# config_mode_param

==> config_mode_param/clk_routes.png <==
Scale bar: 20 µm.
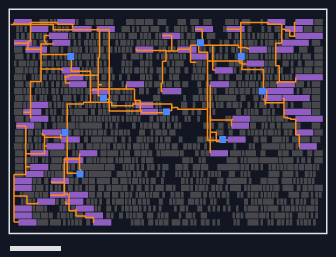

$ cat src/rtl/config_mode_param.sv
// Traffic-light timing editor: edits red/green/yellow times with buttons,
// validates and commits them, and shows the time being edited on both lanes.
module config_mode_param #(
  parameter int TIME_W     = 7,
  parameter int MIN_TIME   = 1,
  parameter int MAX_TIME   = 99,
  parameter int WRAP       = 1,
  parameter int REPEAT_DLY = 50,
  parameter int REPEAT_PER = 10
) (
  input  logic              clk,
  input  logic              reset,
  input  logic              enable,
  input  logic              buttonChangeLight,
  input  logic              buttonIncreaseTime,
  input  logic              buttonDecreaseTime,
  input  logic              buttonConfirm,
  input  logic              buttonCancel,
  input  logic [TIME_W-1:0] greenTime,
  input  logic [TIME_W-1:0] yellowTime,
  input  logic [TIME_W-1:0] redTime,
  output logic [TIME_W-1:0] greenTimeModified,
  output logic [TIME_W-1:0] yellowTimeModified,
  output logic [TIME_W-1:0] redTimeModified,
  output logic [TIME_W-1:0] timeLane1,
  output logic [TIME_W-1:0] timeLane2,
  output logic [1:0]        state,
  output logic              confirmOk,
  output logic              confirmErr,
  output logic              dirty
);

  typedef enum logic [1:0] {RR = 2'd0, GG = 2'd1, YY = 2'd2} light_e;

  localparam int CNT_W = (REPEAT_DLY < 1) ? 1 : $clog2(REPEAT_DLY + 1);
  localparam logic [TIME_W-1:0] MIN_V    = TIME_W'(MIN_TIME);
  localparam logic [TIME_W-1:0] MAX_V    = TIME_W'(MAX_TIME);
  localparam logic [CNT_W-1:0]  DLY_V    = CNT_W'(REPEAT_DLY);
  localparam logic [CNT_W-1:0]  RELOAD_V = CNT_W'(REPEAT_DLY - REPEAT_PER + 1);

  light_e            cur, n_state;
  logic [TIME_W-1:0] red_t, green_t, yellow_t, disp;
  logic [TIME_W-1:0] n_red, n_green, n_yellow, n_rm, n_gm, n_ym, n_disp;
  logic [TIME_W-1:0] sel_t, new_t;
  logic              n_ok, n_err, n_dirty;
  logic              prev_change, prev_inc, prev_dec, prev_confirm, prev_cancel;
  logic [CNT_W-1:0]  cnt_inc, cnt_dec;
  logic              ev_change, ev_inc, ev_dec, ev_confirm, ev_cancel, valid;
  logic [TIME_W:0]   gy_sum;

  function automatic logic [TIME_W-1:0] clamp(input logic [TIME_W-1:0] v);
    if (v < MIN_V) return MIN_V;
    if (v > MAX_V) return MAX_V;
    return v;
  endfunction

  function automatic logic [TIME_W-1:0] step_up(input logic [TIME_W-1:0] v);
    if (v >= MAX_V) return (WRAP != 0) ? MIN_V : MAX_V;
    return v + 1'b1;
  endfunction

  function automatic logic [TIME_W-1:0] step_dn(input logic [TIME_W-1:0] v);
    if (v <= MIN_V) return (WRAP != 0) ? MAX_V : MIN_V;
    return v - 1'b1;
  endfunction

  assign state     = cur;
  assign timeLane1 = disp;
  assign timeLane2 = disp;

  // The hold counter sits at DLY_V exactly on each repeat cycle, then reloads
  // so the next hit comes REPEAT_PER cycles later.
  assign ev_change  = buttonChangeLight & ~prev_change;
  assign ev_inc     = buttonIncreaseTime & (~prev_inc | (cnt_inc == DLY_V));
  assign ev_dec     = buttonDecreaseTime & (~prev_dec | (cnt_dec == DLY_V));
  assign ev_confirm = buttonConfirm & ~prev_confirm;
  assign ev_cancel  = buttonCancel & ~prev_cancel;

  assign gy_sum = {1'b0, green_t} + {1'b0, yellow_t};
  assign valid  = (red_t > green_t) && (red_t > yellow_t) && ({1'b0, red_t} == gy_sum);

  always_comb begin
    n_state  = cur;
    n_red    = red_t;
    n_green  = green_t;
    n_yellow = yellow_t;
    n_rm     = redTimeModified;
    n_gm     = greenTimeModified;
    n_ym     = yellowTimeModified;
    n_disp   = disp;
    n_ok     = 1'b0;
    n_err    = 1'b0;
    case (cur)
      GG:      sel_t = green_t;
      YY:      sel_t = yellow_t;
      default: sel_t = red_t;
    endcase
    new_t = ev_inc ? step_up(sel_t) : step_dn(sel_t);

    if (!enable) begin
      n_state  = RR;
      n_red    = clamp(redTime);
      n_green  = clamp(greenTime);
      n_yellow = clamp(yellowTime);
      n_rm     = n_red;
      n_gm     = n_green;
      n_ym     = n_yellow;
      n_disp   = n_red;
    end else if (ev_cancel) begin
      n_red    = redTimeModified;
      n_green  = greenTimeModified;
      n_yellow = yellowTimeModified;
      case (cur)
        GG:      n_disp = greenTimeModified;
        YY:      n_disp = yellowTimeModified;
        default: n_disp = redTimeModified;
      endcase
    end else if (ev_confirm) begin
      if (valid) begin
        n_rm = red_t;
        n_gm = green_t;
        n_ym = yellow_t;
        n_ok = 1'b1;
      end else begin
        n_err = 1'b1;
      end
    end else if (ev_change) begin
      case (cur)
        RR: begin n_state = GG; n_disp = green_t;  end
        GG: begin n_state = YY; n_disp = yellow_t; end
        default: begin n_state = RR; n_disp = red_t; end
      endcase
    end else if (ev_inc ^ ev_dec) begin
      case (cur)
        GG:      n_green  = new_t;
        YY:      n_yellow = new_t;
        default: n_red    = new_t;
      endcase
      n_disp = new_t;
    end

    n_dirty = (n_red != n_rm) || (n_green != n_gm) || (n_yellow != n_ym);
  end

  always_ff @(posedge clk) begin
    if (!reset) begin
      cur                <= RR;
      red_t              <= clamp(redTime);
      green_t            <= clamp(greenTime);
      yellow_t           <= clamp(yellowTime);
      redTimeModified    <= clamp(redTime);
      greenTimeModified  <= clamp(greenTime);
      yellowTimeModified <= clamp(yellowTime);
      disp               <= clamp(redTime);
      confirmOk          <= 1'b0;
      confirmErr         <= 1'b0;
      dirty              <= 1'b0;
      prev_change        <= 1'b0;
      prev_inc           <= 1'b0;
      prev_dec           <= 1'b0;
      prev_confirm       <= 1'b0;
      prev_cancel        <= 1'b0;
      cnt_inc            <= '0;
      cnt_dec            <= '0;
    end else begin
      cur                <= n_state;
      red_t              <= n_red;
      green_t            <= n_green;
      yellow_t           <= n_yellow;
      redTimeModified    <= n_rm;
      greenTimeModified  <= n_gm;
      yellowTimeModified <= n_ym;
      disp               <= n_disp;
      confirmOk          <= n_ok;
      confirmErr         <= n_err;
      dirty              <= n_dirty;
      prev_change        <= buttonChangeLight;
      prev_inc           <= buttonIncreaseTime;
      prev_dec           <= buttonDecreaseTime;
      prev_confirm       <= buttonConfirm;
      prev_cancel        <= buttonCancel;
      if (!buttonIncreaseTime)  cnt_inc <= '0;
      else if (cnt_inc == DLY_V) cnt_inc <= RELOAD_V;
      else                       cnt_inc <= cnt_inc + 1'b1;
      if (!buttonDecreaseTime)  cnt_dec <= '0;
      else if (cnt_dec == DLY_V) cnt_dec <= RELOAD_V;
      else                       cnt_dec <= cnt_dec + 1'b1;
    end
  end

endmodule

$ cat config.mk
export PLATFORM = sky130hd
export DESIGN_NAME = config_mode_param
export DESIGN_NICKNAME = d
export VERILOG_FILES = /design/src/rtl/config_mode_param.sv
export SDC_FILE = /design/constraint.sdc
export NUM_CORES = 1
export LEC_CHECK = 0
export ABC_AREA = 1
export CORE_ASPECT_RATIO = 0.7
export CORE_UTILIZATION = 59
export CTS_BUF_LIST = sky130_fd_sc_hd__clkbuf_4
export CTS_CLUSTER_DIAMETER = 150
export DETAILED_ROUTE_END_ITERATION = 8
export PLACE_DENSITY = 0.83
export SLEW_MARGIN = 40
export SYNTH_ARGS = -nofsm -noshare
export SYNTH_HDL_FRONTEND = slang
export SYNTH_SLANG_ARGS = --single-unit
export TNS_END_PERCENT = 1
$ cat constraint.sdc
create_clock -name clk -period 3.1 [get_ports clk]
set_input_delay 0.775 -clock clk [delete_from_list [all_inputs] [get_ports clk]]
set_output_delay 0.775 -clock clk [all_outputs]
set_load 0.05 [all_outputs]
# dmem_arbiter

==> config.mk <==
export PLATFORM = sky130hd
export DESIGN_NAME = dmem_arbiter
export DESIGN_NICKNAME = d
export VERILOG_FILES = /design/src/rtl/dmem_arb_pkg.sv /design/src/rtl/dmem_arbiter_starve_counter.sv /design/src/rtl/dmem_arbiter.sv
export SDC_FILE = /design/constraint.sdc
export NUM_CORES = 1
export LEC_CHECK = 0
export CAP_MARGIN = 20
export CORE_AREA = 2 2 100 102
export DETAILED_ROUTE_END_ITERATION = 8
export DIE_AREA = 0 0 102 104
export HOLD_SLACK_MARGIN = 0.06
export PLACE_DENSITY_LB_ADDON = 0.25
export SYNTH_ARGS = -nofsm -noshare
export SYNTH_HDL_FRONTEND = slang
export SYNTH_SLANG_ARGS = --single-unit
==> constraint.sdc <==
create_clock -name clk -period 4.2 [get_ports clk]
set_input_delay 0.84 -clock clk [delete_from_list [all_inputs] [get_ports clk]]
set_output_delay 0.84 -clock clk [all_outputs]
set_load 0.05 [all_outputs]
==> src/rtl/dmem_arb_pkg.sv <==
// rtl/dmem_arb_pkg.sv - shared constants for the data-memory arbiter
// Purpose: port index constants, default widths and a byte-enable width helper.
// Ports: none (package).
package dmem_arb_pkg;

  localparam int PORT_CPU         = 0;
  localparam int PORT_LOADER      = 1;

  localparam int ADDR_WIDTH_DEF   = 14;
  localparam int DATA_WIDTH_DEF   = 32;
  localparam int WAIT_MAX_DEF     = 4;
  localparam int WAIT_CNT_WIDTH   = 4;

  // One write-enable bit per data byte.
  function automatic int be_width(input int data_width);
    return data_width / 8;
  endfunction

  localparam int BE_WIDTH_DEF     = be_width(DATA_WIDTH_DEF);

endpackage : dmem_arb_pkg

==> src/rtl/dmem_arbiter_starve_counter.sv <==
// rtl/dmem_arbiter_starve_counter.sv - saturating wait counter for the loader port
// Purpose: counts cycles the loader port is valid but not granted; at_max forces
//          the next contended grant to the loader port.
// Ports:
//   clk, rst_n   clock, asynchronous active-low reset
//   p1_valid     loader request valid
//   p1_grant     loader request granted this cycle
//   wait_cnt     current wait count
//   at_max       wait_cnt has reached WAIT_MAX
module starve_counter
  import dmem_arb_pkg::*;
#(
  parameter int WAIT_MAX = WAIT_MAX_DEF
) (
  input  logic                      clk,
  input  logic                      rst_n,
  input  logic                      p1_valid,
  input  logic                      p1_grant,
  output logic [WAIT_CNT_WIDTH-1:0] wait_cnt,
  output logic                      at_max
);

  localparam logic [WAIT_CNT_WIDTH-1:0] MAX_CNT = WAIT_CNT_WIDTH'(WAIT_MAX);

  logic [WAIT_CNT_WIDTH-1:0] wait_cnt_d;
  logic [WAIT_CNT_WIDTH-1:0] wait_cnt_q;

  assign at_max   = (wait_cnt_q == MAX_CNT);
  assign wait_cnt = wait_cnt_q;

  always_comb begin
    wait_cnt_d = wait_cnt_q;
    if (!p1_valid || p1_grant) begin
      wait_cnt_d = '0;
    end else if (!at_max) begin
      wait_cnt_d = wait_cnt_q + 1'b1;
    end
  end

  always_ff @(posedge clk or negedge rst_n) begin
    if (!rst_n) begin
      wait_cnt_q <= '0;
    end else begin
      wait_cnt_q <= wait_cnt_d;
    end
  end

endmodule : starve_counter

==> src/rtl/dmem_arbiter.sv <==
// rtl/dmem_arbiter.sv - two-port arbiter for the single-port data memory
// Purpose: shares one synchronous DMEM between the CPU (port 0, fixed priority)
//          and the loader/DMA (port 1, starvation-bounded), routing read data
//          back to the issuing port one cycle after acceptance.
// Ports:
//   clk, rst_n                  clock, asynchronous active-low reset
//   pN_req_valid/ready          request handshake (N = 0 CPU, 1 loader)
//   pN_req_wbe/addr/wdata       request fields; wbe == 0 means read
//   pN_rsp_valid/rdata          read response
//   mem_en/we/addr/din          memory request side
//   mem_dout                    memory read data, one cycle after a read
module dmem_arbiter
  import dmem_arb_pkg::*;
#(
  parameter int ADDR_WIDTH = ADDR_WIDTH_DEF,
  parameter int DATA_WIDTH = DATA_WIDTH_DEF,
  parameter int WAIT_MAX   = WAIT_MAX_DEF
) (
  input  logic                        clk,
  input  logic                        rst_n,

  input  logic                        p0_req_valid,
  output logic                        p0_req_ready,
  input  logic [DATA_WIDTH/8-1:0]     p0_req_wbe,
  input  logic [ADDR_WIDTH-1:0]       p0_req_addr,
  input  logic [DATA_WIDTH-1:0]       p0_req_wdata,
  output logic                        p0_rsp_valid,
  output logic [DATA_WIDTH-1:0]       p0_rsp_rdata,

  input  logic                        p1_req_valid,
  output logic                        p1_req_ready,
  input  logic [DATA_WIDTH/8-1:0]     p1_req_wbe,
  input  logic [ADDR_WIDTH-1:0]       p1_req_addr,
  input  logic [DATA_WIDTH-1:0]       p1_req_wdata,
  output logic                        p1_rsp_valid,
  output logic [DATA_WIDTH-1:0]       p1_rsp_rdata,

  output logic                        mem_en,
  output logic [DATA_WIDTH/8-1:0]     mem_we,
  output logic [ADDR_WIDTH-1:0]       mem_addr,
  output logic [DATA_WIDTH-1:0]       mem_din,
  input  logic [DATA_WIDTH-1:0]       mem_dout
);

  localparam int BE_W = be_width(DATA_WIDTH);

  logic                      grant_0;
  logic                      grant_1;
  logic                      at_max;
  logic [WAIT_CNT_WIDTH-1:0] wait_cnt;
  logic [1:0]                rsp_pend_d;
  logic [1:0]                rsp_pend_q;

  starve_counter #(
    .WAIT_MAX (WAIT_MAX)
  ) u_starve (
    .clk      (clk),
    .rst_n    (rst_n),
    .p1_valid (p1_req_valid),
    .p1_grant (grant_1),
    .wait_cnt (wait_cnt),
    .at_max   (at_max)
  );

  // Port 1 wins when it is alone or has waited WAIT_MAX cycles; port 0
  // takes whatever is left. Both are held off while reset is asserted so
  // nothing reaches the memory during reset.
  always_comb begin
    grant_1 = rst_n & p1_req_valid & (~p0_req_valid | at_max);
    grant_0 = rst_n & p0_req_valid & ~grant_1;
  end

  assign p0_req_ready = grant_0;
  assign p1_req_ready = grant_1;

  always_comb begin
    mem_en   = grant_0 | grant_1;
    mem_we   = '0;
    mem_addr = '0;
    mem_din  = '0;
    if (grant_1) begin
      mem_we   = p1_req_wbe;
      mem_addr = p1_req_addr;
      mem_din  = p1_req_wdata;
    end else if (grant_0) begin
      mem_we   = p0_req_wbe;
      mem_addr = p0_req_addr;
      mem_din  = p0_req_wdata;
    end
  end

  // Remember which port issued a read so next cycle's mem_dout goes back to it.
  always_comb begin
    rsp_pend_d    = '0;
    rsp_pend_d[0] = grant_0 & (p0_req_wbe == BE_W'(0));
    rsp_pend_d[1] = grant_1 & (p1_req_wbe == BE_W'(0));
  end

  always_ff @(posedge clk or negedge rst_n) begin
    if (!rst_n) begin
      rsp_pend_q <= '0;
    end else begin
      rsp_pend_q <= rsp_pend_d;
    end
  end

  assign p0_rsp_valid = rsp_pend_q[PORT_CPU];
  assign p1_rsp_valid = rsp_pend_q[PORT_LOADER];
  assign p0_rsp_rdata = rsp_pend_q[PORT_CPU]    ? mem_dout : '0;
  assign p1_rsp_rdata = rsp_pend_q[PORT_LOADER] ? mem_dout : '0;

endmodule : dmem_arbiter

==> dmem_arbiter/clk_routes.png <==
Scale bar: 20 µm.
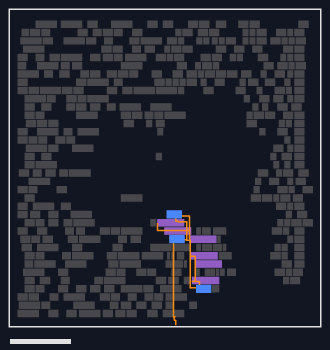
legend:
  blue:
    item: clock drivers
    count: 3
  purple:
    item: flip-flops
    count: 6
  orange:
    item: clock wires
    length: 106 µm
routed clock nets: 4
clock latency of the later-clocked register in the worst-skew pair: 220 ps
clk_skew: 0.675 ps
Clk network pwr share: 13.2%
power dissipated in the clock network: 0.0844 mW

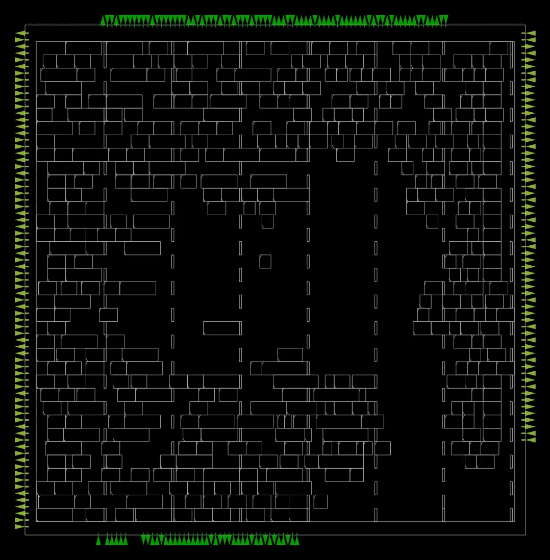
(dmem_arbiter/placement.png)
total number of tap cells: 133
FFs & Latches: 6

==> qor.log, dmem_arbiter <==
[power] share of total power in combinational logic 76.8%
[global_route] global-route wire length before repair 11900 µm
[synth] Adder-Cell Fraction of Synth Area 1.93%
[sta] RSZ-0062 raised after global routing false
[synth] total of flip-flops plus latches after synthesis 6
[synth] Logic family by area AND-OR/OR-AND gates
[critical_path] list of cells traversed by the critical path clkdlybuf4s50_1 > buf_4 > nand2_1 > a21oi_4 > buf_12 > a22o_1 > buf_12
[critical_path] worst setup path startpoint rst_n
[detailed_routing] routed wl met3 986 µm
[critical_path] kind of critical path in2out
[status] outcome complete, no violations
[sta] count of endpoints failing hold in the final timing report 0
[hold_path] hold path startpoint u_starve.wait_cnt[3]
[critical_path] count of buffer and inverter cells on the critical path 4
[cells_and_area] number of flip-flops in the largest register 4
[sta] Worst Slack Setup Final 773 ps
[detailed_routing] number of remaining DRC errors 0
[cells_and_area] Combinational Area 1030 µm²
[detailed_routing] detail-routed via count per cell 4.08
[synth] most frequently used cell type in the post-synthesis netlist sky130_fd_sc_hd__and2_1
[sta] aggregate negative setup slack 0 ps
[placement] Setup Slack @ Placement 746 ps
[hold_path] path category of the worst min-delay check reg2reg
[power] Power Density 143 nW/µm²
[synth] cell type with the largest total area sky130_fd_sc_hd__a22o_1
[synth] YS chip area 1300 µm²
[critical_path] data required time of the worst path 3360 ps
[power] peak ir drop on the vdd network 85.8 µV
[cells_and_area] Flop area 150 µm²
[detailed_routing] WL per Instance 14.6 µm
[critical_path] crit path capture mem_addr[10]
[power] power consumed by combinational cells 0.492 mW
[power] P_sw 0.247 mW
[cts] post-CTS setup buffer count 0
[cts] number of sinks handled by clock tree synthesis 6
[detailed_routing] total number of vias 2202
[detailed_routing] post-detailed-route count of antenna-violating nets 0
[synth] share of the synthesized area in the top cell type 33.8%
[critical_path] most common cell type on the critical path sky130_fd_sc_hd__buf_12
[detailed_routing] detailed-route wire length on metal 1 2570 µm
[synth] async set-or-reset flop fraction in the synthesized netlist 100%
[detailed_routing] wire length reported by the detailed router 7860 µm
[synth] Multiplexer share 1.54%
[global_route] global-route met1 utilization 14.0%
[die] die height 104 µm
[power] leakage power 1.78 nW
[cells_and_area] share of final layout cell area taken by non-clock buffers 68.9%
[cells_and_area] number of antenna diodes 0
[cells_and_area] area of all placed cells without fillers 4500 µm²
[synth] Synth Seq Share 11.6%
[placement] number of port buffers 254
[synth] commonest cells in the netlist sky130_fd_sc_hd__and2_1, sky130_fd_sc_hd__a22o_1, sky130_fd_sc_hd__buf_6, sky130_fd_sc_hd__clkbuf_1, sky130_fd_sc_hd__dfrtp_1
[global_route] Global Route Usage Sum 14.0%
[cts] Max H-tree Level 1
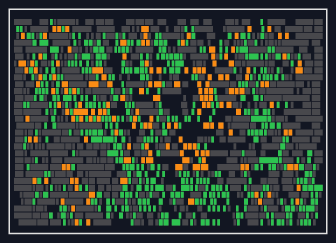
(config_mode_param/logic_types.png)
legend:
  green:
    family: nand cells
    cells: 471
    where: widely spread
  orange:
    family: aoi and oai cells
    cells: 159
    where: widely spread

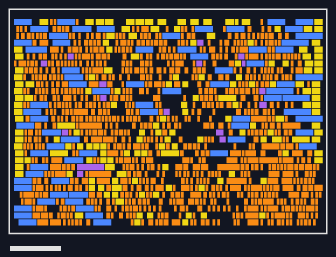
(config_mode_param/placement_by_type.png)
Scale bar: 20 µm.
legend:
  orange:
    class: combinational and other logic
    cells: 930
  blue:
    class: sequential cells
    cells: 71
  yellow:
    class: remaining buffers and delay cells
    cells: 156
  purple:
    class: clock drivers and dummy loads
    cells: 16

About config_mode_param/clk_routes.png:
legend:
  purple:
    item: flip-flops
    count: 71
  orange:
    item: clock wires
    length: 946 µm
  blue:
    item: clock drivers
    count: 9
flops lie: widely spread

==> qor.log, config_mode_param <==
[status] outcome complete, no violations
[detailed_routing] WL per Instance 16.8 µm
[power] power consumed by combinational cells 1.59 mW
[global_route] met3 layer usage reported by global route 11.2%
[detailed_routing] number of optimization iterations in the first detailed-route pass 7
[sta] peak clock frequency supported by timing 337 MHz
[detailed_routing] post-detailed-route count of antenna-violating nets 0
[global_route] global-route wire length before repair 34500 µm
[power] P_sw 1.49 mW
[critical_path] count of buffer and inverter cells on the critical path 3
[synth] complex-gate fraction of the synthesized area 15.0%
[synth] Synth Seq Share 24.1%
[placement] Placement Cell Area 7510 µm²
[power] top power consumer group combinational cells
[sta] Final Critical Period 2970 ps
[critical_path] Worst path max stage delay 860 ps
[die] total number of tap cells 128
[cells_and_area] count of multi-input combinational gates 781
[detailed_routing] DRC marker count from the first detailed-route iteration 1023
[detailed_routing] number of remaining DRC errors 0

==> notes/layouts.md <==
Pictures saved along the way, in no particular order.

Metal 2.
Cells faint in the background.
panel A
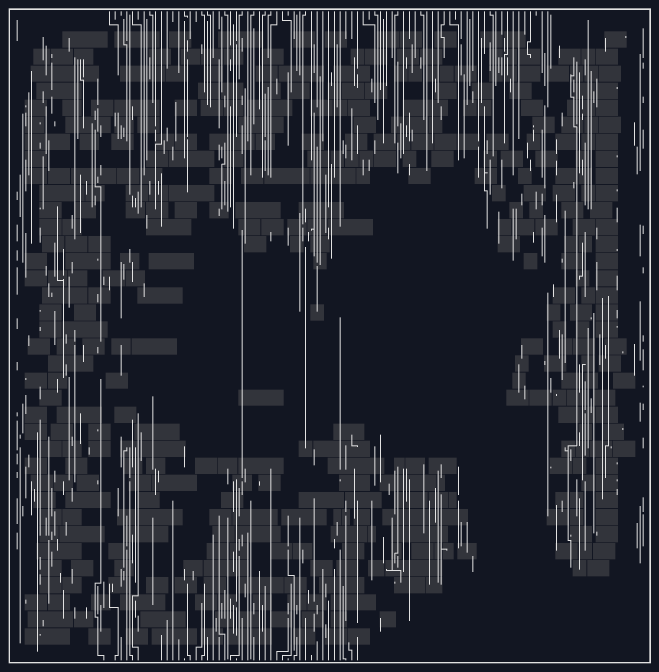
panel B
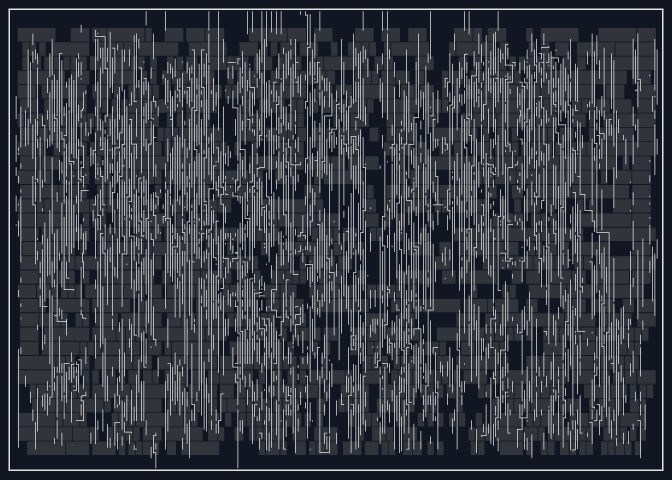
- panel B = config_mode_param
- panel A = dmem_arbiter

Key to panel B:
longest straight run: 34.7 µm
nets with wire on the layer: 982
main direction: vertical
wire length on this layer: 8980 µm
share of all routed wire: 41%


# counter8

==> src/rtl/counter8_pkg.sv <==
// counter8_pkg: shared defaults and types for the counter8 slice.
//   COUNTER8_WIDTH      default counter width
//   COUNTER8_RESET_VAL  default value loaded by reset
//   MAX_COUNT           all-ones value of the default-width counter
//   count_t             default-width count type
package counter8_pkg;

  localparam int COUNTER8_WIDTH     = 8;
  localparam int COUNTER8_RESET_VAL = 0;
  localparam int MAX_COUNT          = (1 << COUNTER8_WIDTH) - 1;

  typedef logic [COUNTER8_WIDTH-1:0] count_t;

endpackage

==> src/rtl/counter8_incr.sv <==
// counter8_incr: purely combinational WIDTH-bit +1 incrementer.
// A ripple chain of half adders: the carry into bit 0 is the constant 1,
// so every stage is just an XOR (sum) and an AND (carry).
// Ports:
//   a      in   WIDTH  value to increment
//   sum    out  WIDTH  (a + 1) mod 2^WIDTH
//   carry  out  1      carry-out; high only when a is all-ones
module counter8_incr #(
  parameter int WIDTH = 8
) (
  input  logic [WIDTH-1:0] a,
  output logic [WIDTH-1:0] sum,
  output logic             carry
);

  logic [WIDTH:0] c;

  assign c[0] = 1'b1;

  for (genvar i = 0; i < WIDTH; i++) begin : g_ha
    assign sum[i]  = a[i] ^ c[i];
    assign c[i+1]  = a[i] & c[i];
  end

  assign carry = c[WIDTH];

endmodule

==> src/rtl/counter8.sv <==
// counter8: free-running WIDTH-bit binary up-counter, wraps modulo 2^WIDTH.
// No enable or load; counts every clk edge once out of reset.
// Optional feature macro: COUNTER8_WRAP_FLAG_EN adds the registered wrap flag.
// Ports:
//   clk    in   1      sole clock, rising edge
//   reset  in   1      synchronous, active-high; has priority over counting
//   cout   out  WIDTH  registered count (no power-up value before reset)
//   wrap   out  1      (COUNTER8_WRAP_FLAG_EN only) high for the one cycle in
//                      which cout is 0 because it wrapped from all-ones
module counter8
  import counter8_pkg::*;
#(
  parameter int               WIDTH     = COUNTER8_WIDTH,
  parameter logic [WIDTH-1:0] RESET_VAL = WIDTH'(COUNTER8_RESET_VAL)
) (
  input  logic             clk,
  input  logic             reset,
  output logic [WIDTH-1:0] cout
`ifdef COUNTER8_WRAP_FLAG_EN
  ,
  output logic             wrap
`endif
);

  logic [WIDTH-1:0] nxt;
  logic             carry;

  counter8_incr #(.WIDTH(WIDTH)) u_incr (
    .a     (cout),
    .sum   (nxt),
    .carry (carry)
  );

  // Count register: no initializer on purpose, reset defines the start value.
  always_ff @(posedge clk) begin
    if (reset) cout <= RESET_VAL;
    else       cout <= nxt;
  end

`ifdef COUNTER8_WRAP_FLAG_EN
  // Carry-out of the incrementer means this edge takes cout from all-ones
  // to 0, so registering it aligns wrap with the cycle cout reads 0.
  always_ff @(posedge clk) begin
    if (reset) wrap <= 1'b0;
    else       wrap <= carry;
  end
`else
  logic unused_carry;
  assign unused_carry = carry;
`endif

endmodule

==> config.mk <==
export PLATFORM = sky130hd
export DESIGN_NAME = counter8
export DESIGN_NICKNAME = d
export VERILOG_FILES = /design/src/rtl/counter8_pkg.sv /design/src/rtl/counter8_incr.sv /design/src/rtl/counter8.sv
export SDC_FILE = /design/constraint.sdc
export NUM_CORES = 1
export LEC_CHECK = 0
export ABC_AREA = 1
export CAP_MARGIN = 20
export CORE_AREA = 2 2 39 41
export CTS_BUF_LIST = sky130_fd_sc_hd__clkbuf_8 sky130_fd_sc_hd__clkbuf_16
export CTS_CLUSTER_SIZE = 24
export DETAILED_ROUTE_END_ITERATION = 16
export DIE_AREA = 0 0 41 43
export PLACE_DENSITY = 0.44
export SLEW_MARGIN = 0
export SYNTH_ARGS = -nofsm -noshare
export SYNTH_HDL_FRONTEND = slang
export SYNTH_SLANG_ARGS = --single-unit
==> constraint.sdc <==
create_clock -name clk -period 4.32 [get_ports clk]
set_clock_uncertainty 0.1 [all_clocks]
set_input_delay 1.296 -clock clk [delete_from_list [all_inputs] [get_ports clk]]
set_output_delay 1.296 -clock clk [all_outputs]
set_load 0.03 [all_outputs]
# word_narrow_tx

<file path="config.mk">
export PLATFORM = sky130hd
export DESIGN_NAME = word_narrow_tx
export DESIGN_NICKNAME = d
export VERILOG_FILES = /design/src/rtl/word_narrow_tx_pkg.sv /design/src/rtl/word_narrow_tx_narrow_ovf_chk.sv /design/src/rtl/word_narrow_tx.sv
export SDC_FILE = /design/constraint.sdc
export NUM_CORES = 1
export LEC_CHECK = 0
export CAP_MARGIN = 20
export CORE_MARGIN = 2
export CORE_UTILIZATION = 51
export CTS_CLUSTER_DIAMETER = 100
export DETAILED_ROUTE_END_ITERATION = 8
export HOLD_SLACK_MARGIN = 0.15
export PLACE_DENSITY = 0.84
export REMOVE_ABC_BUFFERS = 1
export SKIP_CTS_REPAIR_TIMING = 1
export SYNTH_ARGS = -nofsm -noshare
export SYNTH_HDL_FRONTEND = slang
export SYNTH_SLANG_ARGS = --single-unit
</file>
<file path="constraint.sdc">
create_clock -name clk -period 2.9 [get_ports clk]
set_input_delay 0.29 -clock clk [delete_from_list [all_inputs] [get_ports clk]]
set_output_delay 0.29 -clock clk [all_outputs]
set_load 0.01 [all_outputs]
</file>
<file path="src/rtl/word_narrow_tx_pkg.sv">
// Shared definitions for the word narrowing serializer: size codes, FSM states
// and the size-to-last-byte-index mapping.
package word_narrow_tx_pkg;

    localparam logic [1:0] NARROW_BYTE = 2'b00;
    localparam logic [1:0] NARROW_HALF = 2'b01;
    localparam logic [1:0] NARROW_WORD = 2'b10;

    typedef enum logic {
        S_IDLE = 1'b0,
        S_SEND = 1'b1
    } state_t;

    // Index of the final byte for a size code; 2'b11 behaves as a word.
    function automatic logic [1:0] last_index(input logic [1:0] size);
        case (size)
            NARROW_BYTE: return 2'd0;
            NARROW_HALF: return 2'd1;
            default:     return 2'd3;
        endcase
    endfunction

endpackage

</file>
<file path="src/rtl/word_narrow_tx_narrow_ovf_chk.sv">
// Combinational check that the low bytes chosen by size, re-extended
// (signed or unsigned), reproduce the full input word.
module narrow_ovf_chk
    import word_narrow_tx_pkg::*;
#(
    parameter int DW = 32,
    parameter int BW = 8
) (
    input  logic [DW-1:0] data,
    input  logic [1:0]    size,
    input  logic          is_signed,
    output logic          ovf
);

    logic [DW-BW:0]   byte_top;
    logic [DW-2*BW:0] half_top;
    logic             unused_low;

    // Top slices include the sign bit of the narrowed value.
    assign byte_top   = data[DW-1:BW-1];
    assign half_top   = data[DW-1:2*BW-1];
    assign unused_low = ^data[BW-2:0];

    always_comb begin
        ovf = 1'b0;
        case (size)
            NARROW_BYTE: ovf = is_signed ? !((&byte_top) || !(|byte_top))
                                         : |byte_top[DW-BW:1];
            NARROW_HALF: ovf = is_signed ? !((&half_top) || !(|half_top))
                                         : |half_top[DW-2*BW:1];
            default:     ovf = 1'b0;
        endcase
    end

endmodule

</file>
<file path="src/rtl/word_narrow_tx.sv">
// Narrowing serializer: emits 1, 2 or 4 bytes of a word LSB first on a
// valid/ready byte stream. Optional overflow flag under NARROW_OVF_CHK_EN.
module word_narrow_tx
    import word_narrow_tx_pkg::*;
#(
    parameter int DW = 32,
    parameter int BW = 8
) (
    input  logic          clk,
    input  logic          rst,
    input  logic          in_valid,
    output logic          in_ready,
    input  logic [DW-1:0] in_data,
    input  logic [1:0]    in_size,
    input  logic          in_signed,
    output logic          out_valid,
    input  logic          out_ready,
    output logic [BW-1:0] out_byte,
    output logic          out_last,
    output logic          busy
`ifdef NARROW_OVF_CHK_EN
    ,
    output logic          ovf
`endif
);

    state_t        state;
    state_t        state_next;
    logic [DW-1:0] shift;
    logic [1:0]    count;
    logic          rdy;
    logic          accept;
    logic          xfer;

    assign accept   = in_valid & rdy;
    assign xfer     = (state == S_SEND) & out_ready;
    assign in_ready = rdy;

    always_ff @(posedge clk) begin
        if (rst) state <= S_IDLE;
        else     state <= state_next;
    end

    always_comb begin
        state_next = state;
        case (state)
            S_IDLE: if (accept) state_next = S_SEND;
            S_SEND: if (out_ready && count == 2'd0) state_next = S_IDLE;
            default: state_next = S_IDLE;
        endcase
    end

    always_comb begin
        out_valid = (state == S_SEND);
        busy      = (state == S_SEND);
        out_last  = (state == S_SEND) && (count == 2'd0);
        out_byte  = shift[BW-1:0];
    end

    // in_ready is registered from the next state so it stays low during reset
    // and never depends combinationally on out_ready.
    always_ff @(posedge clk) begin
        if (rst) begin
            shift <= '0;
            count <= '0;
            rdy   <= 1'b0;
        end else begin
            rdy <= (state_next == S_IDLE);
            if (accept) begin
                shift <= in_data;
                count <= last_index(in_size);
            end else if (xfer) begin
                if (count == 2'd0) begin
                    shift <= '0;
                end else begin
                    shift <= shift >> BW;
                    count <= count - 2'd1;
                end
            end
        end
    end

`ifdef NARROW_OVF_CHK_EN
    logic ovf_now;

    narrow_ovf_chk #(.DW(DW), .BW(BW)) u_ovf_chk (
        .data      (in_data),
        .size      (in_size),
        .is_signed (in_signed),
        .ovf       (ovf_now)
    );

    always_ff @(posedge clk) begin
        if (rst)         ovf <= 1'b0;
        else if (accept) ovf <= ovf_now;
    end
`else
    logic unused_signed;
    assign unused_signed = in_signed;
`endif

endmodule

</file>

## Gallery

Gate-type map.
(a)
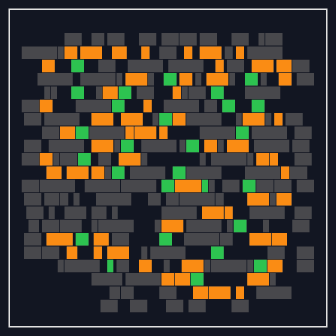
(b)
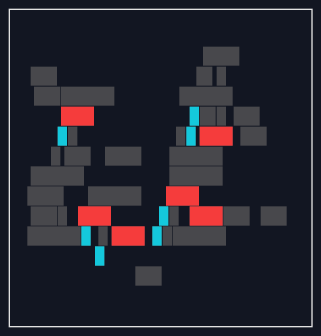
- word_narrow_tx = (a)
- counter8 = (b)
- most cells: (a)

Key to (a):
legend:
  orange:
    family: aoi and oai cells
    cells: 61
    where: widely spread
  green:
    family: nand cells
    cells: 27

==> word_narrow_tx/placement.png <==
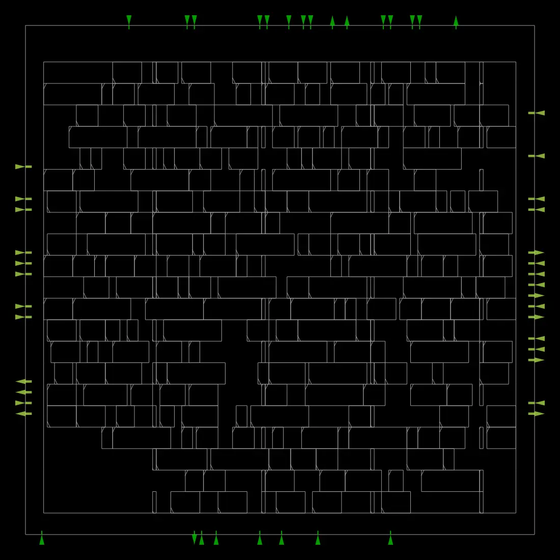
total number of tap cells: 46
filler-free cell count of the finished design: 274
Filler Cell Count: 295

==> qor.log, word_narrow_tx <==
[critical_path] crit path capture out_last
[placement] Setup Slack @ Placement 843 ps
[synth] Adder-Cell Fraction of Synth Area 1.34%
[cts] TritonCTS clock tree done
[detailed_routing] post-detailed-route count of antenna-violating nets 0
[die] core area 3420 µm²
[critical_path] arrival time reported for the critical path endpoint 1610 ps
[cells_and_area] area of all placed cells without fillers 2310 µm²
[global_route] global-route met1 utilization 25.6%
[cells_and_area] register ranked first by flip-flop count shift
[placement] Placement Cell Area 2260 µm²
[detailed_routing] WL per Instance 14.0 µm
[critical_path] Max stage delay cell, worst path sky130_fd_sc_hd__clkdlybuf4s50_1
[status] outcome complete, no violations
[die] initial core utilization 54.6%
[detailed_routing] total number of vias 1519
[cells_and_area] inverters 3
[sta] Final Critical Period 1900 ps
[global_route] global-route wire length before repair 6690 µm
[cells_and_area] Plain + repair buffers 52
[placement] weighted congestion reported at the end of routability-driven placement 0.706
[global_route] total overflow reported by the global router 0
[detailed_routing] routed wl met3 219 µm
[power] Power Density 483 nW/µm²
[critical_path] CP top delay family buffers and inverters
[power] fraction of power spent switching nets 29.9%
[global_route] met2 Resource Use GR 34.0%
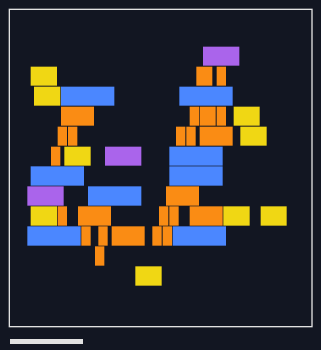
(counter8/placement_by_type.png)
Scale bar: 10 µm.
legend:
  purple:
    class: clock drivers
    cells: 3
  orange:
    class: combinational and other logic
    cells: 24
  yellow:
    class: remaining buffers and delay cells
    cells: 9
  blue:
    class: sequential cells
    cells: 8
sequential share of cell area: 34.9%
final design utilization: 33.2%

==> qor.log, counter8 <==
[status] outcome complete, no violations
[cells_and_area] commonest cells after routing, fill and taps aside sky130_fd_sc_hd__clkdlybuf4s50_1, sky130_fd_sc_hd__nor2_1, sky130_fd_sc_hd__dfxtp_1
[placement] half-perimeter wire length of the detailed placement result 365 µm
[detailed_routing] number of remaining DRC errors 0
[power] Clk network pwr share 48.4%
[sta] worst relative slew slack 79.0%
[die] placement row count 14
[sta] Setup violations, final 0
[cts] CTS-repair resized insts 0
[placement] dpl cells 57
[critical_path] slack of the worst reg-to-reg path 2520 ps
[detailed_routing] routed wl met2 240 µm
[cts] hold_buf cts 0
[cells_and_area] share of final layout cell area taken by non-clock buffers 19.6%
[cells_and_area] inverters 7
[synth] ys cells 33
[synth] Synth Seq Share 50.2%

# memwrite_exp_table

==> memwrite_exp_table/layer_met2.png <==
Cells faint in the background.
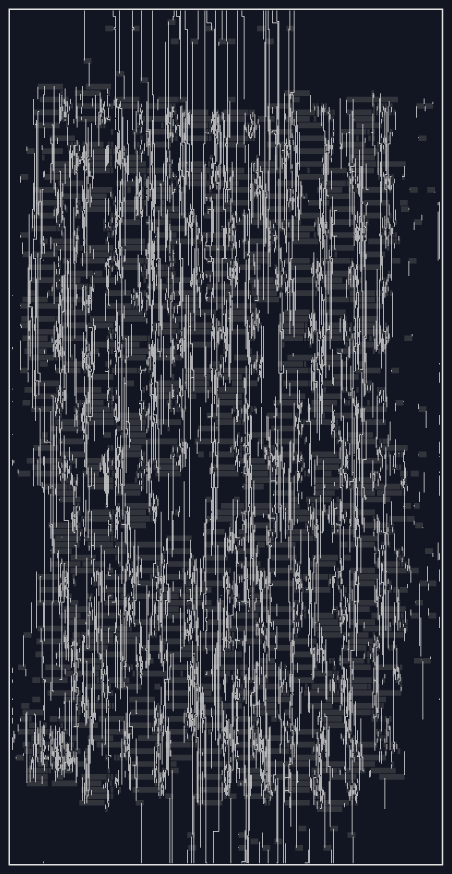

File: config.mk
export PLATFORM = sky130hd
export DESIGN_NAME = memwrite_exp_table
export DESIGN_NICKNAME = d
export VERILOG_FILES = /design/src/rtl/mips_check_pkg.sv /design/src/rtl/memwrite_exp_table.sv
export SDC_FILE = /design/constraint.sdc
export NUM_CORES = 1
export LEC_CHECK = 0
export ABC_AREA = 1
export CAP_MARGIN = 40
export CORE_ASPECT_RATIO = 2
export CORE_MARGIN = 2
export CORE_UTILIZATION = 35
export CTS_CLUSTER_DIAMETER = 80
export DETAILED_ROUTE_END_ITERATION = 8
export PLACE_DENSITY = 0.54
export SYNTH_ARGS = -nofsm -noshare
export SYNTH_HDL_FRONTEND = slang
export SYNTH_SLANG_ARGS = --single-unit
File: constraint.sdc
create_clock -name clk -period 20.7 [get_ports clk]
set_input_delay 2.07 -clock clk [delete_from_list [all_inputs] [get_ports clk]]
set_output_delay 2.07 -clock clk [all_outputs]
set_load 0.01 [all_outputs]
File: src/rtl/mips_check_pkg.sv
// Shared types for the MIPS data-memory write checker.
package mips_check_pkg;

  typedef enum logic [1:0] {
    IDLE,
    RUN,
    PASS,
    FAIL
  } check_state_t;

  typedef enum logic [2:0] {
    FC_NONE    = 3'd0,
    FC_ADDR    = 3'd1,
    FC_DATA    = 3'd2,
    FC_TIMEOUT = 3'd3,
    FC_EMPTY   = 3'd4
  } fail_code_t;

  // Index width for an n-entry array, never narrower than one bit.
  function automatic int unsigned idx_width(input int unsigned n);
    return (n > 1) ? $clog2(n) : 1;
  endfunction

endpackage

File: src/rtl/memwrite_exp_table.sv
// Expected-store table: append-only register file with entry count,
// full flag and a combinational read port addressed by the check pointer.
module memwrite_exp_table
  import mips_check_pkg::*;
#(
  parameter int unsigned WIDTH = 32,
  parameter int unsigned DEPTH = 8
) (
  input  logic                       clk,
  input  logic                       reset,
  input  logic                       clear,
  input  logic                       we,
  input  logic [WIDTH-1:0]           wr_addr,
  input  logic [WIDTH-1:0]           wr_data,
  input  logic [$clog2(DEPTH+1)-1:0] rd_ptr,
  output logic [WIDTH-1:0]           rd_addr,
  output logic [WIDTH-1:0]           rd_data,
  output logic [$clog2(DEPTH+1)-1:0] count,
  output logic                       full
);

  localparam int unsigned CNT_W = $clog2(DEPTH + 1);
  localparam int unsigned IDX_W = idx_width(DEPTH);

  logic [WIDTH-1:0] addr_mem [DEPTH];
  logic [WIDTH-1:0] data_mem [DEPTH];

  logic [CNT_W-1:0] count_q, count_d;
  logic             full_q, full_d;
  logic             wr_en_c;

  // Appends are dropped once the table holds DEPTH entries.
  always_comb begin
    count_d = count_q;
    wr_en_c = 1'b0;
    if (clear) begin
      count_d = '0;
    end else if (we && (count_q < CNT_W'(DEPTH))) begin
      wr_en_c = 1'b1;
      count_d = CNT_W'(count_q + CNT_W'(1));
    end
    full_d = (count_d == CNT_W'(DEPTH));
  end

  always_ff @(posedge clk or posedge reset) begin
    if (reset) begin
      count_q <= '0;
      full_q  <= 1'b0;
    end else begin
      count_q <= count_d;
      full_q  <= full_d;
    end
  end

  // Storage needs no reset: entries beyond count are never read.
  always_ff @(posedge clk) begin
    if (wr_en_c) begin
      addr_mem[IDX_W'(count_q)] <= wr_addr;
      data_mem[IDX_W'(count_q)] <= wr_data;
    end
  end

  assign rd_addr = addr_mem[IDX_W'(rd_ptr)];
  assign rd_data = data_mem[IDX_W'(rd_ptr)];
  assign count   = count_q;
  assign full    = full_q;

endmodule

# risc_param_reg_file

File: config.mk
export PLATFORM = sky130hd
export DESIGN_NAME = risc_param_reg_file
export DESIGN_NICKNAME = d
export VERILOG_FILES = /design/src/rtl/risc_param_reg_file.sv
export SDC_FILE = /design/constraint.sdc
export NUM_CORES = 1
export LEC_CHECK = 0
export CAP_MARGIN = 10
export CELL_PAD_IN_SITES_DETAIL_PLACEMENT = 1
export CELL_PAD_IN_SITES_GLOBAL_PLACEMENT = 1
export CORE_MARGIN = 8
export CORE_UTILIZATION = 49
export DETAILED_ROUTE_END_ITERATION = 10
export PLACE_DENSITY_LB_ADDON = 0.1
export SKIP_CTS_REPAIR_TIMING = 1
export SYNTH_ARGS = -nofsm -noshare
export SYNTH_HDL_FRONTEND = slang
export SYNTH_SLANG_ARGS = --single-unit
File: constraint.sdc
create_clock -name clk -period 3.5 [get_ports clk]
set_input_delay 0.7 -clock clk [delete_from_list [all_inputs] [get_ports clk]]
set_output_delay 0.7 -clock clk [all_outputs]
set_load 0.01 [all_outputs]
File: src/rtl/risc_param_reg_file.sv
// Parametrised 2R/1W register file with sequential init fill and optional WB->read forwarding.
// Reads register one cycle after the address edge; WB writes arriving while busy are dropped and flagged on wr_drop.
module risc_param_reg_file #(
  parameter int DATA_W    = 32,
  parameter int ADDR_W    = 5,
  parameter int ZERO_REG  = 1,
  parameter int BYPASS    = 1,
  parameter int INIT_MODE = 1
) (
  input  logic              clk,
  input  logic              reset,
  input  logic [ADDR_W-1:0] DOF_EX_AA,
  input  logic [ADDR_W-1:0] DOF_EX_BA,
  input  logic [ADDR_W-1:0] WB_DA,
  input  logic              WB_RW,
  input  logic [DATA_W-1:0] WB_Bus_D,
  input  logic              init_req,
  output logic [DATA_W-1:0] Reg_Bus_A,
  output logic [DATA_W-1:0] Reg_Bus_B,
  output logic              busy,
  output logic              wr_drop
);

  localparam int DEPTH = 2 ** ADDR_W;
  localparam logic [ADDR_W-1:0] LAST_IDX = '1;

  typedef enum logic {
    ST_INIT = 1'b0,
    ST_RUN  = 1'b1
  } state_t;

  state_t              state;
  state_t              state_nxt;
  logic [ADDR_W-1:0]   idx;
  logic [ADDR_W-1:0]   idx_nxt;
  logic [DATA_W-1:0]   init_val;
  logic [DATA_W-1:0]   rd_a;
  logic [DATA_W-1:0]   rd_b;
  logic                drop_nxt;
  logic                wr_run;
  logic [DATA_W-1:0]   mem [DEPTH];

  // Writes to the hardwired zero entry are silently ignored, not counted as drops.
  assign wr_run = (state == ST_RUN) && WB_RW && !((ZERO_REG != 0) && (WB_DA == '0));
  assign busy   = (state == ST_INIT);

  always_comb begin
    init_val = '0;
    if (INIT_MODE != 0) begin
      init_val[ADDR_W-1:0] = idx;
    end
  end

  function automatic logic [DATA_W-1:0] read_port(
    input logic [ADDR_W-1:0] ra,
    input logic [DATA_W-1:0] stored
  );
    logic [DATA_W-1:0] val;
    val = stored;
    if ((ZERO_REG != 0) && (ra == '0)) begin
      val = '0;
    end else if ((BYPASS != 0) && wr_run && (WB_DA == ra)) begin
      val = WB_Bus_D;
    end
    return val;
  endfunction

  always_comb begin
    state_nxt = state;
    idx_nxt   = idx;
    rd_a      = '0;
    rd_b      = '0;
    drop_nxt  = 1'b0;
    unique case (state)
      ST_INIT: begin
        idx_nxt  = idx + 1'b1;
        drop_nxt = WB_RW;
        if (idx == LAST_IDX) begin
          state_nxt = ST_RUN;
        end
      end
      ST_RUN: begin
        rd_a = read_port(DOF_EX_AA, mem[DOF_EX_AA]);
        rd_b = read_port(DOF_EX_BA, mem[DOF_EX_BA]);
        if (init_req) begin
          state_nxt = ST_INIT;
          idx_nxt   = '0;
        end
      end
      default: begin
        state_nxt = ST_INIT;
        idx_nxt   = '0;
      end
    endcase
  end

  always_ff @(posedge clk or negedge reset) begin
    if (!reset) begin
      state     <= ST_INIT;
      idx       <= '0;
      Reg_Bus_A <= '0;
      Reg_Bus_B <= '0;
      wr_drop   <= 1'b0;
    end else begin
      state     <= state_nxt;
      idx       <= idx_nxt;
      Reg_Bus_A <= rd_a;
      Reg_Bus_B <= rd_b;
      wr_drop   <= drop_nxt;
    end
  end

  // Array has no reset; while reset is held the engine only rewrites entry 0 with its init value.
  always_ff @(posedge clk) begin
    if (state == ST_INIT) begin
      mem[idx] <= init_val;
    end else if (wr_run) begin
      mem[WB_DA] <= WB_Bus_D;
    end
  end

endmodule

# sdram_port_arbiter_flat

[src/rtl/sdram_port_arbiter_pkg.sv]
// Shared definitions for the SDRAM port arbiter: call-bit indices, grant ids
// and FSM state encodings.
package sdram_port_arbiter_pkg;

  localparam int CALL_GREAD = 2;
  localparam int CALL_WRITE = 1;
  localparam int CALL_READ  = 0;

  typedef enum logic [1:0] {
    GNT_NONE = 2'd0,
    GNT_DISP = 2'd1,
    GNT_CAM  = 2'd2,
    GNT_AUX  = 2'd3
  } grant_e;

  typedef enum logic [1:0] {
    ST_IDLE  = 2'd0,
    ST_ISSUE = 2'd1,
    ST_WAIT  = 2'd2,
    ST_ACK   = 2'd3
  } state_e;

  // One-hot controller call for a granted port; zero when nobody is granted.
  function automatic logic [2:0] call_bit(input grant_e g);
    logic [2:0] v;
    v = 3'b000;
    case (g)
      GNT_DISP: v[CALL_GREAD] = 1'b1;
      GNT_CAM:  v[CALL_WRITE] = 1'b1;
      GNT_AUX:  v[CALL_READ]  = 1'b1;
      default:  v = 3'b000;
    endcase
    return v;
  endfunction

endpackage

[src/rtl/sdram_port_arbiter_if.sv]
// Requester and controller-side bus of the SDRAM port arbiter. The master
// modport is the arbiter's view; slave is the requesters plus controller.
interface sdram_port_arbiter_if #(
  parameter int ADDR_W = 24,
  parameter int DATA_W = 16
);

  logic              disp_req;
  logic              cam_req;
  logic              aux_req;
  logic [ADDR_W-1:0] disp_addr;
  logic [ADDR_W-1:0] cam_addr;
  logic [ADDR_W-1:0] aux_addr;
  logic [DATA_W-1:0] cam_wdata;
  logic              disp_done;
  logic              cam_done;
  logic              aux_done;
  logic [DATA_W-1:0] aux_rdata;
  logic [2:0]        mem_call;
  logic [2:0]        mem_done;
  logic [ADDR_W-1:0] mem_addr;
  logic [DATA_W-1:0] mem_wdata;
  logic [DATA_W-1:0] mem_rdata;
  logic              busy;
  logic [1:0]        grant_id;

  modport master (
    input  disp_req, cam_req, aux_req, disp_addr, cam_addr, aux_addr,
           cam_wdata, mem_done, mem_rdata,
    output disp_done, cam_done, aux_done, aux_rdata, mem_call, mem_addr,
           mem_wdata, busy, grant_id
  );

  modport slave (
    output disp_req, cam_req, aux_req, disp_addr, cam_addr, aux_addr,
           cam_wdata, mem_done, mem_rdata,
    input  disp_done, cam_done, aux_done, aux_rdata, mem_call, mem_addr,
           mem_wdata, busy, grant_id
  );

endinterface

[src/rtl/sdram_arb_pick.sv]
// Combinational winner selection: fixed priority disp > cam > aux, overridden
// by a saturated starvation counter (cam's override beats aux's).
module sdram_arb_pick
  import sdram_port_arbiter_pkg::*;
#(
  parameter int CNT_W      = 4,
  parameter int STARVE_MAX = 8
) (
  input  logic             disp_req,
  input  logic             cam_req,
  input  logic             aux_req,
  input  logic [CNT_W-1:0] starve_cam,
  input  logic [CNT_W-1:0] starve_aux,
  output grant_e           winner
);

  always_comb begin
    winner = GNT_NONE;
    if (cam_req && starve_cam == CNT_W'(STARVE_MAX)) begin
      winner = GNT_CAM;
    end else if (aux_req && starve_aux == CNT_W'(STARVE_MAX)) begin
      winner = GNT_AUX;
    end else if (disp_req) begin
      winner = GNT_DISP;
    end else if (cam_req) begin
      winner = GNT_CAM;
    end else if (aux_req) begin
      winner = GNT_AUX;
    end
  end

endmodule

[src/rtl/sdram_port_arbiter.sv]
// Shares the SDRAM command controller between display, camera and aux ports:
// arbitrates in IDLE, holds one call bit until its done, returns a port done.
module sdram_port_arbiter #(
  parameter int ADDR_W     = 24,
  parameter int DATA_W     = 16,
  parameter int STARVE_MAX = 8
) (
  input logic                 clk,
  input logic                 rst_n,
  sdram_port_arbiter_if.master bus
);

  import sdram_port_arbiter_pkg::*;

  localparam int CNT_W = $clog2(STARVE_MAX + 1);

  state_e            state_q, state_d;
  grant_e            grant_q, grant_d, pick;
  logic [2:0]        call_q, call_d;
  logic [2:0]        done_q, done_d;
  logic [ADDR_W-1:0] addr_q, addr_d;
  logic [DATA_W-1:0] wdata_q, wdata_d;
  logic [DATA_W-1:0] rdata_q, rdata_d;
  logic [CNT_W-1:0]  starve_cam_q, starve_cam_d;
  logic [CNT_W-1:0]  starve_aux_q, starve_aux_d;

  sdram_arb_pick #(
    .CNT_W      (CNT_W),
    .STARVE_MAX (STARVE_MAX)
  ) u_pick (
    .disp_req   (bus.disp_req),
    .cam_req    (bus.cam_req),
    .aux_req    (bus.aux_req),
    .starve_cam (starve_cam_q),
    .starve_aux (starve_aux_q),
    .winner     (pick)
  );

  function automatic logic [CNT_W-1:0] bump(input logic [CNT_W-1:0] cnt);
    return (cnt == CNT_W'(STARVE_MAX)) ? cnt : cnt + 1'b1;
  endfunction

  always_comb begin
    // NOTE: every *_d gets its hold value first, so no path leaves a
    // variable unassigned and no latch is inferred.
    state_d      = state_q;
    grant_d      = grant_q;
    call_d       = call_q;
    done_d       = 3'b000;
    addr_d       = addr_q;
    wdata_d      = wdata_q;
    rdata_d      = rdata_q;
    starve_cam_d = starve_cam_q;
    starve_aux_d = starve_aux_q;

    case (state_q)
      ST_IDLE: begin
        if (pick != GNT_NONE) begin
          grant_d = pick;
          state_d = ST_ISSUE;
          case (pick)
            GNT_DISP: addr_d = bus.disp_addr;
            GNT_CAM: begin
              addr_d  = bus.cam_addr;
              wdata_d = bus.cam_wdata;
            end
            GNT_AUX:  addr_d = bus.aux_addr;
            default:  addr_d = addr_q;
          endcase
          // A pending loser ages; a winner or an idle port starts over.
          starve_cam_d = (bus.cam_req && pick != GNT_CAM) ? bump(starve_cam_q) : '0;
          starve_aux_d = (bus.aux_req && pick != GNT_AUX) ? bump(starve_aux_q) : '0;
        end
      end
      ST_ISSUE: begin
        call_d  = call_bit(grant_q);
        state_d = ST_WAIT;
      end
      ST_WAIT: begin
        // Only the done bit matching our own call ends the transaction.
        if ((bus.mem_done & call_q) != 3'b000) begin
          call_d  = 3'b000;
          done_d  = call_q;
          state_d = ST_ACK;
          if (grant_q == GNT_AUX) begin
            rdata_d = bus.mem_rdata;
          end
        end
      end
      ST_ACK: begin
        grant_d = GNT_NONE;
        state_d = ST_IDLE;
      end
      default: state_d = ST_IDLE;
    endcase
  end

  // NOTE: sequential state uses non-blocking assignments only, so every flop
  // samples the pre-edge value of every other flop.
  always_ff @(posedge clk or negedge rst_n) begin
    if (!rst_n) begin
      state_q      <= ST_IDLE;
      grant_q      <= GNT_NONE;
      call_q       <= 3'b000;
      done_q       <= 3'b000;
      addr_q       <= '0;
      wdata_q      <= '0;
      rdata_q      <= '0;
      starve_cam_q <= '0;
      starve_aux_q <= '0;
    end else begin
      state_q      <= state_d;
      grant_q      <= grant_d;
      call_q       <= call_d;
      done_q       <= done_d;
      addr_q       <= addr_d;
      wdata_q      <= wdata_d;
      rdata_q      <= rdata_d;
      starve_cam_q <= starve_cam_d;
      starve_aux_q <= starve_aux_d;
    end
  end

  assign bus.mem_call  = call_q;
  assign bus.mem_addr  = addr_q;
  assign bus.mem_wdata = wdata_q;
  assign bus.aux_rdata = rdata_q;
  assign bus.disp_done = done_q[CALL_GREAD];
  assign bus.cam_done  = done_q[CALL_WRITE];
  assign bus.aux_done  = done_q[CALL_READ];
  assign bus.busy      = (state_q != ST_IDLE);
  assign bus.grant_id  = grant_q;

endmodule

[src/flat_wrapper.sv]
// flat-port wrapper written by rule: the top's interface ports become plain ports
module sdram_port_arbiter_flat import sdram_port_arbiter_pkg::*;
#(
  parameter int ADDR_W     = 24,
  parameter int DATA_W     = 16,
  parameter int STARVE_MAX = 8
)
  (clk, rst_n, bus_disp_req, bus_cam_req, bus_aux_req, bus_disp_addr, bus_cam_addr, bus_aux_addr, bus_cam_wdata, bus_mem_done, bus_mem_rdata, bus_disp_done, bus_cam_done, bus_aux_done, bus_aux_rdata, bus_mem_call, bus_mem_addr, bus_mem_wdata, bus_busy, bus_grant_id);
  sdram_port_arbiter_if #(.ADDR_W(ADDR_W), .DATA_W(DATA_W)) bus_i ();
  input logic clk;
  input logic rst_n;
  input wire logic [$bits(bus_i.disp_req)-1:0] bus_disp_req;
  input wire logic [$bits(bus_i.cam_req)-1:0] bus_cam_req;
  input wire logic [$bits(bus_i.aux_req)-1:0] bus_aux_req;
  input wire logic [$bits(bus_i.disp_addr)-1:0] bus_disp_addr;
  input wire logic [$bits(bus_i.cam_addr)-1:0] bus_cam_addr;
  input wire logic [$bits(bus_i.aux_addr)-1:0] bus_aux_addr;
  input wire logic [$bits(bus_i.cam_wdata)-1:0] bus_cam_wdata;
  input wire logic [$bits(bus_i.mem_done)-1:0] bus_mem_done;
  input wire logic [$bits(bus_i.mem_rdata)-1:0] bus_mem_rdata;
  output wire logic [$bits(bus_i.disp_done)-1:0] bus_disp_done;
  output wire logic [$bits(bus_i.cam_done)-1:0] bus_cam_done;
  output wire logic [$bits(bus_i.aux_done)-1:0] bus_aux_done;
  output wire logic [$bits(bus_i.aux_rdata)-1:0] bus_aux_rdata;
  output wire logic [$bits(bus_i.mem_call)-1:0] bus_mem_call;
  output wire logic [$bits(bus_i.mem_addr)-1:0] bus_mem_addr;
  output wire logic [$bits(bus_i.mem_wdata)-1:0] bus_mem_wdata;
  output wire logic [$bits(bus_i.busy)-1:0] bus_busy;
  output wire logic [$bits(bus_i.grant_id)-1:0] bus_grant_id;
  assign bus_i.disp_req = bus_disp_req;
  assign bus_i.cam_req = bus_cam_req;
  assign bus_i.aux_req = bus_aux_req;
  assign bus_i.disp_addr = bus_disp_addr;
  assign bus_i.cam_addr = bus_cam_addr;
  assign bus_i.aux_addr = bus_aux_addr;
  assign bus_i.cam_wdata = bus_cam_wdata;
  assign bus_i.mem_done = bus_mem_done;
  assign bus_i.mem_rdata = bus_mem_rdata;
  assign bus_disp_done = bus_i.disp_done;
  assign bus_cam_done = bus_i.cam_done;
  assign bus_aux_done = bus_i.aux_done;
  assign bus_aux_rdata = bus_i.aux_rdata;
  assign bus_mem_call = bus_i.mem_call;
  assign bus_mem_addr = bus_i.mem_addr;
  assign bus_mem_wdata = bus_i.mem_wdata;
  assign bus_busy = bus_i.busy;
  assign bus_grant_id = bus_i.grant_id;
  sdram_port_arbiter #(.ADDR_W(ADDR_W), .DATA_W(DATA_W), .STARVE_MAX(STARVE_MAX)) u_core (.clk(clk), .rst_n(rst_n), .bus(bus_i));
endmodule
[config.mk]
export PLATFORM = sky130hd
export DESIGN_NAME = sdram_port_arbiter_flat
export DESIGN_NICKNAME = d
export VERILOG_FILES = /design/src/rtl/sdram_port_arbiter_pkg.sv /design/src/rtl/sdram_port_arbiter_if.sv /design/src/rtl/sdram_arb_pick.sv /design/src/rtl/sdram_port_arbiter.sv /design/src/flat_wrapper.sv
export SDC_FILE = /design/constraint.sdc
export NUM_CORES = 1
export LEC_CHECK = 0
export CORE_AREA = 2 2 104 86
export CTS_CLUSTER_DIAMETER = 100
export DETAILED_ROUTE_END_ITERATION = 7
export DIE_AREA = 0 0 106 88
export PLACE_DENSITY = 0.91
export SETUP_SLACK_MARGIN = 0.02
export SLEW_MARGIN = 5
export SYNTH_ARGS = -nofsm -noshare
export SYNTH_HDL_FRONTEND = slang
export SYNTH_SLANG_ARGS = --single-unit
[constraint.sdc]
create_clock -name clk -period 3.09 [get_ports clk]
set_input_delay 0.618 -clock clk [delete_from_list [all_inputs] [get_ports clk]]
set_output_delay 0.618 -clock clk [all_outputs]
set_load 0.05 [all_outputs]
# ts_adc_emu_flat

File: src/rtl/ts_adc_emu_if.sv
// ts_adc_emu_if: D2A control/data inputs and A2D result outputs of the temperature-sensor ADC emulator
interface ts_adc_emu_if;
    logic       D2A_TS_EN;
    logic       D2A_TS_START_EN;
    logic       D2A_TS_CLK;
    logic       D2A_TS_CHOPPER_CLK;
    logic [7:0] temp_code;
    logic [3:0] chop_offset;
    logic       A2D_TS_DETOK;
    logic [7:0] A2D_TS_DOUT;
    logic       busy;
    logic       chop_ph;
    modport master (
        output D2A_TS_EN, D2A_TS_START_EN, D2A_TS_CLK, D2A_TS_CHOPPER_CLK, temp_code, chop_offset,
        input  A2D_TS_DETOK, A2D_TS_DOUT, busy, chop_ph
    );
    modport slave (
        input  D2A_TS_EN, D2A_TS_START_EN, D2A_TS_CLK, D2A_TS_CHOPPER_CLK, temp_code, chop_offset,
        output A2D_TS_DETOK, A2D_TS_DOUT, busy, chop_ph
    );
endinterface

File: src/rtl/ts_adc_emu.sv
// ts_adc_emu: SAR temperature-sensor ADC emulator with chopper offset; TS_EMU_NOISE_EN adds LFSR dither on bit 0
module ts_adc_emu #(
    parameter int unsigned DETOK_DLY = 2
) (
    input logic        clk,
    input logic        RST,
    ts_adc_emu_if.slave bus
);
    typedef enum logic [2:0] {IDLE, ARM, CONV, WAIT, DONE} state_t;
    localparam logic [2:0] LAST = 3'(DETOK_DLY - 1);
    state_t     state, state_nx;
    logic       start_q, tsclk_q, start_rise, tsclk_rise, step, arm_entry;
    logic       detok, chop_ph;
    logic [7:0] dout, sar, target, sat, target_nx, keep, sar_nx;
    logic [2:0] idx, cnt;
    logic [9:0] off_x, sum;
    always_comb begin
        start_rise = bus.D2A_TS_START_EN & ~start_q;
        tsclk_rise = bus.D2A_TS_CLK & ~tsclk_q;
        step       = tsclk_rise & bus.D2A_TS_EN & ~start_rise;
        state_nx   = !bus.D2A_TS_EN ? IDLE :
                     start_rise ? ARM :
                     state == ARM ? CONV :
                     (state == CONV && tsclk_rise && idx == 3'd0) ? WAIT :
                     (state == WAIT && tsclk_rise && cnt == LAST) ? DONE : state;
        arm_entry  = state_nx == ARM;
    end
    // 10-bit signed sum covers -8..263, so bit 9 flags underflow and bit 8 overflow
    always_comb begin
        off_x = {{6{bus.chop_offset[3]}}, bus.chop_offset};
        sum   = bus.D2A_TS_CHOPPER_CLK ? {2'b00, bus.temp_code} + off_x : {2'b00, bus.temp_code} - off_x;
        sat   = sum[9] ? 8'h00 : sum[8] ? 8'hFF : sum[7:0];
    end
`ifdef TS_EMU_NOISE_EN
    logic [7:0] lfsr, lfsr_nx;
    always_comb begin
        lfsr_nx   = {lfsr[6:0], lfsr[7] ^ lfsr[5] ^ lfsr[4] ^ lfsr[3]};
        target_nx = {sat[7:1], sat[0] ^ lfsr_nx[0]};
    end
    always_ff @(posedge clk)
        if (RST) lfsr <= 8'hA5;
        else if (arm_entry) lfsr <= lfsr_nx;
`else
    always_comb target_nx = sat;
`endif
    always_comb begin
        keep   = sar <= target ? sar : sar & ~(8'h01 << idx);
        sar_nx = keep | (idx == 3'd0 ? 8'h00 : 8'h01 << (idx - 3'd1));
    end
    always_ff @(posedge clk) begin
        if (RST) begin
            state   <= IDLE;
            start_q <= 1'b0;
            tsclk_q <= 1'b0;
            detok   <= 1'b0;
            dout    <= 8'h70;
            chop_ph <= 1'b0;
            target  <= 8'h00;
            sar     <= 8'h00;
            idx     <= 3'd0;
            cnt     <= 3'd0;
        end else begin
            state   <= state_nx;
            start_q <= bus.D2A_TS_START_EN;
            tsclk_q <= bus.D2A_TS_CLK;
            detok   <= state == DONE && state_nx == DONE;
            if (arm_entry) begin
                chop_ph <= bus.D2A_TS_CHOPPER_CLK;
                target  <= target_nx;
                sar     <= 8'h80;
                idx     <= 3'd7;
                cnt     <= 3'd0;
            end else if (state == CONV && step) begin
                sar <= sar_nx;
                idx <= idx - 3'd1;
            end else if (state == WAIT && step) begin
                cnt <= cnt + 3'd1;
            end
            if (state == WAIT && state_nx == DONE) dout <= sar;
        end
    end
    assign bus.A2D_TS_DETOK = detok;
    assign bus.A2D_TS_DOUT  = dout;
    assign bus.busy         = state == ARM || state == CONV || state == WAIT;
    assign bus.chop_ph      = chop_ph;
endmodule
File: src/flat_wrapper.sv
// flat-port wrapper written by rule: the top's interface ports become plain ports
module ts_adc_emu_flat 
#(
    parameter int unsigned DETOK_DLY = 2
)
  (clk, RST, bus_D2A_TS_EN, bus_D2A_TS_START_EN, bus_D2A_TS_CLK, bus_D2A_TS_CHOPPER_CLK, bus_temp_code, bus_chop_offset, bus_A2D_TS_DETOK, bus_A2D_TS_DOUT, bus_busy, bus_chop_ph);
  ts_adc_emu_if bus_i ();
  input logic clk;
  input logic RST;
  input wire logic [$bits(bus_i.D2A_TS_EN)-1:0] bus_D2A_TS_EN;
  input wire logic [$bits(bus_i.D2A_TS_START_EN)-1:0] bus_D2A_TS_START_EN;
  input wire logic [$bits(bus_i.D2A_TS_CLK)-1:0] bus_D2A_TS_CLK;
  input wire logic [$bits(bus_i.D2A_TS_CHOPPER_CLK)-1:0] bus_D2A_TS_CHOPPER_CLK;
  input wire logic [$bits(bus_i.temp_code)-1:0] bus_temp_code;
  input wire logic [$bits(bus_i.chop_offset)-1:0] bus_chop_offset;
  output wire logic [$bits(bus_i.A2D_TS_DETOK)-1:0] bus_A2D_TS_DETOK;
  output wire logic [$bits(bus_i.A2D_TS_DOUT)-1:0] bus_A2D_TS_DOUT;
  output wire logic [$bits(bus_i.busy)-1:0] bus_busy;
  output wire logic [$bits(bus_i.chop_ph)-1:0] bus_chop_ph;
  assign bus_i.D2A_TS_EN = bus_D2A_TS_EN;
  assign bus_i.D2A_TS_START_EN = bus_D2A_TS_START_EN;
  assign bus_i.D2A_TS_CLK = bus_D2A_TS_CLK;
  assign bus_i.D2A_TS_CHOPPER_CLK = bus_D2A_TS_CHOPPER_CLK;
  assign bus_i.temp_code = bus_temp_code;
  assign bus_i.chop_offset = bus_chop_offset;
  assign bus_A2D_TS_DETOK = bus_i.A2D_TS_DETOK;
  assign bus_A2D_TS_DOUT = bus_i.A2D_TS_DOUT;
  assign bus_busy = bus_i.busy;
  assign bus_chop_ph = bus_i.chop_ph;
  ts_adc_emu #(.DETOK_DLY(DETOK_DLY)) u_core (.clk(clk), .RST(RST), .bus(bus_i));
endmodule
File: config.mk
export PLATFORM = sky130hd
export DESIGN_NAME = ts_adc_emu_flat
export DESIGN_NICKNAME = d
export VERILOG_FILES = /design/src/rtl/ts_adc_emu_if.sv /design/src/rtl/ts_adc_emu.sv /design/src/flat_wrapper.sv
export SDC_FILE = /design/constraint.sdc
export NUM_CORES = 1
export LEC_CHECK = 0
export ABC_AREA = 1
export CAP_MARGIN = 5
export CORE_AREA = 3 3 107 109
export CTS_CLUSTER_SIZE = 16
export DETAILED_ROUTE_END_ITERATION = 8
export DIE_AREA = 0 0 110 112
export SLEW_MARGIN = 20
export SYNTH_ARGS = -nofsm -noshare
export SYNTH_HDL_FRONTEND = slang
export SYNTH_SLANG_ARGS = --single-unit
File: constraint.sdc
create_clock -name clk -period 3.3 [get_ports clk]
set_input_delay 0.66 -clock clk [delete_from_list [all_inputs] [get_ports clk]]
set_output_delay 0.66 -clock clk [all_outputs]
set_load 0.005 [all_outputs]
==> sdram_port_arbiter_flat/placement.png <==
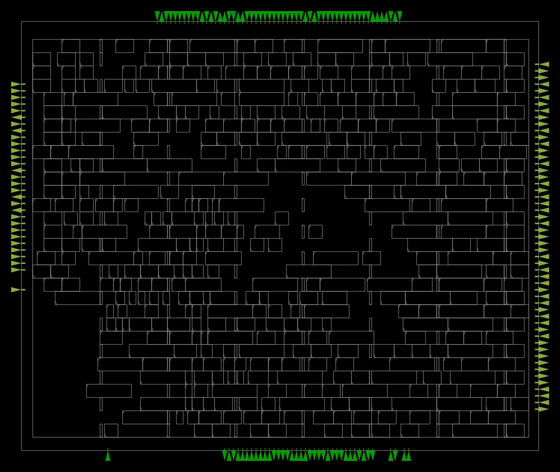
placement row count: 30
filler-free cell count of the finished design: 579
sequential share of cell area: 33.6%
Filler Cell Count: 661

==> qor.log, sdram_port_arbiter_flat <==
[synth] total of flip-flops plus latches after synthesis 74
[critical_path] sort of element at the end of the critical path primary output
[synth] net count of the mapped netlist 410
[synth] number of flops mapped to enable cells by yosys 0
[cells_and_area] clock buffer count in the final layout 10
[global_route] Global Route Usage Sum 21.0%
[global_route] GR peak layer met2
[synth] count of warnings emitted by yosys 0
[cells_and_area] layout cell share with drive strength beyond 1 13.5%
[global_route] global-route wire length before repair 15300 µm
[synth] complex-gate fraction of the synthesized area 20.5%
[critical_path] cell count along the critical path 4
[cells_and_area] commonest cells after routing, fill and taps aside sky130_fd_sc_hd__clkdlybuf4s50_1, sky130_fd_sc_hd__dfrtp_1, sky130_fd_sc_hd__a22oi_1
[detailed_routing] total number of vias 3043
[cells_and_area] relative area of clock buffers and inverters in the final design 3.49%
[die] core area 8300 µm²
[detailed_routing] routed wl met3 662 µm
[critical_path] Worst path max stage delay 840 ps
[cells_and_area] share of final layout cell area taken by non-clock buffers 32.8%
[sta] Final Critical Period 2820 ps
[sta] worst relative slew slack 38.5%
[placement] dpl cells 563
[synth] most frequently used cell type in the post-synthesis netlist sky130_fd_sc_hd__dfrtp_1
[status] outcome complete, no violations
[critical_path] crit path capture bus_busy
[global_route] met3 layer usage reported by global route 6.40%
[cells_and_area] layout net count 582
[cells_and_area] area of all placed cells without fillers 5520 µm²
[global_route] global-route met1 utilization 24.8%
[critical_path] crit-path max FO 11
[critical_path] CP top delay family buffers and inverters
[sta] Worst Hold Slack 408 ps
[detailed_routing] DRC marker count from the first detailed-route iteration 177
[synth] and+or+nand+nor area frac 6.58%
[power] internal power 3.06 mW
[power] fraction of power spent switching nets 47.5%
[cts] post-CTS setup buffer count 0
[power] Power Density 1060 nW/µm²
[placement] Placement Cell Area 5320 µm²
[die] total number of tap cells 112
[cts] hold_buf cts 0
[cells_and_area] count of multi-input combinational gates 186
[cts] CTS-repair resized insts 0
[synth] Synth Seq Share 52.9%
[power] Total Power 5.82 mW
[synth] Multiplexer share 12.3%
[sta] clk_skew 11.0 ps
[cells_and_area] FFs & Latches 74
[cts] TritonCTS clock tree done
[synth] cell type with the largest total area sky130_fd_sc_hd__dfrtp_1
[power] P_sw 2.77 mW
[global_route] antenna violations before repair 0
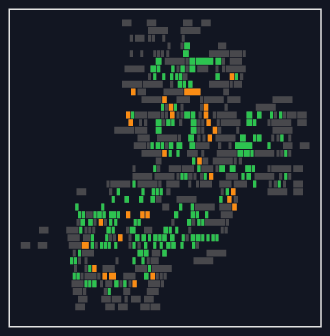
(ts_adc_emu_flat/logic_types.png)
legend:
  green:
    family: nand cells
    cells: 163
  orange:
    family: aoi and oai cells
    cells: 30
most instantiated logic cell after routing: sky130_fd_sc_hd__nand2_1
logic share of the area: 49.5%
filler-free cell count of the finished design: 574

==> qor.log, ts_adc_emu_flat <==
[critical_path] list of cells traversed by the critical path clkdlybuf4s50_1 > inv_1 > ha_1 > nand3_1 > ha_1 > nand2_1 > nand2_1 > inv_1 > ha_1 > nand2_1 > inv_1 > a21oi_1 > nand2_1 > nand2_1 > nand3_1 > nand2_1 > inv_1 > nand3_1 > nand2_1
[synth] number of flops mapped to enable cells by yosys 0
[synth] complex-gate fraction of the synthesized area 6.92%
[sta] count of endpoints failing hold in the final timing report 0
[critical_path] RR Startpoint u_core.state[1]
[cts] number of clock buffers inserted by TritonCTS 5
[status] outcome complete, no violations
[hold_path] hold path startpoint u_core.target[5]
[synth] share of the synthesized area in the top cell type 28.3%
[hold_path] end point of the worst hold path u_core.target[5]
[synth] net count of the mapped netlist 447
[cells_and_area] final design utilization 29.4%
[synth] ys cells 402
[critical_path] sort of element at the end of the critical path flip-flop
[cells_and_area] layout net count 478
[synth] async set-or-reset flop fraction in the synthesized netlist 0%
[critical_path] startpoint kind of the worst setup timing path input pin
[cells_and_area] commonest cells after routing, fill and taps aside sky130_fd_sc_hd__nand2_1, sky130_fd_sc_hd__inv_1, sky130_fd_sc_hd__nor2_1
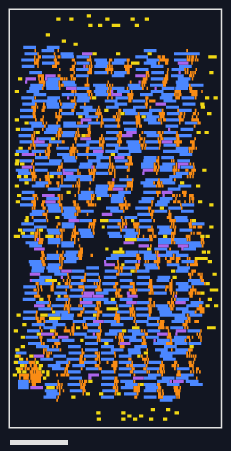
(memwrite_exp_table/placement_by_type.png)
Scale bar: 50 µm.
legend:
  orange:
    class: combinational and other logic
    cells: 1644
  blue:
    class: sequential cells
    cells: 517
  yellow:
    class: remaining buffers and delay cells
    cells: 167
  purple:
    class: clock drivers and dummy loads
    cells: 86

## Picture notes: memwrite_exp_table/layer_met2.png
nets with wire on the layer: 1747
share of all routed wire: 52%
wire length on this layer: 27.0 mm
longest straight run: 96.5 µm
met2 Resource Use GR: 28.9%
wire length reported by the detailed router: 51800 µm
total number of vias: 14600

==> qor.log, memwrite_exp_table <==
[sta] Final Critical Period 7020 ps
[die] placement row count 130
[detailed_routing] detail-routed via count per cell 4.54
[global_route] met3 layer usage reported by global route 2.61%
[sta] RSZ-0062 raised after global routing false
[cells_and_area] inverters 270
[detailed_routing] detailed-route wire length on metal 1 21100 µm
[power] share of total power in combinational logic 7.8%
[status] outcome complete, no violations
[power] Clk network pwr share 39.1%
[critical_path] worst setup path startpoint rd_ptr[0]
[synth] Adder-Cell Fraction of Synth Area 0.0564%
[detailed_routing] routed wl met2 27000 µm
[synth] count of warnings emitted by yosys 0
[critical_path] worst reg2reg path endpoint data_mem[5][14]
[synth] most frequently used cell type in the post-synthesis netlist sky130_fd_sc_hd__nand2_1
[power] fraction of power spent switching nets 21.8%
[cells_and_area] Flop area 15500 µm²
[detailed_routing] routed wl met3 2220 µm
[synth] Synth Flop Type sky130_fd_sc_hd__edfxtp_1
[die] area enclosed by the die boundary 65500 µm²
[cells_and_area] commonest cells after routing, fill and taps aside sky130_fd_sc_hd__nand2_1, sky130_fd_sc_hd__nor2_1, sky130_fd_sc_hd__edfxtp_1
[hold_path] hold-critical path depth 2
[critical_path] crit-path max FO 276
[placement] half-perimeter wire length of the detailed placement result 28500 µm
[power] peak ir drop on the vdd network 76.6 µV
[power] relative contribution of sequential cells to total power 53.1%
[hold_path] hold path startpoint count[3]
[critical_path] slack of the worst reg-to-reg path 18100 ps
[critical_path] crit path capture rd_addr[28]
[synth] number of flops mapped to enable cells by yosys 512
[sta] count of endpoints failing hold in the final timing report 0
[cts] clock latency of the later-clocked register in the worst-skew pair 570 ps
[critical_path] kind of critical path in2out
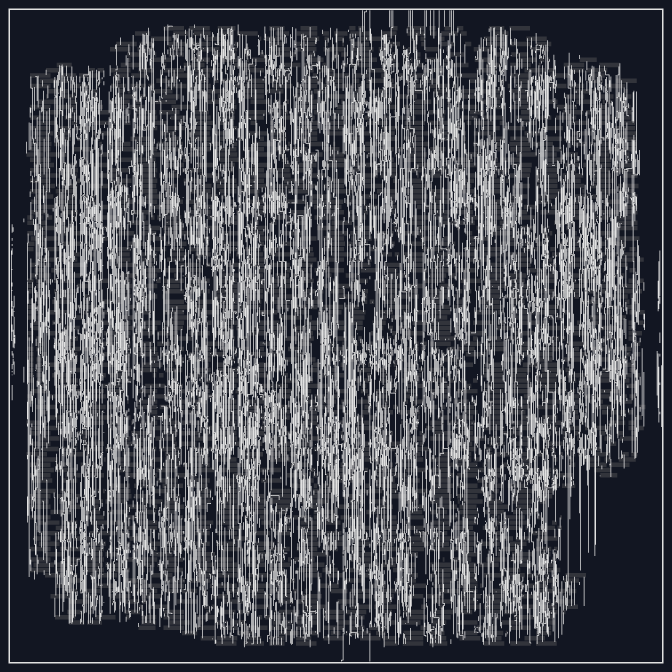
(risc_param_reg_file/layer_met2.png)
Cells faint in the background.
share of all routed wire: 47%
nets with wire on the layer: 2790
wire length on this layer: 83.4 mm
longest straight run: 143 µm
main direction: vertical

==> qor.log, risc_param_reg_file <==
[power] fraction of power spent switching nets 28.2%
[die] number of placed I/O pins 117
[detailed_routing] post-detailed-route count of antenna-violating nets 0
[cts] number of clock buffers inserted by TritonCTS 114
[cells_and_area] commonest cells after routing, fill and taps aside sky130_fd_sc_hd__edfxtp_1, sky130_fd_sc_hd__mux4_2, sky130_fd_sc_hd__mux2i_1
[cells_and_area] Flop area 32500 µm²
[synth] complex-gate fraction of the synthesized area 6.28%
[global_route] via count of the first global-routing pass 32500
[power] P_sw 10.4 mW
[sta] final number of max-transition violations 0
[global_route] global-route met1 utilization 42.4%
[cts] Max H-tree Level 3
[cts] CTS Root Cell sky130_fd_sc_hd__clkbuf_16
[detailed_routing] detailed-route wire length on metal 1 68200 µm
[synth] YS chip area 50500 µm²
[cells_and_area] sequential share of cell area 54.9%
[global_route] global-route wire length before repair 250000 µm
[sta] Worst Hold Slack 510 ps
[cells_and_area] number of antenna diodes 4
[power] power consumed by combinational cells 7.02 mW
[sta] RSZ-0062 raised after global routing false
[detailed_routing] wire length reported by the detailed router 177000 µm
[die] area enclosed by the die boundary 114000 µm²
[power] top power consumer group sequential cells
[sta] clk_skew 22.8 ps
[synth] most frequently used cell type in the post-synthesis netlist sky130_fd_sc_hd__edfxtp_1
[power] Clk network pwr share 34.1%
[status] outcome complete, no violations
[die] placement row count 118
[synth] count of warnings emitted by yosys 0
[synth] commonest cells in the netlist sky130_fd_sc_hd__edfxtp_1, sky130_fd_sc_hd__mux4_2, sky130_fd_sc_hd__mux2i_1, sky130_fd_sc_hd__nand2_1, sky130_fd_sc_hd__a211oi_1
[sta] aggregate negative setup slack 0 ps
[critical_path] list of cells traversed by the critical path clkdlybuf4s50_1 > nor3_2 > buf_4 > a21oi_4 > o32ai_1 > nand2b_1 > nor2_4 > buf_4
[synth] share of the synthesized area in the top cell type 60.8%
[synth] Multiplexer share 23.5%
[sta] ratio of final minimum period to clock period 80.6%
[detailed_routing] DRC marker count from the first detailed-route iteration 3780
[cts] number of sinks handled by clock tree synthesis 1095

==> gallery <==
Clock network drawn from the DEF.
Plate I
Scale bar: 20 µm.
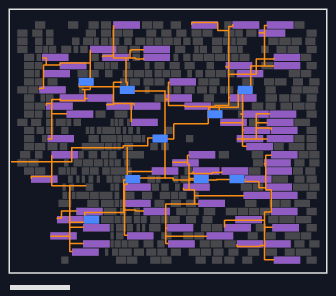
Plate II
Scale bar: 50 µm.
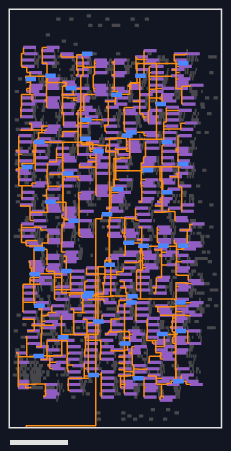
Plate III
Scale bar: 20 µm.
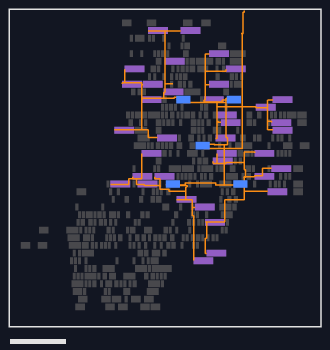
Plate IV
Scale bar: 100 µm.
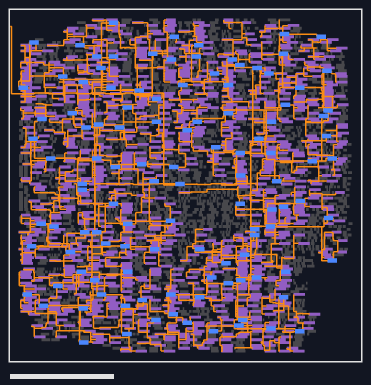
Plate IV -> risc_param_reg_file
Plate I -> sdram_port_arbiter_flat
Plate II -> memwrite_exp_table
Plate III -> ts_adc_emu_flat
- smallest die: Plate I
- fewest sequential cells: Plate III


# layer_act_sequencer_flat

File: config.mk
export PLATFORM = sky130hd
export DESIGN_NAME = layer_act_sequencer_flat
export DESIGN_NICKNAME = d
export VERILOG_FILES = /design/src/rtl/layer_act_sequencer_pkg.sv /design/src/rtl/layer_act_sequencer_if.sv /design/src/rtl/layer_act_sequencer_argmax_tracker.sv /design/src/rtl/layer_act_sequencer.sv /design/src/flat_wrapper.sv
export SDC_FILE = /design/constraint.sdc
export NUM_CORES = 1
export LEC_CHECK = 0
export CAP_MARGIN = 0
export CORE_ASPECT_RATIO = 2
export CORE_MARGIN = 2
export CORE_UTILIZATION = 47
export CTS_CLUSTER_SIZE = 12
export DETAILED_ROUTE_END_ITERATION = 12
export PLACE_DENSITY = 0.76
export REMOVE_ABC_BUFFERS = 1
export SETUP_SLACK_MARGIN = 0.02
export SLEW_MARGIN = 20
export SYNTH_ARGS = -nofsm -noshare
export SYNTH_HDL_FRONTEND = slang
export SYNTH_SLANG_ARGS = --single-unit
File: constraint.sdc
create_clock -name clk -period 5 [get_ports clk]
set_input_delay 0.75 -clock clk [delete_from_list [all_inputs] [get_ports clk]]
set_output_delay 0.75 -clock clk [all_outputs]
set_load 0.005 [all_outputs]
File: src/rtl/layer_act_sequencer_pkg.sv
// Shared neural-network constants and the sequencer state type.
// Layer sizes here are used to size NUM_NEURONS where a sequencer is instantiated.
package layer_act_sequencer_pkg;

  // Q1.15 activation format
  localparam int          Q15_W    = 16;
  localparam logic [15:0] Q15_MAX  = 16'h7FFF;
  localparam logic [15:0] Q15_ZERO = 16'h0000;

  // Layer sizes of the network
  localparam int L1_NEURONS = 16;
  localparam int L2_NEURONS = 10;

  // COLLECT gathers one activation per neuron; STREAM serialises them
  typedef enum logic {
    ST_COLLECT = 1'b0,
    ST_STREAM  = 1'b1
  } seq_state_e;

endpackage

File: src/rtl/layer_act_sequencer_if.sv
// Bundle of the neuron-side capture bus, the downstream beat stream and the class result.
// slave is the sequencer's view; master is the view of whatever drives/consumes it.
interface layer_act_sequencer_if #(
  parameter int DATA_W      = 16,
  parameter int NUM_NEURONS = 10
);
  localparam int IDX_W = $clog2(NUM_NEURONS);

  logic [NUM_NEURONS*DATA_W-1:0] act_in;
  logic [NUM_NEURONS-1:0]        act_valid;
  logic                          out_ready;
  logic [DATA_W-1:0]             data_out;
  logic                          data_valid;
  logic [IDX_W-1:0]              data_idx;
  logic                          data_last;
  logic                          busy;
  logic                          class_valid;
  logic [IDX_W-1:0]              class_idx;
  logic [DATA_W-1:0]             class_val;
  logic                          overflow;

  modport slave (
    input  act_in, act_valid, out_ready,
    output data_out, data_valid, data_idx, data_last, busy,
           class_valid, class_idx, class_val, overflow
  );

  modport master (
    output act_in, act_valid, out_ready,
    input  data_out, data_valid, data_idx, data_last, busy,
           class_valid, class_idx, class_val, overflow
  );

endinterface

File: src/rtl/layer_act_sequencer_argmax_tracker.sv
// Running argmax over a stream of signed activations.
// best_*_o already include the value presented this cycle, so the owner can
// register the final winner on the same edge that accepts the last beat.
module argmax_tracker #(
  parameter int DATA_W = 16,
  parameter int IDX_W  = 4
) (
  input  logic              clk,
  input  logic              rst,
  input  logic              clear_i,
  input  logic              load_i,
  input  logic              update_i,
  input  logic [DATA_W-1:0] val_i,
  input  logic [IDX_W-1:0]  idx_i,
  output logic [IDX_W-1:0]  best_idx_o,
  output logic [DATA_W-1:0] best_val_o
);

  logic [IDX_W-1:0]  best_idx_q, best_idx_d;
  logic [DATA_W-1:0] best_val_q, best_val_d;

  // Merge the presented value into the running best; strict compare keeps the lowest index on ties
  always_comb begin
    best_idx_d = best_idx_q;
    best_val_d = best_val_q;
    if (clear_i) begin
      best_idx_d = {IDX_W{1'b0}};
      best_val_d = {DATA_W{1'b0}};
    end else if (load_i) begin
      best_idx_d = idx_i;
      best_val_d = val_i;
    end else if (update_i && ($signed(val_i) > $signed(best_val_q))) begin
      best_idx_d = idx_i;
      best_val_d = val_i;
    end else begin
      best_idx_d = best_idx_q;
      best_val_d = best_val_q;
    end
  end

  // Running-best register
  always_ff @(posedge clk) begin
    if (rst) begin
      best_idx_q <= {IDX_W{1'b0}};
      best_val_q <= {DATA_W{1'b0}};
    end else begin
      best_idx_q <= best_idx_d;
      best_val_q <= best_val_d;
    end
  end

  assign best_idx_o = best_idx_d;
  assign best_val_o = best_val_d;

endmodule

File: src/rtl/layer_act_sequencer.sv
// Captures one activation per neuron of the producing layer, then streams them
// one per accepted beat to the next layer while tracking the argmax class.
module layer_act_sequencer
  import layer_act_sequencer_pkg::*;
#(
  parameter int DATA_W      = Q15_W,
  parameter int NUM_NEURONS = L2_NEURONS
) (
  input logic                  clk,
  input logic                  rst,
  layer_act_sequencer_if.slave bus
);

  localparam int               IDX_W    = $clog2(NUM_NEURONS);
  localparam logic [IDX_W-1:0] LAST_IDX = IDX_W'(NUM_NEURONS - 1);

  seq_state_e             state_q, state_d;
  logic [NUM_NEURONS-1:0] mask_q, mask_d;
  logic [DATA_W-1:0]      act_buf_q [NUM_NEURONS];
  logic [DATA_W-1:0]      act_buf_d [NUM_NEURONS];
  logic [IDX_W-1:0]       idx_q, idx_d;
  logic                   ovf_q, ovf_d;
  logic                   cls_valid_q, cls_valid_d;
  logic [IDX_W-1:0]       cls_idx_q, cls_idx_d;
  logic [DATA_W-1:0]      cls_val_q, cls_val_d;

  logic                   streaming_s;
  logic                   accept_s;
  logic                   is_last_s;
  logic                   start_stream_s;
  logic [DATA_W-1:0]      stream_val_s;
  logic [IDX_W-1:0]       trk_idx_s;
  logic [DATA_W-1:0]      trk_val_s;

  assign streaming_s  = (state_q == ST_STREAM);
  assign is_last_s    = (idx_q == LAST_IDX);
  assign accept_s     = streaming_s & bus.out_ready;
  assign stream_val_s = act_buf_q[idx_q];

  // Next-state, capture buffer, stream index, overflow and class result
  always_comb begin
    state_d        = state_q;
    mask_d         = mask_q;
    act_buf_d      = act_buf_q;
    idx_d          = idx_q;
    ovf_d          = ovf_q;
    cls_valid_d    = 1'b0;
    cls_idx_d      = cls_idx_q;
    cls_val_d      = cls_val_q;
    start_stream_s = 1'b0;
    case (state_q)
      ST_COLLECT: begin
        // Every qualified slice is written; a repeat for the same neuron simply overwrites
        for (int i = 0; i < NUM_NEURONS; i++) begin
          if (bus.act_valid[i]) begin
            act_buf_d[i] = bus.act_in[i*DATA_W +: DATA_W];
            mask_d[i]    = 1'b1;
          end else begin
            act_buf_d[i] = act_buf_q[i];
          end
        end
        if (&mask_d) begin
          state_d        = ST_STREAM;
          idx_d          = {IDX_W{1'b0}};
          start_stream_s = 1'b1;
        end else begin
          state_d = ST_COLLECT;
        end
      end
      ST_STREAM: begin
        // Activations arriving now have nowhere to go: drop them and remember it
        if (|bus.act_valid) begin
          ovf_d = 1'b1;
        end else begin
          ovf_d = ovf_q;
        end
        if (accept_s && is_last_s) begin
          state_d     = ST_COLLECT;
          mask_d      = {NUM_NEURONS{1'b0}};
          idx_d       = {IDX_W{1'b0}};
          cls_valid_d = 1'b1;
          cls_idx_d   = trk_idx_s;
          cls_val_d   = trk_val_s;
        end else if (accept_s) begin
          idx_d = idx_q + IDX_W'(1);
        end else begin
          idx_d = idx_q;
        end
      end
      default: begin
        state_d = ST_COLLECT;
        mask_d  = {NUM_NEURONS{1'b0}};
        idx_d   = {IDX_W{1'b0}};
      end
    endcase
  end

  // State, buffer and result registers; reset discards any partial frame
  always_ff @(posedge clk) begin
    if (rst) begin
      state_q     <= ST_COLLECT;
      mask_q      <= {NUM_NEURONS{1'b0}};
      idx_q       <= {IDX_W{1'b0}};
      ovf_q       <= 1'b0;
      cls_valid_q <= 1'b0;
      cls_idx_q   <= {IDX_W{1'b0}};
      cls_val_q   <= {DATA_W{1'b0}};
      for (int i = 0; i < NUM_NEURONS; i++) begin
        act_buf_q[i] <= {DATA_W{1'b0}};
      end
    end else begin
      state_q     <= state_d;
      mask_q      <= mask_d;
      idx_q       <= idx_d;
      ovf_q       <= ovf_d;
      cls_valid_q <= cls_valid_d;
      cls_idx_q   <= cls_idx_d;
      cls_val_q   <= cls_val_d;
      act_buf_q   <= act_buf_d;
    end
  end

  argmax_tracker #(
    .DATA_W (DATA_W),
    .IDX_W  (IDX_W)
  ) u_argmax (
    .clk        (clk),
    .rst        (rst),
    .clear_i    (start_stream_s),
    .load_i     (accept_s && (idx_q == {IDX_W{1'b0}})),
    .update_i   (accept_s && (idx_q != {IDX_W{1'b0}})),
    .val_i      (stream_val_s),
    .idx_i      (idx_q),
    .best_idx_o (trk_idx_s),
    .best_val_o (trk_val_s)
  );

  // Stream outputs are decoded straight from registered state so beat 0 appears right after the completing edge
  assign bus.data_valid  = streaming_s;
  assign bus.busy        = streaming_s;
  assign bus.data_out    = streaming_s ? stream_val_s : {DATA_W{1'b0}};
  assign bus.data_idx    = idx_q;
  assign bus.data_last   = streaming_s & is_last_s;
  assign bus.class_valid = cls_valid_q;
  assign bus.class_idx   = cls_idx_q;
  assign bus.class_val   = cls_val_q;
  assign bus.overflow    = ovf_q;

endmodule
File: src/flat_wrapper.sv
// flat-port wrapper written by rule: the top's interface ports become plain ports
module layer_act_sequencer_flat import layer_act_sequencer_pkg::*;
#(
  parameter int DATA_W      = Q15_W,
  parameter int NUM_NEURONS = L2_NEURONS
)
  (clk, rst, bus_act_in, bus_act_valid, bus_out_ready, bus_data_out, bus_data_valid, bus_data_idx, bus_data_last, bus_busy, bus_class_valid, bus_class_idx, bus_class_val, bus_overflow);
  layer_act_sequencer_if #(.DATA_W(DATA_W), .NUM_NEURONS(NUM_NEURONS)) bus_i ();
  input logic clk;
  input logic rst;
  input wire logic [$bits(bus_i.act_in)-1:0] bus_act_in;
  input wire logic [$bits(bus_i.act_valid)-1:0] bus_act_valid;
  input wire logic [$bits(bus_i.out_ready)-1:0] bus_out_ready;
  output wire logic [$bits(bus_i.data_out)-1:0] bus_data_out;
  output wire logic [$bits(bus_i.data_valid)-1:0] bus_data_valid;
  output wire logic [$bits(bus_i.data_idx)-1:0] bus_data_idx;
  output wire logic [$bits(bus_i.data_last)-1:0] bus_data_last;
  output wire logic [$bits(bus_i.busy)-1:0] bus_busy;
  output wire logic [$bits(bus_i.class_valid)-1:0] bus_class_valid;
  output wire logic [$bits(bus_i.class_idx)-1:0] bus_class_idx;
  output wire logic [$bits(bus_i.class_val)-1:0] bus_class_val;
  output wire logic [$bits(bus_i.overflow)-1:0] bus_overflow;
  assign bus_i.act_in = bus_act_in;
  assign bus_i.act_valid = bus_act_valid;
  assign bus_i.out_ready = bus_out_ready;
  assign bus_data_out = bus_i.data_out;
  assign bus_data_valid = bus_i.data_valid;
  assign bus_data_idx = bus_i.data_idx;
  assign bus_data_last = bus_i.data_last;
  assign bus_busy = bus_i.busy;
  assign bus_class_valid = bus_i.class_valid;
  assign bus_class_idx = bus_i.class_idx;
  assign bus_class_val = bus_i.class_val;
  assign bus_overflow = bus_i.overflow;
  layer_act_sequencer #(.DATA_W(DATA_W), .NUM_NEURONS(NUM_NEURONS)) u_core (.clk(clk), .rst(rst), .bus(bus_i));
endmodule
# seq_frame_tx

[config.mk]
export PLATFORM = sky130hd
export DESIGN_NAME = seq_frame_tx
export DESIGN_NICKNAME = d
export VERILOG_FILES = /design/src/rtl/seq_frame_tx_pkg.sv /design/src/rtl/seq_frame_tx_piso.sv /design/src/rtl/seq_frame_tx.sv
export SDC_FILE = /design/constraint.sdc
export NUM_CORES = 1
export LEC_CHECK = 0
export ABC_AREA = 1
export CAP_MARGIN = 20
export CELL_PAD_IN_SITES_DETAIL_PLACEMENT = 0
export CELL_PAD_IN_SITES_GLOBAL_PLACEMENT = 1
export CORE_AREA = 2 2 45 64
export CTS_BUF_LIST = sky130_fd_sc_hd__clkbuf_2 sky130_fd_sc_hd__clkbuf_4 sky130_fd_sc_hd__clkbuf_8
export DETAILED_ROUTE_END_ITERATION = 6
export DIE_AREA = 0 0 47 66
export GPL_TIMING_DRIVEN = 0
export HOLD_SLACK_MARGIN = 0.1
export PLACE_DENSITY_LB_ADDON = 0.2
export SYNTH_ARGS = -nofsm -noshare
export SYNTH_HDL_FRONTEND = slang
export SYNTH_HIERARCHICAL = 1
export SYNTH_SLANG_ARGS = --single-unit
[constraint.sdc]
create_clock -name clk -period 3.5 [get_ports clk]
set_input_delay 0.7 -clock clk [delete_from_list [all_inputs] [get_ports clk]]
set_output_delay 0.7 -clock clk [all_outputs]
set_load 0.005 [all_outputs]
[src/rtl/seq_frame_tx_pkg.sv]
// Shared definitions for the serial frame transmitter: FSM state encoding,
// the default sync header (also used by the downstream 1101 detector) and
// a small helper for sizing the bit counter.
package seq_frame_tx_pkg;

  typedef enum logic [1:0] {
    ST_IDLE = 2'd0,
    ST_SYNC = 2'd1,
    ST_DATA = 2'd2,
    ST_GAP  = 2'd3
  } state_t;

  localparam logic [3:0] SYNC_PAT_DEFAULT = 4'b1101;

  function automatic int max_int(input int a, input int b);
    return (a > b) ? a : b;
  endfunction

endpackage

[src/rtl/seq_frame_tx_piso.sv]
// Parallel-in / serial-out shift register holding {sync, payload}.
// next_msb is the bit that becomes the MSB after the pending shift, which
// lets the transmitter's output register present each bit in the cycle
// right after the shift that exposes it.
module seq_frame_tx_piso #(
  parameter int W = 12
) (
  input  logic         clk,
  input  logic         rst_n,
  input  logic         load,
  input  logic         shift,
  input  logic [W-1:0] load_data,
  output logic         next_msb
);

  logic [W-1:0] data_q;

  // Load has priority over shift; shift moves bits toward the MSB end.
  always_ff @(posedge clk or negedge rst_n) begin
    if (!rst_n) begin
      data_q <= '0;
    end else if (load) begin
      data_q <= load_data;
    end else if (shift) begin
      data_q <= {data_q[W-2:0], 1'b0};
    end
  end

  assign next_msb = data_q[W-2];

endmodule

[src/rtl/seq_frame_tx.sv]
// Serial frame transmitter: accepts a parallel word and sends SYNC_PAT,
// then the payload (both MSB first), then GAP_CYCLES forced-low cycles.
//
// Handshake: a word transfers on a rising edge where in_valid && in_ready.
// in_ready is decoded purely from state (high only in IDLE), so there is no
// combinational path from in_valid to in_ready; in_data is sampled only on
// that transfer edge, and in_valid while busy is ignored (no queuing).
module seq_frame_tx
  import seq_frame_tx_pkg::*;
#(
  parameter int                DATA_W     = 8,
  parameter int                SYNC_W     = 4,
  parameter logic [SYNC_W-1:0] SYNC_PAT   = SYNC_PAT_DEFAULT,
  parameter int                GAP_CYCLES = 2
) (
  input  logic              clk,
  input  logic              rst_n,
  input  logic              in_valid,
  input  logic [DATA_W-1:0] in_data,
  output logic              in_ready,
  output logic              outp,
  output logic              busy,
  output logic              frame_done
);

  localparam int SR_W  = SYNC_W + DATA_W;
  localparam int CNT_W = $clog2(max_int(SR_W, GAP_CYCLES) + 1);

  // Counter reload values: each state counts down to zero from its length-1.
  localparam logic [CNT_W-1:0] SYNC_LOAD = CNT_W'(SYNC_W - 1);
  localparam logic [CNT_W-1:0] DATA_LOAD = CNT_W'(DATA_W - 1);
  localparam logic [CNT_W-1:0] GAP_LOAD  = CNT_W'((GAP_CYCLES > 0) ? GAP_CYCLES - 1 : 0);

  state_t           state_q, state_d;
  logic [CNT_W-1:0] cnt_q, cnt_d;
  logic             outp_d;
  logic             done_d;
  logic             sr_load;
  logic             sr_shift;
  logic             sr_next;

  seq_frame_tx_piso #(
    .W (SR_W)
  ) u_piso (
    .clk       (clk),
    .rst_n     (rst_n),
    .load      (sr_load),
    .shift     (sr_shift),
    .load_data ({SYNC_PAT, in_data}),
    .next_msb  (sr_next)
  );

  // State, counter and the registered serial output / done pulse.
  always_ff @(posedge clk or negedge rst_n) begin
    if (!rst_n) begin
      state_q    <= ST_IDLE;
      cnt_q      <= '0;
      outp       <= 1'b0;
      frame_done <= 1'b0;
    end else begin
      state_q    <= state_d;
      cnt_q      <= cnt_d;
      outp       <= outp_d;
      frame_done <= done_d;
    end
  end

  // Next-state, counter reload and next output bit for each frame phase.
  always_comb begin
    state_d  = state_q;
    cnt_d    = cnt_q;
    outp_d   = 1'b0;
    done_d   = 1'b0;
    sr_load  = 1'b0;
    sr_shift = 1'b0;
    unique case (state_q)
      ST_IDLE: begin
        if (in_valid) begin
          state_d = ST_SYNC;
          cnt_d   = SYNC_LOAD;
          sr_load = 1'b1;
          outp_d  = SYNC_PAT[SYNC_W-1];
        end
      end
      ST_SYNC: begin
        sr_shift = 1'b1;
        outp_d   = sr_next;
        if (cnt_q == '0) begin
          state_d = ST_DATA;
          cnt_d   = DATA_LOAD;
        end else begin
          cnt_d = cnt_q - 1'b1;
        end
      end
      ST_DATA: begin
        sr_shift = 1'b1;
        if (cnt_q == '0) begin
          // Last payload bit is on the line now; flag done for next cycle.
          done_d = 1'b1;
          if (GAP_CYCLES > 0) begin
            state_d = ST_GAP;
            cnt_d   = GAP_LOAD;
          end else begin
            state_d = ST_IDLE;
          end
        end else begin
          outp_d = sr_next;
          cnt_d  = cnt_q - 1'b1;
        end
      end
      ST_GAP: begin
        if (cnt_q == '0) begin
          state_d = ST_IDLE;
        end else begin
          cnt_d = cnt_q - 1'b1;
        end
      end
      default: begin
        state_d = ST_IDLE;
      end
    endcase
  end

  assign in_ready = (state_q == ST_IDLE);
  assign busy     = (state_q != ST_IDLE);

endmodule
# ring_fifo

<file path="src/rtl/sv_buffer_pkg.sv">
// Shared sizing helpers and defaults for the elastic-buffer family.
package sv_buffer_pkg;

  localparam int DEFAULT_DEPTH  = 8;
  localparam int DEFAULT_DATA_W = 8;

  function automatic int ptr_w(input int depth);
    return $clog2(depth);
  endfunction

  function automatic int cnt_w(input int depth);
    return $clog2(depth) + 1;
  endfunction

endpackage

</file>
<file path="src/rtl/ring_counter.sv">
// Modulo-WIDTH up/down counter, 0..WIDTH-1, wraps both ways; value is registered (1-cycle update).
// No backpressure: inc and dec together cancel.
module ring_counter
  import sv_buffer_pkg::*;
#(
  parameter  int WIDTH = DEFAULT_DEPTH,
  localparam int PW    = ptr_w(WIDTH)
) (
  input  logic          clk,
  input  logic          rst_n,
  input  logic          inc,
  input  logic          dec,
  output logic [PW-1:0] value
);

  localparam logic [PW-1:0] MAX = PW'(WIDTH - 1);

  logic [PW-1:0] value_q, value_d;

  always_comb begin
    value_d = value_q;
    if (inc && !dec) begin
      value_d = (value_q == MAX) ? '0 : value_q + PW'(1);
    end else if (dec && !inc) begin
      value_d = (value_q == '0) ? MAX : value_q - PW'(1);
    end
  end

  // rst_n is asserted high in this codebase.
  always_ff @(posedge clk or posedge rst_n) begin
    if (rst_n) begin
      value_q <= '0;
    end else begin
      value_q <= value_d;
    end
  end

  assign value = value_q;

endmodule

</file>
<file path="src/rtl/ring_fifo.sv">
// Circular-buffer FIFO, first-word fall-through with 1-cycle write-to-read latency.
// in_ready = !full, out_valid = !empty, both from registered count; no cross-side ready paths.
module ring_fifo
  import sv_buffer_pkg::*;
#(
  parameter  int DEPTH  = DEFAULT_DEPTH,
  parameter  int DATA_W = DEFAULT_DATA_W,
  localparam int PW     = ptr_w(DEPTH),
  localparam int CW     = cnt_w(DEPTH)
) (
  input  logic              clk,
  input  logic              rst_n,
  input  logic              in_valid,
  output logic              in_ready,
  input  logic [DATA_W-1:0] in_data,
  output logic              out_valid,
  input  logic              out_ready,
  output logic [DATA_W-1:0] out_data,
  output logic [CW-1:0]     count,
  output logic              full,
  output logic              empty
);

  logic [DATA_W-1:0] mem_q [DEPTH];
  logic [CW-1:0]     count_q, count_d;
  logic [PW-1:0]     wr_ptr, rd_ptr;
  logic              push, pop;

  assign full      = (count_q == CW'(DEPTH));
  assign empty     = (count_q == '0);
  assign in_ready  = !full;
  assign out_valid = !empty;
  assign push      = in_valid && in_ready;
  assign pop       = out_valid && out_ready;
  assign count     = count_q;
  assign out_data  = mem_q[rd_ptr];

  ring_counter #(.WIDTH(DEPTH)) u_wr_ptr (
    .clk   (clk),
    .rst_n (rst_n),
    .inc   (push),
    .dec   (1'b0),
    .value (wr_ptr)
  );

  ring_counter #(.WIDTH(DEPTH)) u_rd_ptr (
    .clk   (clk),
    .rst_n (rst_n),
    .inc   (pop),
    .dec   (1'b0),
    .value (rd_ptr)
  );

  always_comb begin
    count_d = count_q;
    unique case ({push, pop})
      2'b10:   count_d = count_q + CW'(1);
      2'b01:   count_d = count_q - CW'(1);
      default: count_d = count_q;
    endcase
  end

  always_ff @(posedge clk or posedge rst_n) begin
    if (rst_n) begin
      count_q <= '0;
    end else begin
      count_q <= count_d;
    end
  end

  // Storage is deliberately left unreset; contents are invisible while empty.
  always_ff @(posedge clk) begin
    if (push) begin
      mem_q[wr_ptr] <= in_data;
    end
  end

endmodule

</file>
<file path="config.mk">
export PLATFORM = sky130hd
export DESIGN_NAME = ring_fifo
export DESIGN_NICKNAME = d
export VERILOG_FILES = /design/src/rtl/sv_buffer_pkg.sv /design/src/rtl/ring_counter.sv /design/src/rtl/ring_fifo.sv
export SDC_FILE = /design/constraint.sdc
export NUM_CORES = 1
export LEC_CHECK = 0
export ABC_AREA = 1
export CAP_MARGIN = 10
export CORE_MARGIN = 10
export CORE_UTILIZATION = 30
export CTS_BUF_LIST = sky130_fd_sc_hd__clkbuf_4 sky130_fd_sc_hd__clkbuf_8
export DETAILED_ROUTE_END_ITERATION = 12
export SLEW_MARGIN = 25
export SYNTH_ARGS = -nofsm -noshare
export SYNTH_HDL_FRONTEND = slang
export SYNTH_SLANG_ARGS = --single-unit
</file>
<file path="constraint.sdc">
create_clock -name clk -period 2.5 [get_ports clk]
set_input_delay 0.25 -clock clk [delete_from_list [all_inputs] [get_ports clk]]
set_output_delay 0.25 -clock clk [all_outputs]
set_load 0.05 [all_outputs]
</file>
==> seq_frame_tx/placement_by_type.png <==
Scale bar: 10 µm.
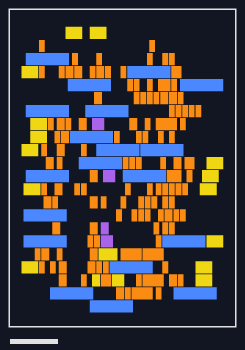
legend:
  blue:
    class: sequential cells
    cells: 19
  purple:
    class: clock drivers and dummy loads
    cells: 4
  orange:
    class: combinational and other logic
    cells: 124
  yellow:
    class: remaining buffers and delay cells
    cells: 17

==> qor.log, seq_frame_tx <==
[status] outcome complete, no violations
[synth] Synth Cell Area 1050 µm²
[detailed_routing] routed wl met2 1110 µm
[critical_path] cell count along the critical path 4
[critical_path] worst setup path startpoint state_q[0]
[cells_and_area] FFs & Latches 19
[power] peak ir drop on the vdd network 522 µV
[placement] number of port buffers 14
[critical_path] count of buffer and inverter cells on the critical path 3
[cts] CTS-repair resized insts 0
[die] core area 2530 µm²
[hold_path] hold-critical path depth 2
[sta] clk_skew 4.52 ps
[die] placement row count 22
[critical_path] crit path capture busy
[cts] number of sinks handled by clock tree synthesis 19
[synth] Adder-Cell Fraction of Synth Area 5.93%
[power] top power consumer group combinational cells
[detailed_routing] highest metal layer used by the detailed router met4
[critical_path] sort of element at the end of the critical path primary output
[placement] dpl cells 196
[flow_run] count of warning messages emitted by the tools 29
[detailed_routing] number of optimization iterations in the first detailed-route pass 3
[synth] YS chip area 1050 µm²
[cts] Max H-tree Level 1
[synth] share of the synthesized area in the top cell type 45.1%
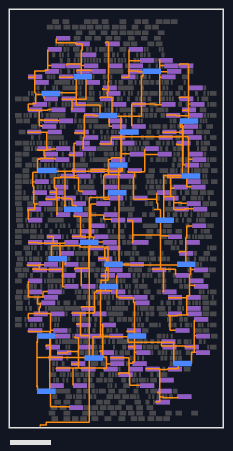
(layer_act_sequencer_flat/clk_routes.png)
Scale bar: 20 µm.
legend:
  purple:
    item: flip-flops
    count: 217
  orange:
    item: clock wires
    length: 2500 µm
  blue:
    item: clock drivers
    count: 22
flops lie: widely spread
routed clock nets: 23

==> qor.log, layer_act_sequencer_flat <==
[critical_path] RR Startpoint u_core.bus.data_idx[0]
[flow_run] number of maximum-capacitance constraint violations 0
[critical_path] count of buffer and inverter cells on the critical path 1
[power] fraction of power spent switching nets 24.3%
[detailed_routing] DRC marker count from the first detailed-route iteration 543
[detailed_routing] number of remaining DRC errors 0
[detailed_routing] routed wl met2 16200 µm
[status] outcome complete, no violations
[detailed_routing] WL per Instance 18.9 µm
[global_route] met2 Resource Use GR 51.0%
[power] Clk network pwr share 38.3%
[cells_and_area] number of flip-flops in the largest register 160
[critical_path] startpoint kind of the worst setup timing path flip-flop
[critical_path] slack of the worst reg-to-reg path 780 ps
[sta] clk_skew 20.7 ps
[synth] cell type with the largest total area sky130_fd_sc_hd__dfxtp_1
[critical_path] length in cells of the worst reg-to-reg path 10
[synth] Multiplexer share 9.53%
[cells_and_area] sequential share of cell area 35.0%
[sta] Worst Slack Setup Final 783 ps
[cells_and_area] logic share of the area 38.2%
[synth] share of the synthesized area in the top cell type 45.4%
[detailed_routing] post-detailed-route count of antenna-violating nets 0
[global_route] total overflow reported by the global router 0
[global_route] met3 layer usage reported by global route 2.79%
[power] top power consumer group sequential cells
[synth] YS chip area 9560 µm²
[cells_and_area] share of final layout cell area taken by non-clock buffers 18.8%
[power] seq pwr 1.86 mW
[detailed_routing] detailed-route wire length on metal 1 10200 µm
[sta] ratio of final minimum period to clock period 84.3%
[hold_path] hold-critical path depth 2
[synth] async set-or-reset flop fraction in the synthesized netlist 0%
[power] share of total power in combinational logic 12.5%
[cts] TritonCTS clock tree done
[global_route] global-route wire length before repair 45500 µm
[synth] gate count after technology mapping 1147
[power] power consumed by combinational cells 0.474 mW
[cells_and_area] commonest cells after routing, fill and taps aside sky130_fd_sc_hd__nand2_1, sky130_fd_sc_hd__clkdlybuf4s50_1, sky130_fd_sc_hd__dfxtp_1
[die] placement row count 73
[global_route] GR peak layer met2
[power] P_sw 0.919 mW
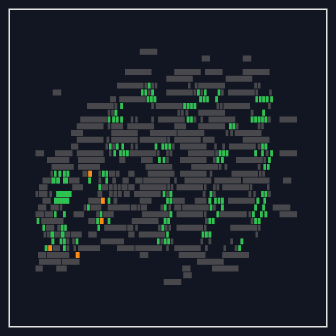
(ring_fifo/logic_types.png)
legend:
  green:
    family: nand cells
    cells: 138
  orange:
    family: aoi and oai cells
    cells: 5
logic share of the area: 24.1%
filler-free cell count of the finished design: 549

==> qor.log, ring_fifo <==
[critical_path] CP top delay family buffers and inverters
[detailed_routing] detail-routed via count per cell 4.21
[cells_and_area] Filler Cell Count 1110
[cts] CTS Root Cell sky130_fd_sc_hd__clkbuf_8
[die] die height 127 µm
[synth] cell type with the largest total area sky130_fd_sc_hd__edfxtp_1
[critical_path] worst setup path startpoint count[0]
[cells_and_area] number of antenna diodes 0
[synth] Top cells by area sky130_fd_sc_hd__edfxtp_1, sky130_fd_sc_hd__nand2_1, sky130_fd_sc_hd__dfrtp_1
[status] outcome complete, no violations
[critical_path] kind of critical path reg2out
[die] placement row count 38
[power] internal power 3.11 mW
[sta] RSZ-0062 raised after global routing false
[detailed_routing] WL per Instance 12.4 µm
[detailed_routing] total number of vias 2309
[synth] gate count after technology mapping 365

# mem_access_unit

==> mem_access_unit/placement.png <==
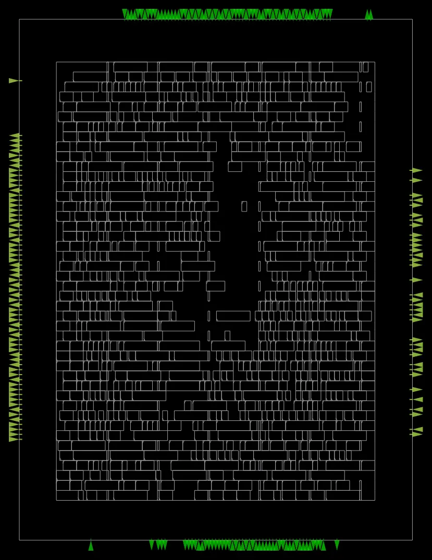

File: src/rtl/mem_access_unit.sv
// rtl/mem_access_unit.sv - MEM-stage data memory access unit with ready/rvalid bus handshake
//
// Ports:
//   clk, resetn                     clock, asynchronous active-low reset
//   valid_in, mem_read_in,          EX/MEM instruction qualifiers
//   mem_write_in, funct3_in
//   addr_in, store_data_in          byte address and rs2 store value
//   dmem_req, dmem_we, dmem_addr,   bus request side (held stable while in REQ)
//   dmem_wstrb, dmem_wdata
//   dmem_ready, dmem_rvalid,        bus response side
//   dmem_rdata
//   load_data_out                   extracted/extended load result, held until next load
//   stall_out                       freeze upstream pipeline registers
//   misaligned_out                  misaligned access flagged, no bus access made
module mem_access_unit (
    input  logic        clk,
    input  logic        resetn,
    input  logic        valid_in,
    input  logic        mem_read_in,
    input  logic        mem_write_in,
    input  logic [2:0]  funct3_in,
    input  logic [31:0] addr_in,
    input  logic [31:0] store_data_in,
    output logic        dmem_req,
    output logic        dmem_we,
    output logic [31:0] dmem_addr,
    output logic [3:0]  dmem_wstrb,
    output logic [31:0] dmem_wdata,
    input  logic        dmem_ready,
    input  logic        dmem_rvalid,
    input  logic [31:0] dmem_rdata,
    output logic [31:0] load_data_out,
    output logic        stall_out,
    output logic        misaligned_out
);

    typedef enum logic [1:0] {IDLE, REQ, WAIT, DONE} state_t;

    state_t      state_q, state_d;
    logic [29:0] addr_q;
    logic        we_q;
    logic [2:0]  funct3_q;
    logic [1:0]  off_q;
    logic [3:0]  wstrb_q;
    logic [31:0] wdata_q;
    logic [31:0] load_q;

    logic        is_byte, is_half;
    logic        access, misaligned, start;
    logic [3:0]  wstrb_in;
    logic [31:0] wdata_in;
    logic [7:0]  byte_sel;
    logic [15:0] half_sel;
    logic [31:0] load_ext;

    // funct3[1:0] alone fixes the size; the reserved encodings (011,110,111)
    // fall through to word access.
    always_comb begin
        is_byte    = (funct3_in[1:0] == 2'b00);
        is_half    = (funct3_in[1:0] == 2'b01);
        access     = mem_read_in | mem_write_in;
        misaligned = (is_half & addr_in[0]) |
                     (~is_byte & ~is_half & (addr_in[1:0] != 2'b00));
        // Gated with resetn so the pipeline is never stalled while held in reset.
        start          = resetn & (state_q == IDLE) & valid_in & access & ~misaligned;
        misaligned_out = resetn & (state_q == IDLE) & valid_in & access & misaligned;
    end

    always_comb begin
        wstrb_in = 4'b1111;
        wdata_in = store_data_in;
        if (is_byte) begin
            wstrb_in = 4'b0001 << addr_in[1:0];
            wdata_in = {4{store_data_in[7:0]}};
        end else if (is_half) begin
            wstrb_in = addr_in[1] ? 4'b1100 : 4'b0011;
            wdata_in = {2{store_data_in[15:0]}};
        end
    end

    always_comb begin
        case (off_q)
            2'd0:    byte_sel = dmem_rdata[7:0];
            2'd1:    byte_sel = dmem_rdata[15:8];
            2'd2:    byte_sel = dmem_rdata[23:16];
            default: byte_sel = dmem_rdata[31:24];
        endcase
        half_sel = off_q[1] ? dmem_rdata[31:16] : dmem_rdata[15:0];
        case (funct3_q)
            3'b000:  load_ext = {{24{byte_sel[7]}}, byte_sel};
            3'b100:  load_ext = {24'd0, byte_sel};
            3'b001:  load_ext = {{16{half_sel[15]}}, half_sel};
            3'b101:  load_ext = {16'd0, half_sel};
            default: load_ext = dmem_rdata;
        endcase
    end

    always_comb begin
        state_d = state_q;
        case (state_q)
            IDLE:    if (start) state_d = REQ;
            REQ:     if (dmem_ready) state_d = we_q ? DONE : WAIT;
            WAIT:    if (dmem_rvalid) state_d = DONE;
            default: state_d = IDLE;
        endcase
    end

    always_ff @(posedge clk or negedge resetn) begin
        if (!resetn) begin
            state_q <= IDLE;
        end else begin
            state_q <= state_d;
        end
    end

    // Request fields are captured once at start and only change on the next
    // start, which keeps them stable across any number of REQ wait cycles.
    // Loads drive no strobes or data.
    always_ff @(posedge clk or negedge resetn) begin
        if (!resetn) begin
            addr_q   <= '0;
            we_q     <= 1'b0;
            funct3_q <= '0;
            off_q    <= '0;
            wstrb_q  <= '0;
            wdata_q  <= '0;
        end else if (start) begin
            addr_q   <= addr_in[31:2];
            we_q     <= mem_write_in;
            funct3_q <= funct3_in;
            off_q    <= addr_in[1:0];
            wstrb_q  <= mem_write_in ? wstrb_in : 4'b0000;
            wdata_q  <= mem_write_in ? wdata_in : 32'd0;
        end
    end

    always_ff @(posedge clk or negedge resetn) begin
        if (!resetn) begin
            load_q <= '0;
        end else if ((state_q == WAIT) && dmem_rvalid) begin
            load_q <= load_ext;
        end
    end

    always_comb begin
        dmem_req      = (state_q == REQ);
        dmem_we       = we_q;
        dmem_addr     = {addr_q, 2'b00};
        dmem_wstrb    = wstrb_q;
        dmem_wdata    = wdata_q;
        load_data_out = load_q;
        stall_out     = start | (state_q == REQ) | (state_q == WAIT);
    end

endmodule

File: config.mk
export PLATFORM = sky130hd
export DESIGN_NAME = mem_access_unit
export DESIGN_NICKNAME = d
export VERILOG_FILES = /design/src/rtl/mem_access_unit.sv
export SDC_FILE = /design/constraint.sdc
export NUM_CORES = 1
export LEC_CHECK = 0
export ABC_AREA = 1
export CORE_ASPECT_RATIO = 1.4
export CORE_MARGIN = 10
export CORE_UTILIZATION = 48
export CTS_BUF_LIST = sky130_fd_sc_hd__clkbuf_8
export DETAILED_ROUTE_END_ITERATION = 16
export HOLD_SLACK_MARGIN = 0.1
export PLACE_DENSITY = 0.88
export SYNTH_ARGS = -nofsm -noshare
export SYNTH_HDL_FRONTEND = slang
export SYNTH_SLANG_ARGS = --single-unit
File: constraint.sdc
create_clock -name clk -period 5.55 [get_ports clk]
set_clock_uncertainty 0.2 [all_clocks]
set_input_delay 1.665 -clock clk [delete_from_list [all_inputs] [get_ports clk]]
set_output_delay 1.665 -clock clk [all_outputs]
set_load 0.01 [all_outputs]
# timer_ctrl_flat

===== src/rtl/timer_pkg.sv =====
// ----------------------------------------------------------------------------
// timer_pkg
// Shared definitions for the stopwatch control block:
//   state_t    - 2-bit FSM encoding (IDLE=00, RUN=01, PAUSE=10, DONE=11)
//   cnt_width  - width of a counter that must hold 0..n-1 (minimum 1 bit)
// ----------------------------------------------------------------------------
package timer_pkg;

    typedef enum logic [1:0] {
        ST_IDLE  = 2'b00,
        ST_RUN   = 2'b01,
        ST_PAUSE = 2'b10,
        ST_DONE  = 2'b11
    } state_t;

    // Bits needed for a counter spanning 0..n-1; never returns 0.
    function automatic int cnt_width(input int n);
        return (n <= 1) ? 1 : $clog2(n);
    endfunction

endpackage


===== src/rtl/timer_ctrl_if.sv =====
// ----------------------------------------------------------------------------
// timer_ctrl_if
// Bundles the key inputs, datapath feedback and control outputs of
// timer_ctrl.
//   key_start_n, key_clr_n : raw active-low push-buttons (asynchronous)
//   at_max                 : datapath holds 59:59
//   tick_en, clr_pulse     : one-cycle strobes to the datapath
//   running, state         : FSM status (state doubles as debug visibility)
// Handshake semantics: there is no valid/ready pair here; tick_en and
// clr_pulse are single-cycle strobes that the datapath must consume on the
// cycle they are high, and at_max is a level sampled every cycle.
// Modports: slave = timer_ctrl, master = board / datapath side.
// ----------------------------------------------------------------------------
interface timer_ctrl_if;

    logic       key_start_n;
    logic       key_clr_n;
    logic       at_max;
    logic       tick_en;
    logic       clr_pulse;
    logic       running;
    logic [1:0] state;

    modport slave (
        input  key_start_n,
        input  key_clr_n,
        input  at_max,
        output tick_en,
        output clr_pulse,
        output running,
        output state
    );

    modport master (
        output key_start_n,
        output key_clr_n,
        output at_max,
        input  tick_en,
        input  clr_pulse,
        input  running,
        input  state
    );

endinterface


===== src/rtl/key_debounce.sv =====
// ----------------------------------------------------------------------------
// key_debounce
// 2-FF synchronizer, counter debounce and press (1->0) pulse for one
// active-low push-button.
//   clk_i, rst_ni : clock, asynchronous active-low reset
//   key_n_i       : raw key level, asynchronous to clk_i
//   press_o       : one-cycle pulse after the debounced level falls
// The debounced level changes only after DB_CYCLES consecutive samples that
// differ from it; release produces no pulse.
// ----------------------------------------------------------------------------
module key_debounce
    import timer_pkg::*;
#(
    parameter int DB_CYCLES = 1000000
) (
    input  logic clk_i,
    input  logic rst_ni,
    input  logic key_n_i,
    output logic press_o
);

    localparam int            CW      = cnt_width(DB_CYCLES);
    localparam logic [CW-1:0] CNT_MAX = CW'(DB_CYCLES - 1);

    logic          sync1_q, sync2_q;
    logic          db_q, db_d;
    logic [CW-1:0] cnt_q, cnt_d;
    logic          press_q, press_d;

    always_comb begin
        db_d    = db_q;
        cnt_d   = cnt_q;
        if (sync2_q == db_q) begin
            cnt_d = '0;
        end else if (cnt_q == CNT_MAX) begin
            db_d  = sync2_q;
            cnt_d = '0;
        end else begin
            cnt_d = cnt_q + CW'(1);
        end
        // Registered so the pulse lands in the cycle after the level falls.
        press_d = db_q & ~db_d;
    end

    always_ff @(posedge clk_i or negedge rst_ni) begin
        if (!rst_ni) begin
            sync1_q <= 1'b1;
            sync2_q <= 1'b1;
            db_q    <= 1'b1;
            cnt_q   <= '0;
            press_q <= 1'b0;
        end else begin
            sync1_q <= key_n_i;
            sync2_q <= sync1_q;
            db_q    <= db_d;
            cnt_q   <= cnt_d;
            press_q <= press_d;
        end
    end

    assign press_o = press_q;

endmodule


===== src/rtl/timer_ctrl.sv =====
// ----------------------------------------------------------------------------
// timer_ctrl
// Control and sequencing for the mm:ss stopwatch datapath: key conditioning,
// IDLE/RUN/PAUSE/DONE state machine, tick prescaler and clear strobe.
//   CLOCK_50 : system clock
//   RESET_N  : asynchronous active-low reset
//   bus      : timer_ctrl_if.slave (keys, at_max in; tick_en, clr_pulse,
//              running, state out). All outputs are registered.
// DIV = CLK_HZ/TICK_HZ must be at least 2.
// ----------------------------------------------------------------------------
module timer_ctrl
    import timer_pkg::*;
#(
    parameter int CLK_HZ    = 50000000,
    parameter int TICK_HZ   = 1,
    parameter int DB_CYCLES = 1000000,
    parameter bit WRAP      = 1'b1
) (
    input  logic         CLOCK_50,
    input  logic         RESET_N,
    timer_ctrl_if.slave  bus
);

    localparam int            DIV       = CLK_HZ / TICK_HZ;
    localparam int            PW        = cnt_width(DIV);
    localparam logic [PW-1:0] PRESC_MAX = PW'(DIV - 1);

    logic          start_ev, clr_ev;
    state_t        state_q, state_d;
    logic [PW-1:0] presc_q, presc_d;
    logic          tick_q, tick_d;
    logic          clr_q, clr_d;
    logic          running_q;

    key_debounce #(.DB_CYCLES(DB_CYCLES)) u_db_start (
        .clk_i   (CLOCK_50),
        .rst_ni  (RESET_N),
        .key_n_i (bus.key_start_n),
        .press_o (start_ev)
    );

    key_debounce #(.DB_CYCLES(DB_CYCLES)) u_db_clr (
        .clk_i   (CLOCK_50),
        .rst_ni  (RESET_N),
        .key_n_i (bus.key_clr_n),
        .press_o (clr_ev)
    );

    always_comb begin
        state_d = state_q;
        presc_d = presc_q;
        tick_d  = 1'b0;
        clr_d   = 1'b0;
        if (clr_ev) begin
            // Clear outranks a simultaneous start, which is simply dropped.
            state_d = ST_IDLE;
            presc_d = '0;
            clr_d   = 1'b1;
        end else begin
            case (state_q)
                ST_IDLE: begin
                    if (start_ev) begin
                        state_d = ST_RUN;
                        presc_d = '0;
                    end
                end
                ST_RUN: begin
                    if (presc_q == PRESC_MAX) begin
                        presc_d = '0;
                        if (!WRAP && bus.at_max) begin
                            state_d = ST_DONE;
                        end else begin
                            // Tick still goes out when pausing on terminal count.
                            tick_d = 1'b1;
                            if (start_ev) state_d = ST_PAUSE;
                        end
                    end else if (start_ev) begin
                        // Freeze the prescaler at its current value so the
                        // fractional second resumes exactly where it left off.
                        state_d = ST_PAUSE;
                    end else begin
                        presc_d = presc_q + PW'(1);
                    end
                end
                ST_PAUSE: begin
                    if (start_ev) state_d = ST_RUN;
                end
                ST_DONE: begin
                end
                default: state_d = ST_IDLE;
            endcase
        end
    end

    always_ff @(posedge CLOCK_50 or negedge RESET_N) begin
        if (!RESET_N) begin
            state_q   <= ST_IDLE;
            presc_q   <= '0;
            tick_q    <= 1'b0;
            clr_q     <= 1'b0;
            running_q <= 1'b0;
        end else begin
            state_q   <= state_d;
            presc_q   <= presc_d;
            tick_q    <= tick_d;
            clr_q     <= clr_d;
            running_q <= (state_d == ST_RUN);
        end
    end

    assign bus.tick_en   = tick_q;
    assign bus.clr_pulse = clr_q;
    assign bus.running   = running_q;
    assign bus.state     = state_q;

endmodule


===== src/flat_wrapper.sv =====
// flat-port wrapper written by rule: the top's interface ports become plain ports
module timer_ctrl_flat import timer_pkg::*;
#(
    parameter int CLK_HZ    = 50000000,
    parameter int TICK_HZ   = 1,
    parameter int DB_CYCLES = 1000000,
    parameter bit WRAP      = 1'b1
)
  (CLOCK_50, RESET_N, bus_key_start_n, bus_key_clr_n, bus_at_max, bus_tick_en, bus_clr_pulse, bus_running, bus_state);
  timer_ctrl_if bus_i ();
  input  logic CLOCK_50;
  input  logic RESET_N;
  input wire logic [$bits(bus_i.key_start_n)-1:0] bus_key_start_n;
  input wire logic [$bits(bus_i.key_clr_n)-1:0] bus_key_clr_n;
  input wire logic [$bits(bus_i.at_max)-1:0] bus_at_max;
  output wire logic [$bits(bus_i.tick_en)-1:0] bus_tick_en;
  output wire logic [$bits(bus_i.clr_pulse)-1:0] bus_clr_pulse;
  output wire logic [$bits(bus_i.running)-1:0] bus_running;
  output wire logic [$bits(bus_i.state)-1:0] bus_state;
  assign bus_i.key_start_n = bus_key_start_n;
  assign bus_i.key_clr_n = bus_key_clr_n;
  assign bus_i.at_max = bus_at_max;
  assign bus_tick_en = bus_i.tick_en;
  assign bus_clr_pulse = bus_i.clr_pulse;
  assign bus_running = bus_i.running;
  assign bus_state = bus_i.state;
  timer_ctrl #(.CLK_HZ(CLK_HZ), .TICK_HZ(TICK_HZ), .DB_CYCLES(DB_CYCLES), .WRAP(WRAP)) u_core (.CLOCK_50(CLOCK_50), .RESET_N(RESET_N), .bus(bus_i));
endmodule

===== config.mk =====
export PLATFORM = sky130hd
export DESIGN_NAME = timer_ctrl_flat
export DESIGN_NICKNAME = d
export VERILOG_FILES = /design/src/rtl/timer_pkg.sv /design/src/rtl/timer_ctrl_if.sv /design/src/rtl/key_debounce.sv /design/src/rtl/timer_ctrl.sv /design/src/flat_wrapper.sv
export SDC_FILE = /design/constraint.sdc
export NUM_CORES = 1
export LEC_CHECK = 0
export ABC_AREA = 1
export CAP_MARGIN = 15
export CORE_UTILIZATION = 34
export CTS_BUF_LIST = sky130_fd_sc_hd__clkbuf_2 sky130_fd_sc_hd__clkbuf_4 sky130_fd_sc_hd__clkbuf_8
export CTS_CLUSTER_DIAMETER = 30
export DETAILED_ROUTE_END_ITERATION = 10
export PLACE_DENSITY = 0.56
export SETUP_SLACK_MARGIN = 0.02
export SLEW_MARGIN = 40
export SYNTH_ARGS = -nofsm -noshare
export SYNTH_HDL_FRONTEND = slang
export SYNTH_HIERARCHICAL = 1
export SYNTH_SLANG_ARGS = --single-unit
export TNS_END_PERCENT = 50

===== constraint.sdc =====
create_clock -name CLOCK_50 -period 1.96 [get_ports CLOCK_50]
set_input_delay 0.588 -clock CLOCK_50 [delete_from_list [all_inputs] [get_ports CLOCK_50]]
set_output_delay 0.588 -clock CLOCK_50 [all_outputs]
set_load 0.02 [all_outputs]

# rx_ctrl_flat

**config.mk**
```make
export PLATFORM = sky130hd
export DESIGN_NAME = rx_ctrl_flat
export DESIGN_NICKNAME = d
export VERILOG_FILES = /design/src/rtl/rx_ctrl_if.sv /design/src/rtl/rx_ctrl.sv /design/src/flat_wrapper.sv
export SDC_FILE = /design/constraint.sdc
export NUM_CORES = 1
export LEC_CHECK = 0
export ABC_AREA = 0
export CAP_MARGIN = 20
export CORE_ASPECT_RATIO = 0.7
export CORE_UTILIZATION = 55
export DETAILED_ROUTE_END_ITERATION = 6
export GPL_TIMING_DRIVEN = 0
export HOLD_SLACK_MARGIN = 0.06
export PLACE_DENSITY = 0.73
export SETUP_SLACK_MARGIN = 0.05
export SYNTH_ARGS = -nofsm -noshare
export SYNTH_HDL_FRONTEND = slang
export SYNTH_SLANG_ARGS = --single-unit
```
**constraint.sdc**
```tcl
create_clock -name clk -period 6.8 [get_ports clk]
set_input_delay 1.36 -clock clk [delete_from_list [all_inputs] [get_ports clk]]
set_output_delay 1.36 -clock clk [all_outputs]
set_load 0.02 [all_outputs]
```
**src/rtl/rx_ctrl_if.sv**
```systemverilog
// rtl/rx_ctrl_if.sv - receiver handshake and host valid/ready bundle for rx_ctrl
interface rx_ctrl_if #(
    parameter int DEPTH         = 8,
    parameter int ERR_CNT_WIDTH = 8
);
    localparam int LW = $clog2(DEPTH) + 1;

    logic                     Receive;
    logic [7:0]               Din;
    logic                     parityErr;
    logic                     ReceiveAck;
    logic [7:0]               Dout;
    logic                     DoutErr;
    logic                     Valid;
    logic                     Ready;
    logic                     ClrStatus;
    logic                     Overflow;
    logic [ERR_CNT_WIDTH-1:0] ErrCount;
    logic [LW-1:0]            Level;

    modport slave (
        input  Receive, Din, parityErr, Ready, ClrStatus,
        output ReceiveAck, Dout, DoutErr, Valid, Overflow, ErrCount, Level
    );

    modport master (
        output Receive, Din, parityErr, Ready, ClrStatus,
        input  ReceiveAck, Dout, DoutErr, Valid, Overflow, ErrCount, Level
    );
endinterface

```
**src/rtl/rx_ctrl.sv**
```systemverilog
// rtl/rx_ctrl.sv - UART receive handshake, show-ahead byte FIFO and status; RX_PARITY_DROP_EN drops errored bytes
module rx_ctrl #(
    parameter int DEPTH         = 8,
    parameter int ERR_CNT_WIDTH = 8
) (
    input logic     clk,
    input logic     rst,
    rx_ctrl_if.slave bus
);
    localparam int AW = $clog2(DEPTH);
    localparam int LW = AW + 1;

    typedef enum logic {IDLE, ACK} state_t;

    state_t                   state;
    logic                     ack;
    logic [8:0]               mem [DEPTH];
    logic [AW-1:0]            rd_ptr;
    logic [AW-1:0]            wr_ptr;
    logic [LW-1:0]            level;
    logic                     overflow;
    logic [ERR_CNT_WIDTH-1:0] err_count;

    logic capture;
    logic full;
    logic pop;
    logic push;
    logic drop_parity;

    assign capture = (state == IDLE) && bus.Receive;
    assign full    = (level == LW'(DEPTH));
    assign pop     = (level != '0) && bus.Ready;
`ifdef RX_PARITY_DROP_EN
    assign drop_parity = bus.parityErr;
`else
    assign drop_parity = 1'b0;
`endif
    // A pop in the same cycle frees the slot, so a full FIFO still accepts the byte
    assign push = capture && !drop_parity && (!full || pop);

    always_ff @(posedge clk or posedge rst) begin
        if (rst) begin
            state <= IDLE;
            ack   <= 1'b0;
        end else begin
            case (state)
                IDLE: if (bus.Receive) begin
                    state <= ACK;
                    ack   <= 1'b1;
                end
                ACK: if (!bus.Receive) begin
                    state <= IDLE;
                    ack   <= 1'b0;
                end
                default: begin
                    state <= IDLE;
                    ack   <= 1'b0;
                end
            endcase
        end
    end

    always_ff @(posedge clk or posedge rst) begin
        if (rst) begin
            for (int i = 0; i < DEPTH; i++) mem[i] <= '0;
            rd_ptr <= '0;
            wr_ptr <= '0;
            level  <= '0;
        end else begin
            if (push) begin
                mem[wr_ptr] <= {bus.parityErr, bus.Din};
                wr_ptr      <= wr_ptr + 1'b1;
            end
            if (pop) rd_ptr <= rd_ptr + 1'b1;
            if (push && !pop)      level <= level + 1'b1;
            else if (pop && !push) level <= level - 1'b1;
        end
    end

    // Clear wins over a same-cycle set or increment
    always_ff @(posedge clk or posedge rst) begin
        if (rst) begin
            overflow  <= 1'b0;
            err_count <= '0;
        end else if (bus.ClrStatus) begin
            overflow  <= 1'b0;
            err_count <= '0;
        end else begin
            if (capture && !drop_parity && full && !pop) overflow <= 1'b1;
            if (capture && bus.parityErr && (err_count != '1)) err_count <= err_count + 1'b1;
        end
    end

    assign bus.ReceiveAck = ack;
    assign bus.Dout       = mem[rd_ptr][7:0];
`ifdef RX_PARITY_DROP_EN
    assign bus.DoutErr    = 1'b0;
`else
    assign bus.DoutErr    = mem[rd_ptr][8];
`endif
    assign bus.Valid      = (level != '0);
    assign bus.Level      = level;
    assign bus.Overflow   = overflow;
    assign bus.ErrCount   = err_count;
endmodule

```
**src/flat_wrapper.sv**
```systemverilog
// flat-port wrapper written by rule: the top's interface ports become plain ports
module rx_ctrl_flat 
#(
    parameter int DEPTH         = 8,
    parameter int ERR_CNT_WIDTH = 8
)
  (clk, rst, bus_Receive, bus_Din, bus_parityErr, bus_Ready, bus_ClrStatus, bus_ReceiveAck, bus_Dout, bus_DoutErr, bus_Valid, bus_Overflow, bus_ErrCount, bus_Level);
  rx_ctrl_if #(.DEPTH(DEPTH), .ERR_CNT_WIDTH(ERR_CNT_WIDTH)) bus_i ();
  input logic clk;
  input logic rst;
  input wire logic [$bits(bus_i.Receive)-1:0] bus_Receive;
  input wire logic [$bits(bus_i.Din)-1:0] bus_Din;
  input wire logic [$bits(bus_i.parityErr)-1:0] bus_parityErr;
  input wire logic [$bits(bus_i.Ready)-1:0] bus_Ready;
  input wire logic [$bits(bus_i.ClrStatus)-1:0] bus_ClrStatus;
  output wire logic [$bits(bus_i.ReceiveAck)-1:0] bus_ReceiveAck;
  output wire logic [$bits(bus_i.Dout)-1:0] bus_Dout;
  output wire logic [$bits(bus_i.DoutErr)-1:0] bus_DoutErr;
  output wire logic [$bits(bus_i.Valid)-1:0] bus_Valid;
  output wire logic [$bits(bus_i.Overflow)-1:0] bus_Overflow;
  output wire logic [$bits(bus_i.ErrCount)-1:0] bus_ErrCount;
  output wire logic [$bits(bus_i.Level)-1:0] bus_Level;
  assign bus_i.Receive = bus_Receive;
  assign bus_i.Din = bus_Din;
  assign bus_i.parityErr = bus_parityErr;
  assign bus_i.Ready = bus_Ready;
  assign bus_i.ClrStatus = bus_ClrStatus;
  assign bus_ReceiveAck = bus_i.ReceiveAck;
  assign bus_Dout = bus_i.Dout;
  assign bus_DoutErr = bus_i.DoutErr;
  assign bus_Valid = bus_i.Valid;
  assign bus_Overflow = bus_i.Overflow;
  assign bus_ErrCount = bus_i.ErrCount;
  assign bus_Level = bus_i.Level;
  rx_ctrl #(.DEPTH(DEPTH), .ERR_CNT_WIDTH(ERR_CNT_WIDTH)) u_core (.clk(clk), .rst(rst), .bus(bus_i));
endmodule
```
# cmd_frame_rx

[src/rtl/cmd_frame_rx.sv]
// cmd_frame_rx
//   Turns a byte stream into address/data commands. A frame is ADDR_BYTES
//   address bytes, then DATA_BYTES data bytes, then an optional XOR checksum
//   byte. Both fields are assembled little-endian. Each pending byte is
//   consumed with a single rx_ack pulse.
//
// Ports
//   i_clk      : clock, everything on its rising edge
//   rst        : synchronous active-high reset
//   rx_data    : received byte, valid while rx_avail=1
//   rx_avail   : level, a byte is pending until acknowledged
//   rx_err     : framing error for the pending byte
//   rx_ack     : one-cycle pulse consuming the pending byte
//   cmd_en     : one-cycle pulse, cmd_addr/cmd_data hold a new command
//   cmd_addr   : command address (8*ADDR_BYTES)
//   cmd_data   : command data (8*DATA_BYTES)
//   frame_err  : one-cycle pulse, frame discarded
//   err_code   : 1 timeout, 2 checksum, 3 byte error; held until next frame_err
module cmd_frame_rx #(
  parameter int ADDR_BYTES     = 1,
  parameter int DATA_BYTES     = 2,
  parameter int CHECKSUM_EN    = 1,
  parameter int TIMEOUT_CYCLES = 100000
) (
  input  logic                    i_clk,
  input  logic                    rst,
  input  logic [7:0]              rx_data,
  input  logic                    rx_avail,
  input  logic                    rx_err,
  output logic                    rx_ack,
  output logic                    cmd_en,
  output logic [8*ADDR_BYTES-1:0] cmd_addr,
  output logic [8*DATA_BYTES-1:0] cmd_data,
  output logic                    frame_err,
  output logic [1:0]              err_code
);

  localparam int FRAME_LEN = ADDR_BYTES + DATA_BYTES + ((CHECKSUM_EN != 0) ? 1 : 0);
  localparam int CNT_W     = 4;
  localparam int TO_W      = $clog2(TIMEOUT_CYCLES + 1);

  localparam logic [CNT_W-1:0] FRAME_LEN_C = CNT_W'(FRAME_LEN);
  localparam logic [CNT_W-1:0] CHK_IDX_C   = CNT_W'(ADDR_BYTES + DATA_BYTES);
  localparam logic [TO_W-1:0]  TO_LAST_C   = TO_W'(TIMEOUT_CYCLES - 1);

  typedef enum logic [1:0] {
    IDLE,
    ACK,
    WAIT,
    FINISH
  } state_t;

  state_t                  state_reg;
  logic [CNT_W-1:0]        byte_cnt_reg;
  logic [8*ADDR_BYTES-1:0] addr_shadow_reg;
  logic [8*DATA_BYTES-1:0] data_shadow_reg;
  logic [7:0]              chk_shadow_reg;
  logic [7:0]              acc_reg;
  logic                    err_seen_reg;
  logic [TO_W-1:0]         timeout_cnt_reg;

  logic                    accept;
  logic                    is_chk_byte;
  logic                    chk_good;
  logic [ADDR_BYTES-1:0]   addr_sel;
  logic [DATA_BYTES-1:0]   data_sel;

  // A byte is only taken while waiting for one; ACK and FINISH ignore rx_avail
  // so the source has a cycle to drop it after the acknowledge.
  assign accept      = rx_avail && ((state_reg == IDLE) || (state_reg == WAIT));
  assign is_chk_byte = (CHECKSUM_EN != 0) && (byte_cnt_reg == CHK_IDX_C);
  assign chk_good    = (CHECKSUM_EN == 0) || (acc_reg == chk_shadow_reg);

  // One-hot byte-lane selects derived from the position within the frame.
  generate
    for (genvar gi = 0; gi < ADDR_BYTES; gi++) begin : g_addr_sel
      assign addr_sel[gi] = (byte_cnt_reg == CNT_W'(gi));
    end
    for (genvar gi = 0; gi < DATA_BYTES; gi++) begin : g_data_sel
      assign data_sel[gi] = (byte_cnt_reg == CNT_W'(ADDR_BYTES + gi));
    end
  endgenerate

  always_ff @(posedge i_clk) begin
    if (rst) begin
      state_reg       <= IDLE;
      byte_cnt_reg    <= '0;
      addr_shadow_reg <= '0;
      data_shadow_reg <= '0;
      chk_shadow_reg  <= '0;
      acc_reg         <= '0;
      err_seen_reg    <= 1'b0;
      timeout_cnt_reg <= '0;
      rx_ack          <= 1'b0;
      cmd_en          <= 1'b0;
      cmd_addr        <= '0;
      cmd_data        <= '0;
      frame_err       <= 1'b0;
      err_code        <= 2'd0;
    end else begin
      rx_ack    <= 1'b0;
      cmd_en    <= 1'b0;
      frame_err <= 1'b0;

      // An arriving byte takes priority over a timeout expiring this cycle.
      if (accept) begin
        for (int i = 0; i < ADDR_BYTES; i++) begin
          if (addr_sel[i]) addr_shadow_reg[8*i +: 8] <= rx_data;
        end
        for (int j = 0; j < DATA_BYTES; j++) begin
          if (data_sel[j]) data_shadow_reg[8*j +: 8] <= rx_data;
        end
        if (is_chk_byte) chk_shadow_reg <= rx_data;
        else             acc_reg        <= acc_reg ^ rx_data;
        err_seen_reg    <= rx_err;
        byte_cnt_reg    <= byte_cnt_reg + CNT_W'(1);
        timeout_cnt_reg <= '0;
        rx_ack          <= 1'b1;
        state_reg       <= ACK;
      end else begin
        case (state_reg)
          ACK: begin
            if (err_seen_reg) begin
              frame_err       <= 1'b1;
              err_code        <= 2'd3;
              byte_cnt_reg    <= '0;
              acc_reg         <= '0;
              timeout_cnt_reg <= '0;
              state_reg       <= IDLE;
            end else if (byte_cnt_reg != FRAME_LEN_C) begin
              state_reg <= WAIT;
            end else begin
              // Results are registered here so they are visible during FINISH.
              if (chk_good) begin
                cmd_en   <= 1'b1;
                cmd_addr <= addr_shadow_reg;
                cmd_data <= data_shadow_reg;
              end else begin
                frame_err <= 1'b1;
                err_code  <= 2'd2;
              end
              byte_cnt_reg <= '0;
              acc_reg      <= '0;
              state_reg    <= FINISH;
            end
          end
          WAIT: begin
            if (timeout_cnt_reg == TO_LAST_C) begin
              frame_err       <= 1'b1;
              err_code        <= 2'd1;
              byte_cnt_reg    <= '0;
              acc_reg         <= '0;
              timeout_cnt_reg <= '0;
              state_reg       <= IDLE;
            end else begin
              timeout_cnt_reg <= timeout_cnt_reg + TO_W'(1);
            end
          end
          FINISH: state_reg <= IDLE;
          default: ;
        endcase
      end
    end
  end

endmodule

[config.mk]
export PLATFORM = sky130hd
export DESIGN_NAME = cmd_frame_rx
export DESIGN_NICKNAME = d
export VERILOG_FILES = /design/src/rtl/cmd_frame_rx.sv
export SDC_FILE = /design/constraint.sdc
export NUM_CORES = 1
export LEC_CHECK = 0
export CORE_AREA = 2 2 89 91
export DETAILED_ROUTE_END_ITERATION = 10
export DIE_AREA = 0 0 91 93
export GPL_TIMING_DRIVEN = 0
export PLACE_DENSITY_LB_ADDON = 0.3
export SLEW_MARGIN = 20
export SYNTH_ARGS = -nofsm -noshare
export SYNTH_HDL_FRONTEND = slang
export SYNTH_SLANG_ARGS = --single-unit
[constraint.sdc]
create_clock -name i_clk -period 2.7 [get_ports i_clk]
set_clock_uncertainty 0.15 [all_clocks]
set_input_delay 0.405 -clock i_clk [delete_from_list [all_inputs] [get_ports i_clk]]
set_output_delay 0.405 -clock i_clk [all_outputs]
set_load 0.1 [all_outputs]
==> mem_access_unit/layer_met2.png <==
Cells faint in the background.
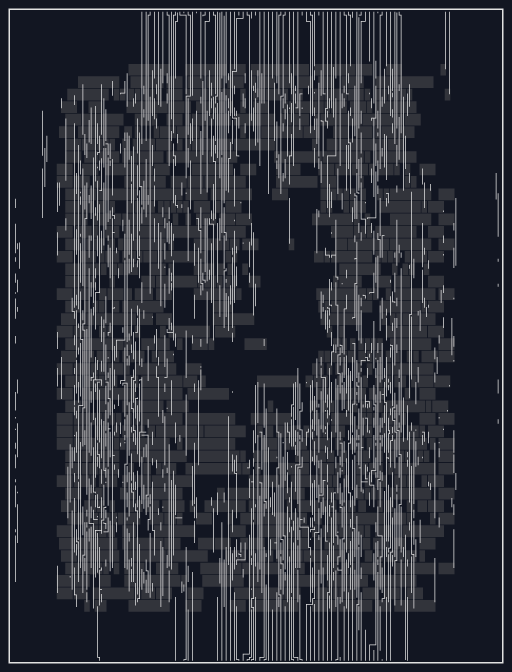
nets with wire on the layer: 770
wire length on this layer: 8420 µm
share of all routed wire: 51%
longest straight run: 76.2 µm
main direction: vertical
total number of vias: 4940
met2 Resource Use GR: 36.9%

Notes on mem_access_unit/placement.png above:
placement row count: 44
final design utilization: 71.3%
filler-free cell count of the finished design: 969
FFs & Latches: 106

==> qor.log, mem_access_unit <==
[status] outcome complete, no violations
[synth] XOR/XNOR share of the synthesized area 0%
[cts] CTS Root Cell sky130_fd_sc_hd__clkbuf_8
[cells_and_area] clock buffer count in the final layout 9
[cts] clock latency of the later-clocked register in the worst-skew pair 370 ps
[synth] Top cells by area sky130_fd_sc_hd__dfrtp_1, sky130_fd_sc_hd__nand2_1, sky130_fd_sc_hd__a21oi_1
[detailed_routing] routed wl met3 1440 µm
[flow_run] number of maximum-capacitance constraint violations 0
[power] seq pwr 1.44 mW
[power] top power consumer group combinational cells
[synth] Logic family by area simple AND/OR/NAND/NOR gates
[die] initial core utilization 49.2%
[cells_and_area] logic share of the area 28.2%
[synth] async set-or-reset flop fraction in the synthesized netlist 100%
[cells_and_area] signed area change from the synthesized netlist to the final layout 44.9%
[detailed_routing] DRC marker count from the first detailed-route iteration 238
[global_route] maximum number of pins on one net before global-route repair 78
[sta] Slew @ Worst Pin 1200 ps
[critical_path] length in cells of the worst reg-to-reg path 11
[power] share of total power in combinational logic 49.2%
[placement] dpl cells 953
[synth] Synth Flop Type sky130_fd_sc_hd__dfrtp_1
[synth] most frequently used cell type in the post-synthesis netlist sky130_fd_sc_hd__nand2_1
[cts] post-CTS setup buffer count 0
[sta] peak clock frequency supported by timing 189 MHz
[placement] weighted congestion reported at the end of routability-driven placement 0.931
[critical_path] list of cells traversed by the critical path clkdlybuf4s50_1 > inv_4 > nand2_4 > nand2_2 > nor3_1 > clkdlybuf4s50_1
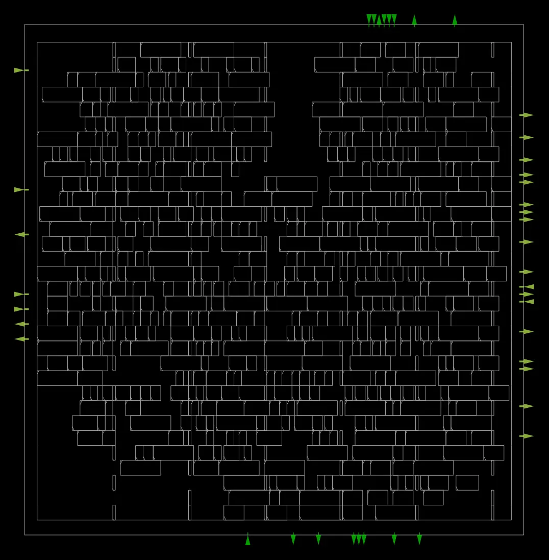
(cmd_frame_rx/placement.png)
final design utilization: 63.1%
FFs & Latches: 93

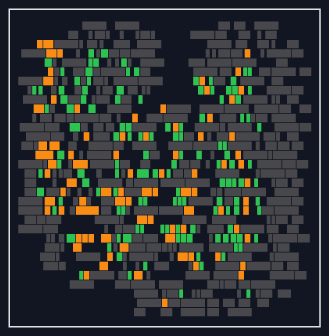
(cmd_frame_rx/logic_types.png)
legend:
  orange:
    family: aoi and oai cells
    cells: 83
  green:
    family: nand cells
    cells: 126
most instantiated logic cell after routing: sky130_fd_sc_hd__dfxtp_1
logic share of the area: 42.9%
filler-free cell count of the finished design: 629

==> qor.log, cmd_frame_rx <==
[synth] total of flip-flops plus latches after synthesis 93
[detailed_routing] total number of vias 3509
[cells_and_area] Plain + repair buffers 64
[die] initial core utilization 53.8%
[synth] number of library cell types mapped by synthesis 49
[cts] number of sinks handled by clock tree synthesis 93
[detailed_routing] routed wl met3 473 µm
[global_route] via count of the first global-routing pass 3378
[synth] net count of the mapped netlist 493
[synth] most frequently used cell type in the post-synthesis netlist sky130_fd_sc_hd__dfxtp_1
[status] outcome complete, no violations
[power] power dissipated in the clock network 0.849 mW
[cells_and_area] inverters 8
[detailed_routing] detailed-route wire length on metal 1 4070 µm
[detailed_routing] highest metal layer used by the detailed router met4
[flow_run] count of warning messages emitted by the tools 33
[global_route] Global Route Usage Sum 22.9%
[cts] TritonCTS clock tree done
[placement] half-perimeter wire length of the detailed placement result 6730 µm
[critical_path] worst setup path startpoint state_reg[0]
[power] fraction of power spent switching nets 38.0%
[critical_path] RR Startpoint state_reg[0]
[power] top power consumer group sequential cells
[critical_path] CP top delay family simple AND/OR/NAND/NOR gates
[cells_and_area] sequential share of cell area 39.2%
[critical_path] list of cells traversed by the critical path inv_1 > ha_1 > o21a_1 > nor3_1 > nand3_2 > buf_6 > mux2i_1 > nor2_1
[sta] Setup violations, final 0
[hold_path] end point of the worst hold path data_shadow_reg[1]
[placement] Placement Cell Area 4580 µm²
[cells_and_area] number of flip-flops in the largest register 17
[cells_and_area] count of multi-input combinational gates 346
[placement] Setup Slack @ Placement 154 ps
[power] Total Power 3.52 mW
[cells_and_area] number of antenna diodes 0
[sta] count of endpoints failing hold in the final timing report 0
[synth] YS chip area 4050 µm²
[critical_path] data required time of the worst path 2800 ps
[hold_path] path category of the worst min-delay check reg2reg
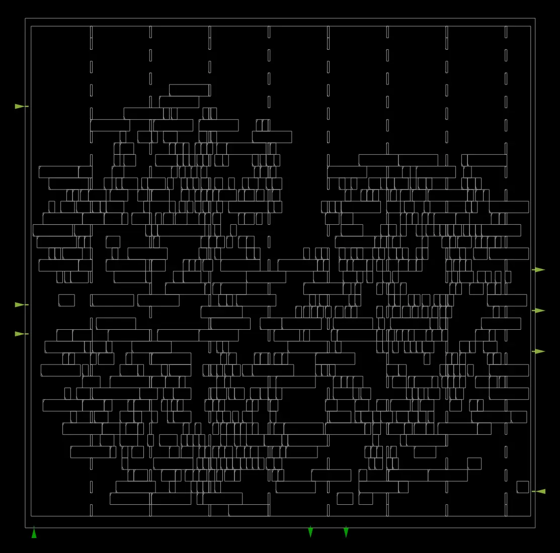
(timer_ctrl_flat/placement.png)
core area: 13300 µm²
total number of tap cells: 176
final design utilization: 39.0%
FFs & Latches: 79

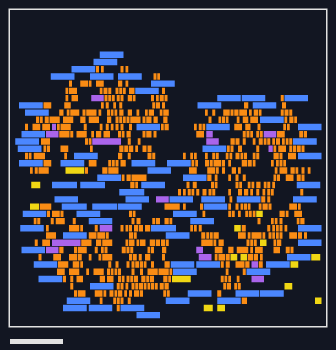
(timer_ctrl_flat/placement_by_type.png)
Scale bar: 20 µm.
legend:
  blue:
    class: sequential cells
    cells: 79
  purple:
    class: clock drivers and dummy loads
    cells: 16
  yellow:
    class: remaining buffers and delay cells
    cells: 15
  orange:
    class: combinational and other logic
    cells: 525
placement row count: 42
area of all placed cells without fillers: 5180 µm²
sequential share of cell area: 38.3%

==> qor.log, timer_ctrl_flat <==
[status] outcome complete, no violations
[cells_and_area] commonest cells after routing, fill and taps aside sky130_fd_sc_hd__nand2_1, sky130_fd_sc_hd__nor2_1, sky130_fd_sc_hd__dfrtp_1
[flow_run] count of warning messages emitted by the tools 27
[placement] Placement Cell Area 4970 µm²
[synth] share of the synthesized area in the top cell type 39.4%
[detailed_routing] detail-routed via count per cell 4.61
[cts] post-CTS setup buffer count 0
[synth] gate count after technology mapping 610
[synth] number of library cell types mapped by synthesis 29
[synth] complex-gate fraction of the synthesized area 4.18%
[cells_and_area] relative area of clock buffers and inverters in the final design 4.17%
[cts] number of sinks handled by clock tree synthesis 79
[critical_path] data required time of the worst path 1370 ps
[cells_and_area] number of antenna diodes 0
[detailed_routing] DRC marker count from the first detailed-route iteration 201
[die] initial core utilization 34.9%
[critical_path] arrival time reported for the critical path endpoint 1290 ps
[detailed_routing] number of optimization iterations in the first detailed-route pass 4
[cts] TritonCTS clock tree done
[detailed_routing] total number of vias 3742
[global_route] via count of the first global-routing pass 3624
[synth] Synth Seq Share 42.8%
[cts] Max H-tree Level 3
[sta] Final Critical Period 1880 ps
[sta] peak clock frequency supported by timing 531 MHz
[cells_and_area] logic share of the area 45.6%
[die] area enclosed by the die boundary 14100 µm²
[sta] worst relative slew slack 66.9%
[synth] Avg Cell Area, Syn 7.61 µm²
[critical_path] worst reg2reg path endpoint u_core/presc_q[18]
[hold_path] path category of the worst min-delay check in2async
[synth] async set-or-reset flop fraction in the synthesized netlist 100%
[critical_path] count of buffer and inverter cells on the critical path 1
[detailed_routing] routed wl met2 4440 µm
[critical_path] crit-path max FO 1
[synth] Adder-Cell Fraction of Synth Area 0.809%
[cells_and_area] layout net count 638
[critical_path] RR Startpoint u_core/presc_q[0]
[detailed_routing] routed wl met3 315 µm
[synth] and+or+nand+nor area frac 38.7%
[die] width of the chip 119 µm
[sta] final number of max-transition violations 0
[die] die height 119 µm
[cells_and_area] most instantiated logic cell after routing sky130_fd_sc_hd__nand2_1
[sta] aggregate negative setup slack 0 ps
[synth] most frequently used cell type in the post-synthesis netlist sky130_fd_sc_hd__nand2_1
[cells_and_area] Plain + repair buffers 15
[global_route] maximum number of pins on one net before global-route repair 36
[global_route] global-route met1 utilization 20.3%
[detailed_routing] highest metal layer used by the detailed router met4
[synth] total of flip-flops plus latches after synthesis 79
[detailed_routing] WL per Instance 11.9 µm
[cts] CTS Root Cell sky130_fd_sc_hd__clkbuf_8
[sta] count of endpoints failing hold in the final timing report 0
[placement] Setup Slack @ Placement 261 ps
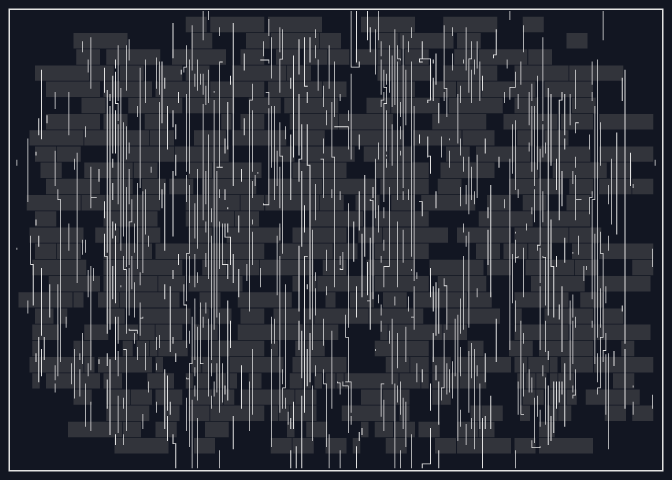
(rx_ctrl_flat/layer_met2.png)
Cells faint in the background.
share of all routed wire: 46%
nets with wire on the layer: 325
longest straight run: 46.6 µm
wire length reported by the detailed router: 8580 µm
met2 Resource Use GR: 32.3%

==> qor.log, rx_ctrl_flat <==
[synth] number of library cell types mapped by synthesis 41
[critical_path] worst setup path startpoint u_core.rd_ptr[1]
[synth] share of the synthesized area in the top cell type 52.3%
[die] placement row count 27
[cts] Max Root-Sink Buffers 2
[sta] peak clock frequency supported by timing 224 MHz
[synth] commonest cells in the netlist sky130_fd_sc_hd__dfrtp_1, sky130_fd_sc_hd__mux2_2, sky130_fd_sc_hd__mux4_2, sky130_fd_sc_hd__nand2_1, sky130_fd_sc_hd__mux2_4
[flow_run] count of warning messages emitted by the tools 26
[synth] Top cells by area sky130_fd_sc_hd__dfrtp_1, sky130_fd_sc_hd__mux2_2, sky130_fd_sc_hd__mux4_2
[global_route] met3 layer usage reported by global route 6.38%
[critical_path] list of cells traversed by the critical path buf_1 > clkbuf_1 > mux4_2 > mux2_2 > clkdlybuf4s50_1
[cells_and_area] most instantiated logic cell after routing sky130_fd_sc_hd__dfrtp_1
[sta] Slew @ Worst Pin 849 ps
[detailed_routing] number of remaining DRC errors 0
[status] outcome complete, no violations
[placement] half-perimeter wire length of the detailed placement result 5640 µm
[power] leakage power 2.36 nW
[cts] number of clock buffers inserted by TritonCTS 9
[critical_path] crit path capture bus_Dout[0]
[power] peak ir drop on the vdd network 255 µV
[placement] Placement Cell Area 4960 µm²
[die] total number of tap cells 101
[critical_path] worst reg2reg path endpoint u_core.bus.Level[3]
[cells_and_area] number of antenna diodes 0
[global_route] maximum number of pins on one net before global-route repair 71
[sta] aggregate negative setup slack 0 ps
[cells_and_area] count of multi-input combinational gates 184


==> layout pictures side by side <==
Gate-type map.
shot_01.png
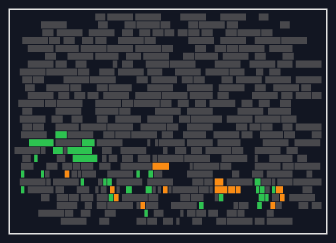
shot_02.png
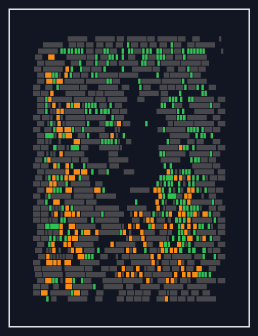
shot_03.png
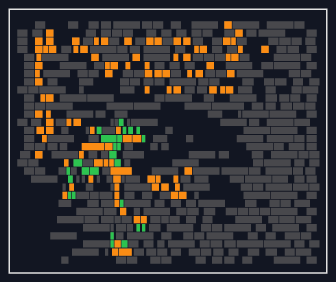
shot_04.png
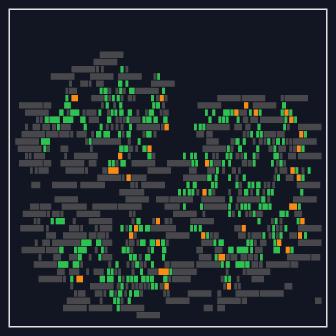
shot_05.png
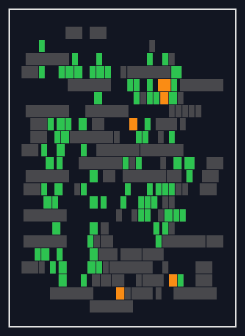
shot_06.png
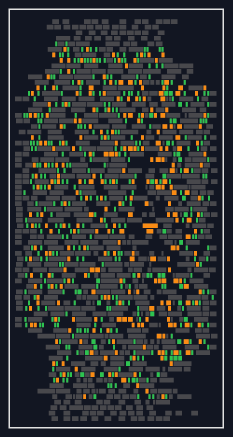
shot_01.png -> rx_ctrl_flat
shot_04.png -> timer_ctrl_flat
shot_03.png -> sdram_port_arbiter_flat
shot_05.png -> seq_frame_tx
shot_02.png -> mem_access_unit
shot_06.png -> layer_act_sequencer_flat
The one with the most cells is shot_06.png.
The one with the fewest cells is shot_05.png.


==> screenshots <==
Placement by cell class.
picture 1
Scale bar: 20 µm.
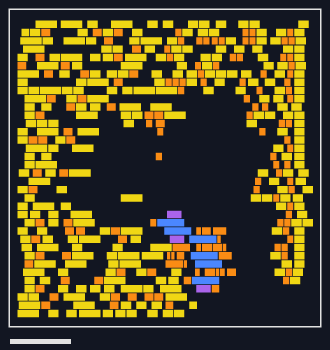
picture 2
Scale bar: 20 µm.
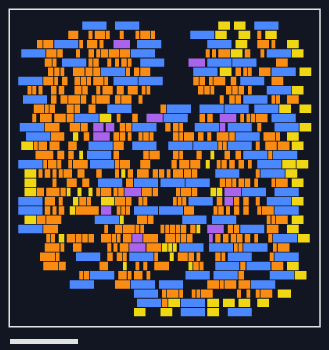
picture 3
Scale bar: 100 µm.
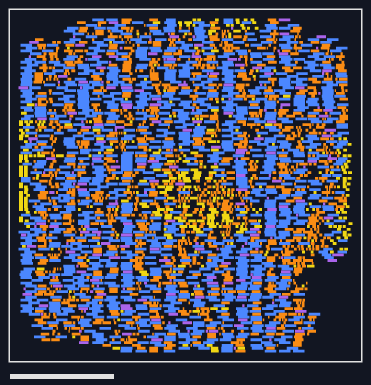
picture 4
Scale bar: 20 µm.
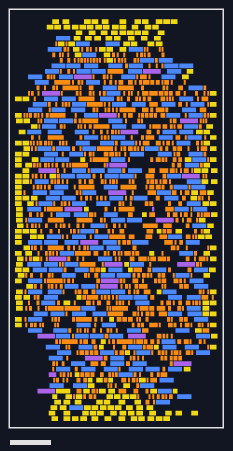
picture 5
Scale bar: 20 µm.
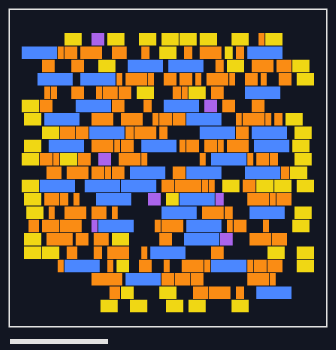
picture 6
Scale bar: 20 µm.
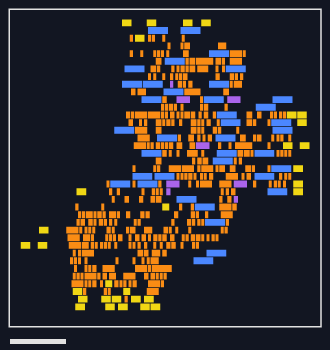
picture 2 -> cmd_frame_rx
picture 4 -> layer_act_sequencer_flat
picture 3 -> risc_param_reg_file
picture 1 -> dmem_arbiter
picture 5 -> word_narrow_tx
picture 6 -> ts_adc_emu_flat

Power figures rest on the tool's default switching activity, not on a simulated workload.
